==================== bit_deser
Fig. 1: bit_deser, the metal 1 layer
Bar = 20 um. Cells faint in the background.
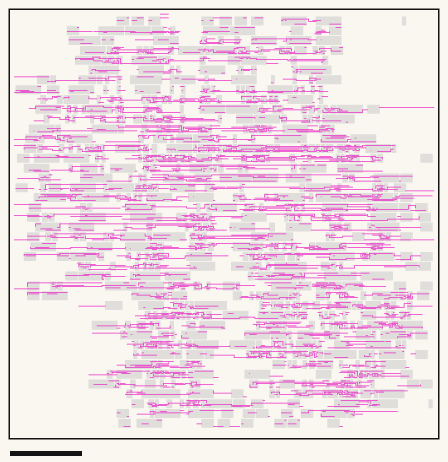
Fig. 2: bit_deser, met2 routing
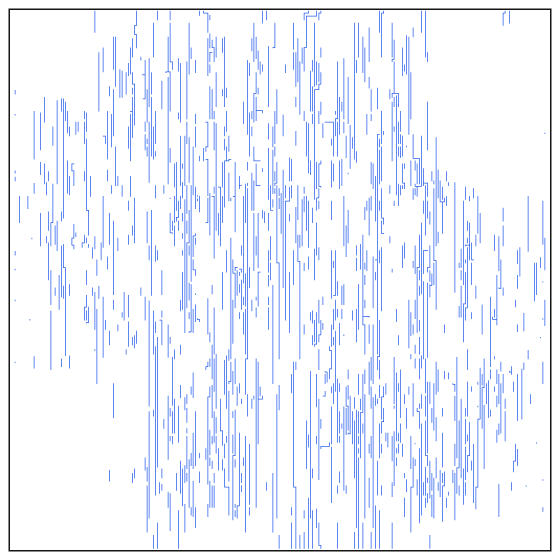
Fig. 3: bit_deser, M3 wires
Bar = 20 um.
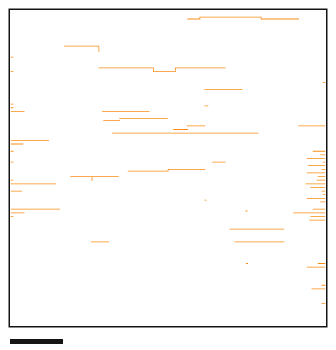
<file path="src/rtl/bit_deser_pkg.sv">
// Definitions shared by the serializer pair (oserdes / bit_deser): FSM encoding
// and byte/word geometry.
package bit_deser_pkg;

    typedef enum logic [1:0] {
        IDLE = 2'd0,
        RX   = 2'd1,
        END  = 2'd2
    } ser_state_t;

    localparam int BYTE_W     = 8;
    localparam int WORD_BYTES = 4;
    localparam int ADDR_STEP  = 4;

endpackage

</file>
<file path="src/rtl/bit_deser_byte_packer.sv">
// Packs recovered bytes into 32-bit little-lane words and issues RAM writes,
// including the zero-padded flush of a partial word at end of frame.
module bit_deser_byte_packer
    import bit_deser_pkg::*;
#(
    parameter int ADDR_W = 10
) (
    input  logic              clk,
    input  logic              rst,
    input  logic              start,
    input  logic              byte_stb,
    input  logic [7:0]        byte_in,
    input  logic              flush,
    output logic              ram_wr_o,
    output logic [ADDR_W-1:0] ram_addr_o,
    output logic [31:0]       ram_data_o
);

    logic [1:0]        lane;
    logic [31:0]       word;
    logic [ADDR_W-1:0] waddr;
    logic [31:0]       word_nx;
    logic [2:0]        lane_nx;
    logic              wr;

    // The byte arriving this cycle is merged before the flush decision, so a
    // final byte that coincides with the frame end is part of the flushed word.
    always_comb begin
        word_nx = word;
        lane_nx = {1'b0, lane};
        if (byte_stb) begin
            word_nx[lane*BYTE_W +: BYTE_W] = byte_in;
            lane_nx = lane_nx + 3'd1;
        end
        wr = (lane_nx == 3'(WORD_BYTES)) || (flush && (lane_nx != 3'd0));
    end

    always_ff @(posedge clk) begin
        if (rst) begin
            lane       <= '0;
            word       <= '0;
            waddr      <= '0;
            ram_wr_o   <= 1'b0;
            ram_addr_o <= '0;
            ram_data_o <= '0;
        end else begin
            ram_wr_o <= wr;
            if (start) begin
                lane  <= '0;
                word  <= '0;
                waddr <= '0;
            end else if (wr) begin
                ram_data_o <= word_nx;
                ram_addr_o <= waddr;
                waddr      <= waddr + ADDR_W'(ADDR_STEP);
                word       <= '0;
                lane       <= '0;
            end else begin
                word <= word_nx;
                lane <= lane_nx[1:0];
            end
        end
    end

endmodule

</file>
<file path="src/rtl/bit_deser.sv">
// Serial-to-byte receiver: recovers MSB-first bytes from a valid-framed bit
// stream, writes packed words to RAM and reports per-frame status.
module bit_deser
    import bit_deser_pkg::*;
#(
    parameter int ADDR_W = 10,
    parameter int LEN_W  = 8
) (
    input  logic              clk,
    input  logic              rst,
    input  logic              bit_in,
    input  logic              bit_valid_in,
    input  logic [LEN_W-1:0]  length_in,
    output logic [7:0]        byte_o,
    output logic              byte_valid_o,
    output logic              ram_wr_o,
    output logic [ADDR_W-1:0] ram_addr_o,
    output logic [31:0]       ram_data_o,
    output logic              done_o,
    output logic [LEN_W-1:0]  byte_cnt_o,
    output logic              err_short_o,
    output logic              err_long_o,
    output logic              err_align_o,
    output logic [1:0]        fsm_state_o
);

    ser_state_t       state;
    logic [7:0]       sr;
    logic [2:0]       bit_cnt;
    logic             byte_rdy;
    logic [LEN_W-1:0] len;

    logic             in_limit;
    logic             emit;
    logic             start;
    logic             flush;
    logic [LEN_W-1:0] cnt_nx;

    // A completed byte waits one cycle in the shift register before it is
    // emitted; that cycle may be the frame-end cycle.
    always_comb begin
        in_limit = (len == '0) || (byte_cnt_o < len);
        emit     = byte_rdy && (state == RX) && in_limit;
        start    = (state == IDLE) && bit_valid_in;
        flush    = (state == RX) && !bit_valid_in;
        cnt_nx   = byte_cnt_o;
        if (emit && (byte_cnt_o != '1))
            cnt_nx = byte_cnt_o + LEN_W'(1);
    end

    assign fsm_state_o = state;

    always_ff @(posedge clk) begin
        if (rst) begin
            state        <= IDLE;
            sr           <= '0;
            bit_cnt      <= '0;
            byte_rdy     <= 1'b0;
            len          <= '0;
            byte_o       <= '0;
            byte_valid_o <= 1'b0;
            done_o       <= 1'b0;
            byte_cnt_o   <= '0;
            err_short_o  <= 1'b0;
            err_long_o   <= 1'b0;
            err_align_o  <= 1'b0;
        end else begin
            byte_valid_o <= emit;
            done_o       <= 1'b0;
            byte_rdy     <= 1'b0;
            byte_cnt_o   <= cnt_nx;
            if (emit)
                byte_o <= sr;
            if (byte_rdy && (state == RX) && !in_limit)
                err_long_o <= 1'b1;

            case (state)
                IDLE: begin
                    if (bit_valid_in) begin
                        state       <= RX;
                        len         <= length_in;
                        byte_cnt_o  <= '0;
                        err_short_o <= 1'b0;
                        err_long_o  <= 1'b0;
                        err_align_o <= 1'b0;
                        sr          <= {sr[6:0], bit_in};
                        bit_cnt     <= 3'd1;
                    end
                end
                RX: begin
                    if (bit_valid_in) begin
                        sr      <= {sr[6:0], bit_in};
                        bit_cnt <= bit_cnt + 3'd1;
                        if (bit_cnt == 3'd7)
                            byte_rdy <= 1'b1;
                    end else begin
                        state       <= END;
                        done_o      <= 1'b1;
                        err_align_o <= (bit_cnt != 3'd0);
                        err_short_o <= (len != '0) && (cnt_nx < len);
                        bit_cnt     <= '0;
                    end
                end
                END:     state <= IDLE;
                default: state <= IDLE;
            endcase
        end
    end

    bit_deser_byte_packer #(
        .ADDR_W(ADDR_W)
    ) u_packer (
        .clk        (clk),
        .rst        (rst),
        .start      (start),
        .byte_stb   (emit),
        .byte_in    (sr),
        .flush      (flush),
        .ram_wr_o   (ram_wr_o),
        .ram_addr_o (ram_addr_o),
        .ram_data_o (ram_data_o)
    );

endmodule

</file>
<file path="config.mk">
export PLATFORM = sky130hd
export DESIGN_NAME = bit_deser
export DESIGN_NICKNAME = d
export VERILOG_FILES = /design/src/rtl/bit_deser_pkg.sv /design/src/rtl/bit_deser_byte_packer.sv /design/src/rtl/bit_deser.sv
export SDC_FILE = /design/constraint.sdc
export NUM_CORES = 1
export LEC_CHECK = 0
export ABC_AREA = 1
export CORE_UTILIZATION = 39
export CTS_CLUSTER_DIAMETER = 200
export CTS_CLUSTER_SIZE = 40
export DETAILED_ROUTE_END_ITERATION = 12
export SYNTH_ARGS = -nofsm -noshare
export SYNTH_HDL_FRONTEND = slang
export SYNTH_SLANG_ARGS = --single-unit
</file>
<file path="constraint.sdc">
create_clock -name clk -period 6.3 [get_ports clk]
set_input_delay 0.945 -clock clk [delete_from_list [all_inputs] [get_ports clk]]
set_output_delay 0.945 -clock clk [all_outputs]
set_load 0.02 [all_outputs]
</file>
==> changes_impl.md <==
## Implementation

* Hold Path Class: register to register
* Place WS at 2.46 ns
* H-tree levels at 4
* ANT cells at 0
* Run status: finished clean
* Worst Tran Pin Value at 1.07 ns
* Crit Path Class: register to register
* Num CTS Buffers at 17
* Final instance area at 0.00671 sq mm
* Synth Instances at 693
* Net Sw Power at 388 uW
* ANT nets after route at 0
* Setup bufs post-CTS at 0
* CP Capture Type: register
* # rows at 42
* Main synth FF type: dfxtp_1
* #FFs+latches synth at 126
* Crit path buf inv count at 3
* VDD IR max at 0.178 mV
* Drt first pass iters at 4
* Yosys simple share at 18.3%
* Hold slack at 0.474 ns
* Warnings from Yosys at 0
* Worst setup path start: len[5]
* R2R cell count at 14
* Min-delay src: u_packer.waddr[9]
* Finished Layout Cells at 943
* Final Max Tran Viols at 0
* Sequential share of power at 45.1%
* Max-cap violations at 0
* Placed instance count at 914
* Root buf cell: clkbuf_16
* Post-synthesis cell type count at 32
* IO Port Bufs at 75
* Total grt overflow at 0
* Io pins at 78
* CP Capture Point: u_packer.waddr[7]
## Picture notes: Fig. 1
The layer carries 6230 um of wire. The wires run mostly horizontal.
final WL: 12.5 mm
M1 GR Usage: 24.7%
via count: 4594

## Picture notes: Fig. 2
648 nets have wire on it. The wires run mostly vertical.

## Picture notes: Fig. 3
The wires run mostly horizontal. 50 nets have wire on it. The layer carries 513 um of wire. The longest straight run is 54.7 um. The layer holds 4.1% of the routed length.
M3 GR Usage: 5.16%

final cells by class:
| cell class | instances | area [sq um] |
|---|---|---|
| clock inverter | 6 | 60.1 |
| fill | 1297 | 6540 |
| inverter | 93 | 352 |
| tap | 176 | 220 |
| multi-input combinational | 442 | 2290 |
| timing repair buffer | 77 | 766 |
| clock buffer | 23 | 498 |
| sequential | 126 | 2520 |

==================== dac_spi_frame_writer
Fig. 4: dac_spi_frame_writer, the metal 1 layer
Bar = 20 um. Cells faint in the background.
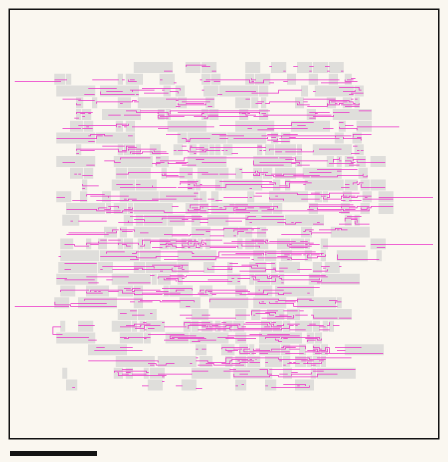
Fig. 5: dac_spi_frame_writer, met2 routing
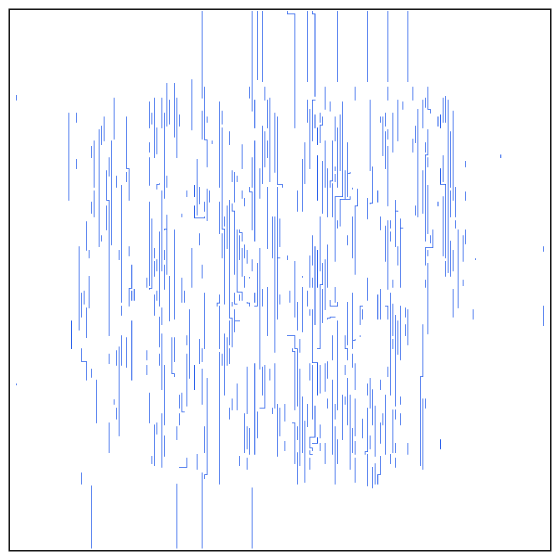
File: src/rtl/dac_spi_frame_writer.sv
// dac_spi_frame_writer: serialises one 12-bit DAC sample into a
// 32-bit LTC2624-style SPI write frame on the shared board bus.
module dac_spi_frame_writer #(
  parameter int unsigned CLK_DIV = 4,
  parameter logic [3:0]  CMD     = 4'b0011
) (
  input  logic        clk,
  input  logic        rst,
  input  logic        start,
  input  logic [11:0] datain,
  input  logic [3:0]  address,
  output logic        busy,
  output logic        done,
  output logic        spi_mosi,
  output logic        spi_sck,
  output logic        dac_cs,
  output logic        dac_clr,
  output logic        amp_cs,
  output logic        ad_conv
);

  typedef enum logic [1:0] {
    IDLE,
    SHIFT,
    HOLD,
    DONE
  } state_t;

  localparam logic [7:0] LP_HALF_LAST = 8'(CLK_DIV - 1);

  state_t      r_state;
  logic [31:0] r_shift;
  logic [7:0]  r_half;
  logic [5:0]  r_bit;
  logic        r_sck;
  logic        r_cs;
  logic        r_busy;
  logic        r_done;
  logic        r_clr;
  logic [31:0] w_frame;

  assign w_frame = {8'h00, CMD, address, datain, 4'h0};

  // MOSI is the shift register MSB; clearing it outside SHIFT keeps MOSI low.
  always_ff @(posedge clk or posedge rst) begin
    if (rst) begin
      r_state <= IDLE;
      r_shift <= '0;
      r_half  <= '0;
      r_bit   <= '0;
      r_sck   <= 1'b0;
      r_cs    <= 1'b1;
      r_busy  <= 1'b0;
      r_done  <= 1'b0;
    end else begin
      r_done <= 1'b0;
      unique case (r_state)
        IDLE: begin
          r_busy <= 1'b0;
          if (start) begin
            r_shift <= w_frame;
            r_half  <= '0;
            r_bit   <= '0;
            r_sck   <= 1'b0;
            r_cs    <= 1'b0;
            r_busy  <= 1'b1;
            r_state <= SHIFT;
          end
        end
        SHIFT: begin
          if (r_half == LP_HALF_LAST) begin
            r_half <= '0;
            r_sck  <= ~r_sck;
            if (r_sck) begin
              if (r_bit == 6'd31) begin
                r_shift <= '0;
                r_state <= HOLD;
              end else begin
                r_bit   <= r_bit + 6'd1;
                r_shift <= {r_shift[30:0], 1'b0};
              end
            end
          end else begin
            r_half <= r_half + 8'd1;
          end
        end
        HOLD: begin
          if (r_half == LP_HALF_LAST) begin
            r_half  <= '0;
            r_cs    <= 1'b1;
            r_done  <= 1'b1;
            r_state <= DONE;
          end else begin
            r_half <= r_half + 8'd1;
          end
        end
        DONE: begin
          r_busy  <= 1'b0;
          r_state <= IDLE;
        end
      endcase
    end
  end

  always_ff @(posedge clk or posedge rst) begin
    if (rst) r_clr <= 1'b0;
    else     r_clr <= 1'b1;
  end

  assign busy     = r_busy;
  assign done     = r_done;
  assign spi_mosi = r_shift[31];
  assign spi_sck  = r_sck;
  assign dac_cs   = r_cs;
  assign dac_clr  = r_clr;
  assign amp_cs   = 1'b1;
  assign ad_conv  = 1'b0;

endmodule

File: config.mk
export PLATFORM = sky130hd
export DESIGN_NAME = dac_spi_frame_writer
export DESIGN_NICKNAME = d
export VERILOG_FILES = /design/src/rtl/dac_spi_frame_writer.sv
export SDC_FILE = /design/constraint.sdc
export NUM_CORES = 1
export LEC_CHECK = 0
export CELL_PAD_IN_SITES_DETAIL_PLACEMENT = 0
export CELL_PAD_IN_SITES_GLOBAL_PLACEMENT = 1
export CORE_MARGIN = 10
export CORE_UTILIZATION = 40
export CTS_BUF_LIST = sky130_fd_sc_hd__clkbuf_4 sky130_fd_sc_hd__clkbuf_8
export CTS_CLUSTER_DIAMETER = 80
export DETAILED_ROUTE_END_ITERATION = 6
export GPL_TIMING_DRIVEN = 0
export PLACE_DENSITY_LB_ADDON = 0.1
export SETUP_SLACK_MARGIN = 0.15
export SYNTH_ARGS = -nofsm -noshare
export SYNTH_HDL_FRONTEND = slang
export SYNTH_SLANG_ARGS = --single-unit
File: constraint.sdc
create_clock -name clk -period 2.2 [get_ports clk]
set_input_delay 0.22 -clock clk [delete_from_list [all_inputs] [get_ports clk]]
set_output_delay 0.22 -clock clk [all_outputs]
set_load 0.05 [all_outputs]
==> changes_impl.md <==
## Implementation

* Endpoints failing setup at 35
* Post-Syn Area at 0.00249 sq mm
* Global placement routability congestion at 0.738
* Sequential share of cell area at 35.8%
* Initial DRC Count at 67
* NonClk Buf Share at 18.1%
* DR WL met3 at 197 um
* TNS Setup at -3.66 ns
* Die Ht at 99.0 um
* Final instance area at 0.00343 sq mm
* Chip area at 0.00979 sq mm
* Multi-input logic area at 0.00137 sq mm
* Top area contributor share at 48.2%
* Ys async rst share at 100%
* H-tree levels at 2
* Hold slack at 0.230 ns
* Post-synthesis cell type count at 41
* Synth top cells by count: nand2_1, dfrtp_1, o21ai_1
* P_seq at 1380 uW
* Design Power at 4960 uW
* Crit path arrival time at 2.54 ns
* Main synth FF type: dfrtp_1
* Largest logic family: AND-OR/OR-AND gates
* Warnings from Yosys at 0
* CP max FO at 7
* Reg area at 0.00123 sq mm
* Finished Layout Cells at 398
* Final Max Tran Viols at 0
* # fillers at 556
* Flop count at 49
* Initial antenna violation count at 0
* Core Util at FP at 41.6%
* Max-cap violations at 0
* Sequential element share of the synthesized area at 49.2%
* Crit Path Class: register to register
* Run status: finished with violations
* Clk pwr at 560 uW
* RSZ-0062 raised after global routing: true
* Comb gates at 196
* Drt first pass iters at 4
* First-pass GRT wire length at 9.94 mm
* Startpoint types: register
* Clk pwr share at 11.3%
* Failing checks: setup timing
* Highest clock rate at 0.426 GHz
* Yosys Chip Area at 0.00249 sq mm
* # DRC at 0
* DR WL/cell at 15.6 um
* Sequential share of power at 27.8%
* VDD IR max at 0.716 mV
* Area after DPL at 0.00288 sq mm
* Yosys Instances at 269
* Top Metal Used: met4
* Worst setup margin at -0.147 ns
* Top cell excl fill/tap: dfrtp_1
* Switching fraction of total power at 42.1%
* Layout cell share with drive strength beyond 1 at 28.8%
* Internal power at 2870 uW
## Picture notes: Fig. 4
The layer carries 3140 um of wire. The longest straight run is 23.0 um. 321 nets have wire on it. The wires run mostly horizontal. The layer holds 51% of the routed length.
M1 GR Usage: 16.5%
final WL: 6.20 mm

## Picture notes: Fig. 5
The wires run mostly vertical. The longest straight run is 31.6 um. The layer holds 45% of the routed length. 285 nets have wire on it.

## critical path, stage by stage, from the launching register on
cell and delay [ns]:
dfrtp_1 0.40, ha_4 0.15, or4b_4 0.46, buf_6 0.14
nor4_4 0.28, buf_6 0.17, inv_2 0.05, a211oi_4 0.27
mux2_4 0.32
## flip-flops by register name (all words and copies together) (netlist names)
register,count
dac_cs,1
dac_clr,1
r_shift,28
done,1
r_bit,6
busy,1
r_half,8
r_state,2
spi_sck,1

==================== pipe_skid_buffer_flat
Fig. 6: pipe_skid_buffer_flat, clock routing
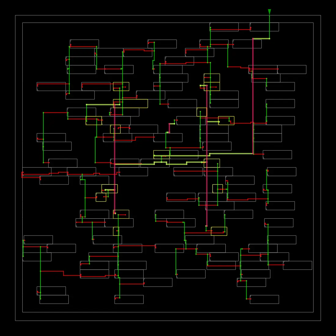
Fig. 7: pipe_skid_buffer_flat, M3 wires
Bar = 20 um.
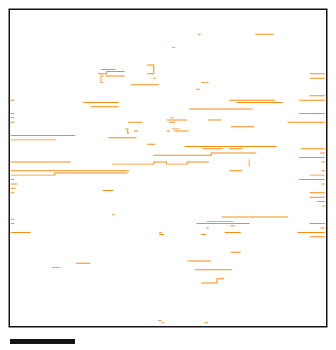
## config.mk

```make
export PLATFORM = sky130hd
export DESIGN_NAME = pipe_skid_buffer_flat
export DESIGN_NICKNAME = d
export VERILOG_FILES = /design/src/rtl/pipe_skid_buffer_pkg.sv /design/src/rtl/pipe_skid_buffer_if.sv /design/src/rtl/pipe_skid_buffer_sat_counter.sv /design/src/rtl/pipe_skid_buffer.sv /design/src/flat_wrapper.sv
export SDC_FILE = /design/constraint.sdc
export NUM_CORES = 1
export LEC_CHECK = 0
export ABC_AREA = 1
export ABC_CLOCK_PERIOD_IN_PS = 5630
export CAP_MARGIN = 25
export CORE_MARGIN = 2
export CORE_UTILIZATION = 55
export CTS_CLUSTER_SIZE = 16
export DETAILED_ROUTE_END_ITERATION = 8
export PLACE_DENSITY = 0.87
export SLEW_MARGIN = 20
export SYNTH_ARGS = -nofsm -noshare
export SYNTH_HDL_FRONTEND = slang
export SYNTH_SLANG_ARGS = --single-unit
```

## constraint.sdc

```tcl
create_clock -name Clk -period 5.63 [get_ports Clk]
set_input_delay 0.563 -clock Clk [delete_from_list [all_inputs] [get_ports Clk]]
set_output_delay 0.563 -clock Clk [all_outputs]
set_load 0.1 [all_outputs]
```

## src/rtl/pipe_skid_buffer_pkg.sv

```systemverilog
// Shared constants for the inter-stage pipeline buffers: buffer state encoding,
// occupancy width and the packed stage-field layout that sets the default DATA_W.
package pipe_buf_pkg;

    localparam int OCC_W = 2;

    typedef enum logic [OCC_W-1:0] {
        ST_EMPTY = 2'd0,
        ST_ONE   = 2'd1,
        ST_FULL  = 2'd2
    } buf_state_t;

    // Stage payload layout, MSB to LSB: {flags(ST,SST), operand, opcode, address}
    localparam int FLAG_W       = 2;
    localparam int OPND_W       = 16;
    localparam int OPCODE_W     = 6;
    localparam int ADDR_W       = 8;
    localparam int STAGE_DATA_W = FLAG_W + OPND_W + OPCODE_W + ADDR_W;

    function automatic logic [STAGE_DATA_W-1:0] pack_stage(
        input logic [FLAG_W-1:0]   flags,
        input logic [OPND_W-1:0]   opnd,
        input logic [OPCODE_W-1:0] opcode,
        input logic [ADDR_W-1:0]   addr
    );
        return {flags, opnd, opcode, addr};
    endfunction

endpackage

```

## src/rtl/pipe_skid_buffer_if.sv

```systemverilog
// Upstream and downstream valid/ready links of one pipeline buffer.
interface pipe_skid_buffer_if #(
    parameter int DATA_W = 32
);
    // A beat moves on a clock edge where valid && ready are both high; the sender
    // holds data stable while valid is high and ready is low.
    logic [DATA_W-1:0] InData;
    logic              InValid;
    logic              InReady;
    logic [DATA_W-1:0] OutData;
    logic              OutValid;
    logic              OutReady;

    modport master (
        output InData, InValid, OutReady,
        input  InReady, OutData, OutValid
    );

    modport slave (
        input  InData, InValid, OutReady,
        output InReady, OutData, OutValid
    );
endinterface

```

## src/rtl/pipe_skid_buffer_sat_counter.sv

```systemverilog
// Statistics counter with a variable increment; wraps or saturates depending on
// the mode input.
module sat_counter #(
    parameter int CNT_W = 16,
    parameter int INC_W = 2
) (
    input  logic             i_clk,
    input  logic             i_rst,
    input  logic             i_sat_mode,
    input  logic [INC_W-1:0] i_inc,
    output logic [CNT_W-1:0] o_count
);
    logic [CNT_W-1:0] r_count;
    logic [CNT_W:0]   w_sum;
    logic [CNT_W-1:0] w_next;

    always_comb begin
        w_sum  = {1'b0, r_count} + (CNT_W+1)'(i_inc);
        w_next = w_sum[CNT_W-1:0];
        if (i_sat_mode && w_sum[CNT_W]) begin
            w_next = '1;
        end
    end

    always_ff @(posedge i_clk or posedge i_rst) begin
        if (i_rst) begin
            r_count <= '0;
        end else begin
            r_count <= w_next;
        end
    end

    assign o_count = r_count;
endmodule

```

## src/rtl/pipe_skid_buffer.sv

```systemverilog
// Two-entry skid pipeline register between datapath stages, with flush, freeze
// and transfer/drop statistics.
module pipe_skid_buffer
    import pipe_buf_pkg::*;
#(
    parameter int                 DATA_W    = STAGE_DATA_W,
    parameter int                 CNT_W     = 16,
    parameter logic [DATA_W-1:0]  RESET_VAL = '0
) (
    input  logic             Clk,
    input  logic             Rst,
    pipe_skid_buffer_if.slave bus,
    input  logic             Flush,
    input  logic             Freeze,
    output logic [OCC_W-1:0] Occupancy,
    output logic [CNT_W-1:0] XferCount,
    output logic [CNT_W-1:0] DropCount
);
    buf_state_t        r_state;
    logic [DATA_W-1:0] r_main;
    logic [DATA_W-1:0] r_skid;

    logic              w_in_ready;
    logic              w_out_valid;
    logic              w_in_fire;
    logic              w_out_fire;
    logic [OCC_W-1:0]  w_xfer_inc;
    logic [OCC_W-1:0]  w_drop_inc;

    assign w_in_ready  = !Freeze && (r_state != ST_FULL);
    assign w_out_valid = !Freeze && (r_state != ST_EMPTY);
    assign w_in_fire   = bus.InValid && w_in_ready;
    assign w_out_fire  = w_out_valid && bus.OutReady;

    assign bus.InReady  = w_in_ready;
    assign bus.OutValid = w_out_valid;
    assign bus.OutData  = r_main;
    assign Occupancy    = r_state;

    // Flush wins over everything, including a transfer handshaking in the same cycle.
    always_ff @(posedge Clk or posedge Rst) begin
        if (Rst) begin
            r_state <= ST_EMPTY;
            r_main  <= RESET_VAL;
            r_skid  <= RESET_VAL;
        end else if (Flush) begin
            r_state <= ST_EMPTY;
            r_main  <= RESET_VAL;
            r_skid  <= RESET_VAL;
        end else begin
            case (r_state)
                ST_EMPTY: begin
                    if (w_in_fire) begin
                        r_main  <= bus.InData;
                        r_state <= ST_ONE;
                    end
                end
                ST_ONE: begin
                    if (w_in_fire && w_out_fire) begin
                        r_main <= bus.InData;
                    end else if (w_in_fire) begin
                        r_skid  <= bus.InData;
                        r_state <= ST_FULL;
                    end else if (w_out_fire) begin
                        r_state <= ST_EMPTY;
                    end
                end
                ST_FULL: begin
                    if (w_out_fire) begin
                        r_main  <= r_skid;
                        r_state <= ST_ONE;
                    end
                end
                default: begin
                    r_state <= ST_EMPTY;
                end
            endcase
        end
    end

    assign w_xfer_inc = {1'b0, (w_out_fire && !Flush)};
    assign w_drop_inc = Flush ? r_state : '0;

    sat_counter #(.CNT_W(CNT_W), .INC_W(OCC_W)) u_xfer_cnt (
        .i_clk      (Clk),
        .i_rst      (Rst),
        .i_sat_mode (1'b0),
        .i_inc      (w_xfer_inc),
        .o_count    (XferCount)
    );

    sat_counter #(.CNT_W(CNT_W), .INC_W(OCC_W)) u_drop_cnt (
        .i_clk      (Clk),
        .i_rst      (Rst),
        .i_sat_mode (1'b1),
        .i_inc      (w_drop_inc),
        .o_count    (DropCount)
    );
endmodule
```

## src/flat_wrapper.sv

```systemverilog
// flat-port wrapper written by rule: the top's interface ports become plain ports
module pipe_skid_buffer_flat import pipe_buf_pkg::*;
#(
    parameter int                 DATA_W    = STAGE_DATA_W,
    parameter int                 CNT_W     = 16,
    parameter logic [DATA_W-1:0]  RESET_VAL = '0
)
  (Clk, Rst, Flush, Freeze, Occupancy, XferCount, DropCount, bus_InData, bus_InValid, bus_OutReady, bus_InReady, bus_OutData, bus_OutValid);
  pipe_skid_buffer_if #(.DATA_W(DATA_W)) bus_i ();
  input  logic Clk;
  input  logic Rst;
  input  logic Flush;
  input  logic Freeze;
  output logic [OCC_W-1:0] Occupancy;
  output logic [CNT_W-1:0] XferCount;
  output logic [CNT_W-1:0] DropCount;
  input wire logic [$bits(bus_i.InData)-1:0] bus_InData;
  input wire logic [$bits(bus_i.InValid)-1:0] bus_InValid;
  input wire logic [$bits(bus_i.OutReady)-1:0] bus_OutReady;
  output wire logic [$bits(bus_i.InReady)-1:0] bus_InReady;
  output wire logic [$bits(bus_i.OutData)-1:0] bus_OutData;
  output wire logic [$bits(bus_i.OutValid)-1:0] bus_OutValid;
  assign bus_i.InData = bus_InData;
  assign bus_i.InValid = bus_InValid;
  assign bus_i.OutReady = bus_OutReady;
  assign bus_InReady = bus_i.InReady;
  assign bus_OutData = bus_i.OutData;
  assign bus_OutValid = bus_i.OutValid;
  pipe_skid_buffer #(.DATA_W(DATA_W), .CNT_W(CNT_W), .RESET_VAL(RESET_VAL)) u_core (.Clk(Clk), .Rst(Rst), .bus(bus_i), .Flush(Flush), .Freeze(Freeze), .Occupancy(Occupancy), .XferCount(XferCount), .DropCount(DropCount));
endmodule
```

==> changes_impl.md <==
## Implementation

* Run status: finished clean
* ANT cells at 0
* Io pins at 106
* Final hold violations at 0
* Largest net degree at the start of global routing at 72
* M1 GR Usage at 33.5%
* Crit path DRT at 5.07 ns
* Final WL at 11.9 mm
* Stage-log warning count at 27
* IO Port Bufs at 105
* Internal power at 1250 uW
* Global placement routability congestion at 0.826
* Clock buffer depth at 2
* CP Capture Point: bus_InReady
* Largest logic family: simple AND/OR/NAND/NOR gates
* Adder share at 1.72%
* DP Wirelength at 7.97 mm
* VDD IR max at 0.461 mV
* Highest clock rate at 0.262 GHz
* Routed metal-1 wirelength at 5.13 mm
About Fig. 6:
clk pwr: 482 uW
Num Clock Sinks: 98
Num CTS Buffers: 9

About Fig. 7:
The layer carries 590 um of wire. 74 nets have wire on it. The layer holds 5.0% of the routed length. The longest straight run is 36.1 um.

final cells by class:
type | instances | area, sq um | area share [%]
clock buffers | 10 | 138 | 2.28
clock inverters | 6 | 70.1 | 1.16
inverters | 34 | 130 | 2.16
multi-input cells | 439 | 2050 | 34.0
flip-flops and latches | 98 | 2450 | 40.7
well taps | 108 | 135 | 2.24
repair buffers | 106 | 1050 | 17.5
sequential cells by signal, summed over array words and instances (netlist names):
name and flops:
u_core.bus.OutData 32, u_core.Occupancy 2, u_core.u_xfer_cnt.o_count 16, u_core.r_skid 32
u_core.u_drop_cnt.o_count 16

==================== rr_arb_2x1
Fig. 8: rr_arb_2x1, the metal 1 layer
Bar = 10 um. Cells faint in the background.
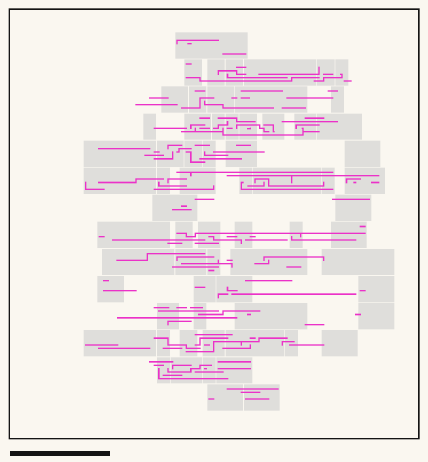
Fig. 9: rr_arb_2x1, met2 routing
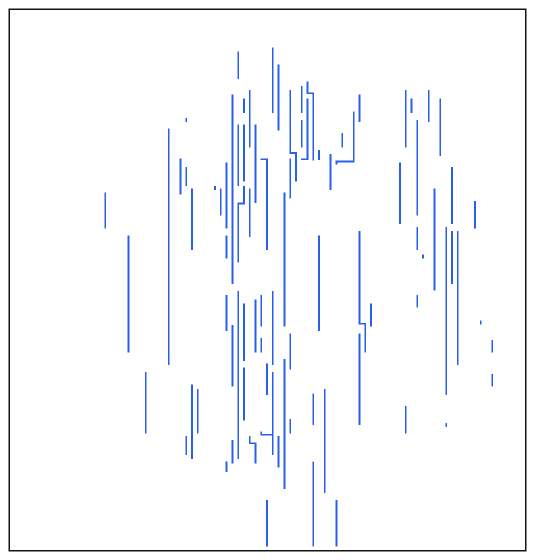
$ cat src/rtl/rr_arb_2x1.sv
// rtl/rr_arb_2x1.sv - two-requester round-robin burst arbiter driving a 2:1 mux select
module rr_arb_2x1 #(
    parameter int MAX_BEATS = 16,
    parameter int CNT_W     = 5
) (
    input  logic CLK,
    input  logic RST,
    input  logic REQ_A,
    input  logic REQ_B,
    input  logic LAST_A,
    input  logic LAST_B,
    input  logic READY,
    output logic GNT_A,
    output logic GNT_B,
    output logic S0,
    output logic VALID
);

    typedef enum logic [1:0] {
        IDLE  = 2'd0,
        OWN_A = 2'd1,
        OWN_B = 2'd2
    } state_t;

    localparam logic [CNT_W-1:0] LIMIT = CNT_W'((MAX_BEATS == 0) ? 0 : MAX_BEATS - 1);

    state_t           state;
    logic             last_winner_b;
    logic [CNT_W-1:0] cnt;

    logic beat;
    logic owner_last;
    logic at_limit;
    logic release_now;
    logic decide;
    logic win_a;
    logic win_b;

    always_comb begin
        VALID       = (GNT_A & REQ_A) | (GNT_B & REQ_B);
        beat        = VALID & READY;
        owner_last  = (GNT_A & LAST_A) | (GNT_B & LAST_B);
        at_limit    = (MAX_BEATS != 0) && (cnt == LIMIT);
        release_now = beat & (owner_last | at_limit);
        // Arbitrate in the release cycle itself so a waiting peer gets the next edge.
        decide      = (state == IDLE) | release_now;
        win_a       = REQ_A & (~REQ_B | last_winner_b);
        win_b       = REQ_B & ~win_a;
    end

    always_ff @(posedge CLK) begin
        if (RST) begin
            state         <= IDLE;
            GNT_A         <= 1'b0;
            GNT_B         <= 1'b0;
            S0            <= 1'b0;
            cnt           <= '0;
            last_winner_b <= 1'b1;
        end else if (decide) begin
            cnt <= '0;
            if (win_a) begin
                state         <= OWN_A;
                GNT_A         <= 1'b1;
                GNT_B         <= 1'b0;
                S0            <= 1'b0;
                last_winner_b <= 1'b0;
            end else if (win_b) begin
                state         <= OWN_B;
                GNT_A         <= 1'b0;
                GNT_B         <= 1'b1;
                S0            <= 1'b1;
                last_winner_b <= 1'b1;
            end else begin
                // S0 keeps its last value to avoid toggling the mux while idle.
                state <= IDLE;
                GNT_A <= 1'b0;
                GNT_B <= 1'b0;
            end
        end else if (beat) begin
            cnt <= cnt + CNT_W'(1);
        end
    end

endmodule

$ cat config.mk
export PLATFORM = sky130hd
export DESIGN_NAME = rr_arb_2x1
export DESIGN_NICKNAME = d
export VERILOG_FILES = /design/src/rtl/rr_arb_2x1.sv
export SDC_FILE = /design/constraint.sdc
export NUM_CORES = 1
export LEC_CHECK = 0
export CAP_MARGIN = 20
export CORE_AREA = 2 2 39 41
export CTS_CLUSTER_DIAMETER = 40
export DETAILED_ROUTE_END_ITERATION = 10
export DIE_AREA = 0 0 41 43
export PLACE_DENSITY = 0.57
export SLEW_MARGIN = 20
export SYNTH_ARGS = -nofsm -noshare
export SYNTH_HDL_FRONTEND = slang
export SYNTH_SLANG_ARGS = --single-unit
$ cat constraint.sdc
create_clock -name CLK -period 2.15 [get_ports CLK]
set_input_delay 0.43 -clock CLK [delete_from_list [all_inputs] [get_ports CLK]]
set_output_delay 0.43 -clock CLK [all_outputs]
set_load 0.05 [all_outputs]
==> changes_impl.md <==
## Implementation

* Run status: finished clean
* Layout cell share with drive strength beyond 1 at 16.4%
* Largest net degree at the start of global routing at 7
* Finished Layout Cells at 83
* Reg area at 180 sq um
* Yosys Chip Area at 477 sq um
* Max-cap violations at 0
* Most numerous cell in the Yosys netlist: dfxtp_1
* Non-clock inverter count at 5
* # fillers at 140
* R2R cell count at 7
* Sequential share of cell area at 28.4%
* Synth top cells by count: dfxtp_1, nand2_1, inv_1, nor2_1
* IO Port Bufs at 10
* Hold EP: cnt[4]
* Total grt overflow at 0
* Tapcells at 16
* Slowest CP cell: clkdlybuf4s50_1
* ANT nets after route at 0
* NonClk Buf Share at 17.4%
* M3 GR Usage at 4.71%
* Reg with most FFs: cnt
* Main synth FF type: dfxtp_1
* Fin crit share at 90.3%
* Post-Syn Area at 477 sq um
* DP Wirelength at 716 um
* ANT cells at 0
* Comb gates at 39
* Warnings from Yosys at 0
* CTS tree: done
* Sequential element share of the synthesized area at 37.8%
* CP Capture Type: primary output
* #FFs+latches synth at 9
* Syn Nets at 62
* Flop2flop setup slack at 0.25 ns
* Worst setup margin at 0.208 ns
* CTS clk-pin slew, worst paths at 0.06 ns
* Worst setup path start: GNT_B
* Endpoints failing setup at 0
* Largest register FFs at 5
* Min-delay src: cnt[4]
* Area after DPL at 607 sq um
* Crit Path Class: register to primary output
* Relative slew slack at 60.5%
* Area-dominant class: combinational gates
## Picture notes: Fig. 8
The longest straight run is 17.0 um. 67 nets have wire on it. The wires run mostly horizontal. The layer holds 52% of the routed length.
via count: 422
M1 GR Usage: 14.3%
final WL: 890 um

## Picture notes: Fig. 9
The wires run mostly vertical. The longest straight run is 18.7 um.
met2 global-route usage: 16.3%

logic make-up (layout without fill, tap and decap cells):
family / count (synthesis) / after routing / synth area share [%]
buffers and inverters: 5 / 19 / 3.94
adder cells (fa/ha/maj): 2 / 2 / 5.25
AND-OR/OR-AND: 14 / 14 / 25.2
multiplexers: 1 / 1 / 2.10
AND/OR/NAND/NOR: 22 / 22 / 25.7
flip-flops: 9 / 9 / 37.8
where the power goes:
group          leakage, uW  switching [uW]  internal, uW
clock network    0.0000177            55.7          68.3
logic             0.000152            80.5          60.4
registers        0.0000735            9.84           177

==================== ctrl_stack_unit_flat
Fig. 10: ctrl_stack_unit_flat, the metal 1 layer
Bar = 50 um. Cells faint in the background.
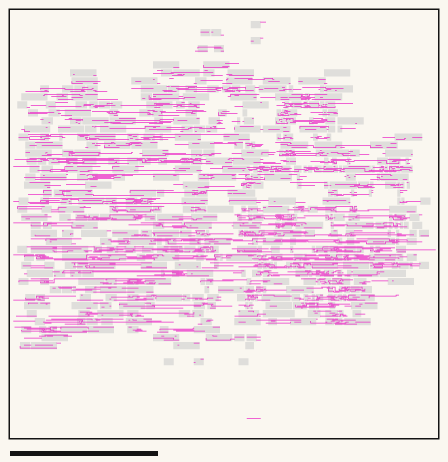
Fig. 11: ctrl_stack_unit_flat, met2 routing
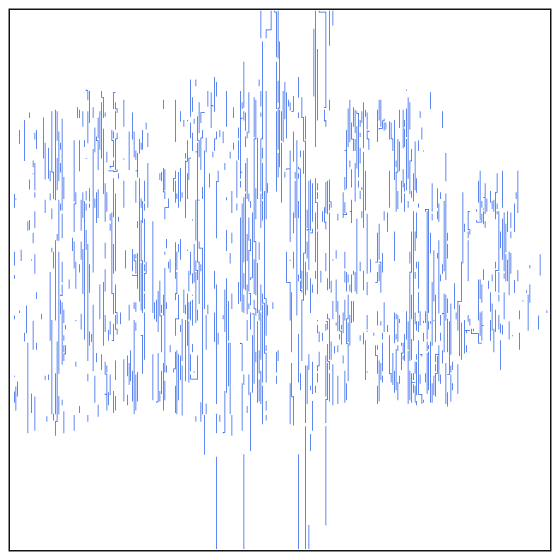
### config.mk
export PLATFORM = sky130hd
export DESIGN_NAME = ctrl_stack_unit_flat
export DESIGN_NICKNAME = d
export VERILOG_FILES = /design/src/rtl/ctrl_stack_if.sv /design/src/rtl/ctrl_stack_unit.sv /design/src/flat_wrapper.sv
export SDC_FILE = /design/constraint.sdc
export NUM_CORES = 1
export LEC_CHECK = 0
export CAP_MARGIN = 0
export CORE_MARGIN = 2
export CORE_UTILIZATION = 30
export CTS_CLUSTER_DIAMETER = 30
export CTS_CLUSTER_SIZE = 28
export DETAILED_ROUTE_END_ITERATION = 8
export GPL_TIMING_DRIVEN = 0
export SYNTH_ARGS = -nofsm -noshare
export SYNTH_HDL_FRONTEND = slang
export SYNTH_SLANG_ARGS = --single-unit
### constraint.sdc
create_clock -name clk -period 4.85 [get_ports clk]
set_input_delay 0.485 -clock clk [delete_from_list [all_inputs] [get_ports clk]]
set_output_delay 0.485 -clock clk [all_outputs]
set_load 0.03 [all_outputs]
### src/rtl/ctrl_stack_if.sv
// Op handshake and status bundle between the core FSM and ctrl_stack_unit.
// The core drives the master side; the stack engine implements the slave side.
interface ctrl_stack_if #(
  parameter int unsigned WIDTH  = 16,
  parameter int unsigned CDEPTH = 4
);
  localparam int unsigned CW = $clog2(CDEPTH + 1);

  logic             op_valid;
  logic             op_ready;
  logic [2:0]       op;
  logic [WIDTH-1:0] push_addr;
  logic             en;
  logic [WIDTH-1:0] ret_addr;
  logic             ret_valid;
  logic             ret_taken;
  logic [CW-1:0]    cdepth;
  logic             overflow;
  logic             underflow;
  logic             err_clr;

  modport master (
    output op_valid, op, push_addr, err_clr,
    input  op_ready, en, ret_addr, ret_valid, ret_taken, cdepth, overflow, underflow
  );

  modport slave (
    input  op_valid, op, push_addr, err_clr,
    output op_ready, en, ret_addr, ret_valid, ret_taken, cdepth, overflow, underflow
  );
endinterface

### src/rtl/ctrl_stack_unit.sv
// Call/return stack and enable-mask stack for the multicycle core, with occupancy
// tracking, sticky overflow/underflow flags and a one-cycle RET response phase.
module ctrl_stack_unit #(
  parameter int unsigned WIDTH  = 16,
  parameter int unsigned CDEPTH = 4,
  parameter int unsigned EDEPTH = 32
) (
  input logic         clk,
  input logic         reset,
  ctrl_stack_if.slave bus
);
  localparam int unsigned CW = $clog2(CDEPTH + 1);
  localparam int unsigned EW = $clog2(EDEPTH + 1);
  localparam logic [CW-1:0] CFull = CW'(CDEPTH);
  localparam logic [EW-1:0] EFull = EW'(EDEPTH);
  localparam logic [EW-1:0] EOne  = EW'(1);

  typedef enum logic [2:0] {
    OpNop, OpCall, OpRet, OpPushEn, OpPopEn, OpAllEn, OpClrEn, OpRsvd
  } op_e;

  typedef enum logic [0:0] {StIdle, StResp} state_e;

  state_e           state_q, state_d;
  logic [WIDTH-1:0] cstk_q [CDEPTH];
  logic [WIDTH-1:0] cstk_d [CDEPTH];
  logic [CW-1:0]    cdepth_q, cdepth_d;
  // Bit 0 is the top of the enable stack; slots beyond the occupancy always hold 1.
  logic [EDEPTH-1:0] estk_q, estk_d;
  logic [EW-1:0]    eocc_q, eocc_d;
  logic [WIDTH-1:0] ret_addr_q, ret_addr_d;
  logic             ret_taken_q, ret_taken_d;
  logic             overflow_q, overflow_d;
  logic             underflow_q, underflow_d;
  logic             accept;
  logic             en_top;

  assign en_top = estk_q[0];
  assign accept = bus.op_valid & (state_q == StIdle);

  always_comb begin
    state_d     = state_q;
    cstk_d      = cstk_q;
    cdepth_d    = cdepth_q;
    estk_d      = estk_q;
    eocc_d      = eocc_q;
    ret_addr_d  = ret_addr_q;
    ret_taken_d = ret_taken_q;
    // A set later in this block overrides the clear on the same edge.
    overflow_d  = overflow_q & ~bus.err_clr;
    underflow_d = underflow_q & ~bus.err_clr;

    if (state_q == StResp) state_d = StIdle;

    if (accept) begin
      case (op_e'(bus.op))
        OpCall: begin
          if (en_top) begin
            for (int i = CDEPTH - 1; i > 0; i--) cstk_d[i] = cstk_q[i-1];
            cstk_d[0] = bus.push_addr;
            if (cdepth_q == CFull) overflow_d = 1'b1;
            else                   cdepth_d   = cdepth_q + 1'b1;
          end
        end
        OpRet: begin
          state_d     = StResp;
          ret_addr_d  = '0;
          ret_taken_d = 1'b0;
          if (en_top) begin
            if (cdepth_q != '0) begin
              ret_addr_d  = cstk_q[0];
              ret_taken_d = 1'b1;
              for (int i = 0; i < CDEPTH - 1; i++) cstk_d[i] = cstk_q[i+1];
              cstk_d[CDEPTH-1] = '0;
              cdepth_d = cdepth_q - 1'b1;
            end else begin
              underflow_d = 1'b1;
            end
          end
        end
        OpPushEn: begin
          estk_d = {estk_q[EDEPTH-2:0], estk_q[0]};
          if (eocc_q == EFull) overflow_d = 1'b1;
          else                 eocc_d     = eocc_q + 1'b1;
        end
        OpPopEn: begin
          if (eocc_q == EOne) begin
            estk_d[0]   = 1'b1;
            underflow_d = 1'b1;
          end else begin
            estk_d = {1'b1, estk_q[EDEPTH-1:1]};
            eocc_d = eocc_q - 1'b1;
          end
        end
        OpAllEn: estk_d[0] = 1'b1;
        OpClrEn: estk_d[0] = 1'b0;
        default: ;
      endcase
    end
  end

  always_ff @(posedge clk or posedge reset) begin
    if (reset) begin
      state_q     <= StIdle;
      for (int i = 0; i < CDEPTH; i++) cstk_q[i] <= '0;
      cdepth_q    <= '0;
      estk_q      <= '1;
      eocc_q      <= EOne;
      ret_addr_q  <= '0;
      ret_taken_q <= 1'b0;
      overflow_q  <= 1'b0;
      underflow_q <= 1'b0;
    end else begin
      state_q     <= state_d;
      cstk_q      <= cstk_d;
      cdepth_q    <= cdepth_d;
      estk_q      <= estk_d;
      eocc_q      <= eocc_d;
      ret_addr_q  <= ret_addr_d;
      ret_taken_q <= ret_taken_d;
      overflow_q  <= overflow_d;
      underflow_q <= underflow_d;
    end
  end

  assign bus.op_ready  = (state_q == StIdle);
  assign bus.ret_valid = (state_q == StResp);
  assign bus.en        = en_top;
  assign bus.ret_addr  = ret_addr_q;
  assign bus.ret_taken = ret_taken_q;
  assign bus.cdepth    = cdepth_q;
  assign bus.overflow  = overflow_q;
  assign bus.underflow = underflow_q;
endmodule

### src/flat_wrapper.sv
// flat-port wrapper written by rule: the top's interface ports become plain ports
module ctrl_stack_unit_flat 
#(
  parameter int unsigned WIDTH  = 16,
  parameter int unsigned CDEPTH = 4,
  parameter int unsigned EDEPTH = 32
)
  (clk, reset, bus_op_valid, bus_op, bus_push_addr, bus_err_clr, bus_op_ready, bus_en, bus_ret_addr, bus_ret_valid, bus_ret_taken, bus_cdepth, bus_overflow, bus_underflow);
  ctrl_stack_if #(.WIDTH(WIDTH), .CDEPTH(CDEPTH)) bus_i ();
  input logic clk;
  input logic reset;
  input wire logic [$bits(bus_i.op_valid)-1:0] bus_op_valid;
  input wire logic [$bits(bus_i.op)-1:0] bus_op;
  input wire logic [$bits(bus_i.push_addr)-1:0] bus_push_addr;
  input wire logic [$bits(bus_i.err_clr)-1:0] bus_err_clr;
  output wire logic [$bits(bus_i.op_ready)-1:0] bus_op_ready;
  output wire logic [$bits(bus_i.en)-1:0] bus_en;
  output wire logic [$bits(bus_i.ret_addr)-1:0] bus_ret_addr;
  output wire logic [$bits(bus_i.ret_valid)-1:0] bus_ret_valid;
  output wire logic [$bits(bus_i.ret_taken)-1:0] bus_ret_taken;
  output wire logic [$bits(bus_i.cdepth)-1:0] bus_cdepth;
  output wire logic [$bits(bus_i.overflow)-1:0] bus_overflow;
  output wire logic [$bits(bus_i.underflow)-1:0] bus_underflow;
  assign bus_i.op_valid = bus_op_valid;
  assign bus_i.op = bus_op;
  assign bus_i.push_addr = bus_push_addr;
  assign bus_i.err_clr = bus_err_clr;
  assign bus_op_ready = bus_i.op_ready;
  assign bus_en = bus_i.en;
  assign bus_ret_addr = bus_i.ret_addr;
  assign bus_ret_valid = bus_i.ret_valid;
  assign bus_ret_taken = bus_i.ret_taken;
  assign bus_cdepth = bus_i.cdepth;
  assign bus_overflow = bus_i.overflow;
  assign bus_underflow = bus_i.underflow;
  ctrl_stack_unit #(.WIDTH(WIDTH), .CDEPTH(CDEPTH), .EDEPTH(EDEPTH)) u_core (.clk(clk), .reset(reset), .bus(bus_i));
endmodule
==> changes_impl.md <==
## Implementation

* Final hold violations at 0
* Met2 wire length at 6.36 mm
* Hold slack at 0.404 ns
* Ys async rst share at 100%
* Relative slew slack at 38.1%
* Finished Layout Cells at 814
* Tapcells at 265
* VDD IR max at 0.310 mV
* Area after DPL at 0.00678 sq mm
* Clock-cell share at 7.33%
* Hold Path Class: primary input to async pin
* Syn Nets at 500
* Highest clock rate at 0.408 GHz
* Area contributors post-synth: dfrtp_1, mux2_2, dfstp_2
* Startpoint types: primary input
* Top area contributor share at 38.6%
* Vias per cell at 4.86
* DR WL met3 at 514 um
* Post-synthesis cell type count at 49
* Routed metal-1 wirelength at 6.28 mm
* Synth top cells by count: mux2_2, dfrtp_1, nand2_1
* Synth Instances at 472
* Core Util at FP at 30.7%
* Sequential share of cell area at 43.3%
* Warnings from Yosys at 0
* Area-dominant class: registers
* Vias in the first global route at 4325
* Layout cell share with drive strength beyond 1 at 36.4%
* Non-clock inverter count at 14
* Setup bufs post-CTS at 0
* Top cells excl fill/tap: mux2_2, dfrtp_1, clkdlybuf4s50_1
* CP Capture Point: u_core.cstk_q[40]
* Comb gates at 303
* First-pass GRT wire length at 22.8 mm
* Sequential element share of the synthesized area at 53.1%
* TNS Setup at 0 ns
* Worst r2r src: u_core.bus.cdepth[2]
* Final instance area at 0.00732 sq mm
* Stage-log warning count at 29
* Crit path arrival time at 2.75 ns
* IO Port Bufs at 45
* R2R cell count at 6
* ANT nets after route at 0
* Initial antenna violation count at 0
* CTS tree: done
* Non-clk bufs at 76
* Fin util at 37.6%
* Min Tclk post-route at 2.45 ns
* Worst Tran Pin Value at 0.921 ns
* Max-cap violations at 0
* Reg area at 0.00317 sq mm
* Run status: finished clean
* GR peak layer: met2
* Gr usage total at 13.6%
* Worst setup path start: bus_op[2]
* Clock buffer depth at 2
* Endpoints failing setup at 0
* Post-synth EDFFs at 0
* Top Metal Used: met4
* Global placement routability congestion at 0.771
* Drt first pass iters at 4
* Crit path DRT at 5.15 ns
* ANT cells at 0
* Worst setup margin at 2.40 ns
* CORE AREA at 0.0195 sq mm
Notes on Fig. 10 above:
The layer carries 6280 um of wire. The wires run mostly horizontal. The longest straight run is 63.7 um.
final WL: 13.4 mm
M1 GR Usage: 17.9%
via count: 3955

Notes on Fig. 11 above:
The wires run mostly vertical. 497 nets have wire on it. The layer carries 6360 um of wire.

[worst max-delay path, cell delays in order]
cell and delay [ns]:
clkdlybuf4s50_1 0.60, nor3b_4 0.40, clkbuf_1 0.59, mux2_2 0.41, mux2_2 0.26
[logic make-up after synthesis]
kind of cell	count (synthesis)	share of synthesized area, %
xor+xnor	10	1.47
simple gates	87	7.74
fa+ha+maj	5	1.17
buf+inv	44	3.90
flops	125	53.1
compound gates	73	8.95
mux	128	23.7
[where the power goes]
part / internal [uW] / total, uW / switching, uW
Sequential: 1350 / 1600 / 245
Clock: 724 / 1160 / 441
Combinational: 480 / 866 / 386

==================== qcldpc_enc_sequencer
Fig. 12: qcldpc_enc_sequencer, the metal 1 layer
Bar = 10 um. Cells faint in the background.
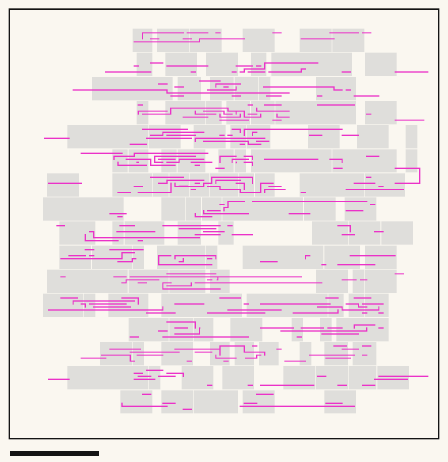
Fig. 13: qcldpc_enc_sequencer, met2 routing
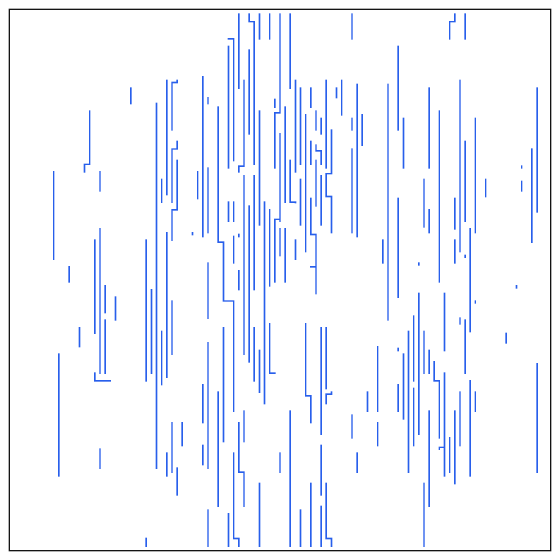
Fig. 14: qcldpc_enc_sequencer, M3 wires
Bar = 10 um.
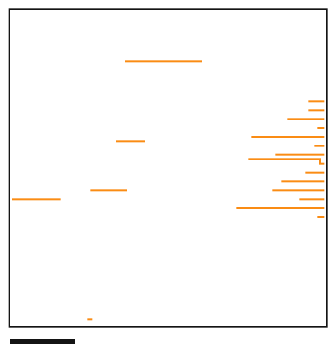
$ cat src/rtl/qcldpc_pkg.sv
// Shared types, default geometry and one-hot helpers for the QC-LDPC encoder sequencer.
package qcldpc_pkg;

    localparam int DEF_NUM_Z         = 3;
    localparam int DEF_NUM_INFO_BLKS = 20;
    localparam int DEF_NUM_PAR_BLKS  = 4;

    typedef enum logic [1:0] {
        IDLE,
        LOAD,
        SOLVE,
        EMIT
    } seq_state_t;

    function automatic logic is_onehot(input logic [31:0] v);
        return (v != 32'd0) && ((v & (v - 32'd1)) == 32'd0);
    endfunction

    // Index of the highest set bit; only meaningful when is_onehot(v) holds.
    function automatic int onehot_to_idx(input logic [31:0] v);
        int idx;
        idx = 0;
        for (int i = 0; i < 32; i++) begin
            if (v[i]) idx = i;
        end
        return idx;
    endfunction

endpackage

$ cat src/rtl/qcldpc_rom_addr_gen.sv
// Shift-ROM address: z_idx*Z_STRIDE + blk_cnt*BLK_STRIDE, built only from constant shifts and adds.
module qcldpc_rom_addr_gen #(
    parameter int          Z_IDX_W    = 2,
    parameter int          BLK_W      = 5,
    parameter int          ADDR_W     = 9,
    parameter int unsigned Z_STRIDE   = 96,
    parameter int unsigned BLK_STRIDE = 4
) (
    input  logic [Z_IDX_W-1:0] z_idx,
    input  logic [BLK_W-1:0]   blk_cnt,
    output logic [ADDR_W-1:0]  rom_addr
);

    always_comb begin
        rom_addr = '0;
        // NOTE: blocking '=' is right here: each loop pass must see the sum built by the previous one.
        for (int i = 0; i < 32; i++) begin
            if (Z_STRIDE[i])   rom_addr = rom_addr + (ADDR_W'(z_idx) << i);
            if (BLK_STRIDE[i]) rom_addr = rom_addr + (ADDR_W'(blk_cnt) << i);
        end
    end

endmodule

$ cat src/rtl/qcldpc_enc_sequencer.sv
// Control FSM sequencing one QC-LDPC encode: latch Z, load info blocks, solve, emit parity.
// Optional abort input enabled by defining QCLDPC_SEQ_ABORT_EN.
module qcldpc_enc_sequencer
    import qcldpc_pkg::*;
#(
    parameter int NUM_Z          = DEF_NUM_Z,
    parameter int NUM_INFO_BLKS  = DEF_NUM_INFO_BLKS,
    parameter int NUM_PAR_BLKS   = DEF_NUM_PAR_BLKS,
    localparam int TOTAL_BLKS    = NUM_INFO_BLKS + NUM_PAR_BLKS,
    localparam int ROM_ADDR_W    = $clog2(TOTAL_BLKS * NUM_PAR_BLKS * NUM_Z),
    localparam int Z_IDX_W       = $clog2(NUM_Z),
    localparam int BLK_W         = $clog2(TOTAL_BLKS),
    localparam int PAR_W         = $clog2(NUM_PAR_BLKS)
) (
    input  logic                  CLK,
    input  logic                  rst_n,
    input  logic [NUM_Z-1:0]      req_z,
    input  logic                  start,
    output logic                  busy,
    output logic                  cfg_err,
    output logic [Z_IDX_W-1:0]    z_idx,
    input  logic                  s_valid,
    output logic                  s_ready,
    output logic [BLK_W-1:0]      blk_cnt,
    output logic [ROM_ADDR_W-1:0] rom_addr,
    output logic                  acc_clr,
    output logic                  acc_en,
    output logic                  solve_en,
    output logic [PAR_W-1:0]      par_sel,
    output logic                  m_valid,
    input  logic                  m_ready,
    output logic                  m_last,
    output logic                  done
`ifdef QCLDPC_SEQ_ABORT_EN
    ,
    input  logic                  abort
`endif
);

    seq_state_t         state_q, state_d;
    logic [Z_IDX_W-1:0] z_q, z_d;
    logic [BLK_W-1:0]   blk_q, blk_d;
    logic [PAR_W-1:0]   par_q, par_d;
    logic               done_q, done_d;
    logic               abort_i;

`ifdef QCLDPC_SEQ_ABORT_EN
    assign abort_i = abort;
`else
    assign abort_i = 1'b0;
`endif

    always_ff @(posedge CLK or negedge rst_n) begin
        if (!rst_n) begin
            state_q <= IDLE;
            z_q     <= '0;
            blk_q   <= '0;
            par_q   <= '0;
            done_q  <= 1'b0;
        end else begin
            // NOTE: non-blocking '<=' so every register updates from pre-edge values, whatever the order.
            state_q <= state_d;
            z_q     <= z_d;
            blk_q   <= blk_d;
            par_q   <= par_d;
            done_q  <= done_d;
        end
    end

    always_comb begin
        // NOTE: every output of this block gets a default first, so no path can infer a latch.
        state_d  = state_q;
        z_d      = z_q;
        blk_d    = blk_q;
        par_d    = par_q;
        done_d   = 1'b0;
        cfg_err  = 1'b0;
        acc_clr  = 1'b0;
        s_ready  = 1'b0;
        solve_en = 1'b0;
        m_valid  = 1'b0;

        unique case (state_q)
            IDLE: begin
                if (start) begin
                    if (is_onehot(32'(req_z))) begin
                        z_d     = Z_IDX_W'(onehot_to_idx(32'(req_z)));
                        blk_d   = '0;
                        par_d   = '0;
                        acc_clr = 1'b1;
                        state_d = LOAD;
                    end else begin
                        cfg_err = 1'b1;
                    end
                end
            end
            LOAD: begin
                // Dropping ready under abort keeps acc_en == s_valid & s_ready while discarding the beat.
                s_ready = !abort_i;
                if (s_valid && s_ready) begin
                    blk_d = blk_q + 1'b1;
                    if (blk_q == BLK_W'(NUM_INFO_BLKS - 1)) state_d = SOLVE;
                end
            end
            SOLVE: begin
                solve_en = 1'b1;
                par_d    = '0;
                state_d  = EMIT;
            end
            EMIT: begin
                m_valid = 1'b1;
                if (m_ready) begin
                    if (par_q == PAR_W'(NUM_PAR_BLKS - 1)) begin
                        state_d = IDLE;
                        blk_d   = '0;
                        par_d   = '0;
                        done_d  = 1'b1;
                    end else begin
                        par_d = par_q + 1'b1;
                    end
                end
            end
            default: state_d = IDLE;
        endcase

        if (abort_i && (state_q != IDLE)) begin
            state_d = IDLE;
            blk_d   = '0;
            par_d   = '0;
            done_d  = 1'b0;
            acc_clr = 1'b1;
        end
    end

    assign busy    = (state_q != IDLE);
    assign z_idx   = z_q;
    assign blk_cnt = blk_q;
    assign par_sel = par_q;
    assign done    = done_q;
    assign acc_en  = s_valid && s_ready;
    assign m_last  = m_valid && (par_q == PAR_W'(NUM_PAR_BLKS - 1));

    qcldpc_rom_addr_gen #(
        .Z_IDX_W    (Z_IDX_W),
        .BLK_W      (BLK_W),
        .ADDR_W     (ROM_ADDR_W),
        .Z_STRIDE   (TOTAL_BLKS * NUM_PAR_BLKS),
        .BLK_STRIDE (NUM_PAR_BLKS)
    ) u_rom_addr_gen (
        .z_idx    (z_q),
        .blk_cnt  (blk_q),
        .rom_addr (rom_addr)
    );

endmodule

$ cat config.mk
export PLATFORM = sky130hd
export DESIGN_NAME = qcldpc_enc_sequencer
export DESIGN_NICKNAME = d
export VERILOG_FILES = /design/src/rtl/qcldpc_pkg.sv /design/src/rtl/qcldpc_rom_addr_gen.sv /design/src/rtl/qcldpc_enc_sequencer.sv
export SDC_FILE = /design/constraint.sdc
export NUM_CORES = 1
export LEC_CHECK = 0
export ABC_AREA = 0
export ABC_CLOCK_PERIOD_IN_PS = 5900
export CAP_MARGIN = 10
export CORE_MARGIN = 2
export CORE_UTILIZATION = 45
export CTS_CLUSTER_SIZE = 25
export DETAILED_ROUTE_END_ITERATION = 12
export PLACE_DENSITY = 0.8
export REMOVE_ABC_BUFFERS = 1
export SLEW_MARGIN = 40
export SYNTH_ARGS = -nofsm -noshare
export SYNTH_HDL_FRONTEND = slang
export SYNTH_SLANG_ARGS = --single-unit
$ cat constraint.sdc
create_clock -name CLK -period 5.9 [get_ports CLK]
set_input_delay 1.18 -clock CLK [delete_from_list [all_inputs] [get_ports CLK]]
set_output_delay 1.18 -clock CLK [all_outputs]
set_load 0.01 [all_outputs]
==> changes_impl.md <==
## Implementation

* Run status: finished clean
* CTS resizes at 0
* Area delta synth->final at 39.9%
* Largest net degree at the start of global routing at 13
* Drt first pass iters at 4
* Endpoint of the worst register-to-register path: par_sel[0]
* Syn Area/Cell at 10.0 sq um
* TNS Setup at 0 ns
* Comb area share at 42.3%
* CP peak stage delay at 0.54 ns
* Clock buffer cells at 4
* Global placement routability congestion at 0.709
* IO Port Bufs at 32
* Vias in the first global route at 707
* Number of nets in the layout at 140
* CTS tree: done
* Synth Instances at 88
* Root buf cell: clkbuf_4
* Leakage at 0.000545 uW
* Highest clock rate at 0.248 GHz
* Met2 wire length at 979 um
* Reg area at 300 sq um
* GR peak layer: met2
* Pwr per Cell Area at 512 mW/mm^2
* Crit path buf inv count at 3
* Core Util at FP at 46.4%
* ANT cells at 0
* Sequential element share of the synthesized area at 34.0%
* # fillers at 169
## Picture notes: Fig. 12
The wires run mostly horizontal. The layer carries 788 um of wire. The layer holds 42% of the routed length. The longest straight run is 19.3 um. 118 nets have wire on it.

## Picture notes: Fig. 13
The layer holds 52% of the routed length. The layer carries 979 um of wire. The longest straight run is 32.6 um.
final WL: 1.89 mm
via count: 740
met2 global-route usage: 28.9%

## Picture notes: Fig. 14
18 nets have wire on it. The layer carries 104 um of wire. The wires run mostly horizontal. The longest straight run is 13.2 um.
M3 GR Usage: 2.78%

## worst register-to-register path, cell delays in order (launching register included)
cell and delay (ns):
dfrtp_1 0.42, inv_1 0.15, ha_1 0.30, inv_1 0.10, o311ai_2 0.58, or3b_4 0.26, mux2_4 0.29
## cell families after synthesis
family	share of synthesized area, %
buffers and inverters	7.22
XOR/XNOR	0.992
adder cells (fa/ha/maj)	18.7
AND/OR/NAND/NOR	19.1
multiplexers	7.79
other	0.425
AND-OR/OR-AND	11.8
flip-flops	34.0
## power breakdown
part / internal (uW) / switching (uW)
logic: 224 / 187
clock network: 37.5 / 28.7
registers: 114 / 41.5

==================== accum_sequencer
Fig. 15: accum_sequencer, the metal 1 layer
Bar = 50 um. Cells faint in the background.
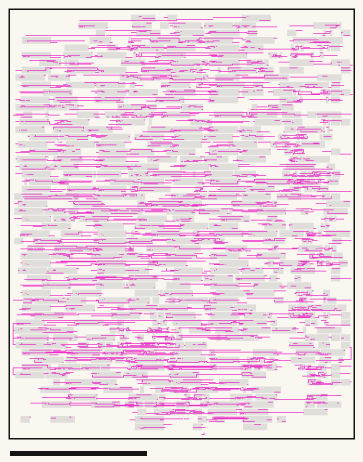
Fig. 16: accum_sequencer, met2 routing
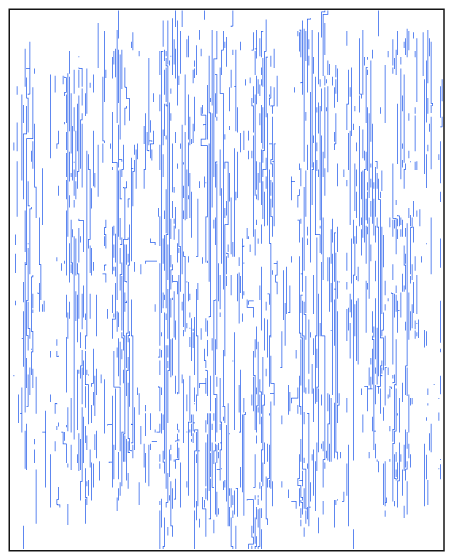
--- src/rtl/accum_sequencer.sv ---
// rtl/accum_sequencer.sv - issues a stored program of ALU ops to the accumulator and streams back {of, r}
module accum_sequencer #(
  parameter int WIDTH = 4,
  parameter int MODEW = 4,
  parameter int AW    = 4,
  parameter int LAT   = 1
) (
  input  logic                       Clk,
  input  logic                       nReset,
  input  logic                       prog_we,
  input  logic [AW-1:0]              prog_addr,
  input  logic [2*WIDTH+MODEW:0]     prog_data,
  input  logic                       start,
  input  logic [AW:0]                count,
  output logic [WIDTH-1:0]           a,
  output logic [WIDTH-1:0]           b,
  output logic [MODEW-1:0]           m,
  output logic                       cin,
  input  logic [WIDTH-1:0]           r,
  input  logic                       of,
  output logic                       busy,
  output logic                       res_valid,
  output logic [WIDTH:0]             res_data,
  output logic [AW-1:0]              res_idx,
  output logic [AW:0]                of_count,
  output logic                       done
);

  localparam int PW = 2*WIDTH + MODEW + 1;
  localparam int CW = (LAT > 1) ? $clog2(LAT) : 1;
  localparam logic [AW:0] DEPTH_N = {1'b1, {AW{1'b0}}};

  typedef enum logic [2:0] {S_IDLE, S_ISSUE, S_WAIT, S_CAPTURE, S_FIN} state_t;

  state_t          state;
  logic [PW-1:0]   ram [1 << AW];
  logic [AW:0]     n;
  logic [AW-1:0]   idx;
  logic [CW-1:0]   wcnt;
  logic [AW:0]     count_min;

  assign count_min = (count > DEPTH_N) ? DEPTH_N : count;

  // Program contents are not reset; writes are locked out for the whole run.
  always_ff @(posedge Clk) begin
    if (prog_we && !busy)
      ram[prog_addr] <= prog_data;
  end

  always_ff @(posedge Clk or negedge nReset) begin
    if (!nReset) begin
      state     <= S_IDLE;
      n         <= '0;
      idx       <= '0;
      wcnt      <= '0;
      a         <= '0;
      b         <= '0;
      m         <= '0;
      cin       <= 1'b0;
      busy      <= 1'b0;
      res_valid <= 1'b0;
      res_data  <= '0;
      res_idx   <= '0;
      of_count  <= '0;
      done      <= 1'b0;
    end else begin
      res_valid <= 1'b0;
      done      <= 1'b0;
      case (state)
        S_IDLE: begin
          if (start) begin
            n        <= count_min;
            of_count <= '0;
            idx      <= '0;
            if (count_min == '0) begin
              state <= S_FIN;
            end else begin
              state <= S_ISSUE;
              busy  <= 1'b1;
            end
          end
        end
        S_ISSUE: begin
          {a, b, m, cin} <= ram[idx];
          wcnt           <= '0;
          state          <= S_WAIT;
        end
        S_WAIT: begin
          if (wcnt == CW'(LAT - 1))
            state <= S_CAPTURE;
          else
            wcnt <= wcnt + CW'(1);
        end
        S_CAPTURE: begin
          res_data  <= {of, r};
          res_idx   <= idx;
          res_valid <= 1'b1;
          if (of && (of_count != '1))
            of_count <= of_count + (AW+1)'(1);
          if (({1'b0, idx} + (AW+1)'(1)) == n) begin
            state <= S_FIN;
          end else begin
            idx   <= idx + AW'(1);
            state <= S_ISSUE;
          end
        end
        S_FIN: begin
          done  <= 1'b1;
          busy  <= 1'b0;
          state <= S_IDLE;
        end
        default: state <= S_IDLE;
      endcase
    end
  end

endmodule

--- config.mk ---
export PLATFORM = sky130hd
export DESIGN_NAME = accum_sequencer
export DESIGN_NICKNAME = d
export VERILOG_FILES = /design/src/rtl/accum_sequencer.sv
export SDC_FILE = /design/constraint.sdc
export NUM_CORES = 1
export LEC_CHECK = 0
export CELL_PAD_IN_SITES_DETAIL_PLACEMENT = 0
export CELL_PAD_IN_SITES_GLOBAL_PLACEMENT = 1
export CORE_ASPECT_RATIO = 1.25
export CORE_UTILIZATION = 51
export DETAILED_ROUTE_END_ITERATION = 10
export HOLD_SLACK_MARGIN = 0.08
export PLACE_DENSITY_LB_ADDON = 0.1
export REMOVE_ABC_BUFFERS = 1
export SYNTH_ARGS = -nofsm -noshare
export SYNTH_HDL_FRONTEND = slang
export SYNTH_SLANG_ARGS = --single-unit
--- constraint.sdc ---
create_clock -name Clk -period 2.55 [get_ports Clk]
set_input_delay 0.51 -clock Clk [delete_from_list [all_inputs] [get_ports Clk]]
set_output_delay 0.51 -clock Clk [all_outputs]
set_load 0.02 [all_outputs]
==> changes_impl.md <==
## Implementation

* Num CTS Buffers at 25
* Root buf cell: clkbuf_16
* Initial DRC Count at 265
* Design Power at 11800 uW
* Area-dominant class: registers
* Sequential share of cell area at 62.8%
* Clock skew at 0.0136 ns
* M3 GR Usage at 2.74%
* Drt first pass iters at 4
* Internal power at 8400 uW
* Die width at 126 um
* Number of nets in the layout at 646
* Run status: finished clean
* DP Wirelength at 12.7 mm
* Io pins at 61
* Met2 wire length at 10.2 mm
* Comb area share at 20.3%
* Post-synth EDFFs at 208
* # fillers at 1349
## Picture notes: Fig. 15
604 nets have wire on it. The layer holds 41% of the routed length. The layer carries 8280 um of wire. The longest straight run is 44.6 um. The wires run mostly horizontal.
via count: 4972
M1 GR Usage: 27.8%
final WL: 20.0 mm

## Picture notes: Fig. 16
The longest straight run is 77.7 um. The layer carries 10200 um of wire. The wires run mostly vertical.
met2 global-route usage: 37.9%

## registers in the layout, indices dropped and copies added, names as in the netlist, 3 cells and up
signal / flops
res_idx: 4
a: 4
idx: 4
res_data: 5
m: 4
of_count: 5
n: 5
ram: 208
state: 3
b: 4
## cell families (layout without fill, tap and decap cells)
kind of cell	after synthesis	count (layout)	synth area share, %
AND-OR/OR-AND	45	45	3.23
XOR/XNOR	9	9	0.808
adder cells (fa/ha/maj)	3	3	0.385
buffers and inverters	26	141	1.24
flip-flops	250	250	74.8
multiplexers	72	72	14.2
AND/OR/NAND/NOR	110	110	5.32

==================== sma_stream_scheduler
Fig. 17: sma_stream_scheduler, the metal 1 layer
Bar = 20 um. Cells faint in the background.
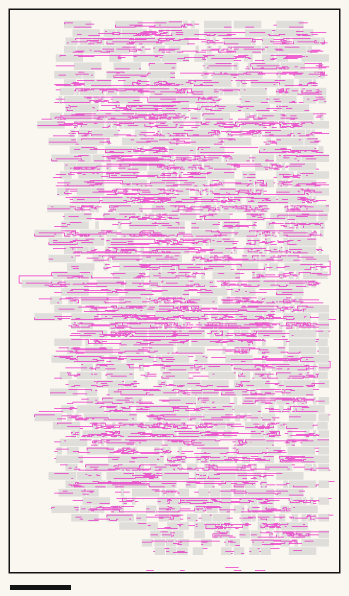
Fig. 18: sma_stream_scheduler, met2 routing
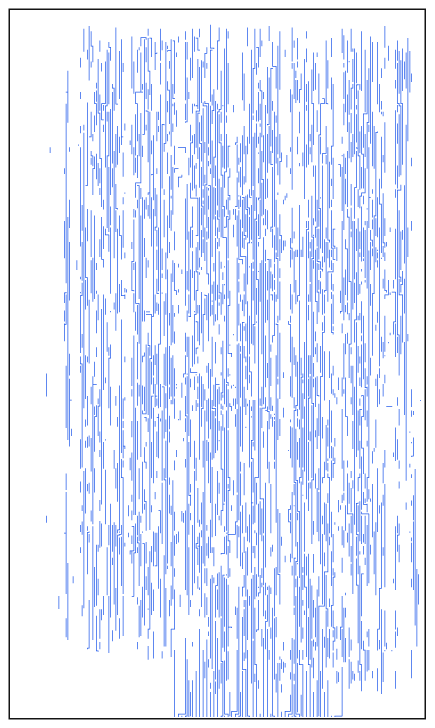
==> config.mk <==
export PLATFORM = sky130hd
export DESIGN_NAME = sma_stream_scheduler
export DESIGN_NICKNAME = d
export VERILOG_FILES = /design/src/rtl/sma_stream_scheduler.sv
export SDC_FILE = /design/constraint.sdc
export NUM_CORES = 1
export LEC_CHECK = 0
export CAP_MARGIN = 15
export CORE_ASPECT_RATIO = 1.75
export CORE_MARGIN = 3
export CORE_UTILIZATION = 60
export CTS_CLUSTER_SIZE = 20
export DETAILED_ROUTE_END_ITERATION = 8
export HOLD_SLACK_MARGIN = 0.02
export PLACE_DENSITY = 0.8
export SLEW_MARGIN = 40
export SYNTH_ARGS = -nofsm -noshare
export SYNTH_HDL_FRONTEND = slang
export SYNTH_SLANG_ARGS = --single-unit
==> constraint.sdc <==
create_clock -name clk -period 13 [get_ports clk]
set_clock_uncertainty 0.15 [all_clocks]
set_input_delay 2.6 -clock clk [delete_from_list [all_inputs] [get_ports clk]]
set_output_delay 2.6 -clock clk [all_outputs]
set_load 0.01 [all_outputs]
==> src/rtl/sma_stream_scheduler.sv <==
// rtl/sma_stream_scheduler.sv - round-robin time-shared moving-average / trade-signal engine for NUM_CH price streams
// Optional build macro: SMA_ROUND_EN (round-half-up SMA with saturation instead of truncation)
module sma_stream_scheduler #(
  parameter  int DATA_WIDTH  = 8,
  parameter  int BUFFER_SIZE = 4,
  parameter  int NUM_CH      = 4,
  localparam int CH_W        = $clog2(NUM_CH),
  localparam int SUM_WIDTH   = DATA_WIDTH + $clog2(BUFFER_SIZE)
) (
  input  logic                         clk,
  input  logic                         rst,
  input  logic [NUM_CH-1:0]            in_valid,
  input  logic [NUM_CH*DATA_WIDTH-1:0] in_data,
  output logic [NUM_CH-1:0]            in_ready,
  output logic                         out_valid,
  input  logic                         out_ready,
  output logic [CH_W-1:0]              out_ch,
  output logic [DATA_WIDTH-1:0]        out_price,
  output logic [DATA_WIDTH-1:0]        out_sma,
  output logic                         out_full,
  output logic [1:0]                   out_signal
);

  localparam int LOG2B = $clog2(BUFFER_SIZE);
  localparam int CNT_W = $clog2(BUFFER_SIZE + 1);
  localparam logic [CNT_W-1:0] CNT_MAX  = CNT_W'(BUFFER_SIZE);
  localparam logic [CNT_W-1:0] CNT_LAST = CNT_W'(BUFFER_SIZE - 1);

  typedef enum logic [1:0] {IDLE = 2'd0, CALC = 2'd1, OUT = 2'd2} state_t;

  state_t                 state;
  logic [DATA_WIDTH-1:0]  win  [NUM_CH][BUFFER_SIZE];
  logic [SUM_WIDTH-1:0]   sum  [NUM_CH];
  logic [LOG2B-1:0]       wptr [NUM_CH];
  logic [CNT_W-1:0]       cnt  [NUM_CH];

  logic [CH_W-1:0]        last_grant;
  logic [CH_W-1:0]        cur_ch;
  logic [DATA_WIDTH-1:0]  cur_price;

  logic [CH_W-1:0]        grant;
  logic                   grant_found;
  logic [DATA_WIDTH-1:0]  grant_data;

  logic [SUM_WIDTH-1:0]   new_sum;
  logic [DATA_WIDTH-1:0]  new_sma;
  logic                   new_full;
  logic [1:0]             new_signal;

  // Channel index 'offset' positions after the one just past base, wrapping at NUM_CH.
  function automatic logic [CH_W-1:0] rr_index(input logic [CH_W-1:0] base, input int offset);
    int t;
    t = int'(base) + 1 + offset;
    if (t >= NUM_CH) t = t - NUM_CH;
    return CH_W'(t);
  endfunction

  // Round-robin search: first valid channel after the last one served.
  always_comb begin
    grant       = '0;
    grant_found = 1'b0;
    for (int i = 0; i < NUM_CH; i++) begin
      if (!grant_found && in_valid[rr_index(last_grant, i)]) begin
        grant       = rr_index(last_grant, i);
        grant_found = 1'b1;
      end
    end
  end

  assign grant_data = in_data[int'(grant)*DATA_WIDTH +: DATA_WIDTH];

  // One-hot accept toward the granted channel, only while idle and out of reset.
  always_comb begin
    in_ready = '0;
    if (!rst && state == IDLE && grant_found) in_ready[grant] = 1'b1;
  end

`ifdef SMA_ROUND_EN
  localparam logic [SUM_WIDTH:0] HALF  = (SUM_WIDTH+1)'(1 << (LOG2B - 1));
  localparam logic [SUM_WIDTH:0] MAX_V = (SUM_WIDTH+1)'((1 << DATA_WIDTH) - 1);
  logic [SUM_WIDTH:0] rnd_q;
`endif

  // Read-modify-write arithmetic for the channel being served; evict oldest slot, add new sample.
  always_comb begin
    new_sum = sum[cur_ch] - SUM_WIDTH'(win[cur_ch][wptr[cur_ch]]) + SUM_WIDTH'(cur_price);
`ifdef SMA_ROUND_EN
    rnd_q   = ({1'b0, new_sum} + HALF) >> LOG2B;
    new_sma = (rnd_q > MAX_V) ? {DATA_WIDTH{1'b1}} : DATA_WIDTH'(rnd_q);
`else
    new_sma = DATA_WIDTH'(new_sum >> LOG2B);
`endif
    new_full = (cnt[cur_ch] >= CNT_LAST);
    if (!new_full)                new_signal = 2'b00;
    else if (cur_price > new_sma) new_signal = 2'b01;
    else if (cur_price < new_sma) new_signal = 2'b10;
    else                          new_signal = 2'b00;
  end

  // Sequencer FSM with per-channel window storage and registered result port.
  always_ff @(posedge clk or posedge rst) begin
    if (rst) begin
      state      <= IDLE;
      last_grant <= CH_W'(NUM_CH - 1);
      cur_ch     <= '0;
      cur_price  <= '0;
      out_valid  <= 1'b0;
      out_ch     <= '0;
      out_price  <= '0;
      out_sma    <= '0;
      out_full   <= 1'b0;
      out_signal <= 2'b00;
      for (int c = 0; c < NUM_CH; c++) begin
        sum[c]  <= '0;
        wptr[c] <= '0;
        cnt[c]  <= '0;
        for (int b = 0; b < BUFFER_SIZE; b++) win[c][b] <= '0;
      end
    end else begin
      case (state)
        IDLE: begin
          if (grant_found) begin
            cur_ch     <= grant;
            cur_price  <= grant_data;
            last_grant <= grant;
            state      <= CALC;
          end
        end
        CALC: begin
          win[cur_ch][wptr[cur_ch]] <= cur_price;
          sum[cur_ch]  <= new_sum;
          wptr[cur_ch] <= wptr[cur_ch] + 1'b1;
          if (cnt[cur_ch] != CNT_MAX) cnt[cur_ch] <= cnt[cur_ch] + 1'b1;
          out_valid  <= 1'b1;
          out_ch     <= cur_ch;
          out_price  <= cur_price;
          out_sma    <= new_sma;
          out_full   <= new_full;
          out_signal <= new_signal;
          state      <= OUT;
        end
        OUT: begin
          if (out_ready) begin
            out_valid <= 1'b0;
            state     <= IDLE;
          end
        end
        default: state <= IDLE;
      endcase
    end
  end

endmodule

==> changes_impl.md <==
## Implementation

* Crit Path Class: primary input to primary output
* Startpoint types: primary input
* Run status: finished clean
* Endpoints failing setup at 0
* CP peak stage delay at 0.61 ns
* Late-Pin Clk Latency at 0.50 ns
* Chip area at 0.0196 sq mm
* Delay-heaviest family, CP: buffers and inverters
* Fin crit share at 57.7%
* Stage-log warning count at 32
* Endpoint of the worst register-to-register path: out_signal[0]
* DR WL met3 at 984 um
* Num CTS Buffers at 20
* Io pins at 65
* Hold slack at 0.328 ns
* Min-delay src: win[122]
* Crit path DRT at 10.25 ns
* # rows at 64
* CP dominant cell by count: clkdlybuf4s50_1
* Comb area share at 38.9%
* Comb gates at 599
* CTS clk-pin slew, worst paths at 0.06 ns
* ANT nets after route at 0
* Total grt overflow at 0
* Main synth FF type: dfrtp_1
* Root buf cell: clkbuf_16
* M3 GR Usage at 2.82%
* Crit path arrival time at 4.75 ns
* Top cell excl fill/tap: dfrtp_1
* # DRC at 0
* Clock buffer depth at 3
* Initial antenna violation count at 0
* Largest register FFs at 128
* Final WL at 25.9 mm
* Syn Area/Cell at 11.8 sq um
* Cell Chain, Critical Path: clkdlybuf4s50_1 -> a21oi_1 -> a31oi_1 -> a21oi_4 -> and3_1 -> clkdlybuf4s50_1
* Top cells excl fill/tap: dfrtp_1, nand2_1, o21ai_0
* Warnings from Yosys at 0
* Layout cell share with drive strength beyond 1 at 20.5%
* Slowest CP cell: a21oi_4
* Post-Syn Area at 0.0107 sq mm
* CTS Hold Bufs at 0
* Area delta synth->final at 14.2%
* Ys async rst share at 100%
* DR WL/cell at 21.5 um
* Synth area leader: dfrtp_1
* Number of nets in the layout at 1034
* Post-synthesis cell type count at 49
* Non-clock inverter count at 40
* H-tree levels at 1
* CP Capture Type: primary output
* Hold EP: win[122]
* Tapcells at 231
* Crit path buf inv count at 2
* Clock buffer cells at 31
* Worst setup margin at 5.50 ns
## Picture notes: Fig. 17
963 nets have wire on it. The longest straight run is 56.1 um. The layer holds 36% of the routed length. The wires run mostly horizontal. The layer carries 9380 um of wire.

## Picture notes: Fig. 18
The wires run mostly vertical. The longest straight run is 91.8 um. 905 nets have wire on it.

through the flow:
step / instances / area [sq um] / util [%]
after floorplan: 913 / 10700 / -
after global placement: 1171 / 11600 / 65.9
after detailed placement: 1171 / 11600 / 66.0
after CTS: 1206 / 12300 / 69.9
after global routing: 1206 / 12300 / 69.9
final: 1206 / 12300 / 69.9

==================== mem_port_arbiter
Fig. 19: mem_port_arbiter, the metal 1 layer
Bar = 50 um. Cells faint in the background.
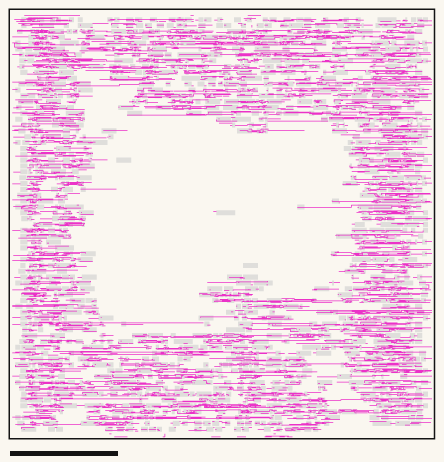
## src/rtl/mem_arb_pkg.sv

```systemverilog
// mem_arb_pkg: shared widths and arbiter state type for mem_port_arbiter
package mem_arb_pkg;
  localparam int MEM_DATA_W = 64;
  localparam int INST_W = 32;
  localparam int WSTRB_W = 8;
  typedef enum logic [1:0] {IDLE, IF_BUSY, D_BUSY} state_e;
endpackage

```

## src/rtl/mem_port_arbiter.sv

```systemverilog
// mem_port_arbiter: fetch/data arbiter for one req/ack memory port (i_if_* fetch, i_d_* data, o_mem_*/i_mem_* memory side)
module mem_port_arbiter
  import mem_arb_pkg::*;
#(
  parameter int ADDR_W = 64,
  parameter int DATA_W = 64,
  parameter int MAX_DATA_RUN = 4
) (
  input  logic               i_clk,
  input  logic               i_reset,
  input  logic               i_if_req,
  input  logic [ADDR_W-1:0]  i_if_addr,
  input  logic               i_if_flush,
  output logic [INST_W-1:0]  o_if_rdata,
  output logic               o_if_valid,
  output logic               o_if_stall,
  input  logic               i_d_req,
  input  logic               i_d_we,
  input  logic [ADDR_W-1:0]  i_d_addr,
  input  logic [DATA_W-1:0]  i_d_wdata,
  input  logic [WSTRB_W-1:0] i_d_wstrb,
  output logic [DATA_W-1:0]  o_d_rdata,
  output logic               o_d_valid,
  output logic               o_d_stall,
  output logic               o_mem_req,
  output logic               o_mem_we,
  output logic [ADDR_W-1:0]  o_mem_addr,
  output logic [DATA_W-1:0]  o_mem_wdata,
  output logic [WSTRB_W-1:0] o_mem_wstrb,
  input  logic               i_mem_ack,
  input  logic [DATA_W-1:0]  i_mem_rdata
);
  localparam int CW = $clog2(MAX_DATA_RUN + 1);
  localparam logic [CW-1:0] RUN_MAX = CW'(MAX_DATA_RUN);
  state_e state_q, state_d;
  logic [CW-1:0] run_cnt_q, run_cnt_d;
  logic drop_q, drop_d;
  logic mem_req_q, mem_req_d;
  logic mem_we_q, mem_we_d;
  logic [ADDR_W-1:0] mem_addr_q, mem_addr_d;
  logic [DATA_W-1:0] mem_wdata_q, mem_wdata_d;
  logic [WSTRB_W-1:0] mem_wstrb_q, mem_wstrb_d;
  logic [INST_W-1:0] if_rdata_q, if_rdata_d;
  logic if_valid_q, if_valid_d;
  logic [DATA_W-1:0] d_rdata_q, d_rdata_d;
  logic d_valid_q, d_valid_d;
  logic ack, data_wins;
  assign ack = mem_req_q && i_mem_ack;
  assign data_wins = i_d_req && !(i_if_req && run_cnt_q == RUN_MAX);
  always_comb begin
    state_d = state_q;
    run_cnt_d = run_cnt_q;
    mem_req_d = mem_req_q;
    mem_we_d = mem_we_q;
    mem_addr_d = mem_addr_q;
    mem_wdata_d = mem_wdata_q;
    mem_wstrb_d = mem_wstrb_q;
    if_rdata_d = if_rdata_q;
    d_rdata_d = d_rdata_q;
    if_valid_d = 1'b0;
    d_valid_d = 1'b0;
    if (state_q == IDLE) begin
      if (data_wins) begin
        state_d = D_BUSY;
        mem_req_d = 1'b1;
        mem_we_d = i_d_we;
        mem_addr_d = i_d_addr;
        mem_wdata_d = i_d_wdata;
        mem_wstrb_d = i_d_wstrb;
        run_cnt_d = (i_if_req && run_cnt_q != RUN_MAX) ? run_cnt_q + 1'b1 : run_cnt_q;
      end else if (i_if_req) begin
        state_d = IF_BUSY;
        mem_req_d = 1'b1;
        mem_we_d = 1'b0;
        mem_addr_d = i_if_addr;
        mem_wdata_d = '0;
        mem_wstrb_d = '0;
        run_cnt_d = '0;
      end
    end else if (ack) begin
      state_d = IDLE;
      mem_req_d = 1'b0;
      if (state_q == IF_BUSY) begin
        if_rdata_d = mem_addr_q[2] ? i_mem_rdata[MEM_DATA_W-1:INST_W] : i_mem_rdata[INST_W-1:0];
        if_valid_d = !drop_q && !i_if_flush;
      end else begin
        d_rdata_d = i_mem_rdata;
        d_valid_d = 1'b1;
      end
    end
    drop_d = (state_q == IF_BUSY && !ack) ? (drop_q || i_if_flush) : 1'b0;
  end
  always_ff @(posedge i_clk) begin
    if (i_reset) begin
      state_q <= IDLE;
      run_cnt_q <= '0;
      drop_q <= 1'b0;
      mem_req_q <= 1'b0;
      mem_we_q <= 1'b0;
      mem_addr_q <= '0;
      mem_wdata_q <= '0;
      mem_wstrb_q <= '0;
      if_rdata_q <= '0;
      if_valid_q <= 1'b0;
      d_rdata_q <= '0;
      d_valid_q <= 1'b0;
    end else begin
      state_q <= state_d;
      run_cnt_q <= run_cnt_d;
      drop_q <= drop_d;
      mem_req_q <= mem_req_d;
      mem_we_q <= mem_we_d;
      mem_addr_q <= mem_addr_d;
      mem_wdata_q <= mem_wdata_d;
      mem_wstrb_q <= mem_wstrb_d;
      if_rdata_q <= if_rdata_d;
      if_valid_q <= if_valid_d;
      d_rdata_q <= d_rdata_d;
      d_valid_q <= d_valid_d;
    end
  end
  assign o_mem_req = mem_req_q;
  assign o_mem_we = mem_we_q;
  assign o_mem_addr = mem_addr_q;
  assign o_mem_wdata = mem_wdata_q;
  assign o_mem_wstrb = mem_wstrb_q;
  assign o_if_rdata = if_rdata_q;
  assign o_if_valid = if_valid_q;
  assign o_d_rdata = d_rdata_q;
  assign o_d_valid = d_valid_q;
  assign o_if_stall = i_if_req && !if_valid_q;
  assign o_d_stall = i_d_req && !d_valid_q;
endmodule

```

## config.mk

```make
export PLATFORM = sky130hd
export DESIGN_NAME = mem_port_arbiter
export DESIGN_NICKNAME = d
export VERILOG_FILES = /design/src/rtl/mem_arb_pkg.sv /design/src/rtl/mem_port_arbiter.sv
export SDC_FILE = /design/constraint.sdc
export NUM_CORES = 1
export LEC_CHECK = 0
export CAP_MARGIN = 20
export CORE_AREA = 2 2 195 197
export DETAILED_ROUTE_END_ITERATION = 8
export DIE_AREA = 0 0 197 199
export SLEW_MARGIN = 20
export SYNTH_ARGS = -nofsm -noshare
export SYNTH_HDL_FRONTEND = slang
export SYNTH_SLANG_ARGS = --single-unit
```

## constraint.sdc

```tcl
create_clock -name i_clk -period 1.7 [get_ports i_clk]
set_input_delay 0.255 -clock i_clk [delete_from_list [all_inputs] [get_ports i_clk]]
set_output_delay 0.255 -clock i_clk [all_outputs]
set_load 0.05 [all_outputs]
```

==> changes_impl.md <==
## Implementation

* Run status: finished clean
* Pwr per Cell Area at 988 mW/mm^2
* Num CTS Buffers at 27
* Syn Area/Cell at 8.33 sq um
* Number of nets in the layout at 1933
* CP Capture Point: o_if_stall
* Synth top cells by count: dfxtp_1, nand3_1, a21oi_1
* CTS tree: done
* Global placement routability congestion at 0.816
* IO Port Bufs at 508
* Cell Chain, Critical Path: clkdlybuf4s50_1 -> buf_4 -> buf_4 -> nor2b_1 -> buf_12
* Sequential element share of the synthesized area at 49.8%
* Syn Nets at 1441
* Sequential share of power at 38.6%
* CP Depth at 5
* Crit Path Class: primary input to primary output
* Largest net degree at the start of global routing at 70
* Total grt overflow at 0
* Clock buffer depth at 3
* Clk pwr at 6050 uW
* CP max FO at 4
* Placed instance count at 2104
* Delay-heaviest family, CP: buffers and inverters
* Worst Tran Pin Value at 0.502 ns
* Chip area at 0.0392 sq mm
* Gr usage total at 18.7%
* RSZ-0062 raised after global routing: false
* Core Util at FP at 26.2%
* Die Ht at 199 um
* MUX area fraction at 3.40%
* Fin crit share at 97.1%
* # fillers at 3676
* CTS Hold Bufs at 0
Notes on Fig. 19 above:
The wires run mostly horizontal. 1684 nets have wire on it. The layer holds 40% of the routed length. The layer carries 16000 um of wire.
M1 GR Usage: 22.8%
final WL: 39.5 mm
via count: 10.7k

[metal layers]
metal	share of wire, %	up-vias	GRT usage, %
li1	-	5141	-
met1	40	5039	22.8
met2	48	455	31.8
met3	8.6	69	4.97
met4	3.1	0	6.88
met5	0	-	0
[layout make-up]
class	instances	area, sq um	area share, %
Timing Repair Buffer	590	5530	34.1
Multi-Input combinational cell	797	4300	26.6
Inverter	2	7.51	0.0464
Clock buffer	42	842	5.20
Clock inverter	5	78.8	0.487
Sequential cell	242	4850	29.9
Tap cell	474	593	3.66

==================== ms3_rr_arbiter
### config.mk
export PLATFORM = sky130hd
export DESIGN_NAME = ms3_rr_arbiter
export DESIGN_NICKNAME = d
export VERILOG_FILES = /design/src/rtl/ms3_rr_arbiter.sv
export SDC_FILE = /design/constraint.sdc
export NUM_CORES = 1
export LEC_CHECK = 0
export CAP_MARGIN = 0
export CORE_MARGIN = 4
export CORE_UTILIZATION = 45
export DETAILED_ROUTE_END_ITERATION = 8
export PLACE_DENSITY = 0.87
export SLEW_MARGIN = 0
export SYNTH_ARGS = -nofsm -noshare
export SYNTH_HDL_FRONTEND = slang
export SYNTH_SLANG_ARGS = --single-unit
### constraint.sdc
create_clock -name clk -period 2.2 [get_ports clk]
set_clock_uncertainty 0.2 [all_clocks]
set_input_delay 0.44 -clock clk [delete_from_list [all_inputs] [get_ports clk]]
set_output_delay 0.44 -clock clk [all_outputs]
set_load 0.03 [all_outputs]
### src/rtl/ms3_rr_arbiter.sv
// ms3_rr_arbiter: round-robin arbiter and sequencer for the 3:1, 4-bit
// address-selected multiplexer. It grants one of three requesters at a time,
// drives the multiplexer select code, and registers the selected word with a
// valid flag.
// Optional build macro: MS3_ARB_LOCK_EN. It adds a `lock` input that lets the
// current owner extend its burst beyond BURST.

// 3:1 multiplexer with a 2-bit select. The code 2'b11 selects nothing and
// produces zero.
module ms3_mux3 #(
  parameter int W = 4
) (
  input  logic [1:0]   adr_i,
  input  logic [W-1:0] x0_i,
  input  logic [W-1:0] x1_i,
  input  logic [W-1:0] x2_i,
  output logic [W-1:0] y_o
);
  // Decode the select code; the idle code yields zero.
  always_comb begin
    case (adr_i)
      2'b00:   y_o = x0_i;
      2'b10:   y_o = x1_i;
      2'b01:   y_o = x2_i;
      default: y_o = '0;
    endcase
  end
endmodule

module ms3_rr_arbiter #(
  parameter int W     = 4,
  parameter int BURST = 4
) (
  input  logic         clk,
  input  logic         rst_n,
  input  logic [2:0]   req,
  input  logic [W-1:0] x0,
  input  logic [W-1:0] x1,
  input  logic [W-1:0] x2,
  output logic [2:0]   gnt,
  output logic [1:0]   adr,
  output logic [W-1:0] y,
  output logic         vld
`ifdef MS3_ARB_LOCK_EN
  ,
  input  logic         lock
`endif
);

  typedef enum logic {IDLE, BUSY} state_e;

  localparam logic [3:0] BURST_C = 4'(BURST);
  localparam logic [1:0] ADR_IDLE = 2'b11;

  state_e       state_q, state_d;
  logic [1:0]   owner_q, owner_d;
  logic [1:0]   ptr_q, ptr_d;
  logic [3:0]   cnt_q, cnt_d;
  logic [2:0]   gnt_q, gnt_d;
  logic [1:0]   adr_q, adr_d;
  logic [W-1:0] y_q;
  logic         vld_q;
  logic [W-1:0] mux_y;

  logic [2:0]   others;
  logic         at_limit;
  logic         hold_lock;
  logic [1:0]   win;

  // Successor index modulo 3.
  function automatic logic [1:0] inc3(input logic [1:0] i);
    return (i == 2'd2) ? 2'd0 : i + 2'd1;
  endfunction

  // One-hot grant vector for an owner index.
  function automatic logic [2:0] onehot(input logic [1:0] i);
    return 3'b001 << i;
  endfunction

  // Multiplexer select code for an owner index.
  function automatic logic [1:0] code(input logic [1:0] i);
    case (i)
      2'd0:    return 2'b00;
      2'd1:    return 2'b10;
      2'd2:    return 2'b01;
      default: return ADR_IDLE;
    endcase
  endfunction

  // First set bit of r scanning start, start+1, start+2 (mod 3).
  // The scan runs backwards so the highest-priority hit is assigned last.
  function automatic logic [1:0] pick(input logic [2:0] r, input logic [1:0] start);
    logic [1:0] res;
    int         s;
    res = start;
    for (int k = 2; k >= 0; k--) begin
      s = int'(start) + k;
      if (s >= 3) s = s - 3;
      if (r[s]) res = 2'(s);
    end
    return res;
  endfunction

  ms3_mux3 #(.W(W)) u_mux (
    .adr_i (adr_q),
    .x0_i  (x0),
    .x1_i  (x1),
    .x2_i  (x2),
    .y_o   (mux_y)
  );

  // Next-state arbitration: grant from IDLE, hold/release/hand over in BUSY.
  always_comb begin
    // NOTE: every variable gets a default first so no path leaves it unassigned and infers a latch.
    state_d  = state_q;
    owner_d  = owner_q;
    ptr_d    = ptr_q;
    cnt_d    = cnt_q;
    gnt_d    = gnt_q;
    adr_d    = adr_q;
    win      = 2'd0;
    others   = req & ~onehot(owner_q);
    at_limit = (cnt_q >= BURST_C);
`ifdef MS3_ARB_LOCK_EN
    hold_lock = lock & req[owner_q];
`else
    hold_lock = 1'b0;
`endif

    case (state_q)
      IDLE: begin
        if (req != 3'b000) begin
          win     = pick(req, ptr_q);
          owner_d = win;
          gnt_d   = onehot(win);
          adr_d   = code(win);
          cnt_d   = 4'd1;
          state_d = BUSY;
        end else begin
          gnt_d = 3'b000;
          adr_d = ADR_IDLE;
        end
      end
      BUSY: begin
        if (!req[owner_q] || (at_limit && (others != 3'b000) && !hold_lock)) begin
          ptr_d = inc3(owner_q);
          if (others != 3'b000) begin
            // Hand over back-to-back, scanning from the owner's successor.
            win     = pick(others, inc3(owner_q));
            owner_d = win;
            gnt_d   = onehot(win);
            adr_d   = code(win);
            cnt_d   = 4'd1;
          end else begin
            gnt_d   = 3'b000;
            adr_d   = ADR_IDLE;
            cnt_d   = 4'd0;
            state_d = IDLE;
          end
        end else begin
          // Keep the grant; the count saturates at BURST.
          cnt_d = at_limit ? BURST_C : cnt_q + 4'd1;
        end
      end
      default: begin
        state_d = IDLE;
        gnt_d   = 3'b000;
        adr_d   = ADR_IDLE;
      end
    endcase
  end

  // Control registers; reset aborts any grant immediately.
  always_ff @(posedge clk or negedge rst_n) begin
    if (!rst_n) begin
      state_q <= IDLE;
      owner_q <= 2'd0;
      ptr_q   <= 2'd0;
      cnt_q   <= 4'd0;
      gnt_q   <= 3'b000;
      adr_q   <= ADR_IDLE;
    end else begin
      // NOTE: non-blocking assignments so every register samples pre-edge values.
      state_q <= state_d;
      owner_q <= owner_d;
      ptr_q   <= ptr_d;
      cnt_q   <= cnt_d;
      gnt_q   <= gnt_d;
      adr_q   <= adr_d;
    end
  end

  // Output data path: register the word selected by the current adr.
  always_ff @(posedge clk or negedge rst_n) begin
    if (!rst_n) begin
      y_q   <= '0;
      vld_q <= 1'b0;
    end else begin
      y_q   <= mux_y;
      vld_q <= (gnt_q != 3'b000);
    end
  end

  assign gnt = gnt_q;
  assign adr = adr_q;
  assign y   = y_q;
  assign vld = vld_q;

endmodule

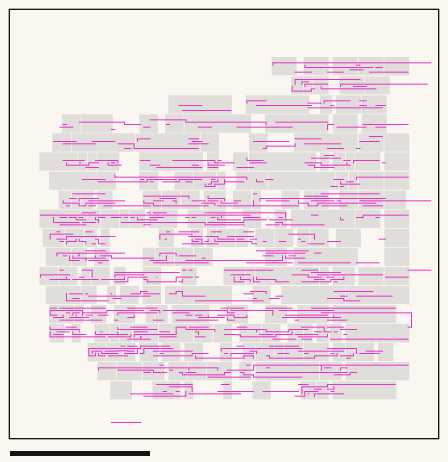
Fig. 20. The metal 1 layer (ms3_rr_arbiter).
Bar = 20 um. Cells faint in the background.
The layer holds 43% of the routed length. The wires run mostly horizontal.
M1 GR Usage: 25.6%
final WL: 3.58 mm
via count: 1300

==> changes_impl.md <==
## Implementation

* Relative slew slack at 67.9%
* Clock buffer depth at 2
* Number of nets in the layout at 215
* Warnings from Yosys at 0
* # rows at 18
* Post-Syn Area at 0.00127 sq mm
* Crit path arrival time at 2.16 ns
* Initial DRC Count at 34
* Yosys Chip Area at 0.00127 sq mm
* Design Power at 2400 uW
* RSZ-0062 raised after global routing: true
* Sequential element share of the synthesized area at 37.7%
* Cell Chain, Critical Path: inv_2 -> ha_4 -> mux2i_2 -> o21ai_2 -> a311oi_4 -> nor4_2 -> a211o_1
* Worst Tran Pin Value at 0.479 ns
* Drt first pass iters at 5
* Run status: finished clean
* Final Max Tran Viols at 0
* Area-dominant class: combinational gates
* DR WL/cell at 16.0 um
* IO Port Bufs at 26
* Die Ht at 61.1 um
* CP Depth at 7
* Syn Area/Cell at 9.12 sq um
* Non-clk bufs at 58
* CP Capture Type: register
* Flop2flop setup slack at 0.03 ns
* Worst r2r src: ptr_q[0]
* CORE AREA at 0.00259 sq mm
* Leakage at 0.000819 uW
* Synth Instances at 139
* Ys async rst share at 100%
* Setup bufs post-CTS at 3
* Clk pwr share at 6.9%
## metal layers
metal,GRT usage [%],part of all wire [%]
met4,7.12,1.3
met3,3.35,7.1
met1,25.6,43
met5,0,0
met2,35.6,48
## kinds of logic after synthesis
group	share of synthesized area [%]
fa+ha+maj	3.95
compound gates	27.4
mux	6.52
simple gates	19.3
flops	37.7
buf+inv	5.13
## registers in the layout, indices dropped and copies added (netlist names)
signal,cells
y,4
adr,2
owner_q,2
gnt,3
cnt_q,4
vld,1
ptr_q,2
state_q,1

==================== axi_timer
Fig. 21: axi_timer, the metal 1 layer
Bar = 50 um. Cells faint in the background.
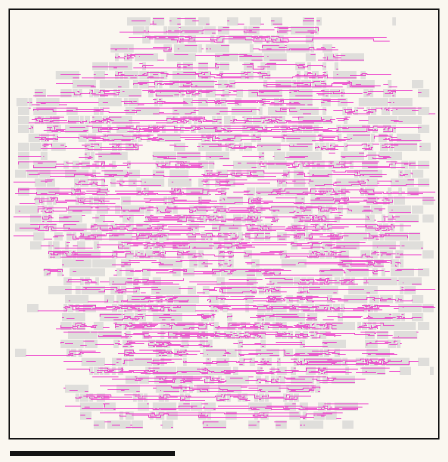
Fig. 22: axi_timer, met2 routing
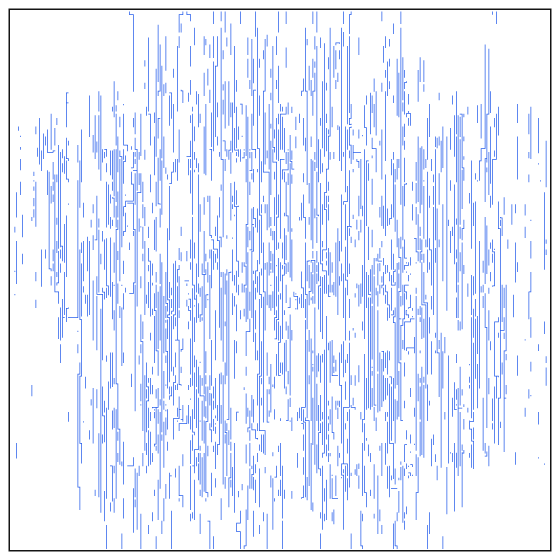
Fig. 23: axi_timer, M3 wires
Bar = 50 um.
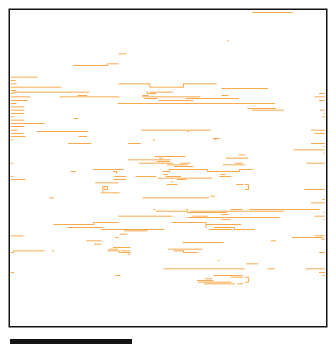
### src/rtl/axi_timer.sv
// rtl/axi_timer.sv - AXI4-Lite timer/compare peripheral with prescaler, auto-reload and level irq
module axi_timer #(
    parameter int ADDR_W = 5
) (
    input  logic              clk_i,
    input  logic              rst_i,
    input  logic              arvalid_i,
    output logic              aready_o,
    input  logic [ADDR_W-1:0] araddr_i,
    output logic              rvalid_o,
    input  logic              rready_i,
    output logic [31:0]       rdata_o,
    output logic [1:0]        rresp_o,
    input  logic              awvalid_i,
    output logic              awready_o,
    input  logic [ADDR_W-1:0] awaddr_i,
    input  logic              wvalid_i,
    output logic              wready_o,
    input  logic [31:0]       wdata_i,
    output logic              bvalid_o,
    input  logic              bready_i,
    output logic [1:0]        bresp_o,
    output logic              irq_o
);

    localparam logic [2:0] OFF_CTRL     = 3'd0;
    localparam logic [2:0] OFF_STATUS   = 3'd1;
    localparam logic [2:0] OFF_COUNT    = 3'd2;
    localparam logic [2:0] OFF_COMPARE  = 3'd3;
    localparam logic [2:0] OFF_PRESCALE = 3'd4;

    localparam logic [1:0] RESP_OKAY   = 2'b00;
    localparam logic [1:0] RESP_SLVERR = 2'b10;

    typedef enum logic [1:0] {W_IDLE, W_ACK, W_RESP} w_state_t;
    typedef enum logic [1:0] {R_IDLE, R_ACK, R_DATA} r_state_t;

    w_state_t    r_w_state;
    w_state_t    w_w_state_nxt;
    r_state_t    r_r_state;
    r_state_t    w_r_state_nxt;

    logic [2:0]  r_ctrl;
    logic        r_match;
    logic [31:0] r_count;
    logic [31:0] r_compare;
    logic [15:0] r_prescale;
    logic [15:0] r_pre_cnt;
    logic [31:0] r_rdata;
    logic [1:0]  r_rresp;
    logic [1:0]  r_bresp;

    logic        w_wr_en;
    logic [2:0]  w_wr_off;
    logic        w_wr_err;
    logic        w_count_wr;
    logic        w_status_clr;
    logic        w_rd_en;
    logic [2:0]  w_rd_off;
    logic [31:0] w_rd_val;
    logic        w_tick;
    logic        w_hit;
    logic        w_unused;

    // Address bits below the word offset (and above it, for wider buses) carry no meaning here.
    assign w_unused = ^{awaddr_i, araddr_i};

    // The write address/data are still held by the master while in W_ACK, so they are used directly.
    assign w_wr_en      = (r_w_state == W_ACK);
    assign w_wr_off     = awaddr_i[4:2];
    assign w_wr_err     = (w_wr_off > OFF_PRESCALE);
    assign w_count_wr   = w_wr_en && (w_wr_off == OFF_COUNT);
    assign w_status_clr = w_wr_en && (w_wr_off == OFF_STATUS) && wdata_i[0];

    assign w_rd_en  = (r_r_state == R_ACK);
    assign w_rd_off = araddr_i[4:2];

    assign w_tick = r_ctrl[0] && (r_pre_cnt == r_prescale);
    assign w_hit  = w_tick && (r_count == r_compare);

    assign irq_o   = r_match && r_ctrl[2];
    assign rdata_o = r_rdata;
    assign rresp_o = r_rresp;
    assign bresp_o = r_bresp;

    // Write channel state register.
    always_ff @(posedge clk_i) begin
        if (!rst_i) r_w_state <= W_IDLE;
        else        r_w_state <= w_w_state_nxt;
    end

    // Write channel next state and handshake outputs: address and data are taken together.
    always_comb begin
        w_w_state_nxt = r_w_state;
        awready_o     = 1'b0;
        wready_o      = 1'b0;
        bvalid_o      = 1'b0;
        case (r_w_state)
            W_IDLE: if (awvalid_i && wvalid_i) w_w_state_nxt = W_ACK;
            W_ACK: begin
                awready_o     = 1'b1;
                wready_o      = 1'b1;
                w_w_state_nxt = W_RESP;
            end
            W_RESP: begin
                bvalid_o = 1'b1;
                if (bready_i) w_w_state_nxt = W_IDLE;
            end
            default: w_w_state_nxt = W_IDLE;
        endcase
    end

    // Read channel state register.
    always_ff @(posedge clk_i) begin
        if (!rst_i) r_r_state <= R_IDLE;
        else        r_r_state <= w_r_state_nxt;
    end

    // Read channel next state and handshake outputs.
    always_comb begin
        w_r_state_nxt = r_r_state;
        aready_o      = 1'b0;
        rvalid_o      = 1'b0;
        case (r_r_state)
            R_IDLE: if (arvalid_i) w_r_state_nxt = R_ACK;
            R_ACK: begin
                aready_o      = 1'b1;
                w_r_state_nxt = R_DATA;
            end
            R_DATA: begin
                rvalid_o = 1'b1;
                if (rready_i) w_r_state_nxt = R_IDLE;
            end
            default: w_r_state_nxt = R_IDLE;
        endcase
    end

    // Register read mux; unmapped offsets read as zero.
    always_comb begin
        w_rd_val = 32'd0;
        case (w_rd_off)
            OFF_CTRL:     w_rd_val = {29'd0, r_ctrl};
            OFF_STATUS:   w_rd_val = {31'd0, r_match};
            OFF_COUNT:    w_rd_val = r_count;
            OFF_COMPARE:  w_rd_val = r_compare;
            OFF_PRESCALE: w_rd_val = {16'd0, r_prescale};
            default:      w_rd_val = 32'd0;
        endcase
    end

    // Read data and response are captured once and held until the R handshake.
    always_ff @(posedge clk_i) begin
        if (!rst_i) begin
            r_rdata <= 32'd0;
            r_rresp <= RESP_OKAY;
        end else if (w_rd_en) begin
            r_rdata <= w_rd_val;
            r_rresp <= (w_rd_off > OFF_PRESCALE) ? RESP_SLVERR : RESP_OKAY;
        end
    end

    // Write response is decided in the accept cycle and held through W_RESP.
    always_ff @(posedge clk_i) begin
        if (!rst_i)       r_bresp <= RESP_OKAY;
        else if (w_wr_en) r_bresp <= w_wr_err ? RESP_SLVERR : RESP_OKAY;
    end

    // Plain configuration registers.
    always_ff @(posedge clk_i) begin
        if (!rst_i) begin
            r_ctrl     <= 3'd0;
            r_compare  <= 32'hFFFF_FFFF;
            r_prescale <= 16'd0;
        end else if (w_wr_en) begin
            if (w_wr_off == OFF_CTRL)     r_ctrl     <= wdata_i[2:0];
            if (w_wr_off == OFF_COMPARE)  r_compare  <= wdata_i;
            if (w_wr_off == OFF_PRESCALE) r_prescale <= wdata_i[15:0];
        end
    end

    // Prescale counter: held at zero while disabled; a new PRESCALE below it lets it run to 0xFFFF and wrap.
    always_ff @(posedge clk_i) begin
        if (!rst_i)               r_pre_cnt <= 16'd0;
        else if (!r_ctrl[0])      r_pre_cnt <= 16'd0;
        else if (w_tick)          r_pre_cnt <= 16'd0;
        else                      r_pre_cnt <= r_pre_cnt + 16'd1;
    end

    // Main count: a bus write to COUNT overrides (and discards) a coincident tick.
    always_ff @(posedge clk_i) begin
        if (!rst_i)          r_count <= 32'd0;
        else if (w_count_wr) r_count <= wdata_i;
        else if (w_tick)     r_count <= (w_hit && r_ctrl[1]) ? 32'd0 : r_count + 32'd1;
    end

    // Match flag: a new match beats a coincident write-1-to-clear.
    always_ff @(posedge clk_i) begin
        if (!rst_i)                     r_match <= 1'b0;
        else if (w_hit && !w_count_wr)  r_match <= 1'b1;
        else if (w_status_clr)          r_match <= 1'b0;
    end

endmodule

### config.mk
export PLATFORM = sky130hd
export DESIGN_NAME = axi_timer
export DESIGN_NICKNAME = d
export VERILOG_FILES = /design/src/rtl/axi_timer.sv
export SDC_FILE = /design/constraint.sdc
export NUM_CORES = 1
export LEC_CHECK = 0
export ABC_CLOCK_PERIOD_IN_PS = 2700
export CAP_MARGIN = 20
export CORE_UTILIZATION = 44
export DETAILED_ROUTE_END_ITERATION = 8
export GPL_ROUTABILITY_DRIVEN = 0
export PLACE_DENSITY = 0.66
export SLEW_MARGIN = 20
export SYNTH_ARGS = -nofsm -noshare
export SYNTH_HDL_FRONTEND = slang
export SYNTH_SLANG_ARGS = --single-unit
### constraint.sdc
create_clock -name clk_i -period 2.7 [get_ports clk_i]
set_input_delay 0.81 -clock clk_i [delete_from_list [all_inputs] [get_ports clk_i]]
set_output_delay 0.81 -clock clk_i [all_outputs]
set_load 0.01 [all_outputs]
==> changes_impl.md <==
## Implementation

* Run status: finished clean
* Multi-input logic area at 0.00406 sq mm
* Area contributors post-synth: dfxtp_1, nand2_1, xnor2_1
* Chip area at 0.0169 sq mm
* GR peak layer: met2
* Synth area leader: dfxtp_1
* Yosys Instances at 917
* Clk pwr at 2500 uW
* # fillers at 1489
* Crit Path Class: register to primary output
* Warnings from Yosys at 0
* Clock buffer cells at 24
* Flop2flop setup slack at 0.33 ns
* Relative slew slack at 60.1%
* Area delta synth->final at 23.9%
* P_seq at 2130 uW
* Stage-log warning count at 30
* Main synth FF type: dfxtp_1
* Clock skew at 0.00778 ns
* Num Clock Sinks at 138
* Core Util at FP at 45.2%
* Leakage at 0.00322 uW
* CTS Hold Bufs at 0
* Clock buffer depth at 2
* Reg area at 0.00276 sq mm
* Setup bufs post-CTS at 0
* Top cell excl fill/tap: nand2_1
* CTS clk-pin slew, worst paths at 0.06 ns
* TNS Setup at 0 ns
* CP Capture Type: primary output
* Largest net degree at the start of global routing at 41
* Io pins at 91
* Internal power at 3920 uW
* Die width at 130 um
* Endpoints failing setup at 0
* Worst Tran Pin Value at 0.598 ns
* Yosys Chip Area at 0.00720 sq mm
* Synth Instances at 917
* VDD IR max at 0.426 mV
* Synth top cells by count: nand2_1, dfxtp_1, o21ai_0
* Post-Syn Area at 0.00720 sq mm
About Fig. 21:
The layer holds 45% of the routed length. The longest straight run is 41.4 um. 944 nets have wire on it. The wires run mostly horizontal. The layer carries 9500 um of wire.

About Fig. 22:
The layer holds 47% of the routed length. 819 nets have wire on it. The longest straight run is 49.0 um. The wires run mostly vertical.
met2 global-route usage: 42.9%
final WL: 21.0 mm
via count: 6939

About Fig. 23:
The wires run mostly horizontal. The longest straight run is 64.4 um. The layer holds 6.6% of the routed length. 125 nets have wire on it.
M3 GR Usage: 5.74%

[stage by stage]
step,hold WS [ns],cell area (sq um),worst slack [ns],std cells,total power [uW]
floorplan,0.400,7210,0.471,918,2400
global placement,0.412,8290,0.125,1181,2600
detailed placement,0.417,8290,0.102,1181,2600
CTS,0.423,8920,0.102,1212,5090
global route,0.451,8920,0.0400,1212,5210
finish,0.417,8920,0.140,1212,5060
[critical path, cell delays in order, from the launching register on]
cell	delay, ns
dfxtp_1	0.36
nor2b_1	0.36
clkdlybuf4s50_1	0.61

==================== alu_seq_ctrl
$ cat config.mk
export PLATFORM = sky130hd
export DESIGN_NAME = alu_seq_ctrl
export DESIGN_NICKNAME = d
export VERILOG_FILES = /design/src/rtl/alu_seq_ctrl.sv
export SDC_FILE = /design/constraint.sdc
export NUM_CORES = 1
export LEC_CHECK = 0
export CAP_MARGIN = 20
export CORE_ASPECT_RATIO = 1.25
export CORE_MARGIN = 1.5
export CORE_UTILIZATION = 34
export CTS_CLUSTER_SIZE = 8
export DETAILED_ROUTE_END_ITERATION = 10
export PLACE_DENSITY = 0.64
export SLEW_MARGIN = 5
export SYNTH_ARGS = -nofsm -noshare
export SYNTH_HDL_FRONTEND = slang
export SYNTH_SLANG_ARGS = --single-unit
$ cat constraint.sdc
create_clock -name clk -period 3.95 [get_ports clk]
set_clock_uncertainty 0.1 [all_clocks]
set_input_delay 0.79 -clock clk [delete_from_list [all_inputs] [get_ports clk]]
set_output_delay 0.79 -clock clk [all_outputs]
set_load 0.02 [all_outputs]
$ cat src/rtl/alu_seq_ctrl.sv
// Sequenced ALU: valid/ready request in, valid/ready result out. Logic and arithmetic ops take one
// execute cycle; shifts iterate one bit per cycle. Results can be chained through an accumulator.
module alu_seq_ctrl #(
  parameter int unsigned WIDTH = 8,
  parameter int unsigned SHW   = 3
) (
  input  logic             clk,
  input  logic             rst_n,
  input  logic             in_valid,
  output logic             in_ready,
  input  logic [2:0]       op,
  input  logic [WIDTH-1:0] a,
  input  logic [WIDTH-1:0] b,
  input  logic             acc_mode,
  input  logic             acc_clr,
  output logic             out_valid,
  input  logic             out_ready,
  output logic [WIDTH-1:0] result,
  output logic             zero,
  output logic             negative,
  output logic             carry,
  output logic             overflow,
  output logic             busy
);

  localparam logic [2:0] OpAdd = 3'b000;
  localparam logic [2:0] OpSub = 3'b001;
  localparam logic [2:0] OpAnd = 3'b010;
  localparam logic [2:0] OpOr  = 3'b011;
  localparam logic [2:0] OpXor = 3'b100;
  localparam logic [2:0] OpSll = 3'b101;
  localparam logic [2:0] OpSrl = 3'b110;
  localparam logic [2:0] OpSra = 3'b111;

  typedef enum logic [1:0] {StIdle, StExec, StShift, StDone} state_e;

  state_e           state_q, state_d;
  logic [2:0]       op_q, op_d;
  logic [WIDTH-1:0] opa_q, opa_d;
  logic [WIDTH-1:0] opb_q, opb_d;
  logic [SHW-1:0]   cnt_q, cnt_d;
  logic             shc_q, shc_d;
  logic [WIDTH-1:0] res_q, res_d;
  logic             z_q, z_d, n_q, n_d, c_q, c_d, v_q, v_d;
  logic [WIDTH-1:0] acc_q, acc_d;

  logic [WIDTH:0]   sum_ext;
  logic [WIDTH-1:0] alu_res;
  logic             alu_c, alu_v;
  logic             is_shift;
  logic             out_hs;

  assign is_shift  = op[2] & (op[1] | op[0]);
  assign out_hs    = (state_q == StDone) & out_ready;
  assign in_ready  = (state_q == StIdle);
  assign out_valid = (state_q == StDone);
  assign busy      = (state_q != StIdle);
  assign result    = res_q;
  assign zero      = z_q;
  assign negative  = n_q;
  assign carry     = c_q;
  assign overflow  = v_q;

  // Single-cycle datapath for the non-shift ops, fed from the latched request.
  always_comb begin
    sum_ext = '0;
    alu_res = '0;
    alu_c   = 1'b0;
    alu_v   = 1'b0;
    unique case (op_q)
      OpAdd: begin
        sum_ext = {1'b0, opa_q} + {1'b0, opb_q};
        alu_res = sum_ext[WIDTH-1:0];
        alu_c   = sum_ext[WIDTH];
        alu_v   = (opa_q[WIDTH-1] == opb_q[WIDTH-1]) & (alu_res[WIDTH-1] != opa_q[WIDTH-1]);
      end
      OpSub: begin
        // Carry out of A + ~B + 1 is the no-borrow flag.
        sum_ext = {1'b0, opa_q} + {1'b0, ~opb_q} + {{WIDTH{1'b0}}, 1'b1};
        alu_res = sum_ext[WIDTH-1:0];
        alu_c   = sum_ext[WIDTH];
        alu_v   = (opa_q[WIDTH-1] != opb_q[WIDTH-1]) & (alu_res[WIDTH-1] != opa_q[WIDTH-1]);
      end
      OpAnd:   alu_res = opa_q & opb_q;
      OpOr:    alu_res = opa_q | opb_q;
      OpXor:   alu_res = opa_q ^ opb_q;
      default: alu_res = opa_q;
    endcase
  end

  always_comb begin
    state_d = state_q;
    op_d    = op_q;
    opa_d   = opa_q;
    opb_d   = opb_q;
    cnt_d   = cnt_q;
    shc_d   = shc_q;
    res_d   = res_q;
    z_d     = z_q;
    n_d     = n_q;
    c_d     = c_q;
    v_d     = v_q;

    unique case (state_q)
      StIdle: begin
        if (in_valid) begin
          op_d    = op;
          opa_d   = acc_mode ? acc_q : a;
          opb_d   = b;
          cnt_d   = b[SHW-1:0];
          shc_d   = 1'b0;
          state_d = is_shift ? StShift : StExec;
        end
      end
      StExec: begin
        res_d   = alu_res;
        c_d     = alu_c;
        v_d     = alu_v;
        z_d     = (alu_res == '0);
        n_d     = alu_res[WIDTH-1];
        state_d = StDone;
      end
      StShift: begin
        if (cnt_q != '0) begin
          cnt_d = cnt_q - SHW'(1);
          unique case (op_q)
            OpSll: begin
              shc_d = opa_q[WIDTH-1];
              opa_d = {opa_q[WIDTH-2:0], 1'b0};
            end
            OpSra: begin
              shc_d = opa_q[0];
              opa_d = {opa_q[WIDTH-1], opa_q[WIDTH-1:1]};
            end
            default: begin
              shc_d = opa_q[0];
              opa_d = {1'b0, opa_q[WIDTH-1:1]};
            end
          endcase
        end else begin
          res_d   = opa_q;
          c_d     = shc_q;
          v_d     = 1'b0;
          z_d     = (opa_q == '0);
          n_d     = opa_q[WIDTH-1];
          state_d = StDone;
        end
      end
      StDone: begin
        if (out_ready) state_d = StIdle;
      end
      default: state_d = StIdle;
    endcase
  end

  // Clear takes priority over loading a handed-off result.
  always_comb begin
    acc_d = acc_q;
    if (out_hs)  acc_d = res_q;
    if (acc_clr) acc_d = '0;
  end

  always_ff @(posedge clk or negedge rst_n) begin
    if (!rst_n) begin
      state_q <= StIdle;
      op_q    <= '0;
      opa_q   <= '0;
      opb_q   <= '0;
      cnt_q   <= '0;
      shc_q   <= 1'b0;
      res_q   <= '0;
      z_q     <= 1'b0;
      n_q     <= 1'b0;
      c_q     <= 1'b0;
      v_q     <= 1'b0;
      acc_q   <= '0;
    end else begin
      state_q <= state_d;
      op_q    <= op_d;
      opa_q   <= opa_d;
      opb_q   <= opb_d;
      cnt_q   <= cnt_d;
      shc_q   <= shc_d;
      res_q   <= res_d;
      z_q     <= z_d;
      n_q     <= n_d;
      c_q     <= c_d;
      v_q     <= v_d;
      acc_q   <= acc_d;
    end
  end

endmodule

==> changes_impl.md <==
## Implementation

* Chip area at 0.0113 sq mm
* # rows at 41
* R2R cell count at 7
* Hold Path Class: primary input to async pin
* Initial DRC Count at 212
* MUX area fraction at 8.16%
* Number of nets in the layout at 508
* Total grt overflow at 0
* Area-dominant class: combinational gates
* CP Depth at 7
* NonClk Buf Share at 9.94%
* Final hold violations at 0
* Io pins at 40
* Multi-input logic area at 0.00225 sq mm
* Relative slew slack at 40.4%
* Setup bufs post-CTS at 0
* Sequential share of cell area at 26.0%
* Final Max Tran Viols at 0
* Tapcells at 129
* CTS clk-pin slew, worst paths at 0.06 ns
* Min Tclk post-route at 2.87 ns
* Ys async rst share at 100%
* Largest net degree at the start of global routing at 45
* # fillers at 1012
* Synth area leader: dfrtp_1
* Top Metal Used: met4
* Pwr per Cell Area at 960 mW/mm^2
* Delay-heaviest family, CP: flip-flops
* Area contributors post-synth: dfrtp_1, ha_1, a21oi_1
* Yosys simple share at 16.5%
* Run status: finished clean
* Post-Syn Area at 0.00362 sq mm
* Place WS at 1.18 ns
* ANT cells at 0
* GR peak layer: met2
* Drt first pass iters at 5
* ANT nets after route at 0
* Core Util at FP at 35.5%
* H-tree levels at 2
* M3 GR Usage at 2.38%
* Area delta synth->final at 16.8%
* Cell Chain, Critical Path: inv_1 -> a21boi_0 -> o221ai_1 -> o2bb2ai_1 -> nor4_1 -> nand3_1 -> o31ai_1
* Worst r2r src: op_q[2]
* Yosys Chip Area at 0.00362 sq mm
* Hold slack at 0.250 ns
* Area after DPL at 0.00403 sq mm
* Startpoint types: register
* Main synth FF type: dfrtp_1
* Comb area share at 53.1%
* Reg area at 0.00110 sq mm
* DR WL/cell at 17.0 um
* CTS resizes at 0
* VDD IR max at 0.450 mV
* Crit path DRT at 4.04 ns
* #FFs+latches synth at 44
* Late-Pin Clk Latency at 0.29 ns
* Non-clk bufs at 42
* Crit Path Class: register to register
* Met2 wire length at 4.96 mm
* Clock-cell share at 4.32%
* Clock buffer depth at 2
* IO Port Bufs at 39
* Synth top cells by count: nand2_1, dfrtp_1, a21oi_1
* Worst Tran Pin Value at 0.894 ns
* Syn Nets at 488
* Vias in the first global route at 3142
* Xor/xnor share at 2.18%
* Design Power at 4060 uW
* Non-clock inverter count at 31
* Top area contributor share at 30.4%
-- registers in the layout (all words and copies together), names as in the netlist --
register / count
state_q: 2
opb_q: 8
cnt_q: 3
zero: 1
shc_q: 1
carry: 1
op_q: 3
acc_q: 8
opa_q: 8
result: 8
overflow: 1
-- report_power, final --
part / internal, uW / leakage (uW) / total [uW] / switching (uW)
combinational: 1070 / 0.00119 / 2630 / 1570
clock: 333 / 0.0000901 / 510 / 177
sequential: 640 / 0.000557 / 914 / 274
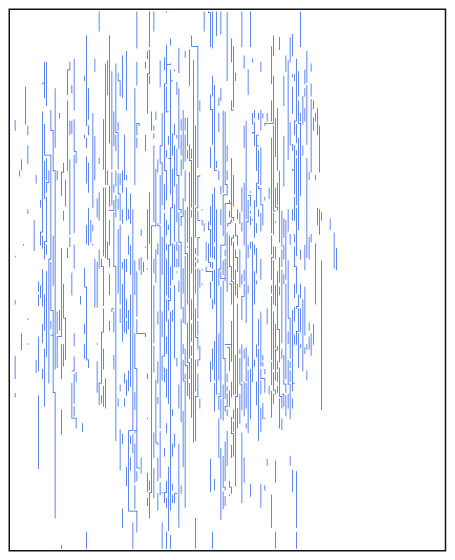
Fig. 24. Met2 routing (alu_seq_ctrl).
The layer holds 50% of the routed length. The longest straight run is 83.6 um. The wires run mostly vertical. The layer carries 4960 um of wire.
met2 global-route usage: 30.8%
final WL: 9.88 mm
via count: 3215

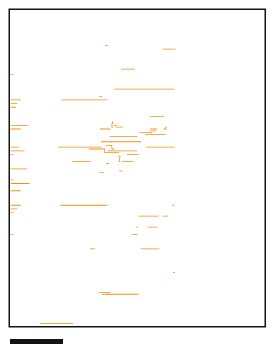
Fig. 25. M3 wires (alu_seq_ctrl).
Bar = 20 um.
The longest straight run is 22.1 um. The layer carries 299 um of wire. 45 nets have wire on it. The wires run mostly horizontal. The layer holds 3.0% of the routed length.

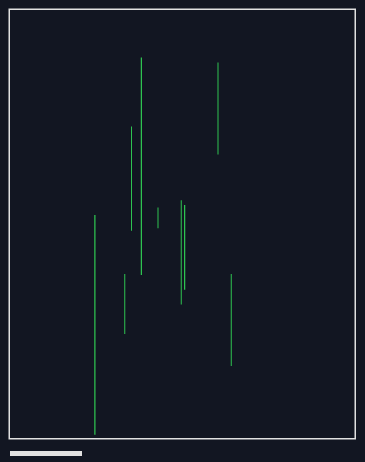
Fig. 26. Metal 4 (alu_seq_ctrl).
Bar = 20 um.
The wires run mostly vertical. The longest straight run is 60.5 um. 8 nets have wire on it.


==================== vga_bus_pixel_ctrl
$ cat config.mk
export PLATFORM = sky130hd
export DESIGN_NAME = vga_bus_pixel_ctrl
export DESIGN_NICKNAME = d
export VERILOG_FILES = /design/src/rtl/vga_bus_pkg.sv /design/src/rtl/vga_raster_counter.sv /design/src/rtl/vga_bus_pixel_ctrl.sv
export SDC_FILE = /design/constraint.sdc
export NUM_CORES = 1
export LEC_CHECK = 0
export ABC_AREA = 0
export CAP_MARGIN = 10
export CORE_MARGIN = 2
export CORE_UTILIZATION = 57
export DETAILED_ROUTE_END_ITERATION = 16
export PLACE_DENSITY = 0.8
export SLEW_MARGIN = 25
export SYNTH_ARGS = -nofsm -noshare
export SYNTH_HDL_FRONTEND = slang
export SYNTH_SLANG_ARGS = --single-unit
export TNS_END_PERCENT = 50
$ cat constraint.sdc
create_clock -name CLK -period 2.74 [get_ports CLK]
set_input_delay 0.822 -clock CLK [delete_from_list [all_inputs] [get_ports CLK]]
set_output_delay 0.822 -clock CLK [all_outputs]
set_load 0.03 [all_outputs]
$ cat src/rtl/vga_bus_pkg.sv
// Shared constants for the bus-mapped VGA pixel controller:
// register offsets, CTRL bit positions and FSM encoding.
package vga_bus_pkg;

  localparam logic [2:0] OFF_X     = 3'd0;
  localparam logic [2:0] OFF_Y     = 3'd1;
  localparam logic [2:0] OFF_PIXEL = 3'd2;
  localparam logic [2:0] OFF_BG    = 3'd3;
  localparam logic [2:0] OFF_FG    = 3'd4;
  localparam logic [2:0] OFF_CTRL  = 3'd5;
  localparam logic [2:0] OFF_FILL  = 3'd6;

  localparam int CTRL_AINC  = 0;
  localparam int CTRL_ERASE = 1;
  localparam int CTRL_DCLR  = 7;

  typedef enum logic [1:0] {
    ST_IDLE,
    ST_WRITE,
    ST_ERASE,
    ST_FILL
  } state_e;

endpackage

$ cat src/rtl/vga_raster_counter.sv
// Raster X/Y counter: clear, per-axis load, step with X_MAX/Y_MAX wrap,
// and a flag marking the last on-screen pixel.
module vga_raster_counter #(
  parameter int X_W   = 8,
  parameter int Y_W   = 7,
  parameter int X_MAX = 159,
  parameter int Y_MAX = 119
) (
  input  logic           clk_i,
  input  logic           rst_ni,
  input  logic           clr_i,
  input  logic           en_i,
  input  logic           ld_x_i,
  input  logic           ld_y_i,
  input  logic [X_W-1:0] x_i,
  input  logic [Y_W-1:0] y_i,
  output logic [X_W-1:0] x_o,
  output logic [Y_W-1:0] y_o,
  output logic           last_o
);

  localparam logic [X_W-1:0] XM = X_W'(X_MAX);
  localparam logic [Y_W-1:0] YM = Y_W'(Y_MAX);

  logic [X_W-1:0] x_q, x_d;
  logic [Y_W-1:0] y_q, y_d;

  always_comb begin
    x_d = x_q;
    y_d = y_q;
    if (clr_i) begin
      x_d = '0;
      y_d = '0;
    end else if (en_i) begin
      if (x_q == XM) begin
        x_d = '0;
        y_d = (y_q == YM) ? '0 : y_q + 1'b1;
      end else begin
        x_d = x_q + 1'b1;
      end
    end
    if (ld_x_i) x_d = x_i;
    if (ld_y_i) y_d = y_i;
  end

  always_ff @(posedge clk_i or negedge rst_ni) begin
    if (!rst_ni) begin
      x_q <= '0;
      y_q <= '0;
    end else begin
      x_q <= x_d;
      y_q <= y_d;
    end
  end

  assign x_o    = x_q;
  assign y_o    = y_q;
  assign last_o = (x_q == XM) && (y_q == YM);

endmodule

$ cat src/rtl/vga_bus_pixel_ctrl.sv
// Bus-mapped frame-buffer writer with cursor, erase-previous and fill.
// Define VGA_BUS_PIXEL_READBACK_EN to add the registered BUS_RDATA port.
module vga_bus_pixel_ctrl
  import vga_bus_pkg::*;
#(
  parameter logic [7:0] BASE_ADDR = 8'hB0,
  parameter int X_W      = 8,
  parameter int Y_W      = 7,
  parameter int PIX_W    = 1,
  parameter int X_MAX    = 159,
  parameter int Y_MAX    = 119,
  parameter int COLOUR_W = 8,
  parameter logic [COLOUR_W-1:0] BG_INIT = 8'h33,
  parameter logic [COLOUR_W-1:0] FG_INIT = 8'hCC,
  parameter logic [1:0] CTRL_INIT = 2'b10
) (
  input  logic                  CLK,
  input  logic                  RESET,
  input  logic [7:0]            BUS_ADDR,
  input  logic [7:0]            BUS_DATA,
  input  logic                  BUS_WE,
  output logic [X_W+Y_W-1:0]    FB_ADDR,
  output logic [PIX_W-1:0]      FB_DATA,
  output logic                  FB_WE,
  output logic [2*COLOUR_W-1:0] CONFIG_COLOURS,
  output logic                  BUSY,
  output logic                  DROP
`ifdef VGA_BUS_PIXEL_READBACK_EN
  ,
  output logic [7:0]            BUS_RDATA
`endif
);

  localparam int AW = X_W + Y_W;
  localparam logic [X_W-1:0] XM = X_W'(X_MAX);
  localparam logic [Y_W-1:0] YM = Y_W'(Y_MAX);

  state_e state_q, state_d;
  logic [AW-1:0] fb_addr_q, fb_addr_d, last_q, prev_q;
  logic [PIX_W-1:0] fb_data_q, fb_data_d;
  logic fb_we_q, fb_we_d;
  logic last_v_q, prev_v_q, drop_q;
  logic [1:0] ctrl_q;
  logic [COLOUR_W-1:0] bg_q, fg_q;

  logic [7:0] off;
  logic in_win, wr, wr_x, wr_y, wr_pix;
  logic wr_bg, wr_fg, wr_ctrl, wr_fill;
  logic [X_W-1:0] xt, xc, cx, fx;
  logic [Y_W-1:0] yt, yc, cy, fy;
  logic cur_en, f_clr, f_en, f_last, unused_cur_last;
  logic go_erase, ret_idle, pix_ok, fill_ok, drop_set;

  assign off     = BUS_ADDR - BASE_ADDR;
  assign in_win  = (off[7:3] == 5'd0);
  assign wr      = BUS_WE && in_win;
  assign wr_x    = wr && (off[2:0] == OFF_X);
  assign wr_y    = wr && (off[2:0] == OFF_Y);
  assign wr_pix  = wr && (off[2:0] == OFF_PIXEL);
  assign wr_bg   = wr && (off[2:0] == OFF_BG);
  assign wr_fg   = wr && (off[2:0] == OFF_FG);
  assign wr_ctrl = wr && (off[2:0] == OFF_CTRL);
  assign wr_fill = wr && (off[2:0] == OFF_FILL);

  // Truncate to coordinate width first, then clamp to the visible area.
  assign xt = X_W'(BUS_DATA);
  assign yt = Y_W'(BUS_DATA);
  assign xc = (xt > XM) ? XM : xt;
  assign yc = (yt > YM) ? YM : yt;

  vga_raster_counter #(
    .X_W(X_W), .Y_W(Y_W), .X_MAX(X_MAX), .Y_MAX(Y_MAX)
  ) u_cursor (
    .clk_i(CLK), .rst_ni(RESET),
    .clr_i(1'b0), .en_i(cur_en),
    .ld_x_i(wr_x), .ld_y_i(wr_y),
    .x_i(xc), .y_i(yc),
    .x_o(cx), .y_o(cy), .last_o(unused_cur_last)
  );

  vga_raster_counter #(
    .X_W(X_W), .Y_W(Y_W), .X_MAX(X_MAX), .Y_MAX(Y_MAX)
  ) u_fill (
    .clk_i(CLK), .rst_ni(RESET),
    .clr_i(f_clr), .en_i(f_en),
    .ld_x_i(1'b0), .ld_y_i(1'b0),
    .x_i('0), .y_i('0),
    .x_o(fx), .y_o(fy), .last_o(f_last)
  );

  assign go_erase = ctrl_q[CTRL_ERASE] && prev_v_q
                    && (prev_q != last_q);
  assign ret_idle = (state_q == ST_WRITE && !go_erase)
                    || (state_q == ST_ERASE)
                    || (state_q == ST_FILL && f_last);
  assign pix_ok   = wr_pix && (state_q == ST_IDLE || ret_idle);
  assign fill_ok  = wr_fill && (state_q == ST_IDLE);
  assign drop_set = (wr_pix && !pix_ok) || (wr_fill && !fill_ok);

  always_comb begin
    state_d   = state_q;
    fb_we_d   = 1'b0;
    fb_addr_d = fb_addr_q;
    fb_data_d = fb_data_q;
    cur_en    = 1'b0;
    f_clr     = 1'b0;
    f_en      = 1'b0;
    unique case (state_q)
      ST_WRITE: begin
        if (go_erase) begin
          state_d   = ST_ERASE;
          fb_we_d   = 1'b1;
          fb_addr_d = prev_q;
          fb_data_d = '0;
        end else begin
          state_d = ST_IDLE;
        end
      end
      ST_ERASE: state_d = ST_IDLE;
      ST_FILL: begin
        if (f_last) begin
          state_d = ST_IDLE;
        end else begin
          f_en    = 1'b1;
          fb_we_d = 1'b1;
        end
      end
      default: ;
    endcase
    if (pix_ok) begin
      state_d   = ST_WRITE;
      fb_we_d   = 1'b1;
      fb_addr_d = {cy, cx};
      fb_data_d = BUS_DATA[PIX_W-1:0];
      cur_en    = ctrl_q[CTRL_AINC];
    end
    if (fill_ok) begin
      state_d   = ST_FILL;
      fb_we_d   = 1'b1;
      fb_data_d = BUS_DATA[PIX_W-1:0];
      f_clr     = 1'b1;
    end
  end

  always_ff @(posedge CLK or negedge RESET) begin
    if (!RESET) begin
      state_q   <= ST_IDLE;
      fb_we_q   <= 1'b0;
      fb_addr_q <= '0;
      fb_data_q <= '0;
      last_q    <= '0;
      prev_q    <= '0;
      last_v_q  <= 1'b0;
      prev_v_q  <= 1'b0;
      drop_q    <= 1'b0;
      ctrl_q    <= CTRL_INIT;
      bg_q      <= BG_INIT;
      fg_q      <= FG_INIT;
    end else begin
      state_q   <= state_d;
      fb_we_q   <= fb_we_d;
      fb_addr_q <= fb_addr_d;
      fb_data_q <= fb_data_d;
      if (wr_ctrl)
        ctrl_q <= {BUS_DATA[CTRL_ERASE], BUS_DATA[CTRL_AINC]};
      if (wr_bg) bg_q <= COLOUR_W'(BUS_DATA);
      if (wr_fg) fg_q <= COLOUR_W'(BUS_DATA);
      if (drop_set)
        drop_q <= 1'b1;
      else if (wr_ctrl && BUS_DATA[CTRL_DCLR])
        drop_q <= 1'b0;
      if (fill_ok) begin
        last_v_q <= 1'b0;
        prev_v_q <= 1'b0;
      end else if (pix_ok) begin
        prev_q   <= last_q;
        prev_v_q <= last_v_q;
        last_q   <= {cy, cx};
        last_v_q <= 1'b1;
      end
    end
  end

  // During a fill the raster counter itself is the address being written.
  assign FB_ADDR = (state_q == ST_FILL) ? {fy, fx} : fb_addr_q;
  assign FB_DATA = fb_data_q;
  assign FB_WE   = fb_we_q;
  assign CONFIG_COLOURS = {bg_q, fg_q};
  assign BUSY = (state_q == ST_FILL) || (state_q == ST_ERASE)
                || (state_q == ST_WRITE && go_erase);
  assign DROP = drop_q;

`ifdef VGA_BUS_PIXEL_READBACK_EN
  logic [7:0] rd_q, rd_d;

  always_comb begin
    rd_d = '0;
    if (in_win) begin
      unique case (off[2:0])
        OFF_X:    rd_d = 8'(cx);
        OFF_Y:    rd_d = 8'(cy);
        OFF_BG:   rd_d = 8'(bg_q);
        OFF_FG:   rd_d = 8'(fg_q);
        OFF_CTRL: rd_d = {DROP, BUSY, 4'b0, ctrl_q};
        default:  rd_d = '0;
      endcase
    end
  end

  always_ff @(posedge CLK or negedge RESET) begin
    if (!RESET) rd_q <= '0;
    else        rd_q <= rd_d;
  end

  assign BUS_RDATA = rd_q;
`endif

endmodule

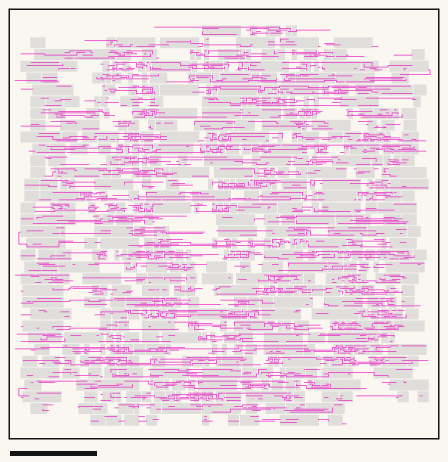
Fig. 27. The metal 1 layer (vga_bus_pixel_ctrl).
Bar = 20 um. Cells faint in the background.
The longest straight run is 29.4 um. The layer carries 5350 um of wire.

==> changes_impl.md <==
## Implementation

* Run status: finished clean
* # fillers at 632
* Crit path buf inv count at 1
* Post-synth EDFFs at 0
* Setup bufs post-CTS at 0
* Global placement routability congestion at 0.892
* Max-cap violations at 0
* CP peak stage delay at 0.43 ns
* Pwr per Cell Area at 550 mW/mm^2
* Main synth FF type: dfrtp_1
* Top area contributor share at 44.6%
* Clock skew at 0.0160 ns
* Comb gates at 386
* Worst Tran Pin Value at 0.424 ns
* Place WS at -0.512 ns
* Gr usage total at 26.7%
* Endpoint of the worst register-to-register path: u_cursor.y_o[3]
* Startpoint types: register
* First-pass GRT wire length at 20.7 mm
* Crit path DRT at 1.92 ns
* Io pins at 54
* DR WL met3 at 580 um
* Layout cell share with drive strength beyond 1 at 20.6%
* GR peak layer: met2
* Final Max Tran Viols at 0
* RSZ-0062 raised after global routing: true
* Warnings from Yosys at 0
* NonClk Buf Share at 13.6%
* MUX area fraction at 10.2%
* Yosys Instances at 517
* Crit Path Class: register to primary output
* Clock buffer depth at 2
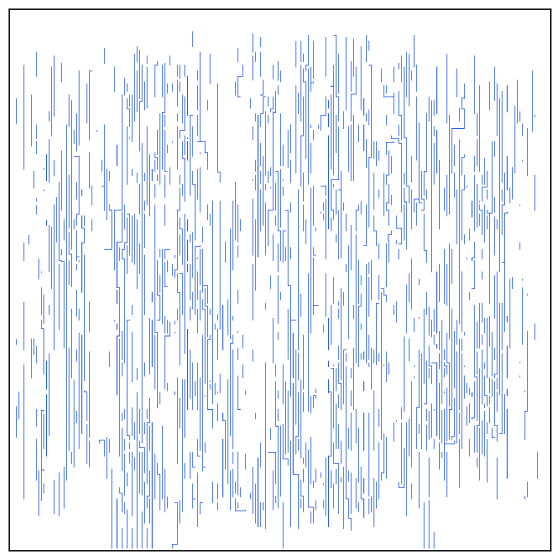
Fig. 28. Met2 routing (vga_bus_pixel_ctrl).
The wires run mostly vertical. 538 nets have wire on it. The layer holds 50% of the routed length. The longest straight run is 64.9 um.
met2 global-route usage: 46.5%
final WL: 12.3 mm
via count: 4175

[registers in the layout, summed over array words and instances, names as in the netlist]
register / count
last_v_q: 1
FB_WE: 1
u_fill.x_o: 8
u_fill.y_o: 7
DROP: 1
bg_q: 8
u_cursor.y_o: 7
ctrl_q: 2
state_q: 2
FB_DATA: 1
u_cursor.x_o: 8
last_q: 15
fb_addr_q: 15
prev_v_q: 1
prev_q: 15
fg_q: 8
[report_power, final]
part	internal, uW	switching [uW]	total [uW]
registers	1600	146	1750
logic	314	419	734
clock network	466	540	1010

==================== mm_operand_streamer
### src/rtl/mm_pkg.sv
// mm_pkg: shared state encoding and default geometry for the matrix-multiply operand streamer.
package mm_pkg;
  localparam int DEF_DATA_WIDTH  = 64;
  localparam int DEF_A_NUM_WIDTH = 3;
  localparam int DEF_B_NUM_WIDTH = 3;
  localparam int DEF_N_MAX_WIDTH = 32;
  localparam int DEF_ADDR_WIDTH  = 16;
  localparam int SI = 1 << DEF_A_NUM_WIDTH;
  localparam int SJ = 1 << DEF_B_NUM_WIDTH;
  typedef enum logic [1:0] {IDLE, A_PH, B_PH, FIN} state_t;
endpackage

### src/rtl/mm_tile_addr_gen.sv
// mm_tile_addr_gen: nested i/j/n/ii/jj counters with incremental A and B RAM address adders.
module mm_tile_addr_gen import mm_pkg::*; #(
  parameter int A_NUM_WIDTH = DEF_A_NUM_WIDTH,
  parameter int B_NUM_WIDTH = DEF_B_NUM_WIDTH,
  parameter int N_MAX_WIDTH = DEF_N_MAX_WIDTH,
  parameter int ADDR_WIDTH  = DEF_ADDR_WIDTH
) (
  input  logic                   clk,
  input  logic                   rst,
  input  logic                   load_i,
  input  logic                   adv_i,
  input  logic                   b_ph_i,
  input  logic [N_MAX_WIDTH-1:0] mt_i,
  input  logic [N_MAX_WIDTH-1:0] n_i,
  input  logic [N_MAX_WIDTH-1:0] kt_i,
  input  logic [N_MAX_WIDTH-1:0] k_i,
  input  logic [ADDR_WIDTH-1:0]  a_base_i,
  input  logic [ADDR_WIDTH-1:0]  b_base_i,
  output logic [ADDR_WIDTH-1:0]  a_addr_o,
  output logic [ADDR_WIDTH-1:0]  b_addr_o,
  output logic                   ii_last_o,
  output logic                   jj_last_o,
  output logic                   n_last_o,
  output logic                   j_last_o,
  output logic                   i_last_o
);
  localparam logic [ADDR_WIDTH-1:0] A_ONE = ADDR_WIDTH'(1);
  localparam logic [ADDR_WIDTH-1:0] SJ_W  = A_ONE << B_NUM_WIDTH;
  localparam logic [N_MAX_WIDTH-1:0] N_ONE = N_MAX_WIDTH'(1);
  logic [A_NUM_WIDTH-1:0] ii_q;
  logic [B_NUM_WIDTH-1:0] jj_q;
  logic [N_MAX_WIDTH-1:0] n_q, i_q, j_q, nd_q, mt_q, kt_q;
  logic [ADDR_WIDTH-1:0]  nw_q, kw_q, a_row_q, a_col_q, a_addr_q;
  logic [ADDR_WIDTH-1:0]  b_base_q, b_tile_q, b_row_q, b_addr_q;
  logic [ADDR_WIDTH-1:0]  a_next_row, b_next_tile;
  assign ii_last_o   = &ii_q;
  assign jj_last_o   = &jj_q;
  assign n_last_o    = n_q == nd_q - N_ONE;
  assign j_last_o    = j_q == kt_q - N_ONE;
  assign i_last_o    = i_q == mt_q - N_ONE;
  assign a_addr_o    = a_addr_q;
  assign b_addr_o    = b_addr_q;
  // a tile row step is Si*N words, a shift rather than a multiply
  assign a_next_row  = a_row_q + (nw_q << A_NUM_WIDTH);
  assign b_next_tile = b_tile_q + SJ_W;
  always_ff @(posedge clk)
    if (!rst) begin
      ii_q <= '0; jj_q <= '0; n_q <= '0; i_q <= '0; j_q <= '0;
      nd_q <= '0; mt_q <= '0; kt_q <= '0; nw_q <= '0; kw_q <= '0;
      a_row_q <= '0; a_col_q <= '0; a_addr_q <= '0;
      b_base_q <= '0; b_tile_q <= '0; b_row_q <= '0; b_addr_q <= '0;
    end else if (load_i) begin
      ii_q <= '0; jj_q <= '0; n_q <= '0; i_q <= '0; j_q <= '0;
      nd_q <= n_i; mt_q <= mt_i; kt_q <= kt_i;
      nw_q <= ADDR_WIDTH'(n_i); kw_q <= ADDR_WIDTH'(k_i);
      a_row_q <= a_base_i; a_col_q <= a_base_i; a_addr_q <= a_base_i;
      b_base_q <= b_base_i; b_tile_q <= b_base_i; b_row_q <= b_base_i; b_addr_q <= b_base_i;
    end else if (adv_i && !b_ph_i) begin
      ii_q     <= ii_q + A_NUM_WIDTH'(1);
      a_addr_q <= ii_last_o ? a_col_q : a_addr_q + nw_q;
    end else if (adv_i) begin
      jj_q <= jj_q + B_NUM_WIDTH'(1);
      if (!jj_last_o) begin
        b_addr_q <= b_addr_q + A_ONE;
      end else if (!n_last_o) begin
        n_q      <= n_q + N_ONE;
        a_col_q  <= a_col_q + A_ONE;
        a_addr_q <= a_col_q + A_ONE;
        b_row_q  <= b_row_q + kw_q;
        b_addr_q <= b_row_q + kw_q;
      end else if (!j_last_o) begin
        n_q      <= '0;
        j_q      <= j_q + N_ONE;
        a_col_q  <= a_row_q;
        a_addr_q <= a_row_q;
        b_tile_q <= b_next_tile;
        b_row_q  <= b_next_tile;
        b_addr_q <= b_next_tile;
      end else begin
        n_q      <= '0;
        j_q      <= '0;
        i_q      <= i_q + N_ONE;
        a_row_q  <= a_next_row;
        a_col_q  <= a_next_row;
        a_addr_q <= a_next_row;
        b_tile_q <= b_base_q;
        b_row_q  <= b_base_q;
        b_addr_q <= b_base_q;
      end
    end
endmodule

### src/rtl/mm_operand_streamer.sv
// mm_operand_streamer: reads A and B from row-major operand RAMs and streams them in tile order.
module mm_operand_streamer import mm_pkg::*; #(
  parameter int DATA_WIDTH  = DEF_DATA_WIDTH,
  parameter int A_NUM_WIDTH = DEF_A_NUM_WIDTH,
  parameter int B_NUM_WIDTH = DEF_B_NUM_WIDTH,
  parameter int N_MAX_WIDTH = DEF_N_MAX_WIDTH,
  parameter int ADDR_WIDTH  = DEF_ADDR_WIDTH
) (
  input  logic                   clk,
  input  logic                   rst,
  input  logic                   start_in,
  input  logic [N_MAX_WIDTH-1:0] M_in,
  input  logic [N_MAX_WIDTH-1:0] N_in,
  input  logic [N_MAX_WIDTH-1:0] K_in,
  input  logic [ADDR_WIDTH-1:0]  a_base_in,
  input  logic [ADDR_WIDTH-1:0]  b_base_in,
  input  logic                   stall_in,
  output logic                   a_rd_en_out,
  output logic [ADDR_WIDTH-1:0]  a_rd_addr_out,
  input  logic [DATA_WIDTH-1:0]  a_rd_data_in,
  output logic                   b_rd_en_out,
  output logic [ADDR_WIDTH-1:0]  b_rd_addr_out,
  input  logic [DATA_WIDTH-1:0]  b_rd_data_in,
  output logic [DATA_WIDTH-1:0]  A_out,
  output logic                   A_valid_out,
  output logic [DATA_WIDTH-1:0]  B_out,
  output logic                   B_valid_out,
  output logic                   busy_out,
  output logic                   done_out
);
  state_t state_q;
  logic a_vld_q, b_vld_q, busy_q, done_q;
  logic [N_MAX_WIDTH-1:0] mt, kt;
  logic [ADDR_WIDTH-1:0] a_addr, b_addr;
  logic zero_dim, accept, b_ph, ii_last, jj_last, n_last, j_last, i_last;
  assign mt       = M_in >> A_NUM_WIDTH;
  assign kt       = K_in >> B_NUM_WIDTH;
  assign zero_dim = mt == '0 || N_in == '0 || kt == '0;
  // busy stays high through the done cycle, so a start there is ignored
  assign accept   = state_q == IDLE && start_in && !busy_q;
  assign b_ph     = state_q == B_PH;
  // read enables are combinational so a stall blocks a read in the same cycle
  assign a_rd_en_out   = state_q == A_PH && !stall_in;
  assign b_rd_en_out   = b_ph && !stall_in;
  assign a_rd_addr_out = a_rd_en_out ? a_addr : '0;
  assign b_rd_addr_out = b_rd_en_out ? b_addr : '0;
  assign A_valid_out   = a_vld_q;
  assign B_valid_out   = b_vld_q;
  assign A_out         = a_vld_q ? a_rd_data_in : '0;
  assign B_out         = b_vld_q ? b_rd_data_in : '0;
  assign busy_out      = busy_q;
  assign done_out      = done_q;
  mm_tile_addr_gen #(
    .A_NUM_WIDTH(A_NUM_WIDTH),
    .B_NUM_WIDTH(B_NUM_WIDTH),
    .N_MAX_WIDTH(N_MAX_WIDTH),
    .ADDR_WIDTH (ADDR_WIDTH)
  ) u_gen (
    .clk      (clk),
    .rst      (rst),
    .load_i   (accept),
    .adv_i    (a_rd_en_out | b_rd_en_out),
    .b_ph_i   (b_ph),
    .mt_i     (mt),
    .n_i      (N_in),
    .kt_i     (kt),
    .k_i      (K_in),
    .a_base_i (a_base_in),
    .b_base_i (b_base_in),
    .a_addr_o (a_addr),
    .b_addr_o (b_addr),
    .ii_last_o(ii_last),
    .jj_last_o(jj_last),
    .n_last_o (n_last),
    .j_last_o (j_last),
    .i_last_o (i_last)
  );
  always_ff @(posedge clk)
    if (!rst) begin
      state_q <= IDLE;
      a_vld_q <= 1'b0;
      b_vld_q <= 1'b0;
      busy_q  <= 1'b0;
      done_q  <= 1'b0;
    end else begin
      state_q <= state_q == IDLE ? (accept ? (zero_dim ? FIN : A_PH) : IDLE)
               : state_q == A_PH ? (a_rd_en_out && ii_last ? B_PH : A_PH)
               : state_q == B_PH ? (b_rd_en_out && jj_last ? (n_last && j_last && i_last ? FIN : A_PH) : B_PH)
               : IDLE;
      a_vld_q <= a_rd_en_out;
      b_vld_q <= b_rd_en_out;
      done_q  <= state_q == FIN;
      busy_q  <= accept | (busy_q & ~done_q);
    end
endmodule

### config.mk
export PLATFORM = sky130hd
export DESIGN_NAME = mm_operand_streamer
export DESIGN_NICKNAME = d
export VERILOG_FILES = /design/src/rtl/mm_pkg.sv /design/src/rtl/mm_tile_addr_gen.sv /design/src/rtl/mm_operand_streamer.sv
export SDC_FILE = /design/constraint.sdc
export NUM_CORES = 1
export LEC_CHECK = 0
export CAP_MARGIN = 5
export CORE_MARGIN = 10
export CORE_UTILIZATION = 45
export CTS_CLUSTER_DIAMETER = 200
export DETAILED_ROUTE_END_ITERATION = 6
export PLACE_DENSITY_LB_ADDON = 0.3
export SYNTH_ARGS = -nofsm -noshare
export SYNTH_HDL_FRONTEND = slang
export SYNTH_SLANG_ARGS = --single-unit
### constraint.sdc
create_clock -name clk -period 12.3 [get_ports clk]
set_input_delay 3.69 -clock clk [delete_from_list [all_inputs] [get_ports clk]]
set_output_delay 3.69 -clock clk [all_outputs]
set_load 0.03 [all_outputs]
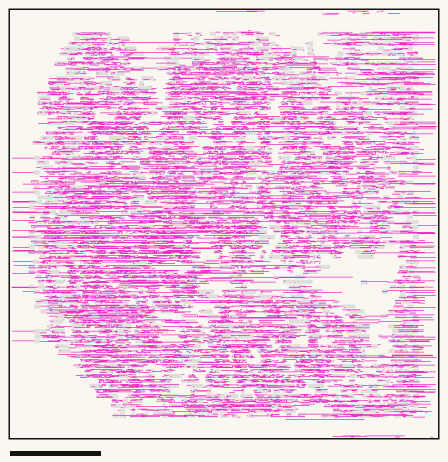
Fig. 29. The metal 1 layer (mm_operand_streamer).
Bar = 50 um. Cells faint in the background.
3218 nets have wire on it. The longest straight run is 53.6 um.
M1 GR Usage: 32.9%
final WL: 80.0 mm
via count: 22.2k

==> changes_impl.md <==
## Implementation

* Run status: finished clean
* CP dominant cell by count: clkdlybuf4s50_1
* Final instance area at 0.0265 sq mm
* Area after DPL at 0.0253 sq mm
* Relative slew slack at 27.6%
* Clock skew at 0.0284 ns
* Met2 global-route usage at 48.4%
* Xor/xnor share at 9.84%
* Routed metal-1 wirelength at 32.3 mm
* Worst Tran Pin Value at 1.08 ns
* Hold Path Class: register to register
* GR peak layer: met2
* Num CTS Buffers at 37
* Most numerous cell in the Yosys netlist: nand2_1
* Top cells excl fill/tap: clkdlybuf4s50_1, nand2_1, dfxtp_1
* Largest registers: u_gen.i_q x32, u_gen.j_q x32, u_gen.n_q x32
* Clk pwr at 1130 uW
* Placed instance count at 3664
* IO Port Bufs at 422
* Net Sw Power at 1080 uW
* Non-clk bufs at 448
* # fillers at 4120
* Synth Instances at 2779
* Fin crit share at 83.0%
* Root buf cell: clkbuf_16
* Leakage at 0.00968 uW
* Gr usage total at 27.3%
* Sequential share of power at 37.1%
* Area delta synth->final at 28.0%
* Place WS at 2.07 ns
* CP Capture Type: primary output
* Main synth FF type: dfxtp_1
* Clk pwr share at 35.1%
* CTS tree: done
* Max-cap violations at 0
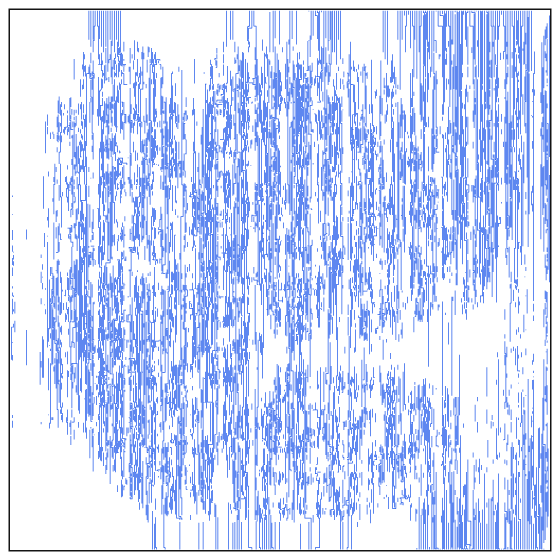
Fig. 30. Met2 routing (mm_operand_streamer).
2883 nets have wire on it. The layer holds 50% of the routed length. The longest straight run is 99.8 um.

==> how the worst max path moves through the flow <==
stage	from	endpoint	slack, ns	depth (start not counted)
4_1_cts	stall_in	b_rd_addr_out[15]	2.07	5
6_report	stall_in	b_rd_addr_out[15]	2.09	5
5_1_grt	stall_in	b_rd_addr_out[15]	2.01	5
3_5_place_dp	stall_in	b_rd_addr_out[15]	2.07	5
2_1_floorplan	stall_in	b_rd_addr_out[10]	3.24	5
3_3_place_gp	stall_in	b_rd_addr_out[15]	2.12	5

==================== pixel_stream_aligner_flat
--- src/rtl/pixel_stream_aligner_if.sv ---
// Upstream pixel stream: 18-bit GRB pixel with start-of-frame marker and a
// valid/ready handshake. The producer uses the master modport, the aligner
// uses the slave modport.
interface pixel_stream_aligner_if;
  logic [17:0] s_pixel;
  logic        s_sof;
  logic        s_valid;
  logic        s_ready;

  modport master (output s_pixel, output s_sof, output s_valid, input s_ready);
  modport slave  (input s_pixel, input s_sof, input s_valid, output s_ready);
endinterface

--- src/rtl/pixel_stream_aligner.sv ---
// Pixel stream aligner: buffers upstream pixels in a small FIFO and locks the
// first pixel of each frame to the first active (DE) cycle after VSync ends,
// producing the 21-bit {hsync, vsync, de, G, R, B} word for the LVDS
// serializer. Underflow during a frame emits black and is counted.
module pixel_stream_aligner #(
  parameter int ScreenX   = 1366,
  parameter int ScreenY   = 768,
  parameter int FifoDepth = 16,
  parameter int SyncOn    = 0
) (
  input  logic                  clk,
  input  logic                  rst,
  pixel_stream_aligner_if.slave up,
  input  logic                  tim_de,
  input  logic                  tim_hsync,
  input  logic                  tim_vsync,
  output logic [20:0]           video_data,
  output logic                  frame_synced,
  output logic                  underflow,
  output logic [15:0]           underflow_count
);

  localparam int          AW      = $clog2(FifoDepth);
  localparam logic [20:0] Total   = 21'(ScreenX * ScreenY);
  localparam logic        SyncLvl = (SyncOn != 0);
  localparam logic        SyncOff = !SyncLvl;

  typedef enum logic [1:0] {SEEK, ARM, RUN} state_t;

  state_t        state_q, state_d;
  logic [18:0]   mem [FifoDepth];
  logic [AW-1:0] wr_ptr_q, rd_ptr_q;
  logic [AW:0]   count_q, count_d;
  logic          ready_q;
  logic          push, pop, empty;
  logic          head_sof;
  logic [17:0]   head_px;
  logic          vsync_q, vsync_end;
  logic          armed_q, armed_d;
  logic [20:0]   pixel_cnt_q, pixel_cnt_d;
  logic          out_px, uf_hit;
  logic [20:0]   video_p1;

  // Counter step that holds at all-ones instead of wrapping.
  function automatic logic [15:0] sat_inc16(input logic [15:0] v);
    return (v == 16'hFFFF) ? v : v + 16'd1;
  endfunction

  assign push         = up.s_valid && ready_q;
  assign empty        = (count_q == '0);
  assign head_sof     = mem[rd_ptr_q][18];
  assign head_px      = mem[rd_ptr_q][17:0];
  assign count_d      = count_q + (AW+1)'(push) - (AW+1)'(pop);
  assign vsync_end    = (vsync_q == SyncLvl) && (tim_vsync == SyncOff);
  assign up.s_ready   = ready_q;
  assign frame_synced = (state_q == RUN);
  assign video_data   = video_p1;

  // FIFO storage; contents need no reset since occupancy is tracked separately.
  always_ff @(posedge clk) begin
    if (push) mem[wr_ptr_q] <= {up.s_sof, up.s_pixel};
  end

  // FIFO pointers and occupancy; ready is registered so a pop never reaches it
  // combinationally, and a slot freed this cycle is offered next cycle.
  always_ff @(posedge clk or negedge rst) begin
    if (!rst) begin
      wr_ptr_q <= '0;
      rd_ptr_q <= '0;
      count_q  <= '0;
      ready_q  <= 1'b0;
    end else begin
      if (push) wr_ptr_q <= wr_ptr_q + AW'(1);
      if (pop)  rd_ptr_q <= rd_ptr_q + AW'(1);
      count_q <= count_d;
      ready_q <= (count_d != (AW+1)'(FifoDepth));
    end
  end

  // Alignment state, frame pixel counter and VSync edge history.
  always_ff @(posedge clk or negedge rst) begin
    if (!rst) begin
      state_q     <= SEEK;
      pixel_cnt_q <= '0;
      armed_q     <= 1'b0;
      vsync_q     <= SyncOff;
    end else begin
      state_q     <= state_d;
      pixel_cnt_q <= pixel_cnt_d;
      armed_q     <= armed_d;
      vsync_q     <= tim_vsync;
    end
  end

  // Next-state logic: hunt for SOF, wait for end of VSync, then stream.
  always_comb begin
    state_d     = state_q;
    pixel_cnt_d = pixel_cnt_q;
    armed_d     = 1'b0;
    pop         = 1'b0;
    out_px      = 1'b0;
    uf_hit      = 1'b0;
    unique case (state_q)
      SEEK: begin
        if (!empty) begin
          if (head_sof) state_d = ARM;
          else          pop     = 1'b1;
        end
      end
      ARM: begin
        armed_d = armed_q || vsync_end;
        if (tim_de && armed_q && !empty) begin
          pop         = 1'b1;
          out_px      = 1'b1;
          armed_d     = 1'b0;
          pixel_cnt_d = 21'd1;
          state_d     = RUN;
          if (pixel_cnt_d == Total) begin
            state_d     = SEEK;
            pixel_cnt_d = '0;
          end
        end
      end
      RUN: begin
        if (!empty && head_sof && pixel_cnt_q != '0) begin
          // Early SOF: abandon this frame and realign on the new one.
          state_d     = ARM;
          pixel_cnt_d = '0;
        end else if (tim_de) begin
          pixel_cnt_d = pixel_cnt_q + 21'd1;
          if (empty) uf_hit = 1'b1;
          else begin
            pop    = 1'b1;
            out_px = 1'b1;
          end
          if (pixel_cnt_d == Total) begin
            state_d     = SEEK;
            pixel_cnt_d = '0;
          end
        end
      end
      default: state_d = SEEK;
    endcase
  end

  // Sticky underflow flag and saturating underflow cycle count.
  always_ff @(posedge clk or negedge rst) begin
    if (!rst) begin
      underflow       <= 1'b0;
      underflow_count <= '0;
    end else if (uf_hit) begin
      underflow       <= 1'b1;
      underflow_count <= sat_inc16(underflow_count);
    end
  end

  // Output stage: timing bits pass through one cycle late; RGB black outside DE.
  always_ff @(posedge clk or negedge rst) begin
    if (!rst) video_p1 <= {SyncOff, SyncOff, 1'b0, 18'h0};
    else      video_p1 <= {tim_hsync, tim_vsync, tim_de,
                           (tim_de && out_px) ? head_px : 18'h0};
  end

endmodule

--- src/flat_wrapper.sv ---
// flat-port wrapper written by rule: the top's interface ports become plain ports
module pixel_stream_aligner_flat 
#(
  parameter int ScreenX   = 1366,
  parameter int ScreenY   = 768,
  parameter int FifoDepth = 16,
  parameter int SyncOn    = 0
)
  (clk, rst, tim_de, tim_hsync, tim_vsync, video_data, frame_synced, underflow, underflow_count, up_s_pixel, up_s_sof, up_s_valid, up_s_ready);
  pixel_stream_aligner_if up_i ();
  input  logic clk;
  input  logic rst;
  input  logic tim_de;
  input  logic tim_hsync;
  input  logic tim_vsync;
  output logic [20:0] video_data;
  output logic frame_synced;
  output logic underflow;
  output logic [15:0] underflow_count;
  input wire logic [$bits(up_i.s_pixel)-1:0] up_s_pixel;
  input wire logic [$bits(up_i.s_sof)-1:0] up_s_sof;
  input wire logic [$bits(up_i.s_valid)-1:0] up_s_valid;
  output wire logic [$bits(up_i.s_ready)-1:0] up_s_ready;
  assign up_i.s_pixel = up_s_pixel;
  assign up_i.s_sof = up_s_sof;
  assign up_i.s_valid = up_s_valid;
  assign up_s_ready = up_i.s_ready;
  pixel_stream_aligner #(.ScreenX(ScreenX), .ScreenY(ScreenY), .FifoDepth(FifoDepth), .SyncOn(SyncOn)) u_core (.clk(clk), .rst(rst), .up(up_i), .tim_de(tim_de), .tim_hsync(tim_hsync), .tim_vsync(tim_vsync), .video_data(video_data), .frame_synced(frame_synced), .underflow(underflow), .underflow_count(underflow_count));
endmodule
--- config.mk ---
export PLATFORM = sky130hd
export DESIGN_NAME = pixel_stream_aligner_flat
export DESIGN_NICKNAME = d
export VERILOG_FILES = /design/src/rtl/pixel_stream_aligner_if.sv /design/src/rtl/pixel_stream_aligner.sv /design/src/flat_wrapper.sv
export SDC_FILE = /design/constraint.sdc
export NUM_CORES = 1
export LEC_CHECK = 0
export CAP_MARGIN = 20
export CORE_UTILIZATION = 45
export DETAILED_ROUTE_END_ITERATION = 8
export HOLD_SLACK_MARGIN = 0.08
export PLACE_DENSITY = 0.6
export RECOVER_POWER = 50
export SYNTH_ARGS = -nofsm -noshare
export SYNTH_HDL_FRONTEND = slang
export SYNTH_SLANG_ARGS = --single-unit
--- constraint.sdc ---
create_clock -name clk -period 3.5 [get_ports clk]
set_input_delay 0.525 -clock clk [delete_from_list [all_inputs] [get_ports clk]]
set_output_delay 0.525 -clock clk [all_outputs]
set_load 0.01 [all_outputs]
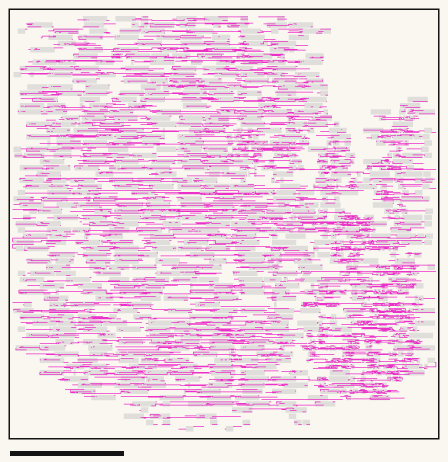
Fig. 31. The metal 1 layer (pixel_stream_aligner_flat).
Bar = 50 um. Cells faint in the background.
The layer holds 44% of the routed length. 949 nets have wire on it.
via count: 8126
M1 GR Usage: 26.8%
final WL: 32.5 mm

==> changes_impl.md <==
## Implementation

* Run status: finished clean
* Top cell excl fill/tap: edfxtp_1
* Area-dominant class: registers
* Non-clock inverter count at 20
* Hold Path Class: register to register
* MUX area fraction at 14.2%
* Flop2flop setup slack at 0.1 ns
* Largest net degree at the start of global routing at 76
* Most numerous cell in the Yosys netlist: edfxtp_1
* Placed instance count at 1371
* Area contributors post-synth: edfxtp_1, mux4_2, dfrtp_1
* Comb area share at 23.4%
* Stage-log warning count at 36
* NonClk Buf Share at 5.84%
* # rows at 67
* VDD IR max at 0.545 mV
* Core Util at FP at 45.9%
* Clock-cell share at 7.16%
* Max-cap violations at 0
* DR WL/cell at 22.4 um
* Sequential share of power at 41.0%
* Endpoint of the worst register-to-register path: u_core.up.s_ready
* Final Max Tran Viols at 0
* Crit Path Class: register to register
* TNS Setup at 0 ns
* #FFs+latches synth at 380
* Crit path DRT at 3.91 ns
* Post-Syn Area at 0.0155 sq mm
* Die width at 187 um
* Compound Share, Synth at 3.09%
* Net Sw Power at 3990 uW
* Die Ht at 187 um
* Worst Tran Pin Value at 1.49 ns
* IO Port Bufs at 64
* Finished Layout Cells at 1452
* Largest register FFs at 304
* # fillers at 2697
* # DRC at 0
* Comb power frac at 28.8%
-- what timing repair did --
item | CTS | global route
hold buffers | 1 | 0
endpoints found under the hold margin | 11 | 0
resized | 3 | 10
endpoints found under the setup margin | 1 | 2
pin swaps | 1 | 9
buffers inserted | 1 | 3
-- layer usage --
layer  routed length, um  track usage (%)  vias up  part of all wire [%]
li1                    -                -     3634                     -
met4                 690             5.19        4                   2.1
met5                  27                0        -                 0.083
met3                1610             3.26       51                   5.0
met1               14200             26.8     4234                    44
met2               16000             30.9      203                    49

==================== fft_r2_sched
Fig. 32: fft_r2_sched, met2 routing
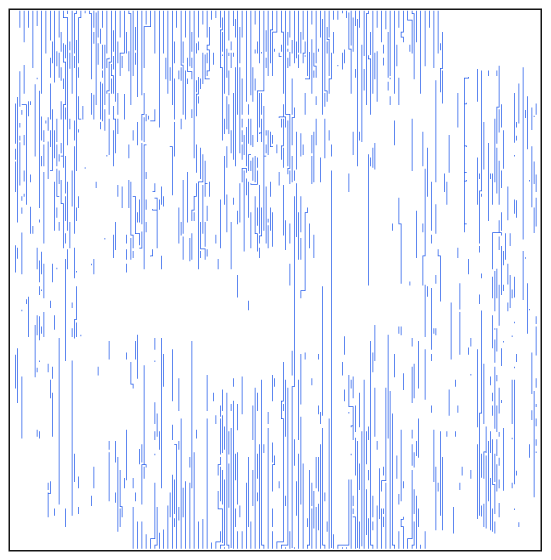
Fig. 33: fft_r2_sched, the metal 1 layer
Bar = 20 um. Cells faint in the background.
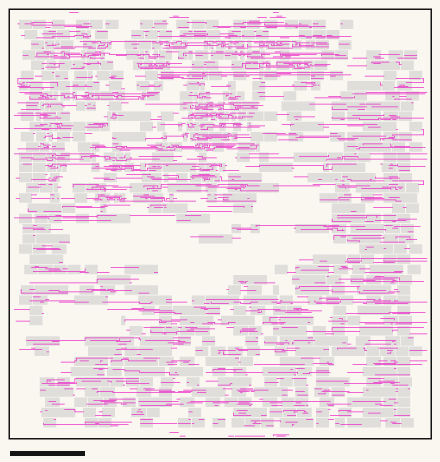
<file path="config.mk">
export PLATFORM = sky130hd
export DESIGN_NAME = fft_r2_sched
export DESIGN_NICKNAME = d
export VERILOG_FILES = /design/src/rtl/fft_pkg.sv /design/src/rtl/fft_addr_gen.sv /design/src/rtl/fft_r2_sched.sv
export SDC_FILE = /design/constraint.sdc
export NUM_CORES = 1
export LEC_CHECK = 0
export CORE_AREA = 2 2 110 112
export DETAILED_ROUTE_END_ITERATION = 10
export DIE_AREA = 0 0 112 114
export PLACE_DENSITY = 0.77
export SYNTH_ARGS = -nofsm -noshare
export SYNTH_HDL_FRONTEND = slang
export SYNTH_SLANG_ARGS = --single-unit
</file>
<file path="constraint.sdc">
create_clock -name clk -period 6 [get_ports clk]
set_clock_uncertainty 0.2 [all_clocks]
set_input_delay 1.2 -clock clk [delete_from_list [all_inputs] [get_ports clk]]
set_output_delay 1.2 -clock clk [all_outputs]
set_load 0.005 [all_outputs]
</file>
<file path="src/rtl/fft_pkg.sv">
// Shared constants and FSM encoding for the radix-2 FFT sequencer family.
package fft_pkg;

    localparam int DW_DEF    = 18;
    localparam int LOG2N_DEF = 3;
    localparam int ROM_LAT   = 1;

    typedef enum logic [2:0] {
        ST_IDLE = 3'd0,
        ST_RD   = 3'd1,
        ST_RDW  = 3'd2,
        ST_BF   = 3'd3,
        ST_WR0  = 3'd4,
        ST_WR1  = 3'd5,
        ST_CLR  = 3'd6,
        ST_DONE = 3'd7
    } fft_state_e;

endpackage

</file>
<file path="src/rtl/fft_addr_gen.sv">
// Combinational in-place DIT addressing: (stage, butterfly) -> (upper leg, lower leg, twiddle index).
module fft_addr_gen #(
    parameter int LOG2N = 3
) (
    input  logic [LOG2N-1:0] s,
    input  logic [LOG2N-2:0] j,
    output logic [LOG2N-1:0] a,
    output logic [LOG2N-1:0] b,
    output logic [LOG2N-2:0] tw
);

    localparam logic [LOG2N-1:0] ONE = LOG2N'(1);
    localparam logic [LOG2N-1:0] TOP = LOG2N'(LOG2N - 1);

    logic [LOG2N-1:0] jx;
    logic [LOG2N-1:0] half;
    logic [LOG2N-1:0] k;

    always_comb begin
        jx   = {1'b0, j};
        half = ONE << s;
        k    = jx & (half - ONE);
        // Group base: drop the low s bits of j, then leave a gap of 'half' for the lower legs.
        a    = ((jx >> s) << (s + ONE)) | k;
        b    = a | half;
        tw   = (LOG2N-1)'(k << (TOP - s));
    end

endmodule

</file>
<file path="src/rtl/fft_r2_sched.sv">
// Sequencer for an in-place radix-2 DIT FFT around one shared butterfly unit.
// Handshake: bf_start is a level held only in BF; the butterfly answers with bf_done, which must fall in CLR before the next butterfly.
module fft_r2_sched
    import fft_pkg::*;
#(
    parameter int DW    = DW_DEF,
    parameter int LOG2N = LOG2N_DEF
) (
    input  logic             clk,
    input  logic             rst,
    input  logic             start,
    output logic             busy,
    output logic             done,
    output logic [LOG2N-1:0] stage_o,
    output logic [LOG2N-1:0] mem_raddr_a,
    output logic [LOG2N-1:0] mem_raddr_b,
    input  logic [DW-1:0]    mem_rd_a_r,
    input  logic [DW-1:0]    mem_rd_a_i,
    input  logic [DW-1:0]    mem_rd_b_r,
    input  logic [DW-1:0]    mem_rd_b_i,
    output logic [LOG2N-2:0] tw_addr,
    output logic [DW-1:0]    bf_in0_r,
    output logic [DW-1:0]    bf_in0_i,
    output logic [DW-1:0]    bf_in1_r,
    output logic [DW-1:0]    bf_in1_i,
    output logic             bf_start,
    input  logic             bf_done,
    input  logic [DW:0]      bf_out0_r,
    input  logic [DW:0]      bf_out0_i,
    input  logic [DW:0]      bf_out1_r,
    input  logic [DW:0]      bf_out1_i,
    output logic             mem_we,
    output logic [LOG2N-1:0] mem_waddr,
    output logic [DW-1:0]    mem_wd_r,
    output logic [DW-1:0]    mem_wd_i,
    output fft_state_e       state_o
);

    localparam logic [LOG2N-1:0] S_LAST = LOG2N'(LOG2N - 1);
    localparam logic [LOG2N-2:0] J_LAST = '1;

    fft_state_e       state_q, state_d;
    logic [LOG2N-1:0] s_q, s_d;
    logic [LOG2N-2:0] j_q, j_d;
    logic [DW-1:0]    in0_r_q, in0_r_d, in0_i_q, in0_i_d;
    logic [DW-1:0]    in1_r_q, in1_r_d, in1_i_q, in1_i_d;

    logic [LOG2N-1:0] addr_a, addr_b;
    logic [LOG2N-2:0] addr_tw;
    logic             run;
    logic             unused_lsb;

    fft_addr_gen #(.LOG2N(LOG2N)) u_addr (
        .s  (s_q),
        .j  (j_q),
        .a  (addr_a),
        .b  (addr_b),
        .tw (addr_tw)
    );

    // The floor-halving write drops the butterfly LSB.
    assign unused_lsb = ^{bf_out0_r[0], bf_out0_i[0], bf_out1_r[0], bf_out1_i[0]};

    assign run      = state_q inside {ST_RD, ST_RDW, ST_BF, ST_WR0, ST_WR1, ST_CLR};
    assign stage_o  = s_q;
    assign state_o  = state_q;
    assign bf_in0_r = in0_r_q;
    assign bf_in0_i = in0_i_q;
    assign bf_in1_r = in1_r_q;
    assign bf_in1_i = in1_i_q;

    always_comb begin
        state_d     = state_q;
        s_d         = s_q;
        j_d         = j_q;
        in0_r_d     = in0_r_q;
        in0_i_d     = in0_i_q;
        in1_r_d     = in1_r_q;
        in1_i_d     = in1_i_q;
        busy        = run;
        done        = 1'b0;
        bf_start    = 1'b0;
        mem_we      = 1'b0;
        mem_waddr   = '0;
        mem_wd_r    = '0;
        mem_wd_i    = '0;
        mem_raddr_a = '0;
        mem_raddr_b = '0;
        tw_addr     = run ? addr_tw : '0;

        case (state_q)
            ST_IDLE: if (start) state_d = ST_RD;
            ST_RD: begin
                mem_raddr_a = addr_a;
                mem_raddr_b = addr_b;
                state_d     = ST_RDW;
            end
            ST_RDW: begin
                in0_r_d = mem_rd_a_r;
                in0_i_d = mem_rd_a_i;
                in1_r_d = mem_rd_b_r;
                in1_i_d = mem_rd_b_i;
                state_d = ST_BF;
            end
            ST_BF: begin
                bf_start = 1'b1;
                if (bf_done) state_d = ST_WR0;
            end
            ST_WR0: begin
                mem_we    = 1'b1;
                mem_waddr = addr_a;
                mem_wd_r  = bf_out0_r[DW:1];
                mem_wd_i  = bf_out0_i[DW:1];
                state_d   = ST_WR1;
            end
            ST_WR1: begin
                mem_we    = 1'b1;
                mem_waddr = addr_b;
                mem_wd_r  = bf_out1_r[DW:1];
                mem_wd_i  = bf_out1_i[DW:1];
                state_d   = ST_CLR;
            end
            ST_CLR: begin
                if (!bf_done) begin
                    state_d = ST_RD;
                    if (j_q == J_LAST) begin
                        j_d = '0;
                        if (s_q == S_LAST) begin
                            s_d     = '0;
                            state_d = ST_DONE;
                        end else begin
                            s_d = s_q + LOG2N'(1);
                        end
                    end else begin
                        j_d = j_q + (LOG2N-1)'(1);
                    end
                end
            end
            ST_DONE: begin
                done = 1'b1;
                if (!start) state_d = ST_IDLE;
            end
            default: state_d = ST_IDLE;
        endcase

        // Dropping start mid-run abandons the transform within the same cycle.
        if (run && !start) begin
            state_d   = ST_IDLE;
            s_d       = '0;
            j_d       = '0;
            busy      = 1'b0;
            bf_start  = 1'b0;
            mem_we    = 1'b0;
            mem_waddr = '0;
            mem_wd_r  = '0;
            mem_wd_i  = '0;
        end
    end

    always_ff @(posedge clk or negedge rst) begin
        if (!rst) begin
            state_q <= ST_IDLE;
            s_q     <= '0;
            j_q     <= '0;
            in0_r_q <= '0;
            in0_i_q <= '0;
            in1_r_q <= '0;
            in1_i_q <= '0;
        end else begin
            state_q <= state_d;
            s_q     <= s_d;
            j_q     <= j_d;
            in0_r_q <= in0_r_d;
            in0_i_q <= in0_i_d;
            in1_r_q <= in1_r_d;
            in1_i_q <= in1_i_d;
        end
    end

endmodule

</file>
==> changes_impl.md <==
## Implementation

* Run status: finished clean
* Relative slew slack at 16.7%
* Gr usage total at 19.3%
* Sequential share of power at 38.7%
* Top cells excl fill/tap: clkdlybuf4s50_1, dfrtp_1, mux2_1
* Chip area at 0.0128 sq mm
* Net Sw Power at 540 uW
* Internal power at 1530 uW
* Initial antenna violation count at 0
* Late-Pin Clk Latency at 0.33 ns
* Clock buffer depth at 2
* Area after DPL at 0.00679 sq mm
* Core Util at FP at 34.4%
* CP peak stage delay at 0.69 ns
* M3 GR Usage at 4.78%
* Yosys Instances at 339
* Area-dominant class: non-clock buffers
* Ys async rst share at 100%
* Post-synth EDFFs at 0
* Reg area at 0.00200 sq mm
* ANT nets after route at 0
* Endpoint of the worst register-to-register path: bf_in1_i[5]
* Yosys simple share at 10.9%
* Most numerous cell in the Yosys netlist: dfrtp_1
* Synth Instances at 339
* Global placement routability congestion at 0.790
## Picture notes: Fig. 32
680 nets have wire on it. The layer holds 52% of the routed length. The wires run mostly vertical. The longest straight run is 79.6 um.
final WL: 12.5 mm
via count: 3652
met2 global-route usage: 33.2%

## Picture notes: Fig. 33
The layer carries 5040 um of wire. The longest straight run is 51.5 um. 646 nets have wire on it. The wires run mostly horizontal.
M1 GR Usage: 24.0%

-- routing by layer --
layer  wire length [um]  vias to the layer above
li1                   -                     1737
met1               5040                     1751
met2               6470                      149
met3                781                       15
met4                185                        0
met5                  0                        -
-- power groups by stage --
stage | Clock (uW) | Combinational, uW | Sequential (uW)
after floorplan | 0 | 242 | 801
after detailed placement | 0 | 732 | 809
after CTS | 558 | 736 | 801
final | 541 | 725 | 799
after global routing | 578 | 776 | 823
after global placement | 0 | 714 | 796

==================== cam_ctrl
File: src/rtl/cam_pkg.sv
// Shared types and default widths for the cam controller slice.
package cam_pkg;

   localparam int unsigned ARRAY_WIDTH_LOG2_DEF = 5;
   localparam int unsigned ARRAY_SIZE_LOG2_DEF  = 5;
   localparam int unsigned STAT_W               = 16;

   typedef enum logic [1:0] {
      OP_READ   = 2'd0,
      OP_WRITE  = 2'd1,
      OP_SEARCH = 2'd2,
      OP_INSERT = 2'd3
   } cam_op_t;

   typedef enum logic [2:0] {
      IDLE      = 3'd0,
      ISSUE     = 3'd1,
      WAIT      = 3'd2,
      INS_WRITE = 3'd3,
      RESP      = 3'd4
   } cam_ctrl_state_t;

   // Saturating increment for the optional statistics counters.
   function automatic logic [STAT_W-1:0] sat_inc(input logic [STAT_W-1:0] v);
      return (v == {STAT_W{1'b1}}) ? v : v + STAT_W'(1);
   endfunction

endpackage

File: src/rtl/cam_alloc_ptr.sv
// Round-robin allocation slot pointer; wraps naturally at 2**PTR_W.
module cam_alloc_ptr
   import cam_pkg::*;
#(
   parameter int unsigned PTR_W = ARRAY_SIZE_LOG2_DEF
) (
   input  logic             clk,
   input  logic             reset_i,
   input  logic             advance_i,
   output logic [PTR_W-1:0] ptr_o
);

   logic [PTR_W-1:0] ptr_q;
   logic [PTR_W-1:0] ptr_d;

   always_comb begin
      ptr_d = ptr_q;
      if (advance_i) begin
         ptr_d = ptr_q + PTR_W'(1);
      end
   end

   always_ff @(posedge clk) begin
      if (reset_i) begin
         ptr_q <= '0;
      end else begin
         ptr_q <= ptr_d;
      end
   end

   assign ptr_o = ptr_q;

endmodule

File: src/rtl/cam_ctrl.sv
// Initiator-side cam controller: one command at a time, READ/WRITE/SEARCH/INSERT.
// Optional hit/miss statistics outputs are enabled with CAM_CTRL_STATS_EN.
module cam_ctrl
   import cam_pkg::*;
#(
   parameter int unsigned ARRAY_WIDTH_LOG2 = ARRAY_WIDTH_LOG2_DEF,
   parameter int unsigned ARRAY_SIZE_LOG2  = ARRAY_SIZE_LOG2_DEF
) (
   input  logic                          clk,
   input  logic                          reset_i,
`ifdef CAM_CTRL_STATS_EN
   output logic [STAT_W-1:0]             stat_hits_o,
   output logic [STAT_W-1:0]             stat_misses_o,
`endif
   input  logic                          cmd_valid_i,
   output logic                          cmd_ready_o,
   input  logic [1:0]                    cmd_op_i,
   input  logic [ARRAY_SIZE_LOG2-1:0]    cmd_index_i,
   input  logic [(1<<ARRAY_WIDTH_LOG2)-1:0] cmd_data_i,
   output logic                          rsp_valid_o,
   input  logic                          rsp_ready_i,
   output logic                          rsp_hit_o,
   output logic [ARRAY_SIZE_LOG2-1:0]    rsp_index_o,
   output logic [(1<<ARRAY_WIDTH_LOG2)-1:0] rsp_data_o,
   output logic                          cam_read_o,
   output logic [ARRAY_SIZE_LOG2-1:0]    cam_read_index_o,
   output logic                          cam_write_o,
   output logic [ARRAY_SIZE_LOG2-1:0]    cam_write_index_o,
   output logic [(1<<ARRAY_WIDTH_LOG2)-1:0] cam_write_data_o,
   output logic                          cam_search_o,
   output logic [(1<<ARRAY_WIDTH_LOG2)-1:0] cam_search_data_o,
   input  logic                          cam_read_valid_i,
   input  logic [(1<<ARRAY_WIDTH_LOG2)-1:0] cam_read_value_i,
   input  logic                          cam_search_valid_i,
   input  logic [ARRAY_SIZE_LOG2-1:0]    cam_search_index_i
);

   localparam int unsigned DW = 1 << ARRAY_WIDTH_LOG2;
   localparam int unsigned IW = ARRAY_SIZE_LOG2;

   cam_ctrl_state_t state_q, state_d;

   // Latched command
   cam_op_t         op_q, op_d;
   logic [IW-1:0]   index_q, index_d;
   logic [DW-1:0]   data_q, data_d;

   // Registered outputs
   logic            cmd_ready_q, cmd_ready_d;
   logic            rsp_valid_q, rsp_valid_d;
   logic            rsp_hit_q, rsp_hit_d;
   logic [IW-1:0]   rsp_index_q, rsp_index_d;
   logic [DW-1:0]   rsp_data_q, rsp_data_d;
   logic            cam_read_q, cam_read_d;
   logic [IW-1:0]   cam_read_index_q, cam_read_index_d;
   logic            cam_write_q, cam_write_d;
   logic [IW-1:0]   cam_write_index_q, cam_write_index_d;
   logic [DW-1:0]   cam_write_data_q, cam_write_data_d;
   logic            cam_search_q, cam_search_d;
   logic [DW-1:0]   cam_search_data_q, cam_search_data_d;

   logic            alloc_adv_c;
   logic [IW-1:0]   alloc_ptr;

   cam_alloc_ptr #(
      .PTR_W (IW)
   ) u_alloc_ptr (
      .clk       (clk),
      .reset_i   (reset_i),
      .advance_i (alloc_adv_c),
      .ptr_o     (alloc_ptr)
   );

   // State register
   always_ff @(posedge clk) begin
      if (reset_i) begin
         state_q <= IDLE;
      end else begin
         state_q <= state_d;
      end
   end

   // Next-state and command latch
   always_comb begin
      state_d = state_q;
      op_d    = op_q;
      index_d = index_q;
      data_d  = data_q;
      unique case (state_q)
         IDLE: begin
            if (cmd_valid_i) begin
               state_d = ISSUE;
               op_d    = cam_op_t'(cmd_op_i);
               index_d = cmd_index_i;
               data_d  = cmd_data_i;
            end
         end
         ISSUE:     state_d = (op_q == OP_WRITE) ? RESP : WAIT;
         WAIT:      state_d = (op_q == OP_INSERT && !cam_search_valid_i) ? INS_WRITE : RESP;
         INS_WRITE: state_d = RESP;
         RESP: begin
            if (rsp_ready_i) begin
               state_d = IDLE;
            end
         end
         default:   state_d = IDLE;
      endcase
   end

   // Output decode; strobes are set on the edge entering the state that owns them
   always_comb begin
      cmd_ready_d       = (state_d == IDLE);
      rsp_valid_d       = rsp_valid_q;
      rsp_hit_d         = rsp_hit_q;
      rsp_index_d       = rsp_index_q;
      rsp_data_d        = rsp_data_q;
      cam_read_d        = 1'b0;
      cam_read_index_d  = cam_read_index_q;
      cam_write_d       = 1'b0;
      cam_write_index_d = cam_write_index_q;
      cam_write_data_d  = cam_write_data_q;
      cam_search_d      = 1'b0;
      cam_search_data_d = cam_search_data_q;
      alloc_adv_c       = 1'b0;
      unique case (state_q)
         IDLE: begin
            if (cmd_valid_i) begin
               unique case (op_d)
                  OP_READ: begin
                     cam_read_d       = 1'b1;
                     cam_read_index_d = cmd_index_i;
                  end
                  OP_WRITE: begin
                     cam_write_d       = 1'b1;
                     cam_write_index_d = cmd_index_i;
                     cam_write_data_d  = cmd_data_i;
                  end
                  default: begin
                     cam_search_d      = 1'b1;
                     cam_search_data_d = cmd_data_i;
                  end
               endcase
            end
         end
         ISSUE: begin
            if (op_q == OP_WRITE) begin
               rsp_valid_d = 1'b1;
               rsp_hit_d   = 1'b1;
               rsp_index_d = index_q;
               rsp_data_d  = data_q;
            end
         end
         WAIT: begin
            if (op_q == OP_READ) begin
               rsp_valid_d = 1'b1;
               rsp_hit_d   = cam_read_valid_i;
               rsp_index_d = index_q;
               rsp_data_d  = cam_read_value_i;
            end else if (op_q == OP_INSERT && !cam_search_valid_i) begin
               cam_write_d       = 1'b1;
               cam_write_index_d = alloc_ptr;
               cam_write_data_d  = data_q;
            end else begin
               rsp_valid_d = 1'b1;
               rsp_hit_d   = cam_search_valid_i;
               rsp_index_d = cam_search_index_i;
               rsp_data_d  = data_q;
            end
         end
         INS_WRITE: begin
            rsp_valid_d = 1'b1;
            rsp_hit_d   = 1'b0;
            rsp_index_d = alloc_ptr;
            rsp_data_d  = data_q;
            alloc_adv_c = 1'b1;
         end
         RESP: begin
            if (rsp_ready_i) begin
               rsp_valid_d = 1'b0;
            end
         end
         default: begin
            rsp_valid_d = 1'b0;
         end
      endcase
   end

   // Datapath and output registers
   always_ff @(posedge clk) begin
      if (reset_i) begin
         op_q              <= OP_READ;
         index_q           <= '0;
         data_q            <= '0;
         cmd_ready_q       <= 1'b1;
         rsp_valid_q       <= 1'b0;
         rsp_hit_q         <= 1'b0;
         rsp_index_q       <= '0;
         rsp_data_q        <= '0;
         cam_read_q        <= 1'b0;
         cam_read_index_q  <= '0;
         cam_write_q       <= 1'b0;
         cam_write_index_q <= '0;
         cam_write_data_q  <= '0;
         cam_search_q      <= 1'b0;
         cam_search_data_q <= '0;
      end else begin
         op_q              <= op_d;
         index_q           <= index_d;
         data_q            <= data_d;
         cmd_ready_q       <= cmd_ready_d;
         rsp_valid_q       <= rsp_valid_d;
         rsp_hit_q         <= rsp_hit_d;
         rsp_index_q       <= rsp_index_d;
         rsp_data_q        <= rsp_data_d;
         cam_read_q        <= cam_read_d;
         cam_read_index_q  <= cam_read_index_d;
         cam_write_q       <= cam_write_d;
         cam_write_index_q <= cam_write_index_d;
         cam_write_data_q  <= cam_write_data_d;
         cam_search_q      <= cam_search_d;
         cam_search_data_q <= cam_search_data_d;
      end
   end

`ifdef CAM_CTRL_STATS_EN
   // Hit/miss counters sampled on the search response
   logic [STAT_W-1:0] hits_q, hits_d;
   logic [STAT_W-1:0] misses_q, misses_d;
   logic              stat_sample_c;

   always_comb begin
      stat_sample_c = (state_q == WAIT) && (op_q == OP_SEARCH || op_q == OP_INSERT);
      hits_d        = hits_q;
      misses_d      = misses_q;
      if (stat_sample_c) begin
         if (cam_search_valid_i) begin
            hits_d = sat_inc(hits_q);
         end else begin
            misses_d = sat_inc(misses_q);
         end
      end
   end

   always_ff @(posedge clk) begin
      if (reset_i) begin
         hits_q   <= '0;
         misses_q <= '0;
      end else begin
         hits_q   <= hits_d;
         misses_q <= misses_d;
      end
   end

   assign stat_hits_o   = hits_q;
   assign stat_misses_o = misses_q;
`endif

   assign cmd_ready_o       = cmd_ready_q;
   assign rsp_valid_o       = rsp_valid_q;
   assign rsp_hit_o         = rsp_hit_q;
   assign rsp_index_o       = rsp_index_q;
   assign rsp_data_o        = rsp_data_q;
   assign cam_read_o        = cam_read_q;
   assign cam_read_index_o  = cam_read_index_q;
   assign cam_write_o       = cam_write_q;
   assign cam_write_index_o = cam_write_index_q;
   assign cam_write_data_o  = cam_write_data_q;
   assign cam_search_o      = cam_search_q;
   assign cam_search_data_o = cam_search_data_q;

endmodule

File: config.mk
export PLATFORM = sky130hd
export DESIGN_NAME = cam_ctrl
export DESIGN_NICKNAME = d
export VERILOG_FILES = /design/src/rtl/cam_pkg.sv /design/src/rtl/cam_alloc_ptr.sv /design/src/rtl/cam_ctrl.sv
export SDC_FILE = /design/constraint.sdc
export NUM_CORES = 1
export LEC_CHECK = 0
export ABC_AREA = 1
export CAP_MARGIN = 20
export CORE_ASPECT_RATIO = 1.75
export CORE_MARGIN = 2
export CORE_UTILIZATION = 44
export CTS_BUF_LIST = sky130_fd_sc_hd__clkbuf_16
export CTS_CLUSTER_DIAMETER = 50
export DETAILED_ROUTE_END_ITERATION = 7
export HOLD_SLACK_MARGIN = 0.15
export PLACE_DENSITY = 0.76
export SYNTH_ARGS = -nofsm -noshare
export SYNTH_HDL_FRONTEND = slang
export SYNTH_SLANG_ARGS = --single-unit
File: constraint.sdc
create_clock -name clk -period 1.5 [get_ports clk]
set_clock_uncertainty 0.1 [all_clocks]
set_input_delay 0.225 -clock clk [delete_from_list [all_inputs] [get_ports clk]]
set_output_delay 0.225 -clock clk [all_outputs]
set_load 0.02 [all_outputs]
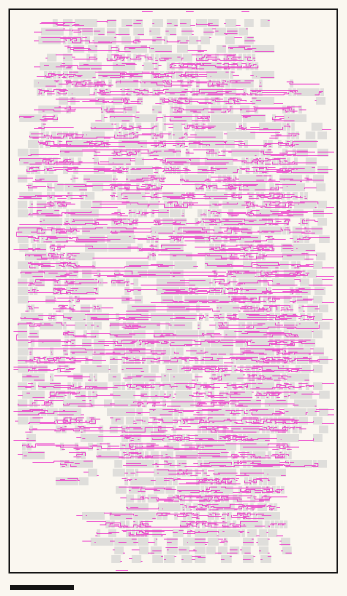
Fig. 34. The metal 1 layer (cam_ctrl).
Bar = 20 um. Cells faint in the background.
The layer holds 38% of the routed length. 1290 nets have wire on it.

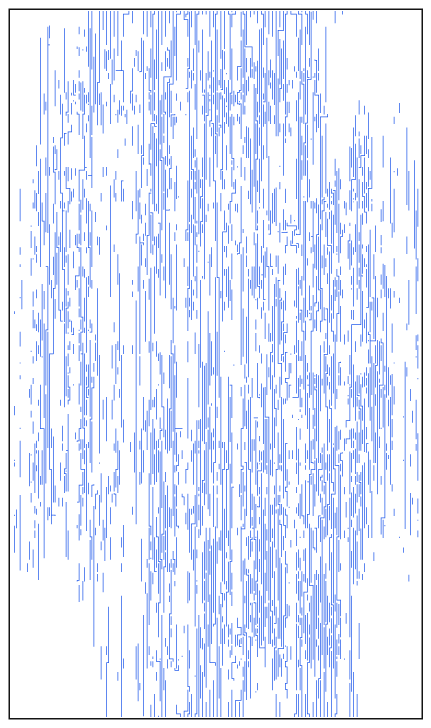
Fig. 35. Met2 routing (cam_ctrl).
The longest straight run is 55.8 um. The wires run mostly vertical. The layer holds 50% of the routed length. 1152 nets have wire on it.
via count: 8140
final WL: 24.9 mm
met2 global-route usage: 43.0%

==> changes_impl.md <==
## Implementation

* Pwr per Cell Area at 1110 mW/mm^2
* DP Wirelength at 16.1 mm
* CTS tree: done
* Post-synthesis cell type count at 24
* Vias per cell at 5.12
* Top cell excl fill/tap: nand2_1
* Startpoint types: register
* Area-dominant class: combinational gates
* CTS clk-pin slew, worst paths at 0.06 ns
* Num CTS Buffers at 17
* Cell Chain, Critical Path: nor2_4 -> nand2_2 -> nand2_2 -> nand2_2 -> nand2_4 -> buf_12 -> nand3_1 -> nand2_1 -> nor2_1
* Crit path DRT at 1.72 ns
* Worst setup margin at -0.0740 ns
* Run status: finished with violations
* Endpoints failing setup at 69
* RSZ-0062 raised after global routing: true
* R2R cell count at 9
* Finished Layout Cells at 1590
* CP dominant cell by count: nand2_2
* # rows at 63
* Min Tclk post-route at 1.57 ns
* NonClk Buf Share at 26.0%
* Initial DRC Count at 306
* Hold slack at 0.295 ns
* Initial antenna violation count at 0
* Leakage at 0.00560 uW
* Failing checks: setup timing
* Relative slew slack at 72.8%
* CTS resizes at 135
[state kept, by name (all words and copies together) (netlist names)]
name               count
cam_search_o           1
cam_read_index_o       5
state_q                3
cam_read_o             1
rsp_data_o            32
u_alloc_ptr.ptr_o      5
cmd_ready_o            1
rsp_valid_o            1
cam_search_data_o     32
index_q                5
cam_write_index_o      5
op_q                   2
rsp_hit_o              1
cam_write_o            1
rsp_index_o            5
cam_write_data_o      32
data_q                32
[power breakdown]
group / internal (uW) / total, uW / switching (uW)
registers: 4740 / 4950 / 214
clock network: 2300 / 4210 / 1910
logic: 1320 / 3110 / 1790

==================== btb_assoc
==> src/rtl/lc3b_types.sv <==
// lc3b_types: shared LC-3b word types plus BTB constants so fetch and resolve stages agree.
package lc3b_types;
    typedef logic [15:0] lc3b_word;
    typedef logic [1:0]  lc3b_2bit;
    localparam int       BTB_ENTRIES    = 4;
    localparam lc3b_2bit BTB_WEAK_TAKEN = 2'b10;
    function automatic int weak_taken(int bits);
        return 1 << (bits - 1);
    endfunction
endpackage

==> src/rtl/btb_victim_sel.sv <==
// btb_victim_sel: picks the allocation victim (lowest invalid entry, else round-robin) and owns rr_ptr.
module btb_victim_sel #(
    parameter int ENTRIES = 4
) (
    input  logic               clk,
    input  logic               reset,
    input  logic [ENTRIES-1:0] valid_i,
    input  logic               alloc_i,
    output logic [ENTRIES-1:0] victim_o,
    output logic               from_rr_o
);
    localparam int PW = $clog2(ENTRIES);
    logic [PW-1:0] rr_ptr_q, rr_ptr_d;
    always_comb begin
        victim_o  = ENTRIES'(1) << rr_ptr_q;
        from_rr_o = 1'b1;
        for (int i = ENTRIES - 1; i >= 0; i--) begin
            if (!valid_i[i]) begin
                victim_o  = ENTRIES'(1) << i;
                from_rr_o = 1'b0;
            end
        end
    end
    // The pointer only advances when it actually supplied the victim.
    assign rr_ptr_d = (alloc_i && from_rr_o) ? rr_ptr_q + PW'(1) : rr_ptr_q;
    always_ff @(posedge clk) begin
        if (reset) rr_ptr_q <= '0;
        else       rr_ptr_q <= rr_ptr_d;
    end
endmodule

==> src/rtl/btb_assoc.sv <==
// btb_assoc: fully-associative BTB with combinational lookup, saturating direction counters
// and invalid-first / round-robin allocation on taken update misses.
module btb_assoc
    import lc3b_types::*;
#(
    parameter int ENTRIES  = BTB_ENTRIES,
    parameter int WIDTH    = $bits(lc3b_word),
    parameter int CTR_BITS = $bits(lc3b_2bit)
) (
    input  logic             clk,
    input  logic             reset,
    input  logic [WIDTH-1:0] pc_check,
    output logic             hit,
    output logic             predicted_taken,
    output logic [WIDTH-1:0] predicted_target,
    input  logic             update,
    input  logic [WIDTH-1:0] update_pc,
    input  logic [WIDTH-1:0] update_target,
    input  logic             update_taken,
    input  logic             flush
);
    localparam logic [CTR_BITS-1:0] WEAK = CTR_BITS'(weak_taken(CTR_BITS));
    logic [ENTRIES-1:0]  valid_q, valid_d;
    logic [WIDTH-1:0]    tag_q [ENTRIES];
    logic [WIDTH-1:0]    tag_d [ENTRIES];
    logic [WIDTH-1:0]    tgt_q [ENTRIES];
    logic [WIDTH-1:0]    tgt_d [ENTRIES];
    logic [CTR_BITS-1:0] ctr_q [ENTRIES];
    logic [CTR_BITS-1:0] ctr_d [ENTRIES];
    logic [ENTRIES-1:0]  upd_vec, upd_oh, victim;
    logic [CTR_BITS-1:0] hit_ctr;
    logic                alloc, from_rr;
    // Descending scan so the lowest matching index wins on a tag collision.
    always_comb begin
        hit              = 1'b0;
        predicted_target = '0;
        hit_ctr          = '0;
        for (int i = ENTRIES - 1; i >= 0; i--) begin
            if (valid_q[i] && tag_q[i] == pc_check) begin
                hit              = 1'b1;
                predicted_target = tgt_q[i];
                hit_ctr          = ctr_q[i];
            end
        end
    end
    assign predicted_taken = hit & hit_ctr[CTR_BITS-1];
    always_comb begin
        upd_vec = '0;
        for (int i = 0; i < ENTRIES; i++) upd_vec[i] = valid_q[i] && tag_q[i] == update_pc;
    end
    assign upd_oh = upd_vec & (~upd_vec + ENTRIES'(1));
    assign alloc  = update && !flush && update_taken && upd_vec == '0;
    btb_victim_sel #(.ENTRIES(ENTRIES)) u_victim (
        .clk       (clk),
        .reset     (reset),
        .valid_i   (valid_q),
        .alloc_i   (alloc),
        .victim_o  (victim),
        .from_rr_o (from_rr)
    );
    always_comb begin
        valid_d = valid_q;
        tag_d   = tag_q;
        tgt_d   = tgt_q;
        ctr_d   = ctr_q;
        for (int i = 0; i < ENTRIES; i++) begin
            if (flush) begin
                valid_d[i] = 1'b0;
            end else if (update && upd_oh[i]) begin
                ctr_d[i] = update_taken ? ((ctr_q[i] == '1) ? ctr_q[i] : ctr_q[i] + CTR_BITS'(1))
                                        : ((ctr_q[i] == '0) ? ctr_q[i] : ctr_q[i] - CTR_BITS'(1));
                tgt_d[i] = update_taken ? update_target : tgt_q[i];
            end else if (alloc && victim[i]) begin
                valid_d[i] = 1'b1;
                tag_d[i]   = update_pc;
                tgt_d[i]   = update_target;
                ctr_d[i]   = WEAK;
            end
        end
    end
    always_ff @(posedge clk) begin
        if (reset) begin
            valid_q <= '0;
            tag_q   <= '{default: '0};
            tgt_q   <= '{default: '0};
            ctr_q   <= '{default: '0};
        end else begin
            valid_q <= valid_d;
            tag_q   <= tag_d;
            tgt_q   <= tgt_d;
            ctr_q   <= ctr_d;
        end
    end
endmodule
==> config.mk <==
export PLATFORM = sky130hd
export DESIGN_NAME = btb_assoc
export DESIGN_NICKNAME = d
export VERILOG_FILES = /design/src/rtl/lc3b_types.sv /design/src/rtl/btb_victim_sel.sv /design/src/rtl/btb_assoc.sv
export SDC_FILE = /design/constraint.sdc
export NUM_CORES = 1
export LEC_CHECK = 0
export CAP_MARGIN = 5
export CORE_MARGIN = 1.5
export CORE_UTILIZATION = 53
export DETAILED_ROUTE_END_ITERATION = 16
export GPL_TIMING_DRIVEN = 0
export PLACE_DENSITY_LB_ADDON = 0.15
export SLEW_MARGIN = 20
export SYNTH_ARGS = -nofsm -noshare
export SYNTH_HDL_FRONTEND = slang
export SYNTH_SLANG_ARGS = --single-unit
==> constraint.sdc <==
create_clock -name clk -period 4.7 [get_ports clk]
set_clock_uncertainty 0.1 [all_clocks]
set_input_delay 1.41 -clock clk [delete_from_list [all_inputs] [get_ports clk]]
set_output_delay 1.41 -clock clk [all_outputs]
set_load 0.01 [all_outputs]
==> changes_impl.md <==
## Implementation

* Run status: finished with violations
* Failing checks: setup timing
* CTS tree: done
* TNS Setup at -2.89 ns
* NonClk Buf Share at 9.91%
* Synth Instances at 918
* Area contributors post-synth: dfxtp_1, mux2i_1, xnor2_1
* Chip area at 0.0159 sq mm
* Flop count at 142
* Post-synthesis cell type count at 58
* CP dominant cell by count: buf_4
* GR peak layer: met2
* Reg area at 0.00284 sq mm
* Hold depth at 2
* Synth area leader: dfxtp_1
* Syn Area/Cell at 8.77 sq um
* Yosys simple share at 18.8%
* Fin crit share at 104%
* CP peak stage delay at 0.40 ns
* R2R cell count at 8
* Worst setup margin at -0.203 ns
* Place WS at -1.83 ns
* Min Tclk post-route at 4.90 ns
* ANT cells at 0
* Pwr per Cell Area at 317 mW/mm^2
* Final hold violations at 0
* Yosys Instances at 918
* Root buf cell: clkbuf_16
* Core Util at FP at 54.7%
* Met2 global-route usage at 48.7%
* Worst r2r src: tag_q[11]
* Warnings from Yosys at 0
* Max-cap violations at 0
* Die width at 126 um
* Endpoints failing setup at 17
* M3 GR Usage at 9.01%
* Area-dominant class: combinational gates
* CTS clk-pin slew, worst paths at 0.06 ns
* Setup bufs post-CTS at 6
* Clock buffer depth at 2
* Adder share at 0.622%
* Compound Share, Synth at 13.6%
* Routed metal-1 wirelength at 10.5 mm
* Largest net degree at the start of global routing at 17
* Delay-heaviest family, CP: buffers and inverters
* Fin util at 65.6%
* CP max FO at 5
* Num Clock Sinks at 142
* Area delta synth->final at 19.9%
* Sequential share of cell area at 29.5%
* Worst setup path start: pc_check[0]
* Late-Pin Clk Latency at 0.43 ns
* Placed instance count at 1145
* CP Capture Type: primary output
* Num CTS Buffers at 17
* Endpoint of the worst register-to-register path: tgt_q[13]
* Design Power at 3050 uW
* Top cell excl fill/tap: dfxtp_1
* RSZ-0062 raised after global routing: true
* Area after DPL at 0.00873 sq mm
* H-tree levels at 4
* Comb gates at 683
* Initial DRC Count at 785
* Worst Tran Pin Value at 0.913 ns
* Syn Nets at 975
* IO Port Bufs at 42
* Flop2flop setup slack at 1.41 ns
* Min-delay src: tgt_q[49]
worst min-delay path: stages (launching register included):
cell and delay (ns):
dfxtp_1 0.31, nand2b_1 0.06, mux2i_1 0.06
report_power, final:
part	total, uW	internal [uW]	switching, uW
clock network	1550	1010	542
logic	276	111	165
registers	1220	1210	9.25
total	3050	2340	716
state kept, by name (all words and copies together) (netlist names):
register,flops
tag_q,64
u_victim.rr_ptr_q,2
valid_q,4
ctr_q,8
tgt_q,64
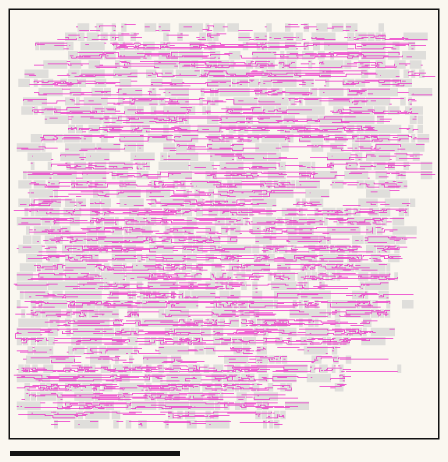
Fig. 36. The metal 1 layer (btb_assoc).
Bar = 50 um. Cells faint in the background.
The longest straight run is 44.6 um. The layer carries 10500 um of wire.
final WL: 24.6 mm
via count: 7132
M1 GR Usage: 41.8%

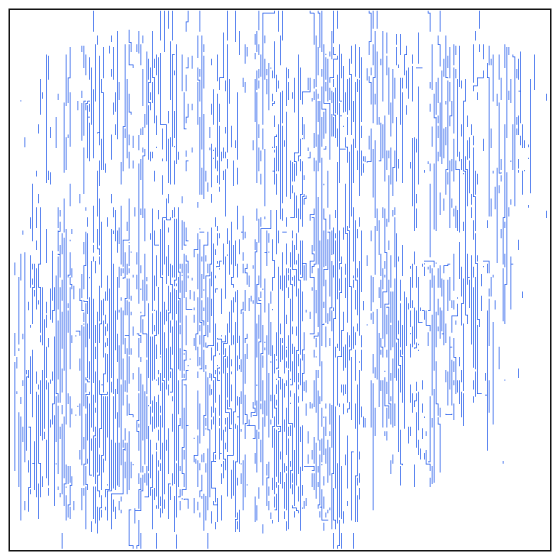
Fig. 37. Met2 routing (btb_assoc).
The longest straight run is 49.0 um. The layer holds 45% of the routed length. 863 nets have wire on it. The wires run mostly vertical. The layer carries 11000 um of wire.


==================== multicycle_ctrl
Fig. 38: multicycle_ctrl, the metal 1 layer
Bar = 20 um. Cells faint in the background.
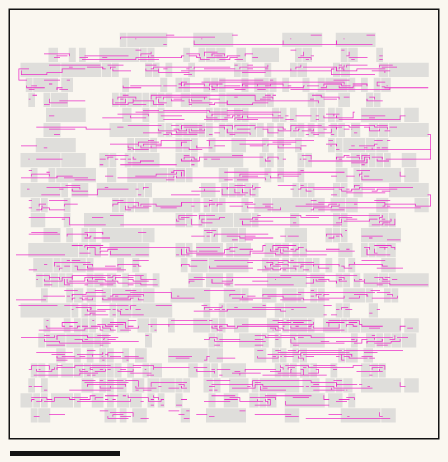
Fig. 39: multicycle_ctrl, met2 routing
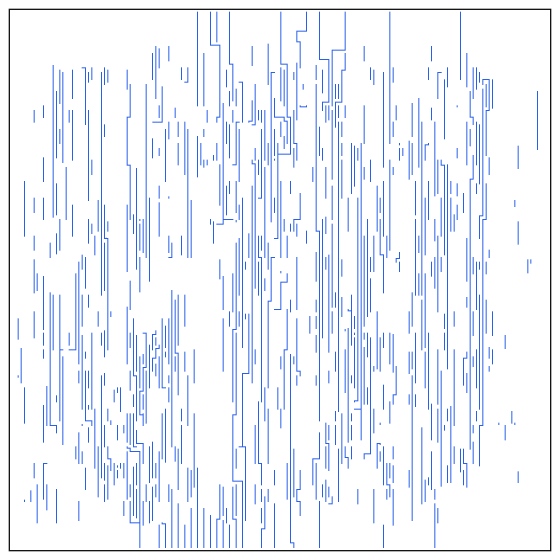
Fig. 40: multicycle_ctrl, M3 wires
Bar = 20 um.
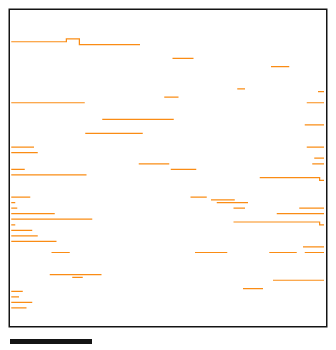
### src/rtl/multicycle_ctrl.sv
// Purpose : multi-cycle control FSM sequencing IR capture, PC update, ALU, memory and write-back for an RV32I subset.
// Latency : R/I/JAL 4 cycles, LOAD 5, STORE 4, BRANCH 3 (mem_ready in its first cycle); each memory wait adds a cycle.
// Backpressure: FETCH and MEM hold their strobes until mem_ready; after MEM_TIMEOUT waiting cycles the FSM traps.
//
// Ports:
//   clk, rst            rising-edge clock, synchronous active-high reset
//   en                  run enable, only looked at while in FETCH
//   opcode, funct3      instruction fields from the IR
//   alu_zero            ALU zero flag, used to resolve BEQ/BNE
//   mem_ready           memory access completes this cycle
//   memread, memwrite   memory strobes; iord selects PC (0) or ALU result (1) as address
//   ir_write, pc_write  IR capture / PC load; pc_src 00=PC+4 01=branch 10=jump
//   alu_src_b, alu_op   ALU operand B select and operation class
//   regwr, wb_sel       register write enable and write-back source (00 ALU, 01 mem, 10 PC+4)
//   instret             retired instruction count (wraps)
//   illegal, bus_err    sticky traps; busy low only when idling in FETCH or trapped
module multicycle_ctrl #(
    parameter int MEM_TIMEOUT = 16,
    parameter int TO_W        = 5
) (
    input  logic        clk,
    input  logic        rst,
    input  logic        en,
    input  logic [6:0]  opcode,
    input  logic [2:0]  funct3,
    input  logic        alu_zero,
    input  logic        mem_ready,
    output logic        memread,
    output logic        memwrite,
    output logic        iord,
    output logic        ir_write,
    output logic        pc_write,
    output logic [1:0]  pc_src,
    output logic        alu_src_b,
    output logic [1:0]  alu_op,
    output logic        regwr,
    output logic [1:0]  wb_sel,
    output logic [31:0] instret,
    output logic        illegal,
    output logic        bus_err,
    output logic        busy
);

    typedef enum logic [2:0] {
        S_FETCH,
        S_DECODE,
        S_EXEC,
        S_MEM,
        S_WB,
        S_TRAP
    } state_t;

    localparam logic [6:0] OP_R     = 7'b0110011;
    localparam logic [6:0] OP_I     = 7'b0010011;
    localparam logic [6:0] OP_LOAD  = 7'b0000011;
    localparam logic [6:0] OP_STORE = 7'b0100011;
    localparam logic [6:0] OP_BR    = 7'b1100011;
    localparam logic [6:0] OP_JAL   = 7'b1101111;

    // Counter value seen in the last permitted waiting cycle.
    localparam logic [TO_W-1:0] TO_LIM = TO_W'(MEM_TIMEOUT - 1);

    state_t          state, state_nx;
    logic [TO_W-1:0] to_cnt, to_cnt_nx;
    logic            waiting;
    logic            retire;
    logic            set_illegal;
    logic            set_bus_err;
    logic            legal;
    logic            br_taken;

    assign legal = (opcode == OP_R) || (opcode == OP_I) || (opcode == OP_LOAD) ||
                   (opcode == OP_STORE) || (opcode == OP_BR) || (opcode == OP_JAL);

    // BEQ taken on zero, BNE taken on non-zero; other funct3 values fall through as not-taken.
    assign br_taken = ((funct3 == 3'b000) && alu_zero) || ((funct3 == 3'b001) && !alu_zero);

    always_comb begin
        state_nx    = state;
        memread     = 1'b0;
        memwrite    = 1'b0;
        iord        = 1'b0;
        ir_write    = 1'b0;
        pc_write    = 1'b0;
        pc_src      = 2'b00;
        alu_src_b   = 1'b0;
        alu_op      = 2'b00;
        regwr       = 1'b0;
        wb_sel      = 2'b00;
        waiting     = 1'b0;
        retire      = 1'b0;
        set_illegal = 1'b0;
        set_bus_err = 1'b0;
        to_cnt_nx   = '0;

        case (state)
            S_FETCH: begin
                if (en) begin
                    memread = 1'b1;
                    waiting = 1'b1;
                    if (mem_ready) begin
                        ir_write = 1'b1;
                        pc_write = 1'b1;
                        state_nx = S_DECODE;
                    end else if (to_cnt == TO_LIM) begin
                        set_bus_err = 1'b1;
                        state_nx    = S_TRAP;
                    end
                end
            end
            S_DECODE: begin
                if (legal) begin
                    state_nx = S_EXEC;
                end else begin
                    set_illegal = 1'b1;
                    state_nx    = S_TRAP;
                end
            end
            S_EXEC: begin
                case (opcode)
                    OP_LOAD, OP_STORE: begin
                        alu_src_b = 1'b1;
                        state_nx  = S_MEM;
                    end
                    OP_R: begin
                        alu_op   = 2'b10;
                        state_nx = S_WB;
                    end
                    OP_I: begin
                        alu_op    = 2'b11;
                        alu_src_b = 1'b1;
                        state_nx  = S_WB;
                    end
                    OP_BR: begin
                        alu_op = 2'b01;
                        if (br_taken) begin
                            pc_write = 1'b1;
                            pc_src   = 2'b01;
                        end
                        retire   = 1'b1;
                        state_nx = S_FETCH;
                    end
                    OP_JAL: begin
                        pc_write = 1'b1;
                        pc_src   = 2'b10;
                        state_nx = S_WB;
                    end
                    default: begin
                        // Opcode changed under us after DECODE accepted it.
                        set_illegal = 1'b1;
                        state_nx    = S_TRAP;
                    end
                endcase
            end
            S_MEM: begin
                iord    = 1'b1;
                waiting = 1'b1;
                if (opcode == OP_STORE) begin
                    memwrite = 1'b1;
                end else begin
                    memread = 1'b1;
                end
                if (mem_ready) begin
                    if (opcode == OP_STORE) begin
                        retire   = 1'b1;
                        state_nx = S_FETCH;
                    end else begin
                        state_nx = S_WB;
                    end
                end else if (to_cnt == TO_LIM) begin
                    set_bus_err = 1'b1;
                    state_nx    = S_TRAP;
                end
            end
            S_WB: begin
                regwr = 1'b1;
                if (opcode == OP_LOAD) begin
                    wb_sel = 2'b01;
                end else if (opcode == OP_JAL) begin
                    wb_sel = 2'b10;
                end
                retire   = 1'b1;
                state_nx = S_FETCH;
            end
            default: begin
                state_nx = S_TRAP;
            end
        endcase

        // Counter runs only across consecutive not-ready waiting cycles; any other cycle clears it,
        // which gives the clear-on-entry behaviour for both FETCH and MEM.
        if (waiting && !mem_ready && (state_nx != S_TRAP)) begin
            to_cnt_nx = to_cnt + TO_W'(1);
        end

        if (rst) begin
            memread  = 1'b0;
            memwrite = 1'b0;
            ir_write = 1'b0;
            pc_write = 1'b0;
            regwr    = 1'b0;
        end
    end

    assign busy = !((state == S_TRAP) || ((state == S_FETCH) && !en));

    always_ff @(posedge clk) begin
        if (rst) begin
            state   <= S_FETCH;
            to_cnt  <= '0;
            instret <= '0;
            illegal <= 1'b0;
            bus_err <= 1'b0;
        end else begin
            state  <= state_nx;
            to_cnt <= to_cnt_nx;
            if (retire) begin
                instret <= instret + 32'd1;
            end
            if (set_illegal) begin
                illegal <= 1'b1;
            end
            if (set_bus_err) begin
                bus_err <= 1'b1;
            end
        end
    end

endmodule

### config.mk
export PLATFORM = sky130hd
export DESIGN_NAME = multicycle_ctrl
export DESIGN_NICKNAME = d
export VERILOG_FILES = /design/src/rtl/multicycle_ctrl.sv
export SDC_FILE = /design/constraint.sdc
export NUM_CORES = 1
export LEC_CHECK = 0
export ABC_AREA = 1
export CORE_MARGIN = 1.5
export CORE_UTILIZATION = 50
export DETAILED_ROUTE_END_ITERATION = 7
export DONT_BUFFER_PORTS = 1
export PLACE_DENSITY = 0.63
export SYNTH_ARGS = -nofsm -noshare
export SYNTH_HDL_FRONTEND = slang
export SYNTH_SLANG_ARGS = --single-unit
export TNS_END_PERCENT = 20
### constraint.sdc
create_clock -name clk -period 4.11 [get_ports clk]
set_clock_uncertainty 0.1 [all_clocks]
set_input_delay 0.6165 -clock clk [delete_from_list [all_inputs] [get_ports clk]]
set_output_delay 0.6165 -clock clk [all_outputs]
set_load 0.1 [all_outputs]
==> changes_impl.md <==
## Implementation

* Area delta synth->final at 13.3%
* Largest registers: instret x32, to_cnt x5, state x3
* Final WL at 6.92 mm
* Crit path arrival time at 1.97 ns
* Placed instance count at 543
* Pwr per Cell Area at 267 mW/mm^2
* Num CTS Buffers at 5
* Setup bufs post-CTS at 0
* Hold depth at 1
* # DRC at 0
* CP peak stage delay at 0.83 ns
* Comb power frac at 14.6%
* Finished Layout Cells at 551
* Late-Pin Clk Latency at 0.31 ns
* Multi-input logic area at 0.00174 sq mm
* Place WS at 1.51 ns
* TNS Setup at 0 ns
* Ys async rst share at 0%
* Synth area leader: dfxtp_1
* Num Clock Sinks at 42
* Hold slack at 0.255 ns
* Vias per cell at 5.18
* Yosys Chip Area at 0.00277 sq mm
* H-tree levels at 2
* Sequential element share of the synthesized area at 30.3%
* Flop2flop setup slack at 1.73 ns
* Run status: finished clean
* Met2 global-route usage at 43.9%
* P_seq at 426 uW
* Clk pwr share at 34.6%
* Final hold violations at 0
* Main synth FF type: dfxtp_1
* # rows at 26
* Clock buffer depth at 2
* Warnings from Yosys at 0
* CORE AREA at 0.00524 sq mm
* CP max FO at 4
* Yosys Instances at 457
* Hold Path Class: primary input to register
* #FFs+latches synth at 42
* M3 GR Usage at 5.88%
* Startpoint types: register
* Root buf cell: clkbuf_8
* Non-clk bufs at 26
* Fin util at 60.0%
* Synth Instances at 457
* # fillers at 541
* Routed metal-1 wirelength at 3.16 mm
* Clk pwr at 290 uW
* Hold EP: instret[15]
* ANT cells at 0
* Largest register FFs at 32
* Total grt overflow at 0
* Syn Nets at 475
* CTS tree: done
* CP Depth at 4
* Via count at 2856
* Reg with most FFs: instret
* Design Power at 838 uW
* Top area contributor share at 30.3%
* Area contributors post-synth: dfxtp_1, nand2_1, nor2_1
About Fig. 38:
465 nets have wire on it. The layer carries 3160 um of wire.

About Fig. 39:
The longest straight run is 42.5 um. The layer carries 3290 um of wire. 385 nets have wire on it. The wires run mostly vertical. The layer holds 48% of the routed length.

About Fig. 40:
The layer carries 364 um of wire. 40 nets have wire on it. The layer holds 5.3% of the routed length. The longest straight run is 20.9 um.

==> kinds of logic (layout without fill, tap and decap cells) <==
| family | count (synthesis) | count (layout) | share of synthesized area [%] |
|---|---|---|---|
| AND-OR/OR-AND | 38 | 38 | 8.07 |
| flip-flops | 42 | 42 | 30.3 |
| AND/OR/NAND/NOR | 317 | 317 | 50.1 |
| buffers and inverters | 50 | 74 | 7.94 |
| XOR/XNOR | 7 | 7 | 2.21 |
| adder cells (fa/ha/maj) | 3 | 3 | 1.35 |

==================== mem_arbiter
===== src/rtl/mem_arbiter.sv =====
// rtl/mem_arbiter.sv - two-master round-robin arbiter onto a shared memory bus (option: MEM_ARBITER_TIMEOUT_EN)
module mem_arbiter #(
  parameter int TIMEOUT = 255
) (
  input  logic        clock,
  input  logic        reset,
  input  logic        m0_valid,
  output logic        m0_ready,
  input  logic [31:0] m0_addr,
  input  logic [31:0] m0_wdata,
  input  logic [3:0]  m0_wstrb,
  input  logic        m0_insn,
  output logic [31:0] m0_rdata,
  input  logic        m1_valid,
  output logic        m1_ready,
  input  logic [31:0] m1_addr,
  input  logic [31:0] m1_wdata,
  input  logic [3:0]  m1_wstrb,
  output logic [31:0] m1_rdata,
  output logic        mem_valid,
  output logic        mem_insn,
  output logic [31:0] mem_addr,
  output logic [31:0] mem_wdata,
  output logic [3:0]  mem_wstrb,
  input  logic        mem_ready,
  input  logic [31:0] mem_rdata,
  output logic        err
);

  typedef enum logic [1:0] {
    IDLE   = 2'd0,
    GRANT0 = 2'd1,
    GRANT1 = 2'd2
  } state_e;

  state_e state_q, state_d;
  // last_grant_q holds the master served most recently; the other one wins a tie
  logic   last_grant_q, last_grant_d;

  logic        gnt_active;
  logic        gnt_sel;
  logic        sel_valid;
  logic        done_ok;
  logic        done_to;
  logic        done;
  logic [31:0] resp_data;

  assign gnt_active = (state_q != IDLE);
  assign gnt_sel    = (state_q == GRANT1);
  assign sel_valid  = gnt_sel ? m1_valid : m0_valid;

  // A completion only counts while the granted master still holds its request
  assign done_ok = gnt_active && sel_valid && mem_ready;

`ifdef MEM_ARBITER_TIMEOUT_EN
  localparam int CW = ($clog2(TIMEOUT) > 8) ? $clog2(TIMEOUT) : 8;

  logic [CW-1:0] cnt_q, cnt_d;
  logic          err_q, err_d;

  // mem_ready in the expiry cycle takes precedence over the timeout
  assign done_to = gnt_active && sel_valid && !mem_ready && (cnt_q == CW'(TIMEOUT - 1));

  // Wait counter is held at zero in IDLE so every grant starts counting from zero
  always_comb begin
    cnt_d = cnt_q;
    err_d = err_q;
    if (state_q == IDLE) begin
      cnt_d = '0;
    end else if (!mem_ready) begin
      cnt_d = cnt_q + 1'b1;
    end
    if (done_to) begin
      err_d = 1'b1;
    end
  end

  // Timeout counter and sticky error flag
  always_ff @(posedge clock or posedge reset) begin
    if (reset) begin
      cnt_q <= '0;
      err_q <= 1'b0;
    end else begin
      cnt_q <= cnt_d;
      err_q <= err_d;
    end
  end

  assign err = err_q;
`else
  logic unused_timeout;
  assign unused_timeout = (TIMEOUT == 0);
  assign done_to        = 1'b0;
  assign err            = 1'b0;
`endif

  assign done      = done_ok || done_to;
  assign resp_data = done_ok ? mem_rdata : 32'hFFFF_FFFF;

  // Next-state logic: round-robin pick in IDLE, return to IDLE on completion or abandoned request
  always_comb begin
    state_d      = state_q;
    last_grant_d = last_grant_q;
    case (state_q)
      IDLE: begin
        if (m0_valid && m1_valid) begin
          state_d = last_grant_q ? GRANT0 : GRANT1;
        end else if (m0_valid) begin
          state_d = GRANT0;
        end else if (m1_valid) begin
          state_d = GRANT1;
        end
      end
      GRANT0, GRANT1: begin
        if (!sel_valid) begin
          state_d = IDLE;
        end else if (done) begin
          state_d      = IDLE;
          last_grant_d = gnt_sel;
        end
      end
      default: begin
        state_d = IDLE;
      end
    endcase
  end

  // State and round-robin pointer; reset makes master 0 win the first tie
  always_ff @(posedge clock or posedge reset) begin
    if (reset) begin
      state_q      <= IDLE;
      last_grant_q <= 1'b1;
    end else begin
      state_q      <= state_d;
      last_grant_q <= last_grant_d;
    end
  end

  // Slave bus mux: idle bus shows master 0 address/data with no byte enables
  assign mem_valid = gnt_active && sel_valid;
  assign mem_addr  = gnt_sel ? m1_addr : m0_addr;
  assign mem_wdata = gnt_sel ? m1_wdata : m0_wdata;
  assign mem_wstrb = !gnt_active ? 4'b0000 : (gnt_sel ? m1_wstrb : m0_wstrb);
  assign mem_insn  = (state_q == GRANT0) && m0_insn;

  // Response steering: only the granted master can see ready or data
  assign m0_ready = done && (state_q == GRANT0);
  assign m1_ready = done && (state_q == GRANT1);
  assign m0_rdata = m0_ready ? resp_data : 32'h0;
  assign m1_rdata = m1_ready ? resp_data : 32'h0;

endmodule


===== config.mk =====
export PLATFORM = sky130hd
export DESIGN_NAME = mem_arbiter
export DESIGN_NICKNAME = d
export VERILOG_FILES = /design/src/rtl/mem_arbiter.sv
export SDC_FILE = /design/constraint.sdc
export NUM_CORES = 1
export LEC_CHECK = 0
export ABC_AREA = 0
export ABC_CLOCK_PERIOD_IN_PS = 5700
export CORE_AREA = 10 10 111 113
export DETAILED_ROUTE_END_ITERATION = 10
export DIE_AREA = 0 0 121 123
export DONT_BUFFER_PORTS = 1
export GPL_ROUTABILITY_DRIVEN = 0
export GPL_TIMING_DRIVEN = 0
export PLACE_DENSITY = 0.3
export SLEW_MARGIN = 10
export SYNTH_ARGS = -nofsm -noshare
export SYNTH_HDL_FRONTEND = slang
export SYNTH_SLANG_ARGS = --single-unit

===== constraint.sdc =====
create_clock -name clock -period 5.7 [get_ports clock]
set_input_delay 1.425 -clock clock [delete_from_list [all_inputs] [get_ports clock]]
set_output_delay 1.425 -clock clock [all_outputs]
set_load 0.05 [all_outputs]

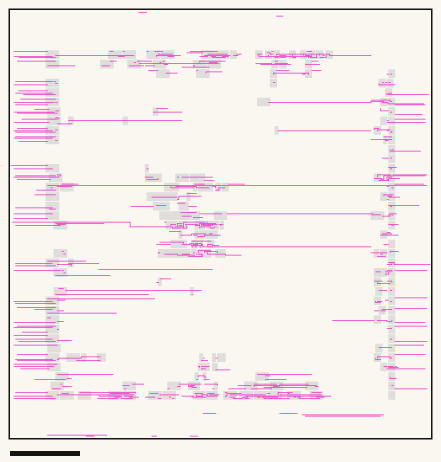
Fig. 41. The metal 1 layer (mem_arbiter).
Bar = 20 um. Cells faint in the background.
The wires run mostly horizontal. The layer carries 2510 um of wire.

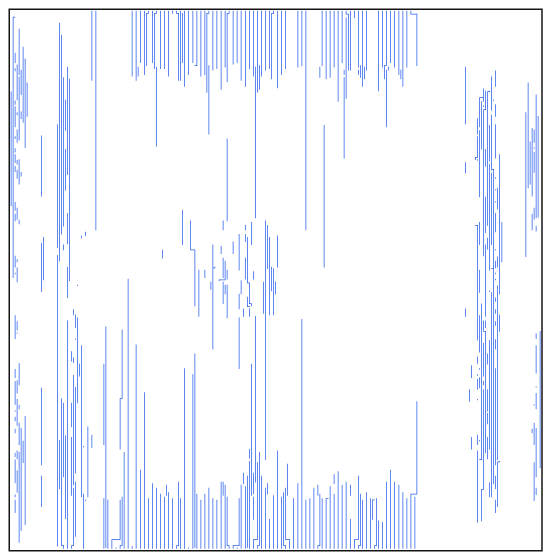
Fig. 42. Met2 routing (mem_arbiter).
The layer holds 57% of the routed length. The layer carries 4930 um of wire. The wires run mostly vertical.

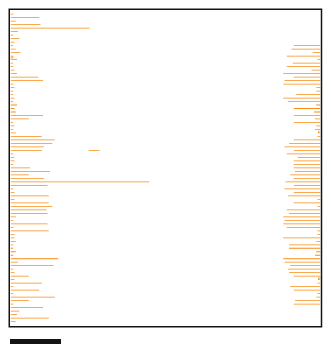
Fig. 43. M3 wires (mem_arbiter).
Bar = 20 um.
The wires run mostly horizontal. The layer carries 1190 um of wire. The layer holds 14% of the routed length. 164 nets have wire on it.
M3 GR Usage: 4.69%
via count: 1415
final WL: 8.69 mm

==> changes_impl.md <==
## Implementation

* Top cells excl fill/tap: and2_1, mux2_2, buf_2
* Final Max Tran Viols at 0
* Worst r2r src: state_q[0]
* Min-delay src: last_grant_q
* Chip area at 0.0149 sq mm
* Sequential share of power at 3.9%
* Comb area share at 76.3%
* Internal power at 278 uW
* CTS tree: done
* Drt first pass iters at 4
* Tapcells at 136
* Run status: finished clean
* Startpoint types: primary input
* Top cell excl fill/tap: and2_1
* Endpoint of the worst register-to-register path: state_q[1]
* Cell Chain, Critical Path: nor2b_2 -> and3_1 -> buf_2 -> and2_1
* CP Capture Point: m1_rdata[27]
* Die Ht at 123 um
* Initial DRC Count at 22
* Area delta synth->final at 13.8%
* Warnings from Yosys at 0
metrics by stage:
step	utilization [%]	cell area (sq um)	worst slack, ns
global route	17.5	1780	1.36
floorplan	-	1560	1.69
global placement	17.1	1730	1.39
detailed placement	17.1	1730	1.42
CTS	17.5	1780	1.42
finish	17.5	1780	1.45
kinds of logic after synthesis:
logic type | share of synthesized area, %
flops | 4.89
fa+ha+maj | 2.41
other cells | 0.240
mux | 49.7
buf+inv | 8.34
simple gates | 30.0
compound gates | 4.41
flip-flops by register name (all words and copies together) (netlist names):
name	cells
last_grant_q	1
state_q	2

==================== count_enable_gen
Fig. 44: count_enable_gen, met2 routing
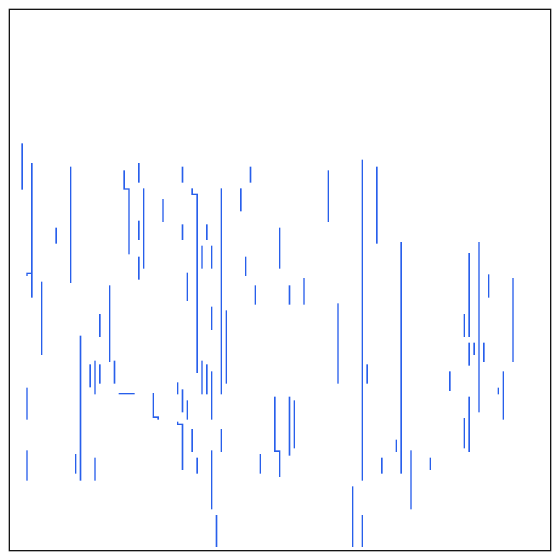
[src/rtl/count_enable_gen_pkg.sv]
// Shared constants for the counter enable generator.
// Debounce state codes and default timing values.
package count_enable_gen_pkg;

   localparam logic [1:0] IDLE   = 2'd0;
   localparam logic [1:0] ARM_HI = 2'd1;
   localparam logic [1:0] HIGH   = 2'd2;
   localparam logic [1:0] ARM_LO = 2'd3;

   localparam int DEF_DIV        = 5;
   localparam int DEF_DEB_CYCLES = 4;

   // Width of a counter that must reach n-1 (at least one bit).
   function automatic int cnt_width(input int n);
      return (n > 1) ? $clog2(n) : 1;
   endfunction

endpackage

[src/rtl/count_enable_gen_btn_debounce.sv]
// Button synchronizer and debounce state machine.
// Emits a one-cycle press pulse when a press is accepted.
module btn_debounce
   import count_enable_gen_pkg::*;
#(
   parameter int DEB_CYCLES = DEF_DEB_CYCLES
) (
   input  logic clk,
   input  logic rst_n,
   input  logic btn_raw,
   output logic btn_level,
   output logic press_pulse
);

   localparam int CW = $clog2(DEB_CYCLES) + 1;
   localparam logic [CW-1:0] LAST = CW'(DEB_CYCLES - 1);

   logic          sync1;
   logic          btn_s;
   logic [1:0]    state;
   logic [CW-1:0] deb_cnt;

   // Two-flop synchronizer for the asynchronous button input.
   always_ff @(posedge clk or negedge rst_n) begin
      if (!rst_n) begin
         sync1 <= 1'b0;
         btn_s <= 1'b0;
      end else begin
         sync1 <= btn_raw;
         btn_s <= sync1;
      end
   end

   // Accept a level change only after it holds for DEB_CYCLES more samples.
   always_ff @(posedge clk or negedge rst_n) begin
      if (!rst_n) begin
         state       <= IDLE;
         deb_cnt     <= '0;
         btn_level   <= 1'b0;
         press_pulse <= 1'b0;
      end else begin
         press_pulse <= 1'b0;
         case (state)
            IDLE: begin
               if (btn_s) begin
                  state   <= ARM_HI;
                  deb_cnt <= '0;
               end
            end
            ARM_HI: begin
               if (!btn_s) begin
                  state <= IDLE;
               end else if (deb_cnt == LAST) begin
                  state       <= HIGH;
                  btn_level   <= 1'b1;
                  press_pulse <= 1'b1;
               end else begin
                  deb_cnt <= deb_cnt + 1'b1;
               end
            end
            HIGH: begin
               if (!btn_s) begin
                  state   <= ARM_LO;
                  deb_cnt <= '0;
               end
            end
            ARM_LO: begin
               if (btn_s) begin
                  state <= HIGH;
               end else if (deb_cnt == LAST) begin
                  state     <= IDLE;
                  btn_level <= 1'b0;
               end else begin
                  deb_cnt <= deb_cnt + 1'b1;
               end
            end
            default: begin
               state     <= IDLE;
               btn_level <= 1'b0;
            end
         endcase
      end
   end

endmodule

[src/rtl/count_enable_gen.sv]
// Enable strobe source for the 4-bit counter.
// Periodic prescaler tick in run mode, debounced press in step mode.
module count_enable_gen
   import count_enable_gen_pkg::*;
#(
   parameter int DIV        = DEF_DIV,
   parameter int DEB_CYCLES = DEF_DEB_CYCLES
) (
   input  logic clk,
   input  logic rst_n,
   input  logic btn_raw,
   input  logic mode,
   output logic en,
   output logic tick,
   output logic btn_level
);

   localparam int PW = cnt_width(DIV);
   localparam logic [PW-1:0] PRE_LAST = PW'(DIV - 1);

   logic [PW-1:0] pre_cnt;
   logic          press_pulse;

   btn_debounce #(
      .DEB_CYCLES (DEB_CYCLES)
   ) u_deb (
      .clk         (clk),
      .rst_n       (rst_n),
      .btn_raw     (btn_raw),
      .btn_level   (btn_level),
      .press_pulse (press_pulse)
   );

   // Prescaler: wraps every DIV cycles in run mode, parked at zero otherwise.
   always_ff @(posedge clk or negedge rst_n) begin
      if (!rst_n) begin
         pre_cnt <= '0;
         tick    <= 1'b0;
      end else if (!mode) begin
         pre_cnt <= '0;
         tick    <= 1'b0;
      end else if (pre_cnt == PRE_LAST) begin
         pre_cnt <= '0;
         tick    <= 1'b1;
      end else begin
         pre_cnt <= pre_cnt + 1'b1;
         tick    <= 1'b0;
      end
   end

   // Select the strobe source by the current mode; no added latency.
   always_comb begin
      en = mode ? tick : press_pulse;
   end

endmodule
[config.mk]
export PLATFORM = sky130hd
export DESIGN_NAME = count_enable_gen
export DESIGN_NICKNAME = d
export VERILOG_FILES = /design/src/rtl/count_enable_gen_pkg.sv /design/src/rtl/count_enable_gen_btn_debounce.sv /design/src/rtl/count_enable_gen.sv
export SDC_FILE = /design/constraint.sdc
export NUM_CORES = 1
export LEC_CHECK = 0
export ABC_AREA = 1
export CAP_MARGIN = 20
export CORE_MARGIN = 1
export CORE_UTILIZATION = 25
export CTS_CLUSTER_SIZE = 12
export DETAILED_ROUTE_END_ITERATION = 16
export HOLD_SLACK_MARGIN = 0.08
export PLACE_DENSITY = 0.42
export SYNTH_ARGS = -nofsm -noshare
export SYNTH_HDL_FRONTEND = slang
export SYNTH_SLANG_ARGS = --single-unit
[constraint.sdc]
create_clock -name clk -period 2.1 [get_ports clk]
set_input_delay 0.21 -clock clk [delete_from_list [all_inputs] [get_ports clk]]
set_output_delay 0.21 -clock clk [all_outputs]
set_load 0.005 [all_outputs]
==> changes_impl.md <==
## Implementation

* Run status: finished clean
* Final Max Tran Viols at 0
* Final instance area at 724 sq um
* Clock buffer cells at 4
* Vias per cell at 3.93
* Syn Nets at 73
* Top Metal Used: met4
* M1 GR Usage at 9.52%
* Yosys simple share at 26.3%
* Crit Path Class: primary input to primary output
* Io pins at 7
* Num CTS Buffers at 3
* Reg area at 325 sq um
* Clk pwr at 148 uW
* VDD IR max at 0.439 mV
* Endpoints failing setup at 0
* NonClk Buf Share at 8.29%
* DR WL/cell at 8.75 um
About Fig. 44:
64 nets have wire on it. The longest straight run is 30.3 um.

-- worst max path at each step --
| stage | to | cells past startpoint | slack (ns) | startpoint |
|---|---|---|---|---|
| finish | en | 4 | 0.53 | mode |
| CTS | en | 4 | 0.53 | mode |
| floorplan | u_deb.deb_cnt[0] | 6 | 0.95 | u_deb.deb_cnt[0] |
| global route | en | 5 | 0.45 | mode |
| global placement | en | 4 | 0.54 | mode |
| detailed placement | en | 5 | 0.54 | mode |

==================== object_stats_reader
Fig. 45: object_stats_reader, the metal 1 layer
Bar = 50 um. Cells faint in the background.
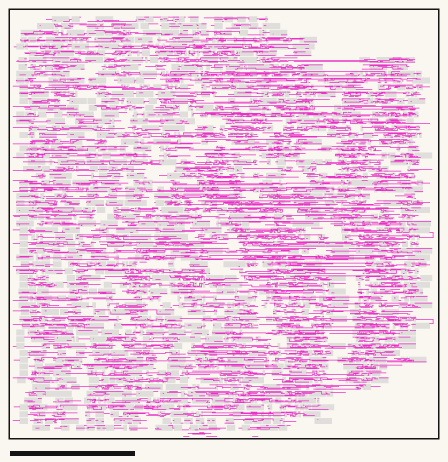
Fig. 46: object_stats_reader, met2 routing
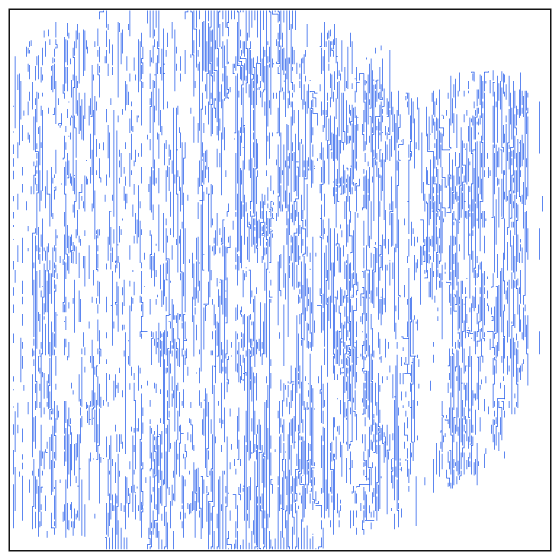
File: config.mk
export PLATFORM = sky130hd
export DESIGN_NAME = object_stats_reader
export DESIGN_NICKNAME = d
export VERILOG_FILES = /design/src/rtl/object_stats_reader.sv
export SDC_FILE = /design/constraint.sdc
export NUM_CORES = 1
export LEC_CHECK = 0
export ABC_CLOCK_PERIOD_IN_PS = 3450
export CAP_MARGIN = 20
export CORE_MARGIN = 2
export CORE_UTILIZATION = 50
export DETAILED_ROUTE_END_ITERATION = 6
export PLACE_DENSITY = 0.71
export SLEW_MARGIN = 20
export SYNTH_ARGS = -nofsm -noshare
export SYNTH_HDL_FRONTEND = slang
export SYNTH_SLANG_ARGS = --single-unit
File: constraint.sdc
create_clock -name clk -period 3.45 [get_ports clk]
set_clock_uncertainty 0.2 [all_clocks]
set_input_delay 0.69 -clock clk [delete_from_list [all_inputs] [get_ports clk]]
set_output_delay 0.69 -clock clk [all_outputs]
set_load 0.02 [all_outputs]
File: src/rtl/object_stats_reader.sv
// Walks labels 1..num_labels-1, reads per-label accumulators and emits integer centroids
// computed by a shared restoring divider. Optional minimum-area filter: OBJ_SIZE_FILTER_EN.
module object_stats_reader #(
    parameter int ACC_WIDTH  = 32,
    parameter int LOC_WIDTH  = 16,
    parameter int WORD_WIDTH = 8,
    parameter int MIN_AREA   = 4
) (
    input  logic                  clk,
    input  logic                  reset_n,
    input  logic                  start,
    input  logic [WORD_WIDTH-1:0] num_labels,
    output logic [WORD_WIDTH-1:0] obj_id,
    input  logic [ACC_WIDTH-1:0]  area_in,
    input  logic [ACC_WIDTH-1:0]  x_acc_in,
    input  logic [ACC_WIDTH-1:0]  y_acc_in,
    output logic                  out_valid,
    input  logic                  out_ready,
    output logic [WORD_WIDTH-1:0] out_id,
    output logic [LOC_WIDTH-1:0]  out_x,
    output logic [LOC_WIDTH-1:0]  out_y,
    output logic [ACC_WIDTH-1:0]  out_area,
    output logic                  busy,
    output logic                  done
);

    localparam logic [2:0] S_IDLE  = 3'd0;
    localparam logic [2:0] S_READ  = 3'd1;
    localparam logic [2:0] S_CHECK = 3'd2;
    localparam logic [2:0] S_DIV   = 3'd3;
    localparam logic [2:0] S_OUT   = 3'd4;
    localparam logic [2:0] S_DONE  = 3'd5;
    localparam int CNT_W = $clog2(ACC_WIDTH);

    logic [2:0]            state_q, state_d;
    logic [WORD_WIDTH-1:0] obj_id_q, obj_id_d;
    logic [WORD_WIDTH-1:0] last_q, last_d;
    logic [ACC_WIDTH-1:0]  area_q, area_d;
    logic [ACC_WIDTH-1:0]  x_rem_q, x_rem_d, y_rem_q, y_rem_d;
    logic [ACC_WIDTH-1:0]  x_dvd_q, x_dvd_d, y_dvd_q, y_dvd_d;
    logic [CNT_W-1:0]      cnt_q, cnt_d;
    logic [WORD_WIDTH-1:0] out_id_q, out_id_d;
    logic [LOC_WIDTH-1:0]  out_x_q, out_x_d, out_y_q, out_y_d;
    logic [ACC_WIDTH-1:0]  out_area_q, out_area_d;
    logic [2*ACC_WIDTH-1:0] x_step, y_step;
    logic                   skip;
    logic                   is_last;

    // One restoring step: shift the next dividend bit into the (ACC_WIDTH+1)-bit partial
    // remainder; the quotient bit replaces the consumed dividend bit, so the dividend
    // register ends up holding the quotient. Returns {remainder, dividend/quotient}.
    function automatic logic [2*ACC_WIDTH-1:0] div_step(
        input logic [ACC_WIDTH-1:0] rem,
        input logic [ACC_WIDTH-1:0] dvd,
        input logic [ACC_WIDTH-1:0] divisor
    );
        logic [ACC_WIDTH:0]   part;
        logic                 ge;
        logic [ACC_WIDTH-1:0] rem_next;
        part     = {rem, dvd[ACC_WIDTH-1]};
        ge       = (part >= {1'b0, divisor});
        rem_next = ge ? (part[ACC_WIDTH-1:0] - divisor) : part[ACC_WIDTH-1:0];
        return {rem_next, dvd[ACC_WIDTH-2:0], ge};
    endfunction

    assign x_step  = div_step(x_rem_q, x_dvd_q, area_q);
    assign y_step  = div_step(y_rem_q, y_dvd_q, area_q);
    assign is_last = (obj_id_q == last_q);

`ifdef OBJ_SIZE_FILTER_EN
    assign skip = (area_q == '0) || (area_q < ACC_WIDTH'(MIN_AREA));
`else
    assign skip = (area_q == '0);
`endif

    // NOTE: every _d starts from its _q so that no path through the case leaves a latch.
    always_comb begin
        state_d    = state_q;
        obj_id_d   = obj_id_q;
        last_d     = last_q;
        area_d     = area_q;
        x_rem_d    = x_rem_q;
        y_rem_d    = y_rem_q;
        x_dvd_d    = x_dvd_q;
        y_dvd_d    = y_dvd_q;
        cnt_d      = cnt_q;
        out_id_d   = out_id_q;
        out_x_d    = out_x_q;
        out_y_d    = out_y_q;
        out_area_d = out_area_q;
        case (state_q)
            S_IDLE: begin
                if (start) begin
                    last_d   = num_labels - WORD_WIDTH'(1);
                    obj_id_d = WORD_WIDTH'(1);
                    state_d  = (num_labels <= WORD_WIDTH'(1)) ? S_DONE : S_READ;
                end
            end
            S_READ: begin
                area_d  = area_in;
                x_dvd_d = x_acc_in;
                y_dvd_d = y_acc_in;
                state_d = S_CHECK;
            end
            S_CHECK: begin
                if (skip) begin
                    if (is_last) begin
                        state_d = S_DONE;
                    end else begin
                        obj_id_d = obj_id_q + WORD_WIDTH'(1);
                        state_d  = S_READ;
                    end
                end else begin
                    x_rem_d = '0;
                    y_rem_d = '0;
                    cnt_d   = '0;
                    state_d = S_DIV;
                end
            end
            S_DIV: begin
                x_rem_d = x_step[2*ACC_WIDTH-1:ACC_WIDTH];
                x_dvd_d = x_step[ACC_WIDTH-1:0];
                y_rem_d = y_step[2*ACC_WIDTH-1:ACC_WIDTH];
                y_dvd_d = y_step[ACC_WIDTH-1:0];
                cnt_d   = cnt_q + CNT_W'(1);
                if (cnt_q == CNT_W'(ACC_WIDTH - 1)) begin
                    out_id_d   = obj_id_q;
                    out_x_d    = x_step[LOC_WIDTH-1:0];
                    out_y_d    = y_step[LOC_WIDTH-1:0];
                    out_area_d = area_q;
                    state_d    = S_OUT;
                end
            end
            S_OUT: begin
                if (out_ready) begin
                    if (is_last) begin
                        state_d = S_DONE;
                    end else begin
                        obj_id_d = obj_id_q + WORD_WIDTH'(1);
                        state_d  = S_READ;
                    end
                end
            end
            S_DONE:  state_d = S_IDLE;
            default: state_d = S_IDLE;
        endcase
    end

    always_ff @(posedge clk) begin
        if (!reset_n) begin
            state_q    <= S_IDLE;
            obj_id_q   <= '0;
            last_q     <= '0;
            area_q     <= '0;
            x_rem_q    <= '0;
            y_rem_q    <= '0;
            x_dvd_q    <= '0;
            y_dvd_q    <= '0;
            cnt_q      <= '0;
            out_id_q   <= '0;
            out_x_q    <= '0;
            out_y_q    <= '0;
            out_area_q <= '0;
        end else begin
            state_q    <= state_d;
            obj_id_q   <= obj_id_d;
            last_q     <= last_d;
            area_q     <= area_d;
            x_rem_q    <= x_rem_d;
            y_rem_q    <= y_rem_d;
            x_dvd_q    <= x_dvd_d;
            y_dvd_q    <= y_dvd_d;
            cnt_q      <= cnt_d;
            out_id_q   <= out_id_d;
            out_x_q    <= out_x_d;
            out_y_q    <= out_y_d;
            out_area_q <= out_area_d;
        end
    end

    assign obj_id    = obj_id_q;
    assign out_id    = out_id_q;
    assign out_x     = out_x_q;
    assign out_y     = out_y_q;
    assign out_area  = out_area_q;
    assign out_valid = (state_q == S_OUT);
    assign busy      = (state_q != S_IDLE);
    assign done      = (state_q == S_DONE);

endmodule

==> changes_impl.md <==
## Implementation

* Finished Layout Cells at 2308
* Switching fraction of total power at 31.4%
* Largest net degree at the start of global routing at 186
* Synth Instances at 1753
* Max-cap violations at 0
* Run status: finished clean
* Most numerous cell in the Yosys netlist: nand2_1
* CP peak stage delay at 0.48 ns
* Hold EP: out_y[4]
* Area contributors post-synth: dfxtp_1, nand2_1, mux2i_1
* Sequential element share of the synthesized area at 36.8%
* Sequential share of cell area at 29.5%
* Xor/xnor share at 4.59%
* Compound Share, Synth at 21.7%
* Worst Tran Pin Value at 0.981 ns
* Area after DPL at 0.0163 sq mm
* Area-dominant class: combinational gates
* Final Max Tran Viols at 0
* Placed instance count at 2252
* M3 GR Usage at 6.99%
* Initial antenna violation count at 0
* Final hold violations at 0
* Syn Area/Cell at 7.95 sq um
* Synth top cells by count: nand2_1, dfxtp_1, a21oi_1
* Flop2flop setup slack at 0.1 ns
* DR WL/cell at 17.5 um
* Warnings from Yosys at 0
* Fin util at 62.9%
* Hold depth at 2
* Worst setup path start: area_q[18]
* Relative slew slack at 34.5%
* Initial DRC Count at 851
* Delay-heaviest family, CP: AND-OR/OR-AND gates
* Vias per cell at 5.59
* Cell Chain, Critical Path: inv_1 -> ha_4 -> a21oi_1 -> o21ai_0 -> or4_1 -> a221oi_4 -> nor2_1 -> a211oi_4 -> buf_12 -> buf_4 -> o21ai_0 -> a22o_1
* CP Capture Point: x_rem_q[18]
* Die Ht at 171 um
* Core Util at FP at 50.4%
* DP Wirelength at 29.0 mm
* Tapcells at 378
* TNS Setup at 0 ns
* CTS Hold Bufs at 0
* Min Tclk post-route at 3.35 ns
* Hold Path Class: register to register
* CP Depth at 12
* Clock-cell share at 5.48%
* Comb gates at 1320
* Crit path DRT at 3.72 ns
* Final instance area at 0.0174 sq mm
* Gr usage total at 27.2%
* Top cells excl fill/tap: nand2_1, dfxtp_1, clkdlybuf4s50_1
* Global placement routability congestion at 0.951
* Io pins at 191
* Sequential share of power at 36.4%
* Slowest CP cell: or4_1
* Setup bufs post-CTS at 0
* ANT cells at 0
* IO Port Bufs at 190
* Non-clock inverter count at 65
* Comb power frac at 28.5%
* Leakage at 0.00660 uW
* Worst setup margin at 0.0967 ns
* Min-delay src: out_y[4]
* Non-clk bufs at 238
* CP max FO at 12
* Endpoint of the worst register-to-register path: x_rem_q[18]
* Syn Nets at 1932
Notes on Fig. 45 above:
1949 nets have wire on it. The layer holds 44% of the routed length. The wires run mostly horizontal.
M1 GR Usage: 34.3%
final WL: 40.5 mm
via count: 12.9k

Notes on Fig. 46 above:
The wires run mostly vertical. The layer holds 46% of the routed length. The layer carries 18700 um of wire.
met2 global-route usage: 45.5%

-- power by group through the flow --
stage                     registers [uW]  logic, uW  clock network (uW)
after detailed placement            3270       2410                   0
final                               3210       2510                3080
after global placement              3270       2390                   0
after CTS                           3210       2420                3120
after global routing                3230       2750                3240
after floorplan                     3230       1710                   0
-- metal layers --
| metal | wire length [um] | vias to the layer above |
|---|---|---|
| li1 | - | 6476 |
| met1 | 17900 | 6026 |
| met2 | 18700 | 337 |
| met3 | 2670 | 70 |
| met4 | 1280 | 0 |
| met5 | 0 | - |

==================== seq_adder_ctrl
Fig. 47: seq_adder_ctrl, the metal 1 layer
Bar = 20 um. Cells faint in the background.
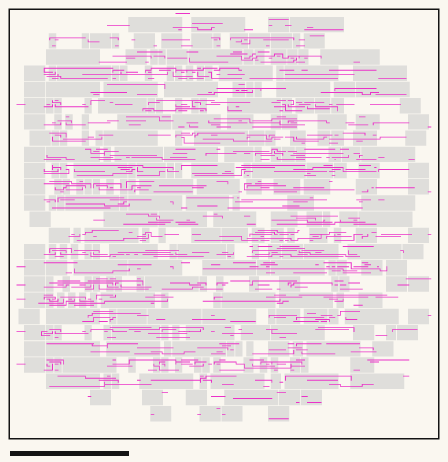
Fig. 48: seq_adder_ctrl, met2 routing
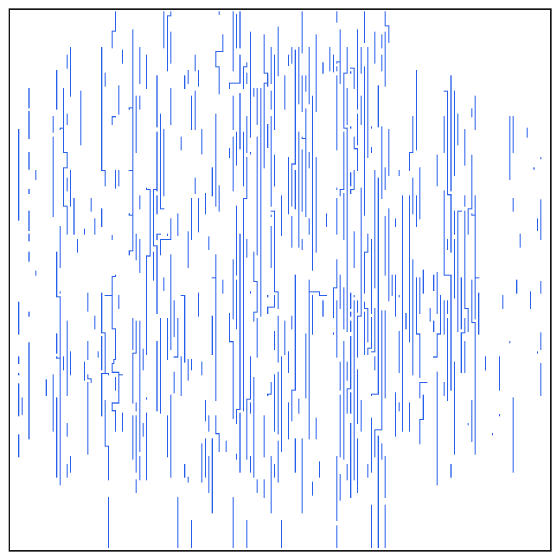
<file path="config.mk">
export PLATFORM = sky130hd
export DESIGN_NAME = seq_adder_ctrl
export DESIGN_NICKNAME = d
export VERILOG_FILES = /design/src/rtl/seq_adder_pkg.sv /design/src/rtl/adder_slice_cin.sv /design/src/rtl/seq_adder_ctrl.sv
export SDC_FILE = /design/constraint.sdc
export NUM_CORES = 1
export LEC_CHECK = 0
export CORE_UTILIZATION = 54
export DETAILED_ROUTE_END_ITERATION = 16
export PLACE_DENSITY = 0.84
export SLEW_MARGIN = 20
export SYNTH_ARGS = -nofsm -noshare
export SYNTH_HDL_FRONTEND = slang
export SYNTH_HIERARCHICAL = 1
export SYNTH_SLANG_ARGS = --single-unit
</file>
<file path="constraint.sdc">
create_clock -name clk -period 5.86 [get_ports clk]
set_input_delay 1.758 -clock clk [delete_from_list [all_inputs] [get_ports clk]]
set_output_delay 1.758 -clock clk [all_outputs]
set_load 0.1 [all_outputs]
</file>
<file path="src/rtl/seq_adder_pkg.sv">
// seq_adder_pkg: shared constants for the slice-serial adder.
//   - controller state encodings (IDLE / RUN / DONE)
//   - default operand width and slice width
//   - slice-count derivation
package seq_adder_pkg;

   localparam int DEF_WIDTH  = 16;
   localparam int DEF_SLICE  = 4;
   localparam int DEF_NSLICE = DEF_WIDTH / DEF_SLICE;

   localparam logic [1:0] IDLE = 2'b00;
   localparam logic [1:0] RUN  = 2'b01;
   localparam logic [1:0] DONE = 2'b10;

   // Number of slice passes needed for a w-bit add with s-bit slices.
   function automatic int nslice(input int w, input int s);
      return w / s;
   endfunction

endpackage

</file>
<file path="src/rtl/adder_slice_cin.sv">
// full_adder: single-bit full-adder cell.
//   a, b, ci : addend bits and carry-in
//   s, co    : sum bit and carry-out
module full_adder (
   input  logic a,
   input  logic b,
   input  logic ci,
   output logic s,
   output logic co
);
   assign s  = a ^ b ^ ci;
   assign co = (a & b) | (ci & (a ^ b));
endmodule

// adder_slice_cin: combinational SLICE-bit ripple-carry adder with an
// explicit carry-in, built as a chain of full_adder cells.
//   x, y : SLICE-bit addends
//   ci   : carry into bit 0
//   s    : SLICE-bit sum
//   co   : carry out of the top bit
module adder_slice_cin
   import seq_adder_pkg::*;
#(
   parameter int SLICE = DEF_SLICE
) (
   input  logic [SLICE-1:0] x,
   input  logic [SLICE-1:0] y,
   input  logic             ci,
   output logic [SLICE-1:0] s,
   output logic             co
);
   logic [SLICE:0] c;

   assign c[0] = ci;

   for (genvar i = 0; i < SLICE; i++) begin : g_bit
      full_adder u_fa (
         .a  (x[i]),
         .b  (y[i]),
         .ci (c[i]),
         .s  (s[i]),
         .co (c[i+1])
      );
   end

   assign co = c[SLICE];
endmodule

</file>
<file path="src/rtl/seq_adder_ctrl.sv">
// seq_adder_ctrl: WIDTH-bit adder that reuses one SLICE-bit ripple slice
// over NSLICE cycles, least-significant slice first, with the inter-slice
// carry held in a register.
//   clk, reset : rising-edge clock, asynchronous active-high reset
//   start      : request; taken only in IDLE or DONE
//   a, b, cin  : operands and carry-in, latched when start is taken
//   busy       : high while slices are being processed
//   done       : one-cycle pulse, sum/cout/ovf valid
//   sum        : result, held from done until the next accepted start
//   cout       : carry out of the MSB
//   ovf        : signed overflow of the add
module seq_adder_ctrl
   import seq_adder_pkg::*;
#(
   parameter int WIDTH = DEF_WIDTH,
   parameter int SLICE = DEF_SLICE
) (
   input  logic             clk,
   input  logic             reset,
   input  logic             start,
   input  logic [WIDTH-1:0] a,
   input  logic [WIDTH-1:0] b,
   input  logic             cin,
   output logic             busy,
   output logic             done,
   output logic [WIDTH-1:0] sum,
   output logic             cout,
   output logic             ovf
);
   localparam int NSLICE = nslice(WIDTH, SLICE);
   localparam int IDX_W  = (NSLICE > 1) ? $clog2(NSLICE) : 1;
   localparam logic [IDX_W-1:0] LAST_IDX = IDX_W'(NSLICE - 1);

   logic [1:0]       state;
   logic [IDX_W-1:0] idx;
   logic [WIDTH-1:0] a_r, b_r, sum_r;
   logic             carry, cout_r, ovf_r;

   logic [SLICE-1:0] sx, sy, ss;
   logic             sco;
   int               base;
   logic             accept, last;

   assign base   = int'(idx) * SLICE;
   assign sx     = a_r[base +: SLICE];
   assign sy     = b_r[base +: SLICE];
   assign accept = start && (state == IDLE || state == DONE);
   assign last   = (idx == LAST_IDX);

   adder_slice_cin #(.SLICE(SLICE)) u_slice (
      .x  (sx),
      .y  (sy),
      .ci (carry),
      .s  (ss),
      .co (sco)
   );

   always_ff @(posedge clk or posedge reset) begin
      if (reset) begin
         state  <= IDLE;
         idx    <= '0;
         a_r    <= '0;
         b_r    <= '0;
         carry  <= 1'b0;
         sum_r  <= '0;
         cout_r <= 1'b0;
         ovf_r  <= 1'b0;
      end else if (accept) begin
         // Clearing sum here is what makes unprocessed slices read 0.
         state  <= RUN;
         idx    <= '0;
         a_r    <= a;
         b_r    <= b;
         carry  <= cin;
         sum_r  <= '0;
         cout_r <= 1'b0;
         ovf_r  <= 1'b0;
      end else if (state == RUN) begin
         sum_r[base +: SLICE] <= ss;
         carry <= sco;
         idx   <= idx + 1'b1;
         if (last) begin
            cout_r <= sco;
            // Top slice's MSB is the final sum MSB.
            ovf_r  <= (a_r[WIDTH-1] == b_r[WIDTH-1]) && (ss[SLICE-1] != a_r[WIDTH-1]);
            state  <= DONE;
         end
      end else begin
         // DONE without a new start, IDLE, or an unused encoding.
         state <= IDLE;
      end
   end

   assign busy = (state == RUN);
   assign done = (state == DONE);
   assign sum  = sum_r;
   assign cout = cout_r;
   assign ovf  = ovf_r;
endmodule

</file>
==> changes_impl.md <==
## Implementation

* Run status: finished clean
* Yosys Instances at 254
* Most numerous cell in the Yosys netlist: nand2_1
* Clock buffer depth at 2
* Syn Nets at 300
* Num CTS Buffers at 5
* Gr usage total at 22.2%
* Sequential element share of the synthesized area at 52.3%
* GR peak layer: met2
* Main synth FF type: dfrtp_1
* Late-Pin Clk Latency at 0.30 ns
* Stage-log warning count at 31
* Delay-heaviest family, CP: buffers and inverters
* Sequential share of power at 31.3%
* Syn Area/Cell at 10.4 sq um
* R2R cell count at 9
* Hold Path Class: register to register
* M3 GR Usage at 4.36%
* Total grt overflow at 0
* Top cell excl fill/tap: nand2_1
* Highest clock rate at 0.246 GHz
* CP Depth at 3
* TNS Setup at 0 ns
* Crit path arrival time at 2.31 ns
* Hold EP: a_r[12]
* ANT cells at 0
* Hold depth at 2
* DP Wirelength at 3.59 mm
* Fin util at 70.0%
* Place WS at 2.13 ns
* Die Ht at 71.8 um
* Post-synthesis cell type count at 32
* Warnings from Yosys at 6
* Routed metal-1 wirelength at 2.25 mm
* Crit Path Class: register to primary output
* Crit path DRT at 4.10 ns
* Worst Tran Pin Value at 0.975 ns
* Chip area at 0.00516 sq mm
* CP max FO at 17
Notes on Fig. 47 above:
The layer carries 2250 um of wire. The layer holds 44% of the routed length. The wires run mostly horizontal. 300 nets have wire on it.
M1 GR Usage: 30.3%
final WL: 5.13 mm

Notes on Fig. 48 above:
The longest straight run is 31.3 um. The layer carries 2600 um of wire. The layer holds 51% of the routed length. 280 nets have wire on it. The wires run mostly vertical.
via count: 1953
met2 global-route usage: 36.6%

area by class of cell:
type	instances	area, sq um
fillers	359	1410
flip-flops and latches	55	1380
multi-input cells	181	1150
repair buffers	58	593
clock buffers	6	72.6
well taps	54	67.6
inverters	5	22.5
cells by family after synthesis:
logic type	synth area share, %
buffers and inverters	4.18
multiplexers	9.41
adder cells (fa/ha/maj)	5.89
AND/OR/NAND/NOR	22.1
AND-OR/OR-AND	6.18
flip-flops	52.3

==================== motor_pwm_ctrl
Fig. 49: motor_pwm_ctrl, M3 wires
Bar = 50 um.
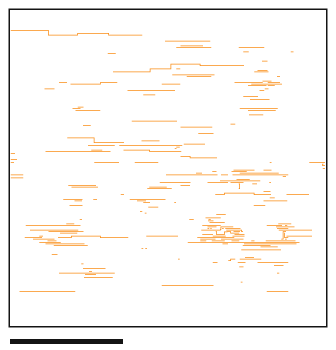
Fig. 50: motor_pwm_ctrl, metal 4
Bar = 50 um.
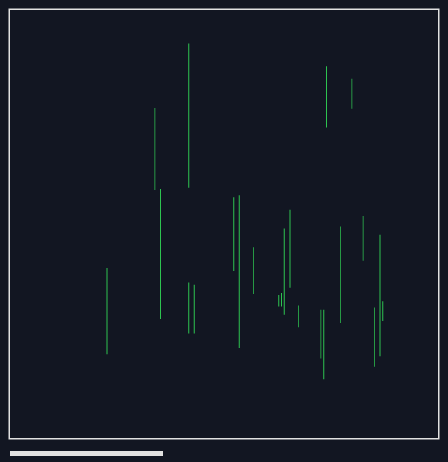
Fig. 51: motor_pwm_ctrl, clock routing
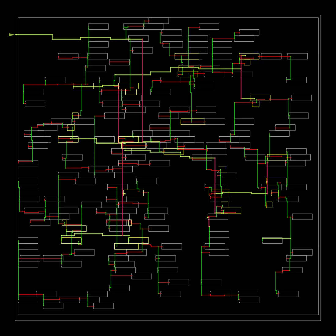
===== config.mk =====
export PLATFORM = sky130hd
export DESIGN_NAME = motor_pwm_ctrl
export DESIGN_NICKNAME = d
export VERILOG_FILES = /design/src/rtl/motor_pwm_pkg.sv /design/src/rtl/oc_guard.sv /design/src/rtl/motor_pwm_ctrl.sv
export SDC_FILE = /design/constraint.sdc
export NUM_CORES = 1
export LEC_CHECK = 0
export CAP_MARGIN = 20
export CORE_UTILIZATION = 55
export CTS_CLUSTER_DIAMETER = 120
export DETAILED_ROUTE_END_ITERATION = 8
export MAX_ROUTING_LAYER = met4
export PLACE_DENSITY = 0.81
export SKIP_LAST_GASP = 1
export SYNTH_ARGS = -nofsm -noshare
export SYNTH_HDL_FRONTEND = slang
export SYNTH_SLANG_ARGS = --single-unit

===== constraint.sdc =====
create_clock -name clock -period 5.76 [get_ports clock]
set_clock_uncertainty 0.15 [all_clocks]
set_input_delay 0.576 -clock clock [delete_from_list [all_inputs] [get_ports clock]]
set_output_delay 0.576 -clock clock [all_outputs]
set_load 0.03 [all_outputs]

===== src/rtl/motor_pwm_pkg.sv =====
// Shared types and helpers for the multi-channel motor PWM driver.
package motor_pwm_pkg;

  typedef enum logic [1:0] {
    StRun,
    StFilt,
    StTrip,
    StLatched
  } ch_state_t;

  localparam logic [1:0] SpeedOff = 2'd0;
  localparam logic [1:0] SpeedL1  = 2'd1;
  localparam logic [1:0] SpeedL2  = 2'd2;
  localparam logic [1:0] SpeedL3  = 2'd3;

  function automatic int unsigned speed_width(input logic [1:0] spd, input int unsigned l1,
                                              input int unsigned l2, input int unsigned l3);
    int unsigned w;
    case (spd)
      SpeedL1: w = l1;
      SpeedL2: w = l2;
      SpeedL3: w = l3;
      default: w = 0;
    endcase
    return w;
  endfunction

endpackage


===== src/rtl/oc_guard.sv =====
// Single-channel over-current guard: glitch filter, timed retry, latch after too many trips.
module oc_guard
  import motor_pwm_pkg::*;
#(
  parameter int unsigned OC_FILTER  = 100000,
  parameter int unsigned RETRY_WAIT = 100000000,
  parameter int unsigned OC_RETRIES = 3
) (
  input  logic clock,
  input  logic reset,
  input  logic oc,
  input  logic fault_clr,
  output logic pwm_en,
  output logic fault
);

  localparam int unsigned FiltW  = $clog2(OC_FILTER + 1);
  localparam int unsigned WaitW  = $clog2(RETRY_WAIT + 1);
  localparam int unsigned RetryW = $clog2(OC_RETRIES + 2);
  localparam logic [FiltW-1:0]  FiltLast = FiltW'(OC_FILTER);
  localparam logic [WaitW-1:0]  WaitLast = WaitW'(RETRY_WAIT - 1);
  localparam logic [RetryW-1:0] RetryMax = RetryW'(OC_RETRIES);

  ch_state_t         state_q, state_d;
  logic [FiltW-1:0]  filt_q, filt_d;
  // Counts the post-trip wait in TRIP and the clean-run time in RUN.
  logic [WaitW-1:0]  wait_q, wait_d;
  logic [RetryW-1:0] retry_q, retry_d;

  always_ff @(posedge clock or posedge reset) begin
    if (reset) begin
      state_q <= StRun;
      filt_q  <= '0;
      wait_q  <= '0;
      retry_q <= '0;
    end else begin
      state_q <= state_d;
      filt_q  <= filt_d;
      wait_q  <= wait_d;
      retry_q <= retry_d;
    end
  end

  always_comb begin
    state_d = state_q;
    filt_d  = filt_q;
    wait_d  = wait_q;
    retry_d = retry_q;
    unique case (state_q)
      StRun: begin
        if (oc) begin
          wait_d = '0;
          if (OC_FILTER <= 1) begin
            state_d = StTrip;
            retry_d = retry_q + 1'b1;
          end else begin
            state_d = StFilt;
            filt_d  = FiltW'(1);
          end
        end else if (wait_q == WaitLast) begin
          wait_d  = '0;
          retry_d = '0;
        end else begin
          wait_d = wait_q + 1'b1;
        end
      end
      StFilt: begin
        if (!oc) begin
          state_d = StRun;
          filt_d  = '0;
        end else if (filt_q + 1'b1 == FiltLast) begin
          state_d = StTrip;
          filt_d  = '0;
          wait_d  = '0;
          retry_d = retry_q + 1'b1;
        end else begin
          filt_d = filt_q + 1'b1;
        end
      end
      StTrip: begin
        if (retry_q >= RetryMax) begin
          state_d = StLatched;
        end else if (wait_q == WaitLast) begin
          state_d = StRun;
          wait_d  = '0;
        end else begin
          wait_d = wait_q + 1'b1;
        end
      end
      StLatched: begin
        if (fault_clr) begin
          state_d = StRun;
          wait_d  = '0;
          retry_d = '0;
        end
      end
      default: state_d = StRun;
    endcase
  end

  assign pwm_en = (state_q == StRun) || (state_q == StFilt);
  assign fault  = (state_q == StLatched);

endmodule


===== src/rtl/motor_pwm_ctrl.sv =====
// Multi-channel soft-start motor PWM with per-channel over-current guard.
// Define PWM_BOOST_EN to add the boost input (speed 3 + boost ramps to 100% duty).
module motor_pwm_ctrl
  import motor_pwm_pkg::*;
#(
  parameter int unsigned NUM_CH     = 2,
  parameter int unsigned CNT_W      = 23,
  parameter int unsigned PERIOD     = 1666667,
  parameter int unsigned DUTY_L1    = 1583332,
  parameter int unsigned DUTY_L2    = 1583332,
  parameter int unsigned DUTY_L3    = 1333333,
  parameter int unsigned RAMP_STEP  = 166666,
  parameter int unsigned OC_FILTER  = 100000,
  parameter int unsigned RETRY_WAIT = 100000000,
  parameter int unsigned OC_RETRIES = 3
) (
  input  logic              clock,
  input  logic              reset,
`ifdef PWM_BOOST_EN
  input  logic              boost,
`endif
  input  logic [1:0]        speed,
  input  logic [NUM_CH-1:0] oc_in,
  input  logic              fault_clr,
  output logic [NUM_CH-1:0] pwm_out,
  output logic [NUM_CH-1:0] oc_led,
  output logic [NUM_CH-1:0] fault,
  output logic              period_tick
);

  logic [CNT_W-1:0]  cnt_q, cur_w_q, tgt_w;
  logic [CNT_W:0]    ramp_sum;
  logic [1:0]        speed_q;
  logic              wrap;
  logic [NUM_CH-1:0] ch_en;
`ifdef PWM_BOOST_EN
  logic              boost_q;
`endif

  assign wrap     = (cnt_q == CNT_W'(PERIOD - 1));
  assign ramp_sum = {1'b0, cur_w_q} + (CNT_W + 1)'(RAMP_STEP);

  always_comb begin
    tgt_w = CNT_W'(speed_width(speed_q, DUTY_L1, DUTY_L2, DUTY_L3));
`ifdef PWM_BOOST_EN
    if (speed_q == SpeedL3 && boost_q) tgt_w = CNT_W'(PERIOD);
`endif
  end

  always_ff @(posedge clock or posedge reset) begin
    if (reset) begin
      cnt_q       <= '0;
      cur_w_q     <= '0;
      speed_q     <= SpeedOff;
      period_tick <= 1'b0;
      oc_led      <= '0;
      pwm_out     <= '0;
`ifdef PWM_BOOST_EN
      boost_q     <= 1'b0;
`endif
    end else begin
      speed_q     <= speed;
      oc_led      <= oc_in;
      period_tick <= wrap;
      cnt_q       <= wrap ? '0 : cnt_q + 1'b1;
`ifdef PWM_BOOST_EN
      boost_q     <= boost;
`endif
      // Width only moves at the wrap so a period never gets a runt pulse.
      if (wrap) begin
        if (tgt_w < cur_w_q) begin
          cur_w_q <= tgt_w;
        end else if (ramp_sum > {1'b0, tgt_w}) begin
          cur_w_q <= tgt_w;
        end else begin
          cur_w_q <= ramp_sum[CNT_W-1:0];
        end
      end
      pwm_out <= {NUM_CH{cnt_q < cur_w_q}} & ch_en;
    end
  end

  for (genvar i = 0; i < NUM_CH; i++) begin : g_ch
    oc_guard #(
      .OC_FILTER (OC_FILTER),
      .RETRY_WAIT(RETRY_WAIT),
      .OC_RETRIES(OC_RETRIES)
    ) u_oc_guard (
      .clock    (clock),
      .reset    (reset),
      .oc       (oc_in[i]),
      .fault_clr(fault_clr),
      .pwm_en   (ch_en[i]),
      .fault    (fault[i])
    );
  end

endmodule


==> changes_impl.md <==
## Implementation

* Run status: finished clean
* Hold Path Class: primary input to async pin
* Root buf cell: clkbuf_16
* Placed instance count at 1408
* Relative slew slack at 28.0%
* Setup bufs post-CTS at 0
* DP Wirelength at 17.4 mm
* Leakage at 0.00482 uW
* Crit path DRT at 5.97 ns
* Cell Chain, Critical Path: ha_1 -> o2111ai_1 -> o21ai_0 -> and3_1 -> o21ai_0 -> xnor2_1 -> ha_1 -> a21o_1 -> a211oi_1 -> nand3_1 -> o211ai_1 -> o211ai_1 -> or4_1 -> mux2i_1
* M1 GR Usage at 38.0%
* Most numerous cell in the Yosys netlist: dfrtp_1
* ANT nets after route at 0
* Worst setup margin at 1.21 ns
* Sequential share of cell area at 33.3%
* Ys async rst share at 100%
* CTS clk-pin slew, worst paths at 0.06 ns
* Crit path arrival time at 4.76 ns
* Endpoint of the worst register-to-register path: cur_w_q[9]
* Fin util at 60.6%
* Yosys Instances at 1219
* Largest logic family: simple AND/OR/NAND/NOR gates
* Warnings from Yosys at 0
* # DRC at 0
* Area contributors post-synth: dfrtp_1, ha_1, nand2_1
* # fillers at 1593
* NonClk Buf Share at 1.99%
* Non-clock inverter count at 68
* Syn Area/Cell at 8.59 sq um
* Area after DPL at 0.0107 sq mm
* Comb power frac at 7.3%
* DR WL/cell at 17.8 um
* Drt first pass iters at 6
* # rows at 50
* Sequential share of power at 44.1%
* Flop2flop setup slack at 1.21 ns
* Clk pwr share at 48.6%
* Post-synth EDFFs at 0
* Clock-cell share at 5.62%
* CTS resizes at 0
* Fin crit share at 78.9%
* Final hold violations at 0
* Clock buffer cells at 19
* Max-cap violations at 0
* Initial DRC Count at 719
* Non-clk bufs at 23
* Delay-heaviest family, CP: AND-OR/OR-AND gates
* Yosys Chip Area at 0.0105 sq mm
* Final instance area at 0.0113 sq mm
* Slowest CP cell: or4_1
About Fig. 49:
The layer holds 6.3% of the routed length. 135 nets have wire on it. The wires run mostly horizontal. The longest straight run is 49.2 um.

About Fig. 50:
The wires run mostly vertical. 19 nets have wire on it.

About Fig. 51:
flop count: 151
Late-Pin Clk Latency: 0.44 ns

==> state kept, by name, indices dropped and copies added, names as in the netlist, 2 cells and up <==
name,flops
speed_q,2
pwm_out,2
g_ch.u_oc_guard.wait_q,54
g_ch.u_oc_guard.retry_q,6
oc_led,2
cnt_q,23
g_ch.u_oc_guard.filt_q,34
cur_w_q,23
g_ch.u_oc_guard.state_q,4
==> metal layers <==
| metal | share of wire (%) | vias to the layer above |
|---|---|---|
| met3 | 6.3 | 53 |
| li1 | - | 4528 |
| met1 | 44 | 4655 |
| met4 | 2.0 | 0 |
| met2 | 48 | 350 |
| met5 | 0 | - |


==> notes/layouts.md <==
Pictures saved along the way, in no particular order.

Clock routing.
image #1
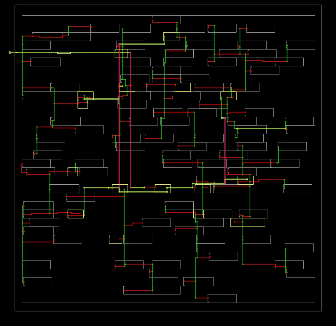
image #2
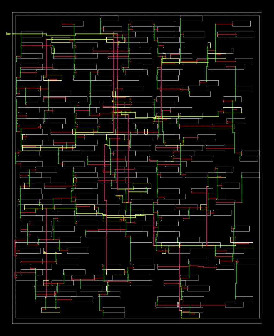
image #3
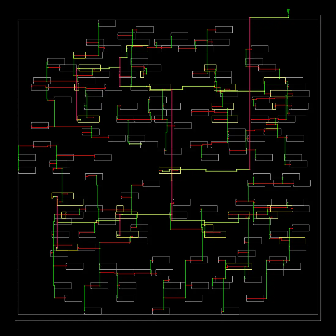
image #4
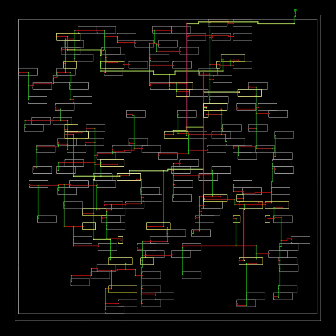
image #5
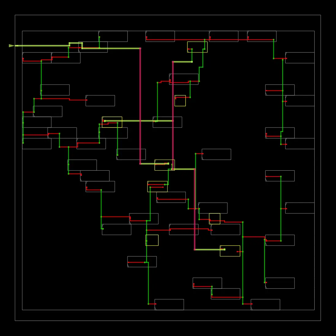
image #6
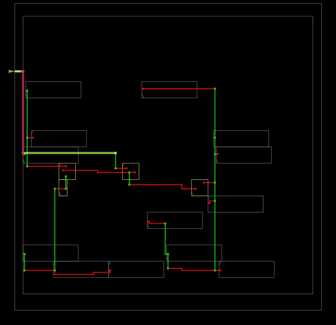
Image #2 comes from accum_sequencer.
Image #6 comes from count_enable_gen.
Image #5 comes from multicycle_ctrl.
Image #4 comes from bit_deser.
Image #3 comes from axi_timer.
Image #1 comes from vga_bus_pixel_ctrl.


## Gallery

Cells by drive strength.
(a)
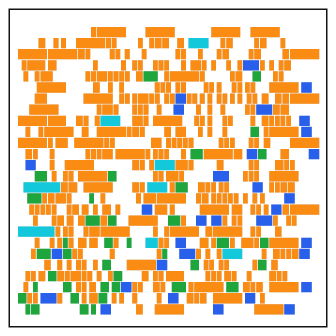
(b)
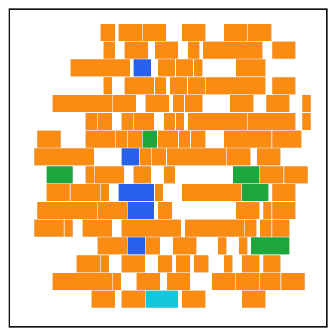
(c)
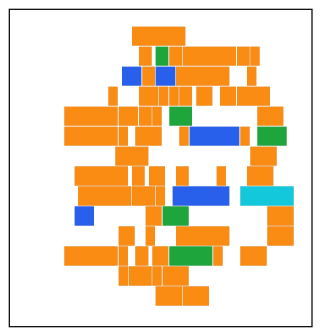
(d)
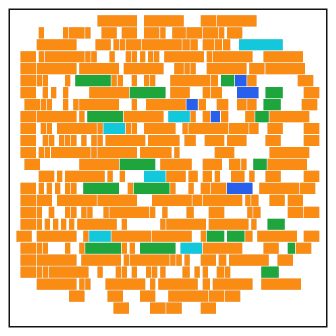
(e)
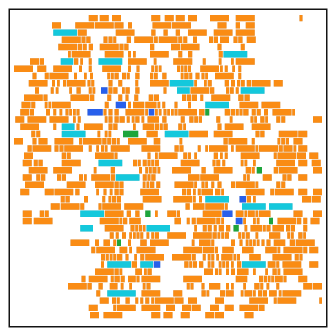
(f)
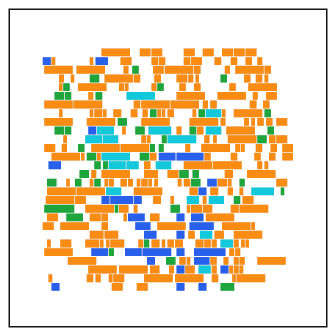
(b): qcldpc_enc_sequencer
(d): seq_adder_ctrl
(a): multicycle_ctrl
(e): bit_deser
(c): rr_arb_2x1
(f): dac_spi_frame_writer
Of these, fewest cells: (c)
Of these, most cells: (e)

Power and IR drop assume default switching activity.
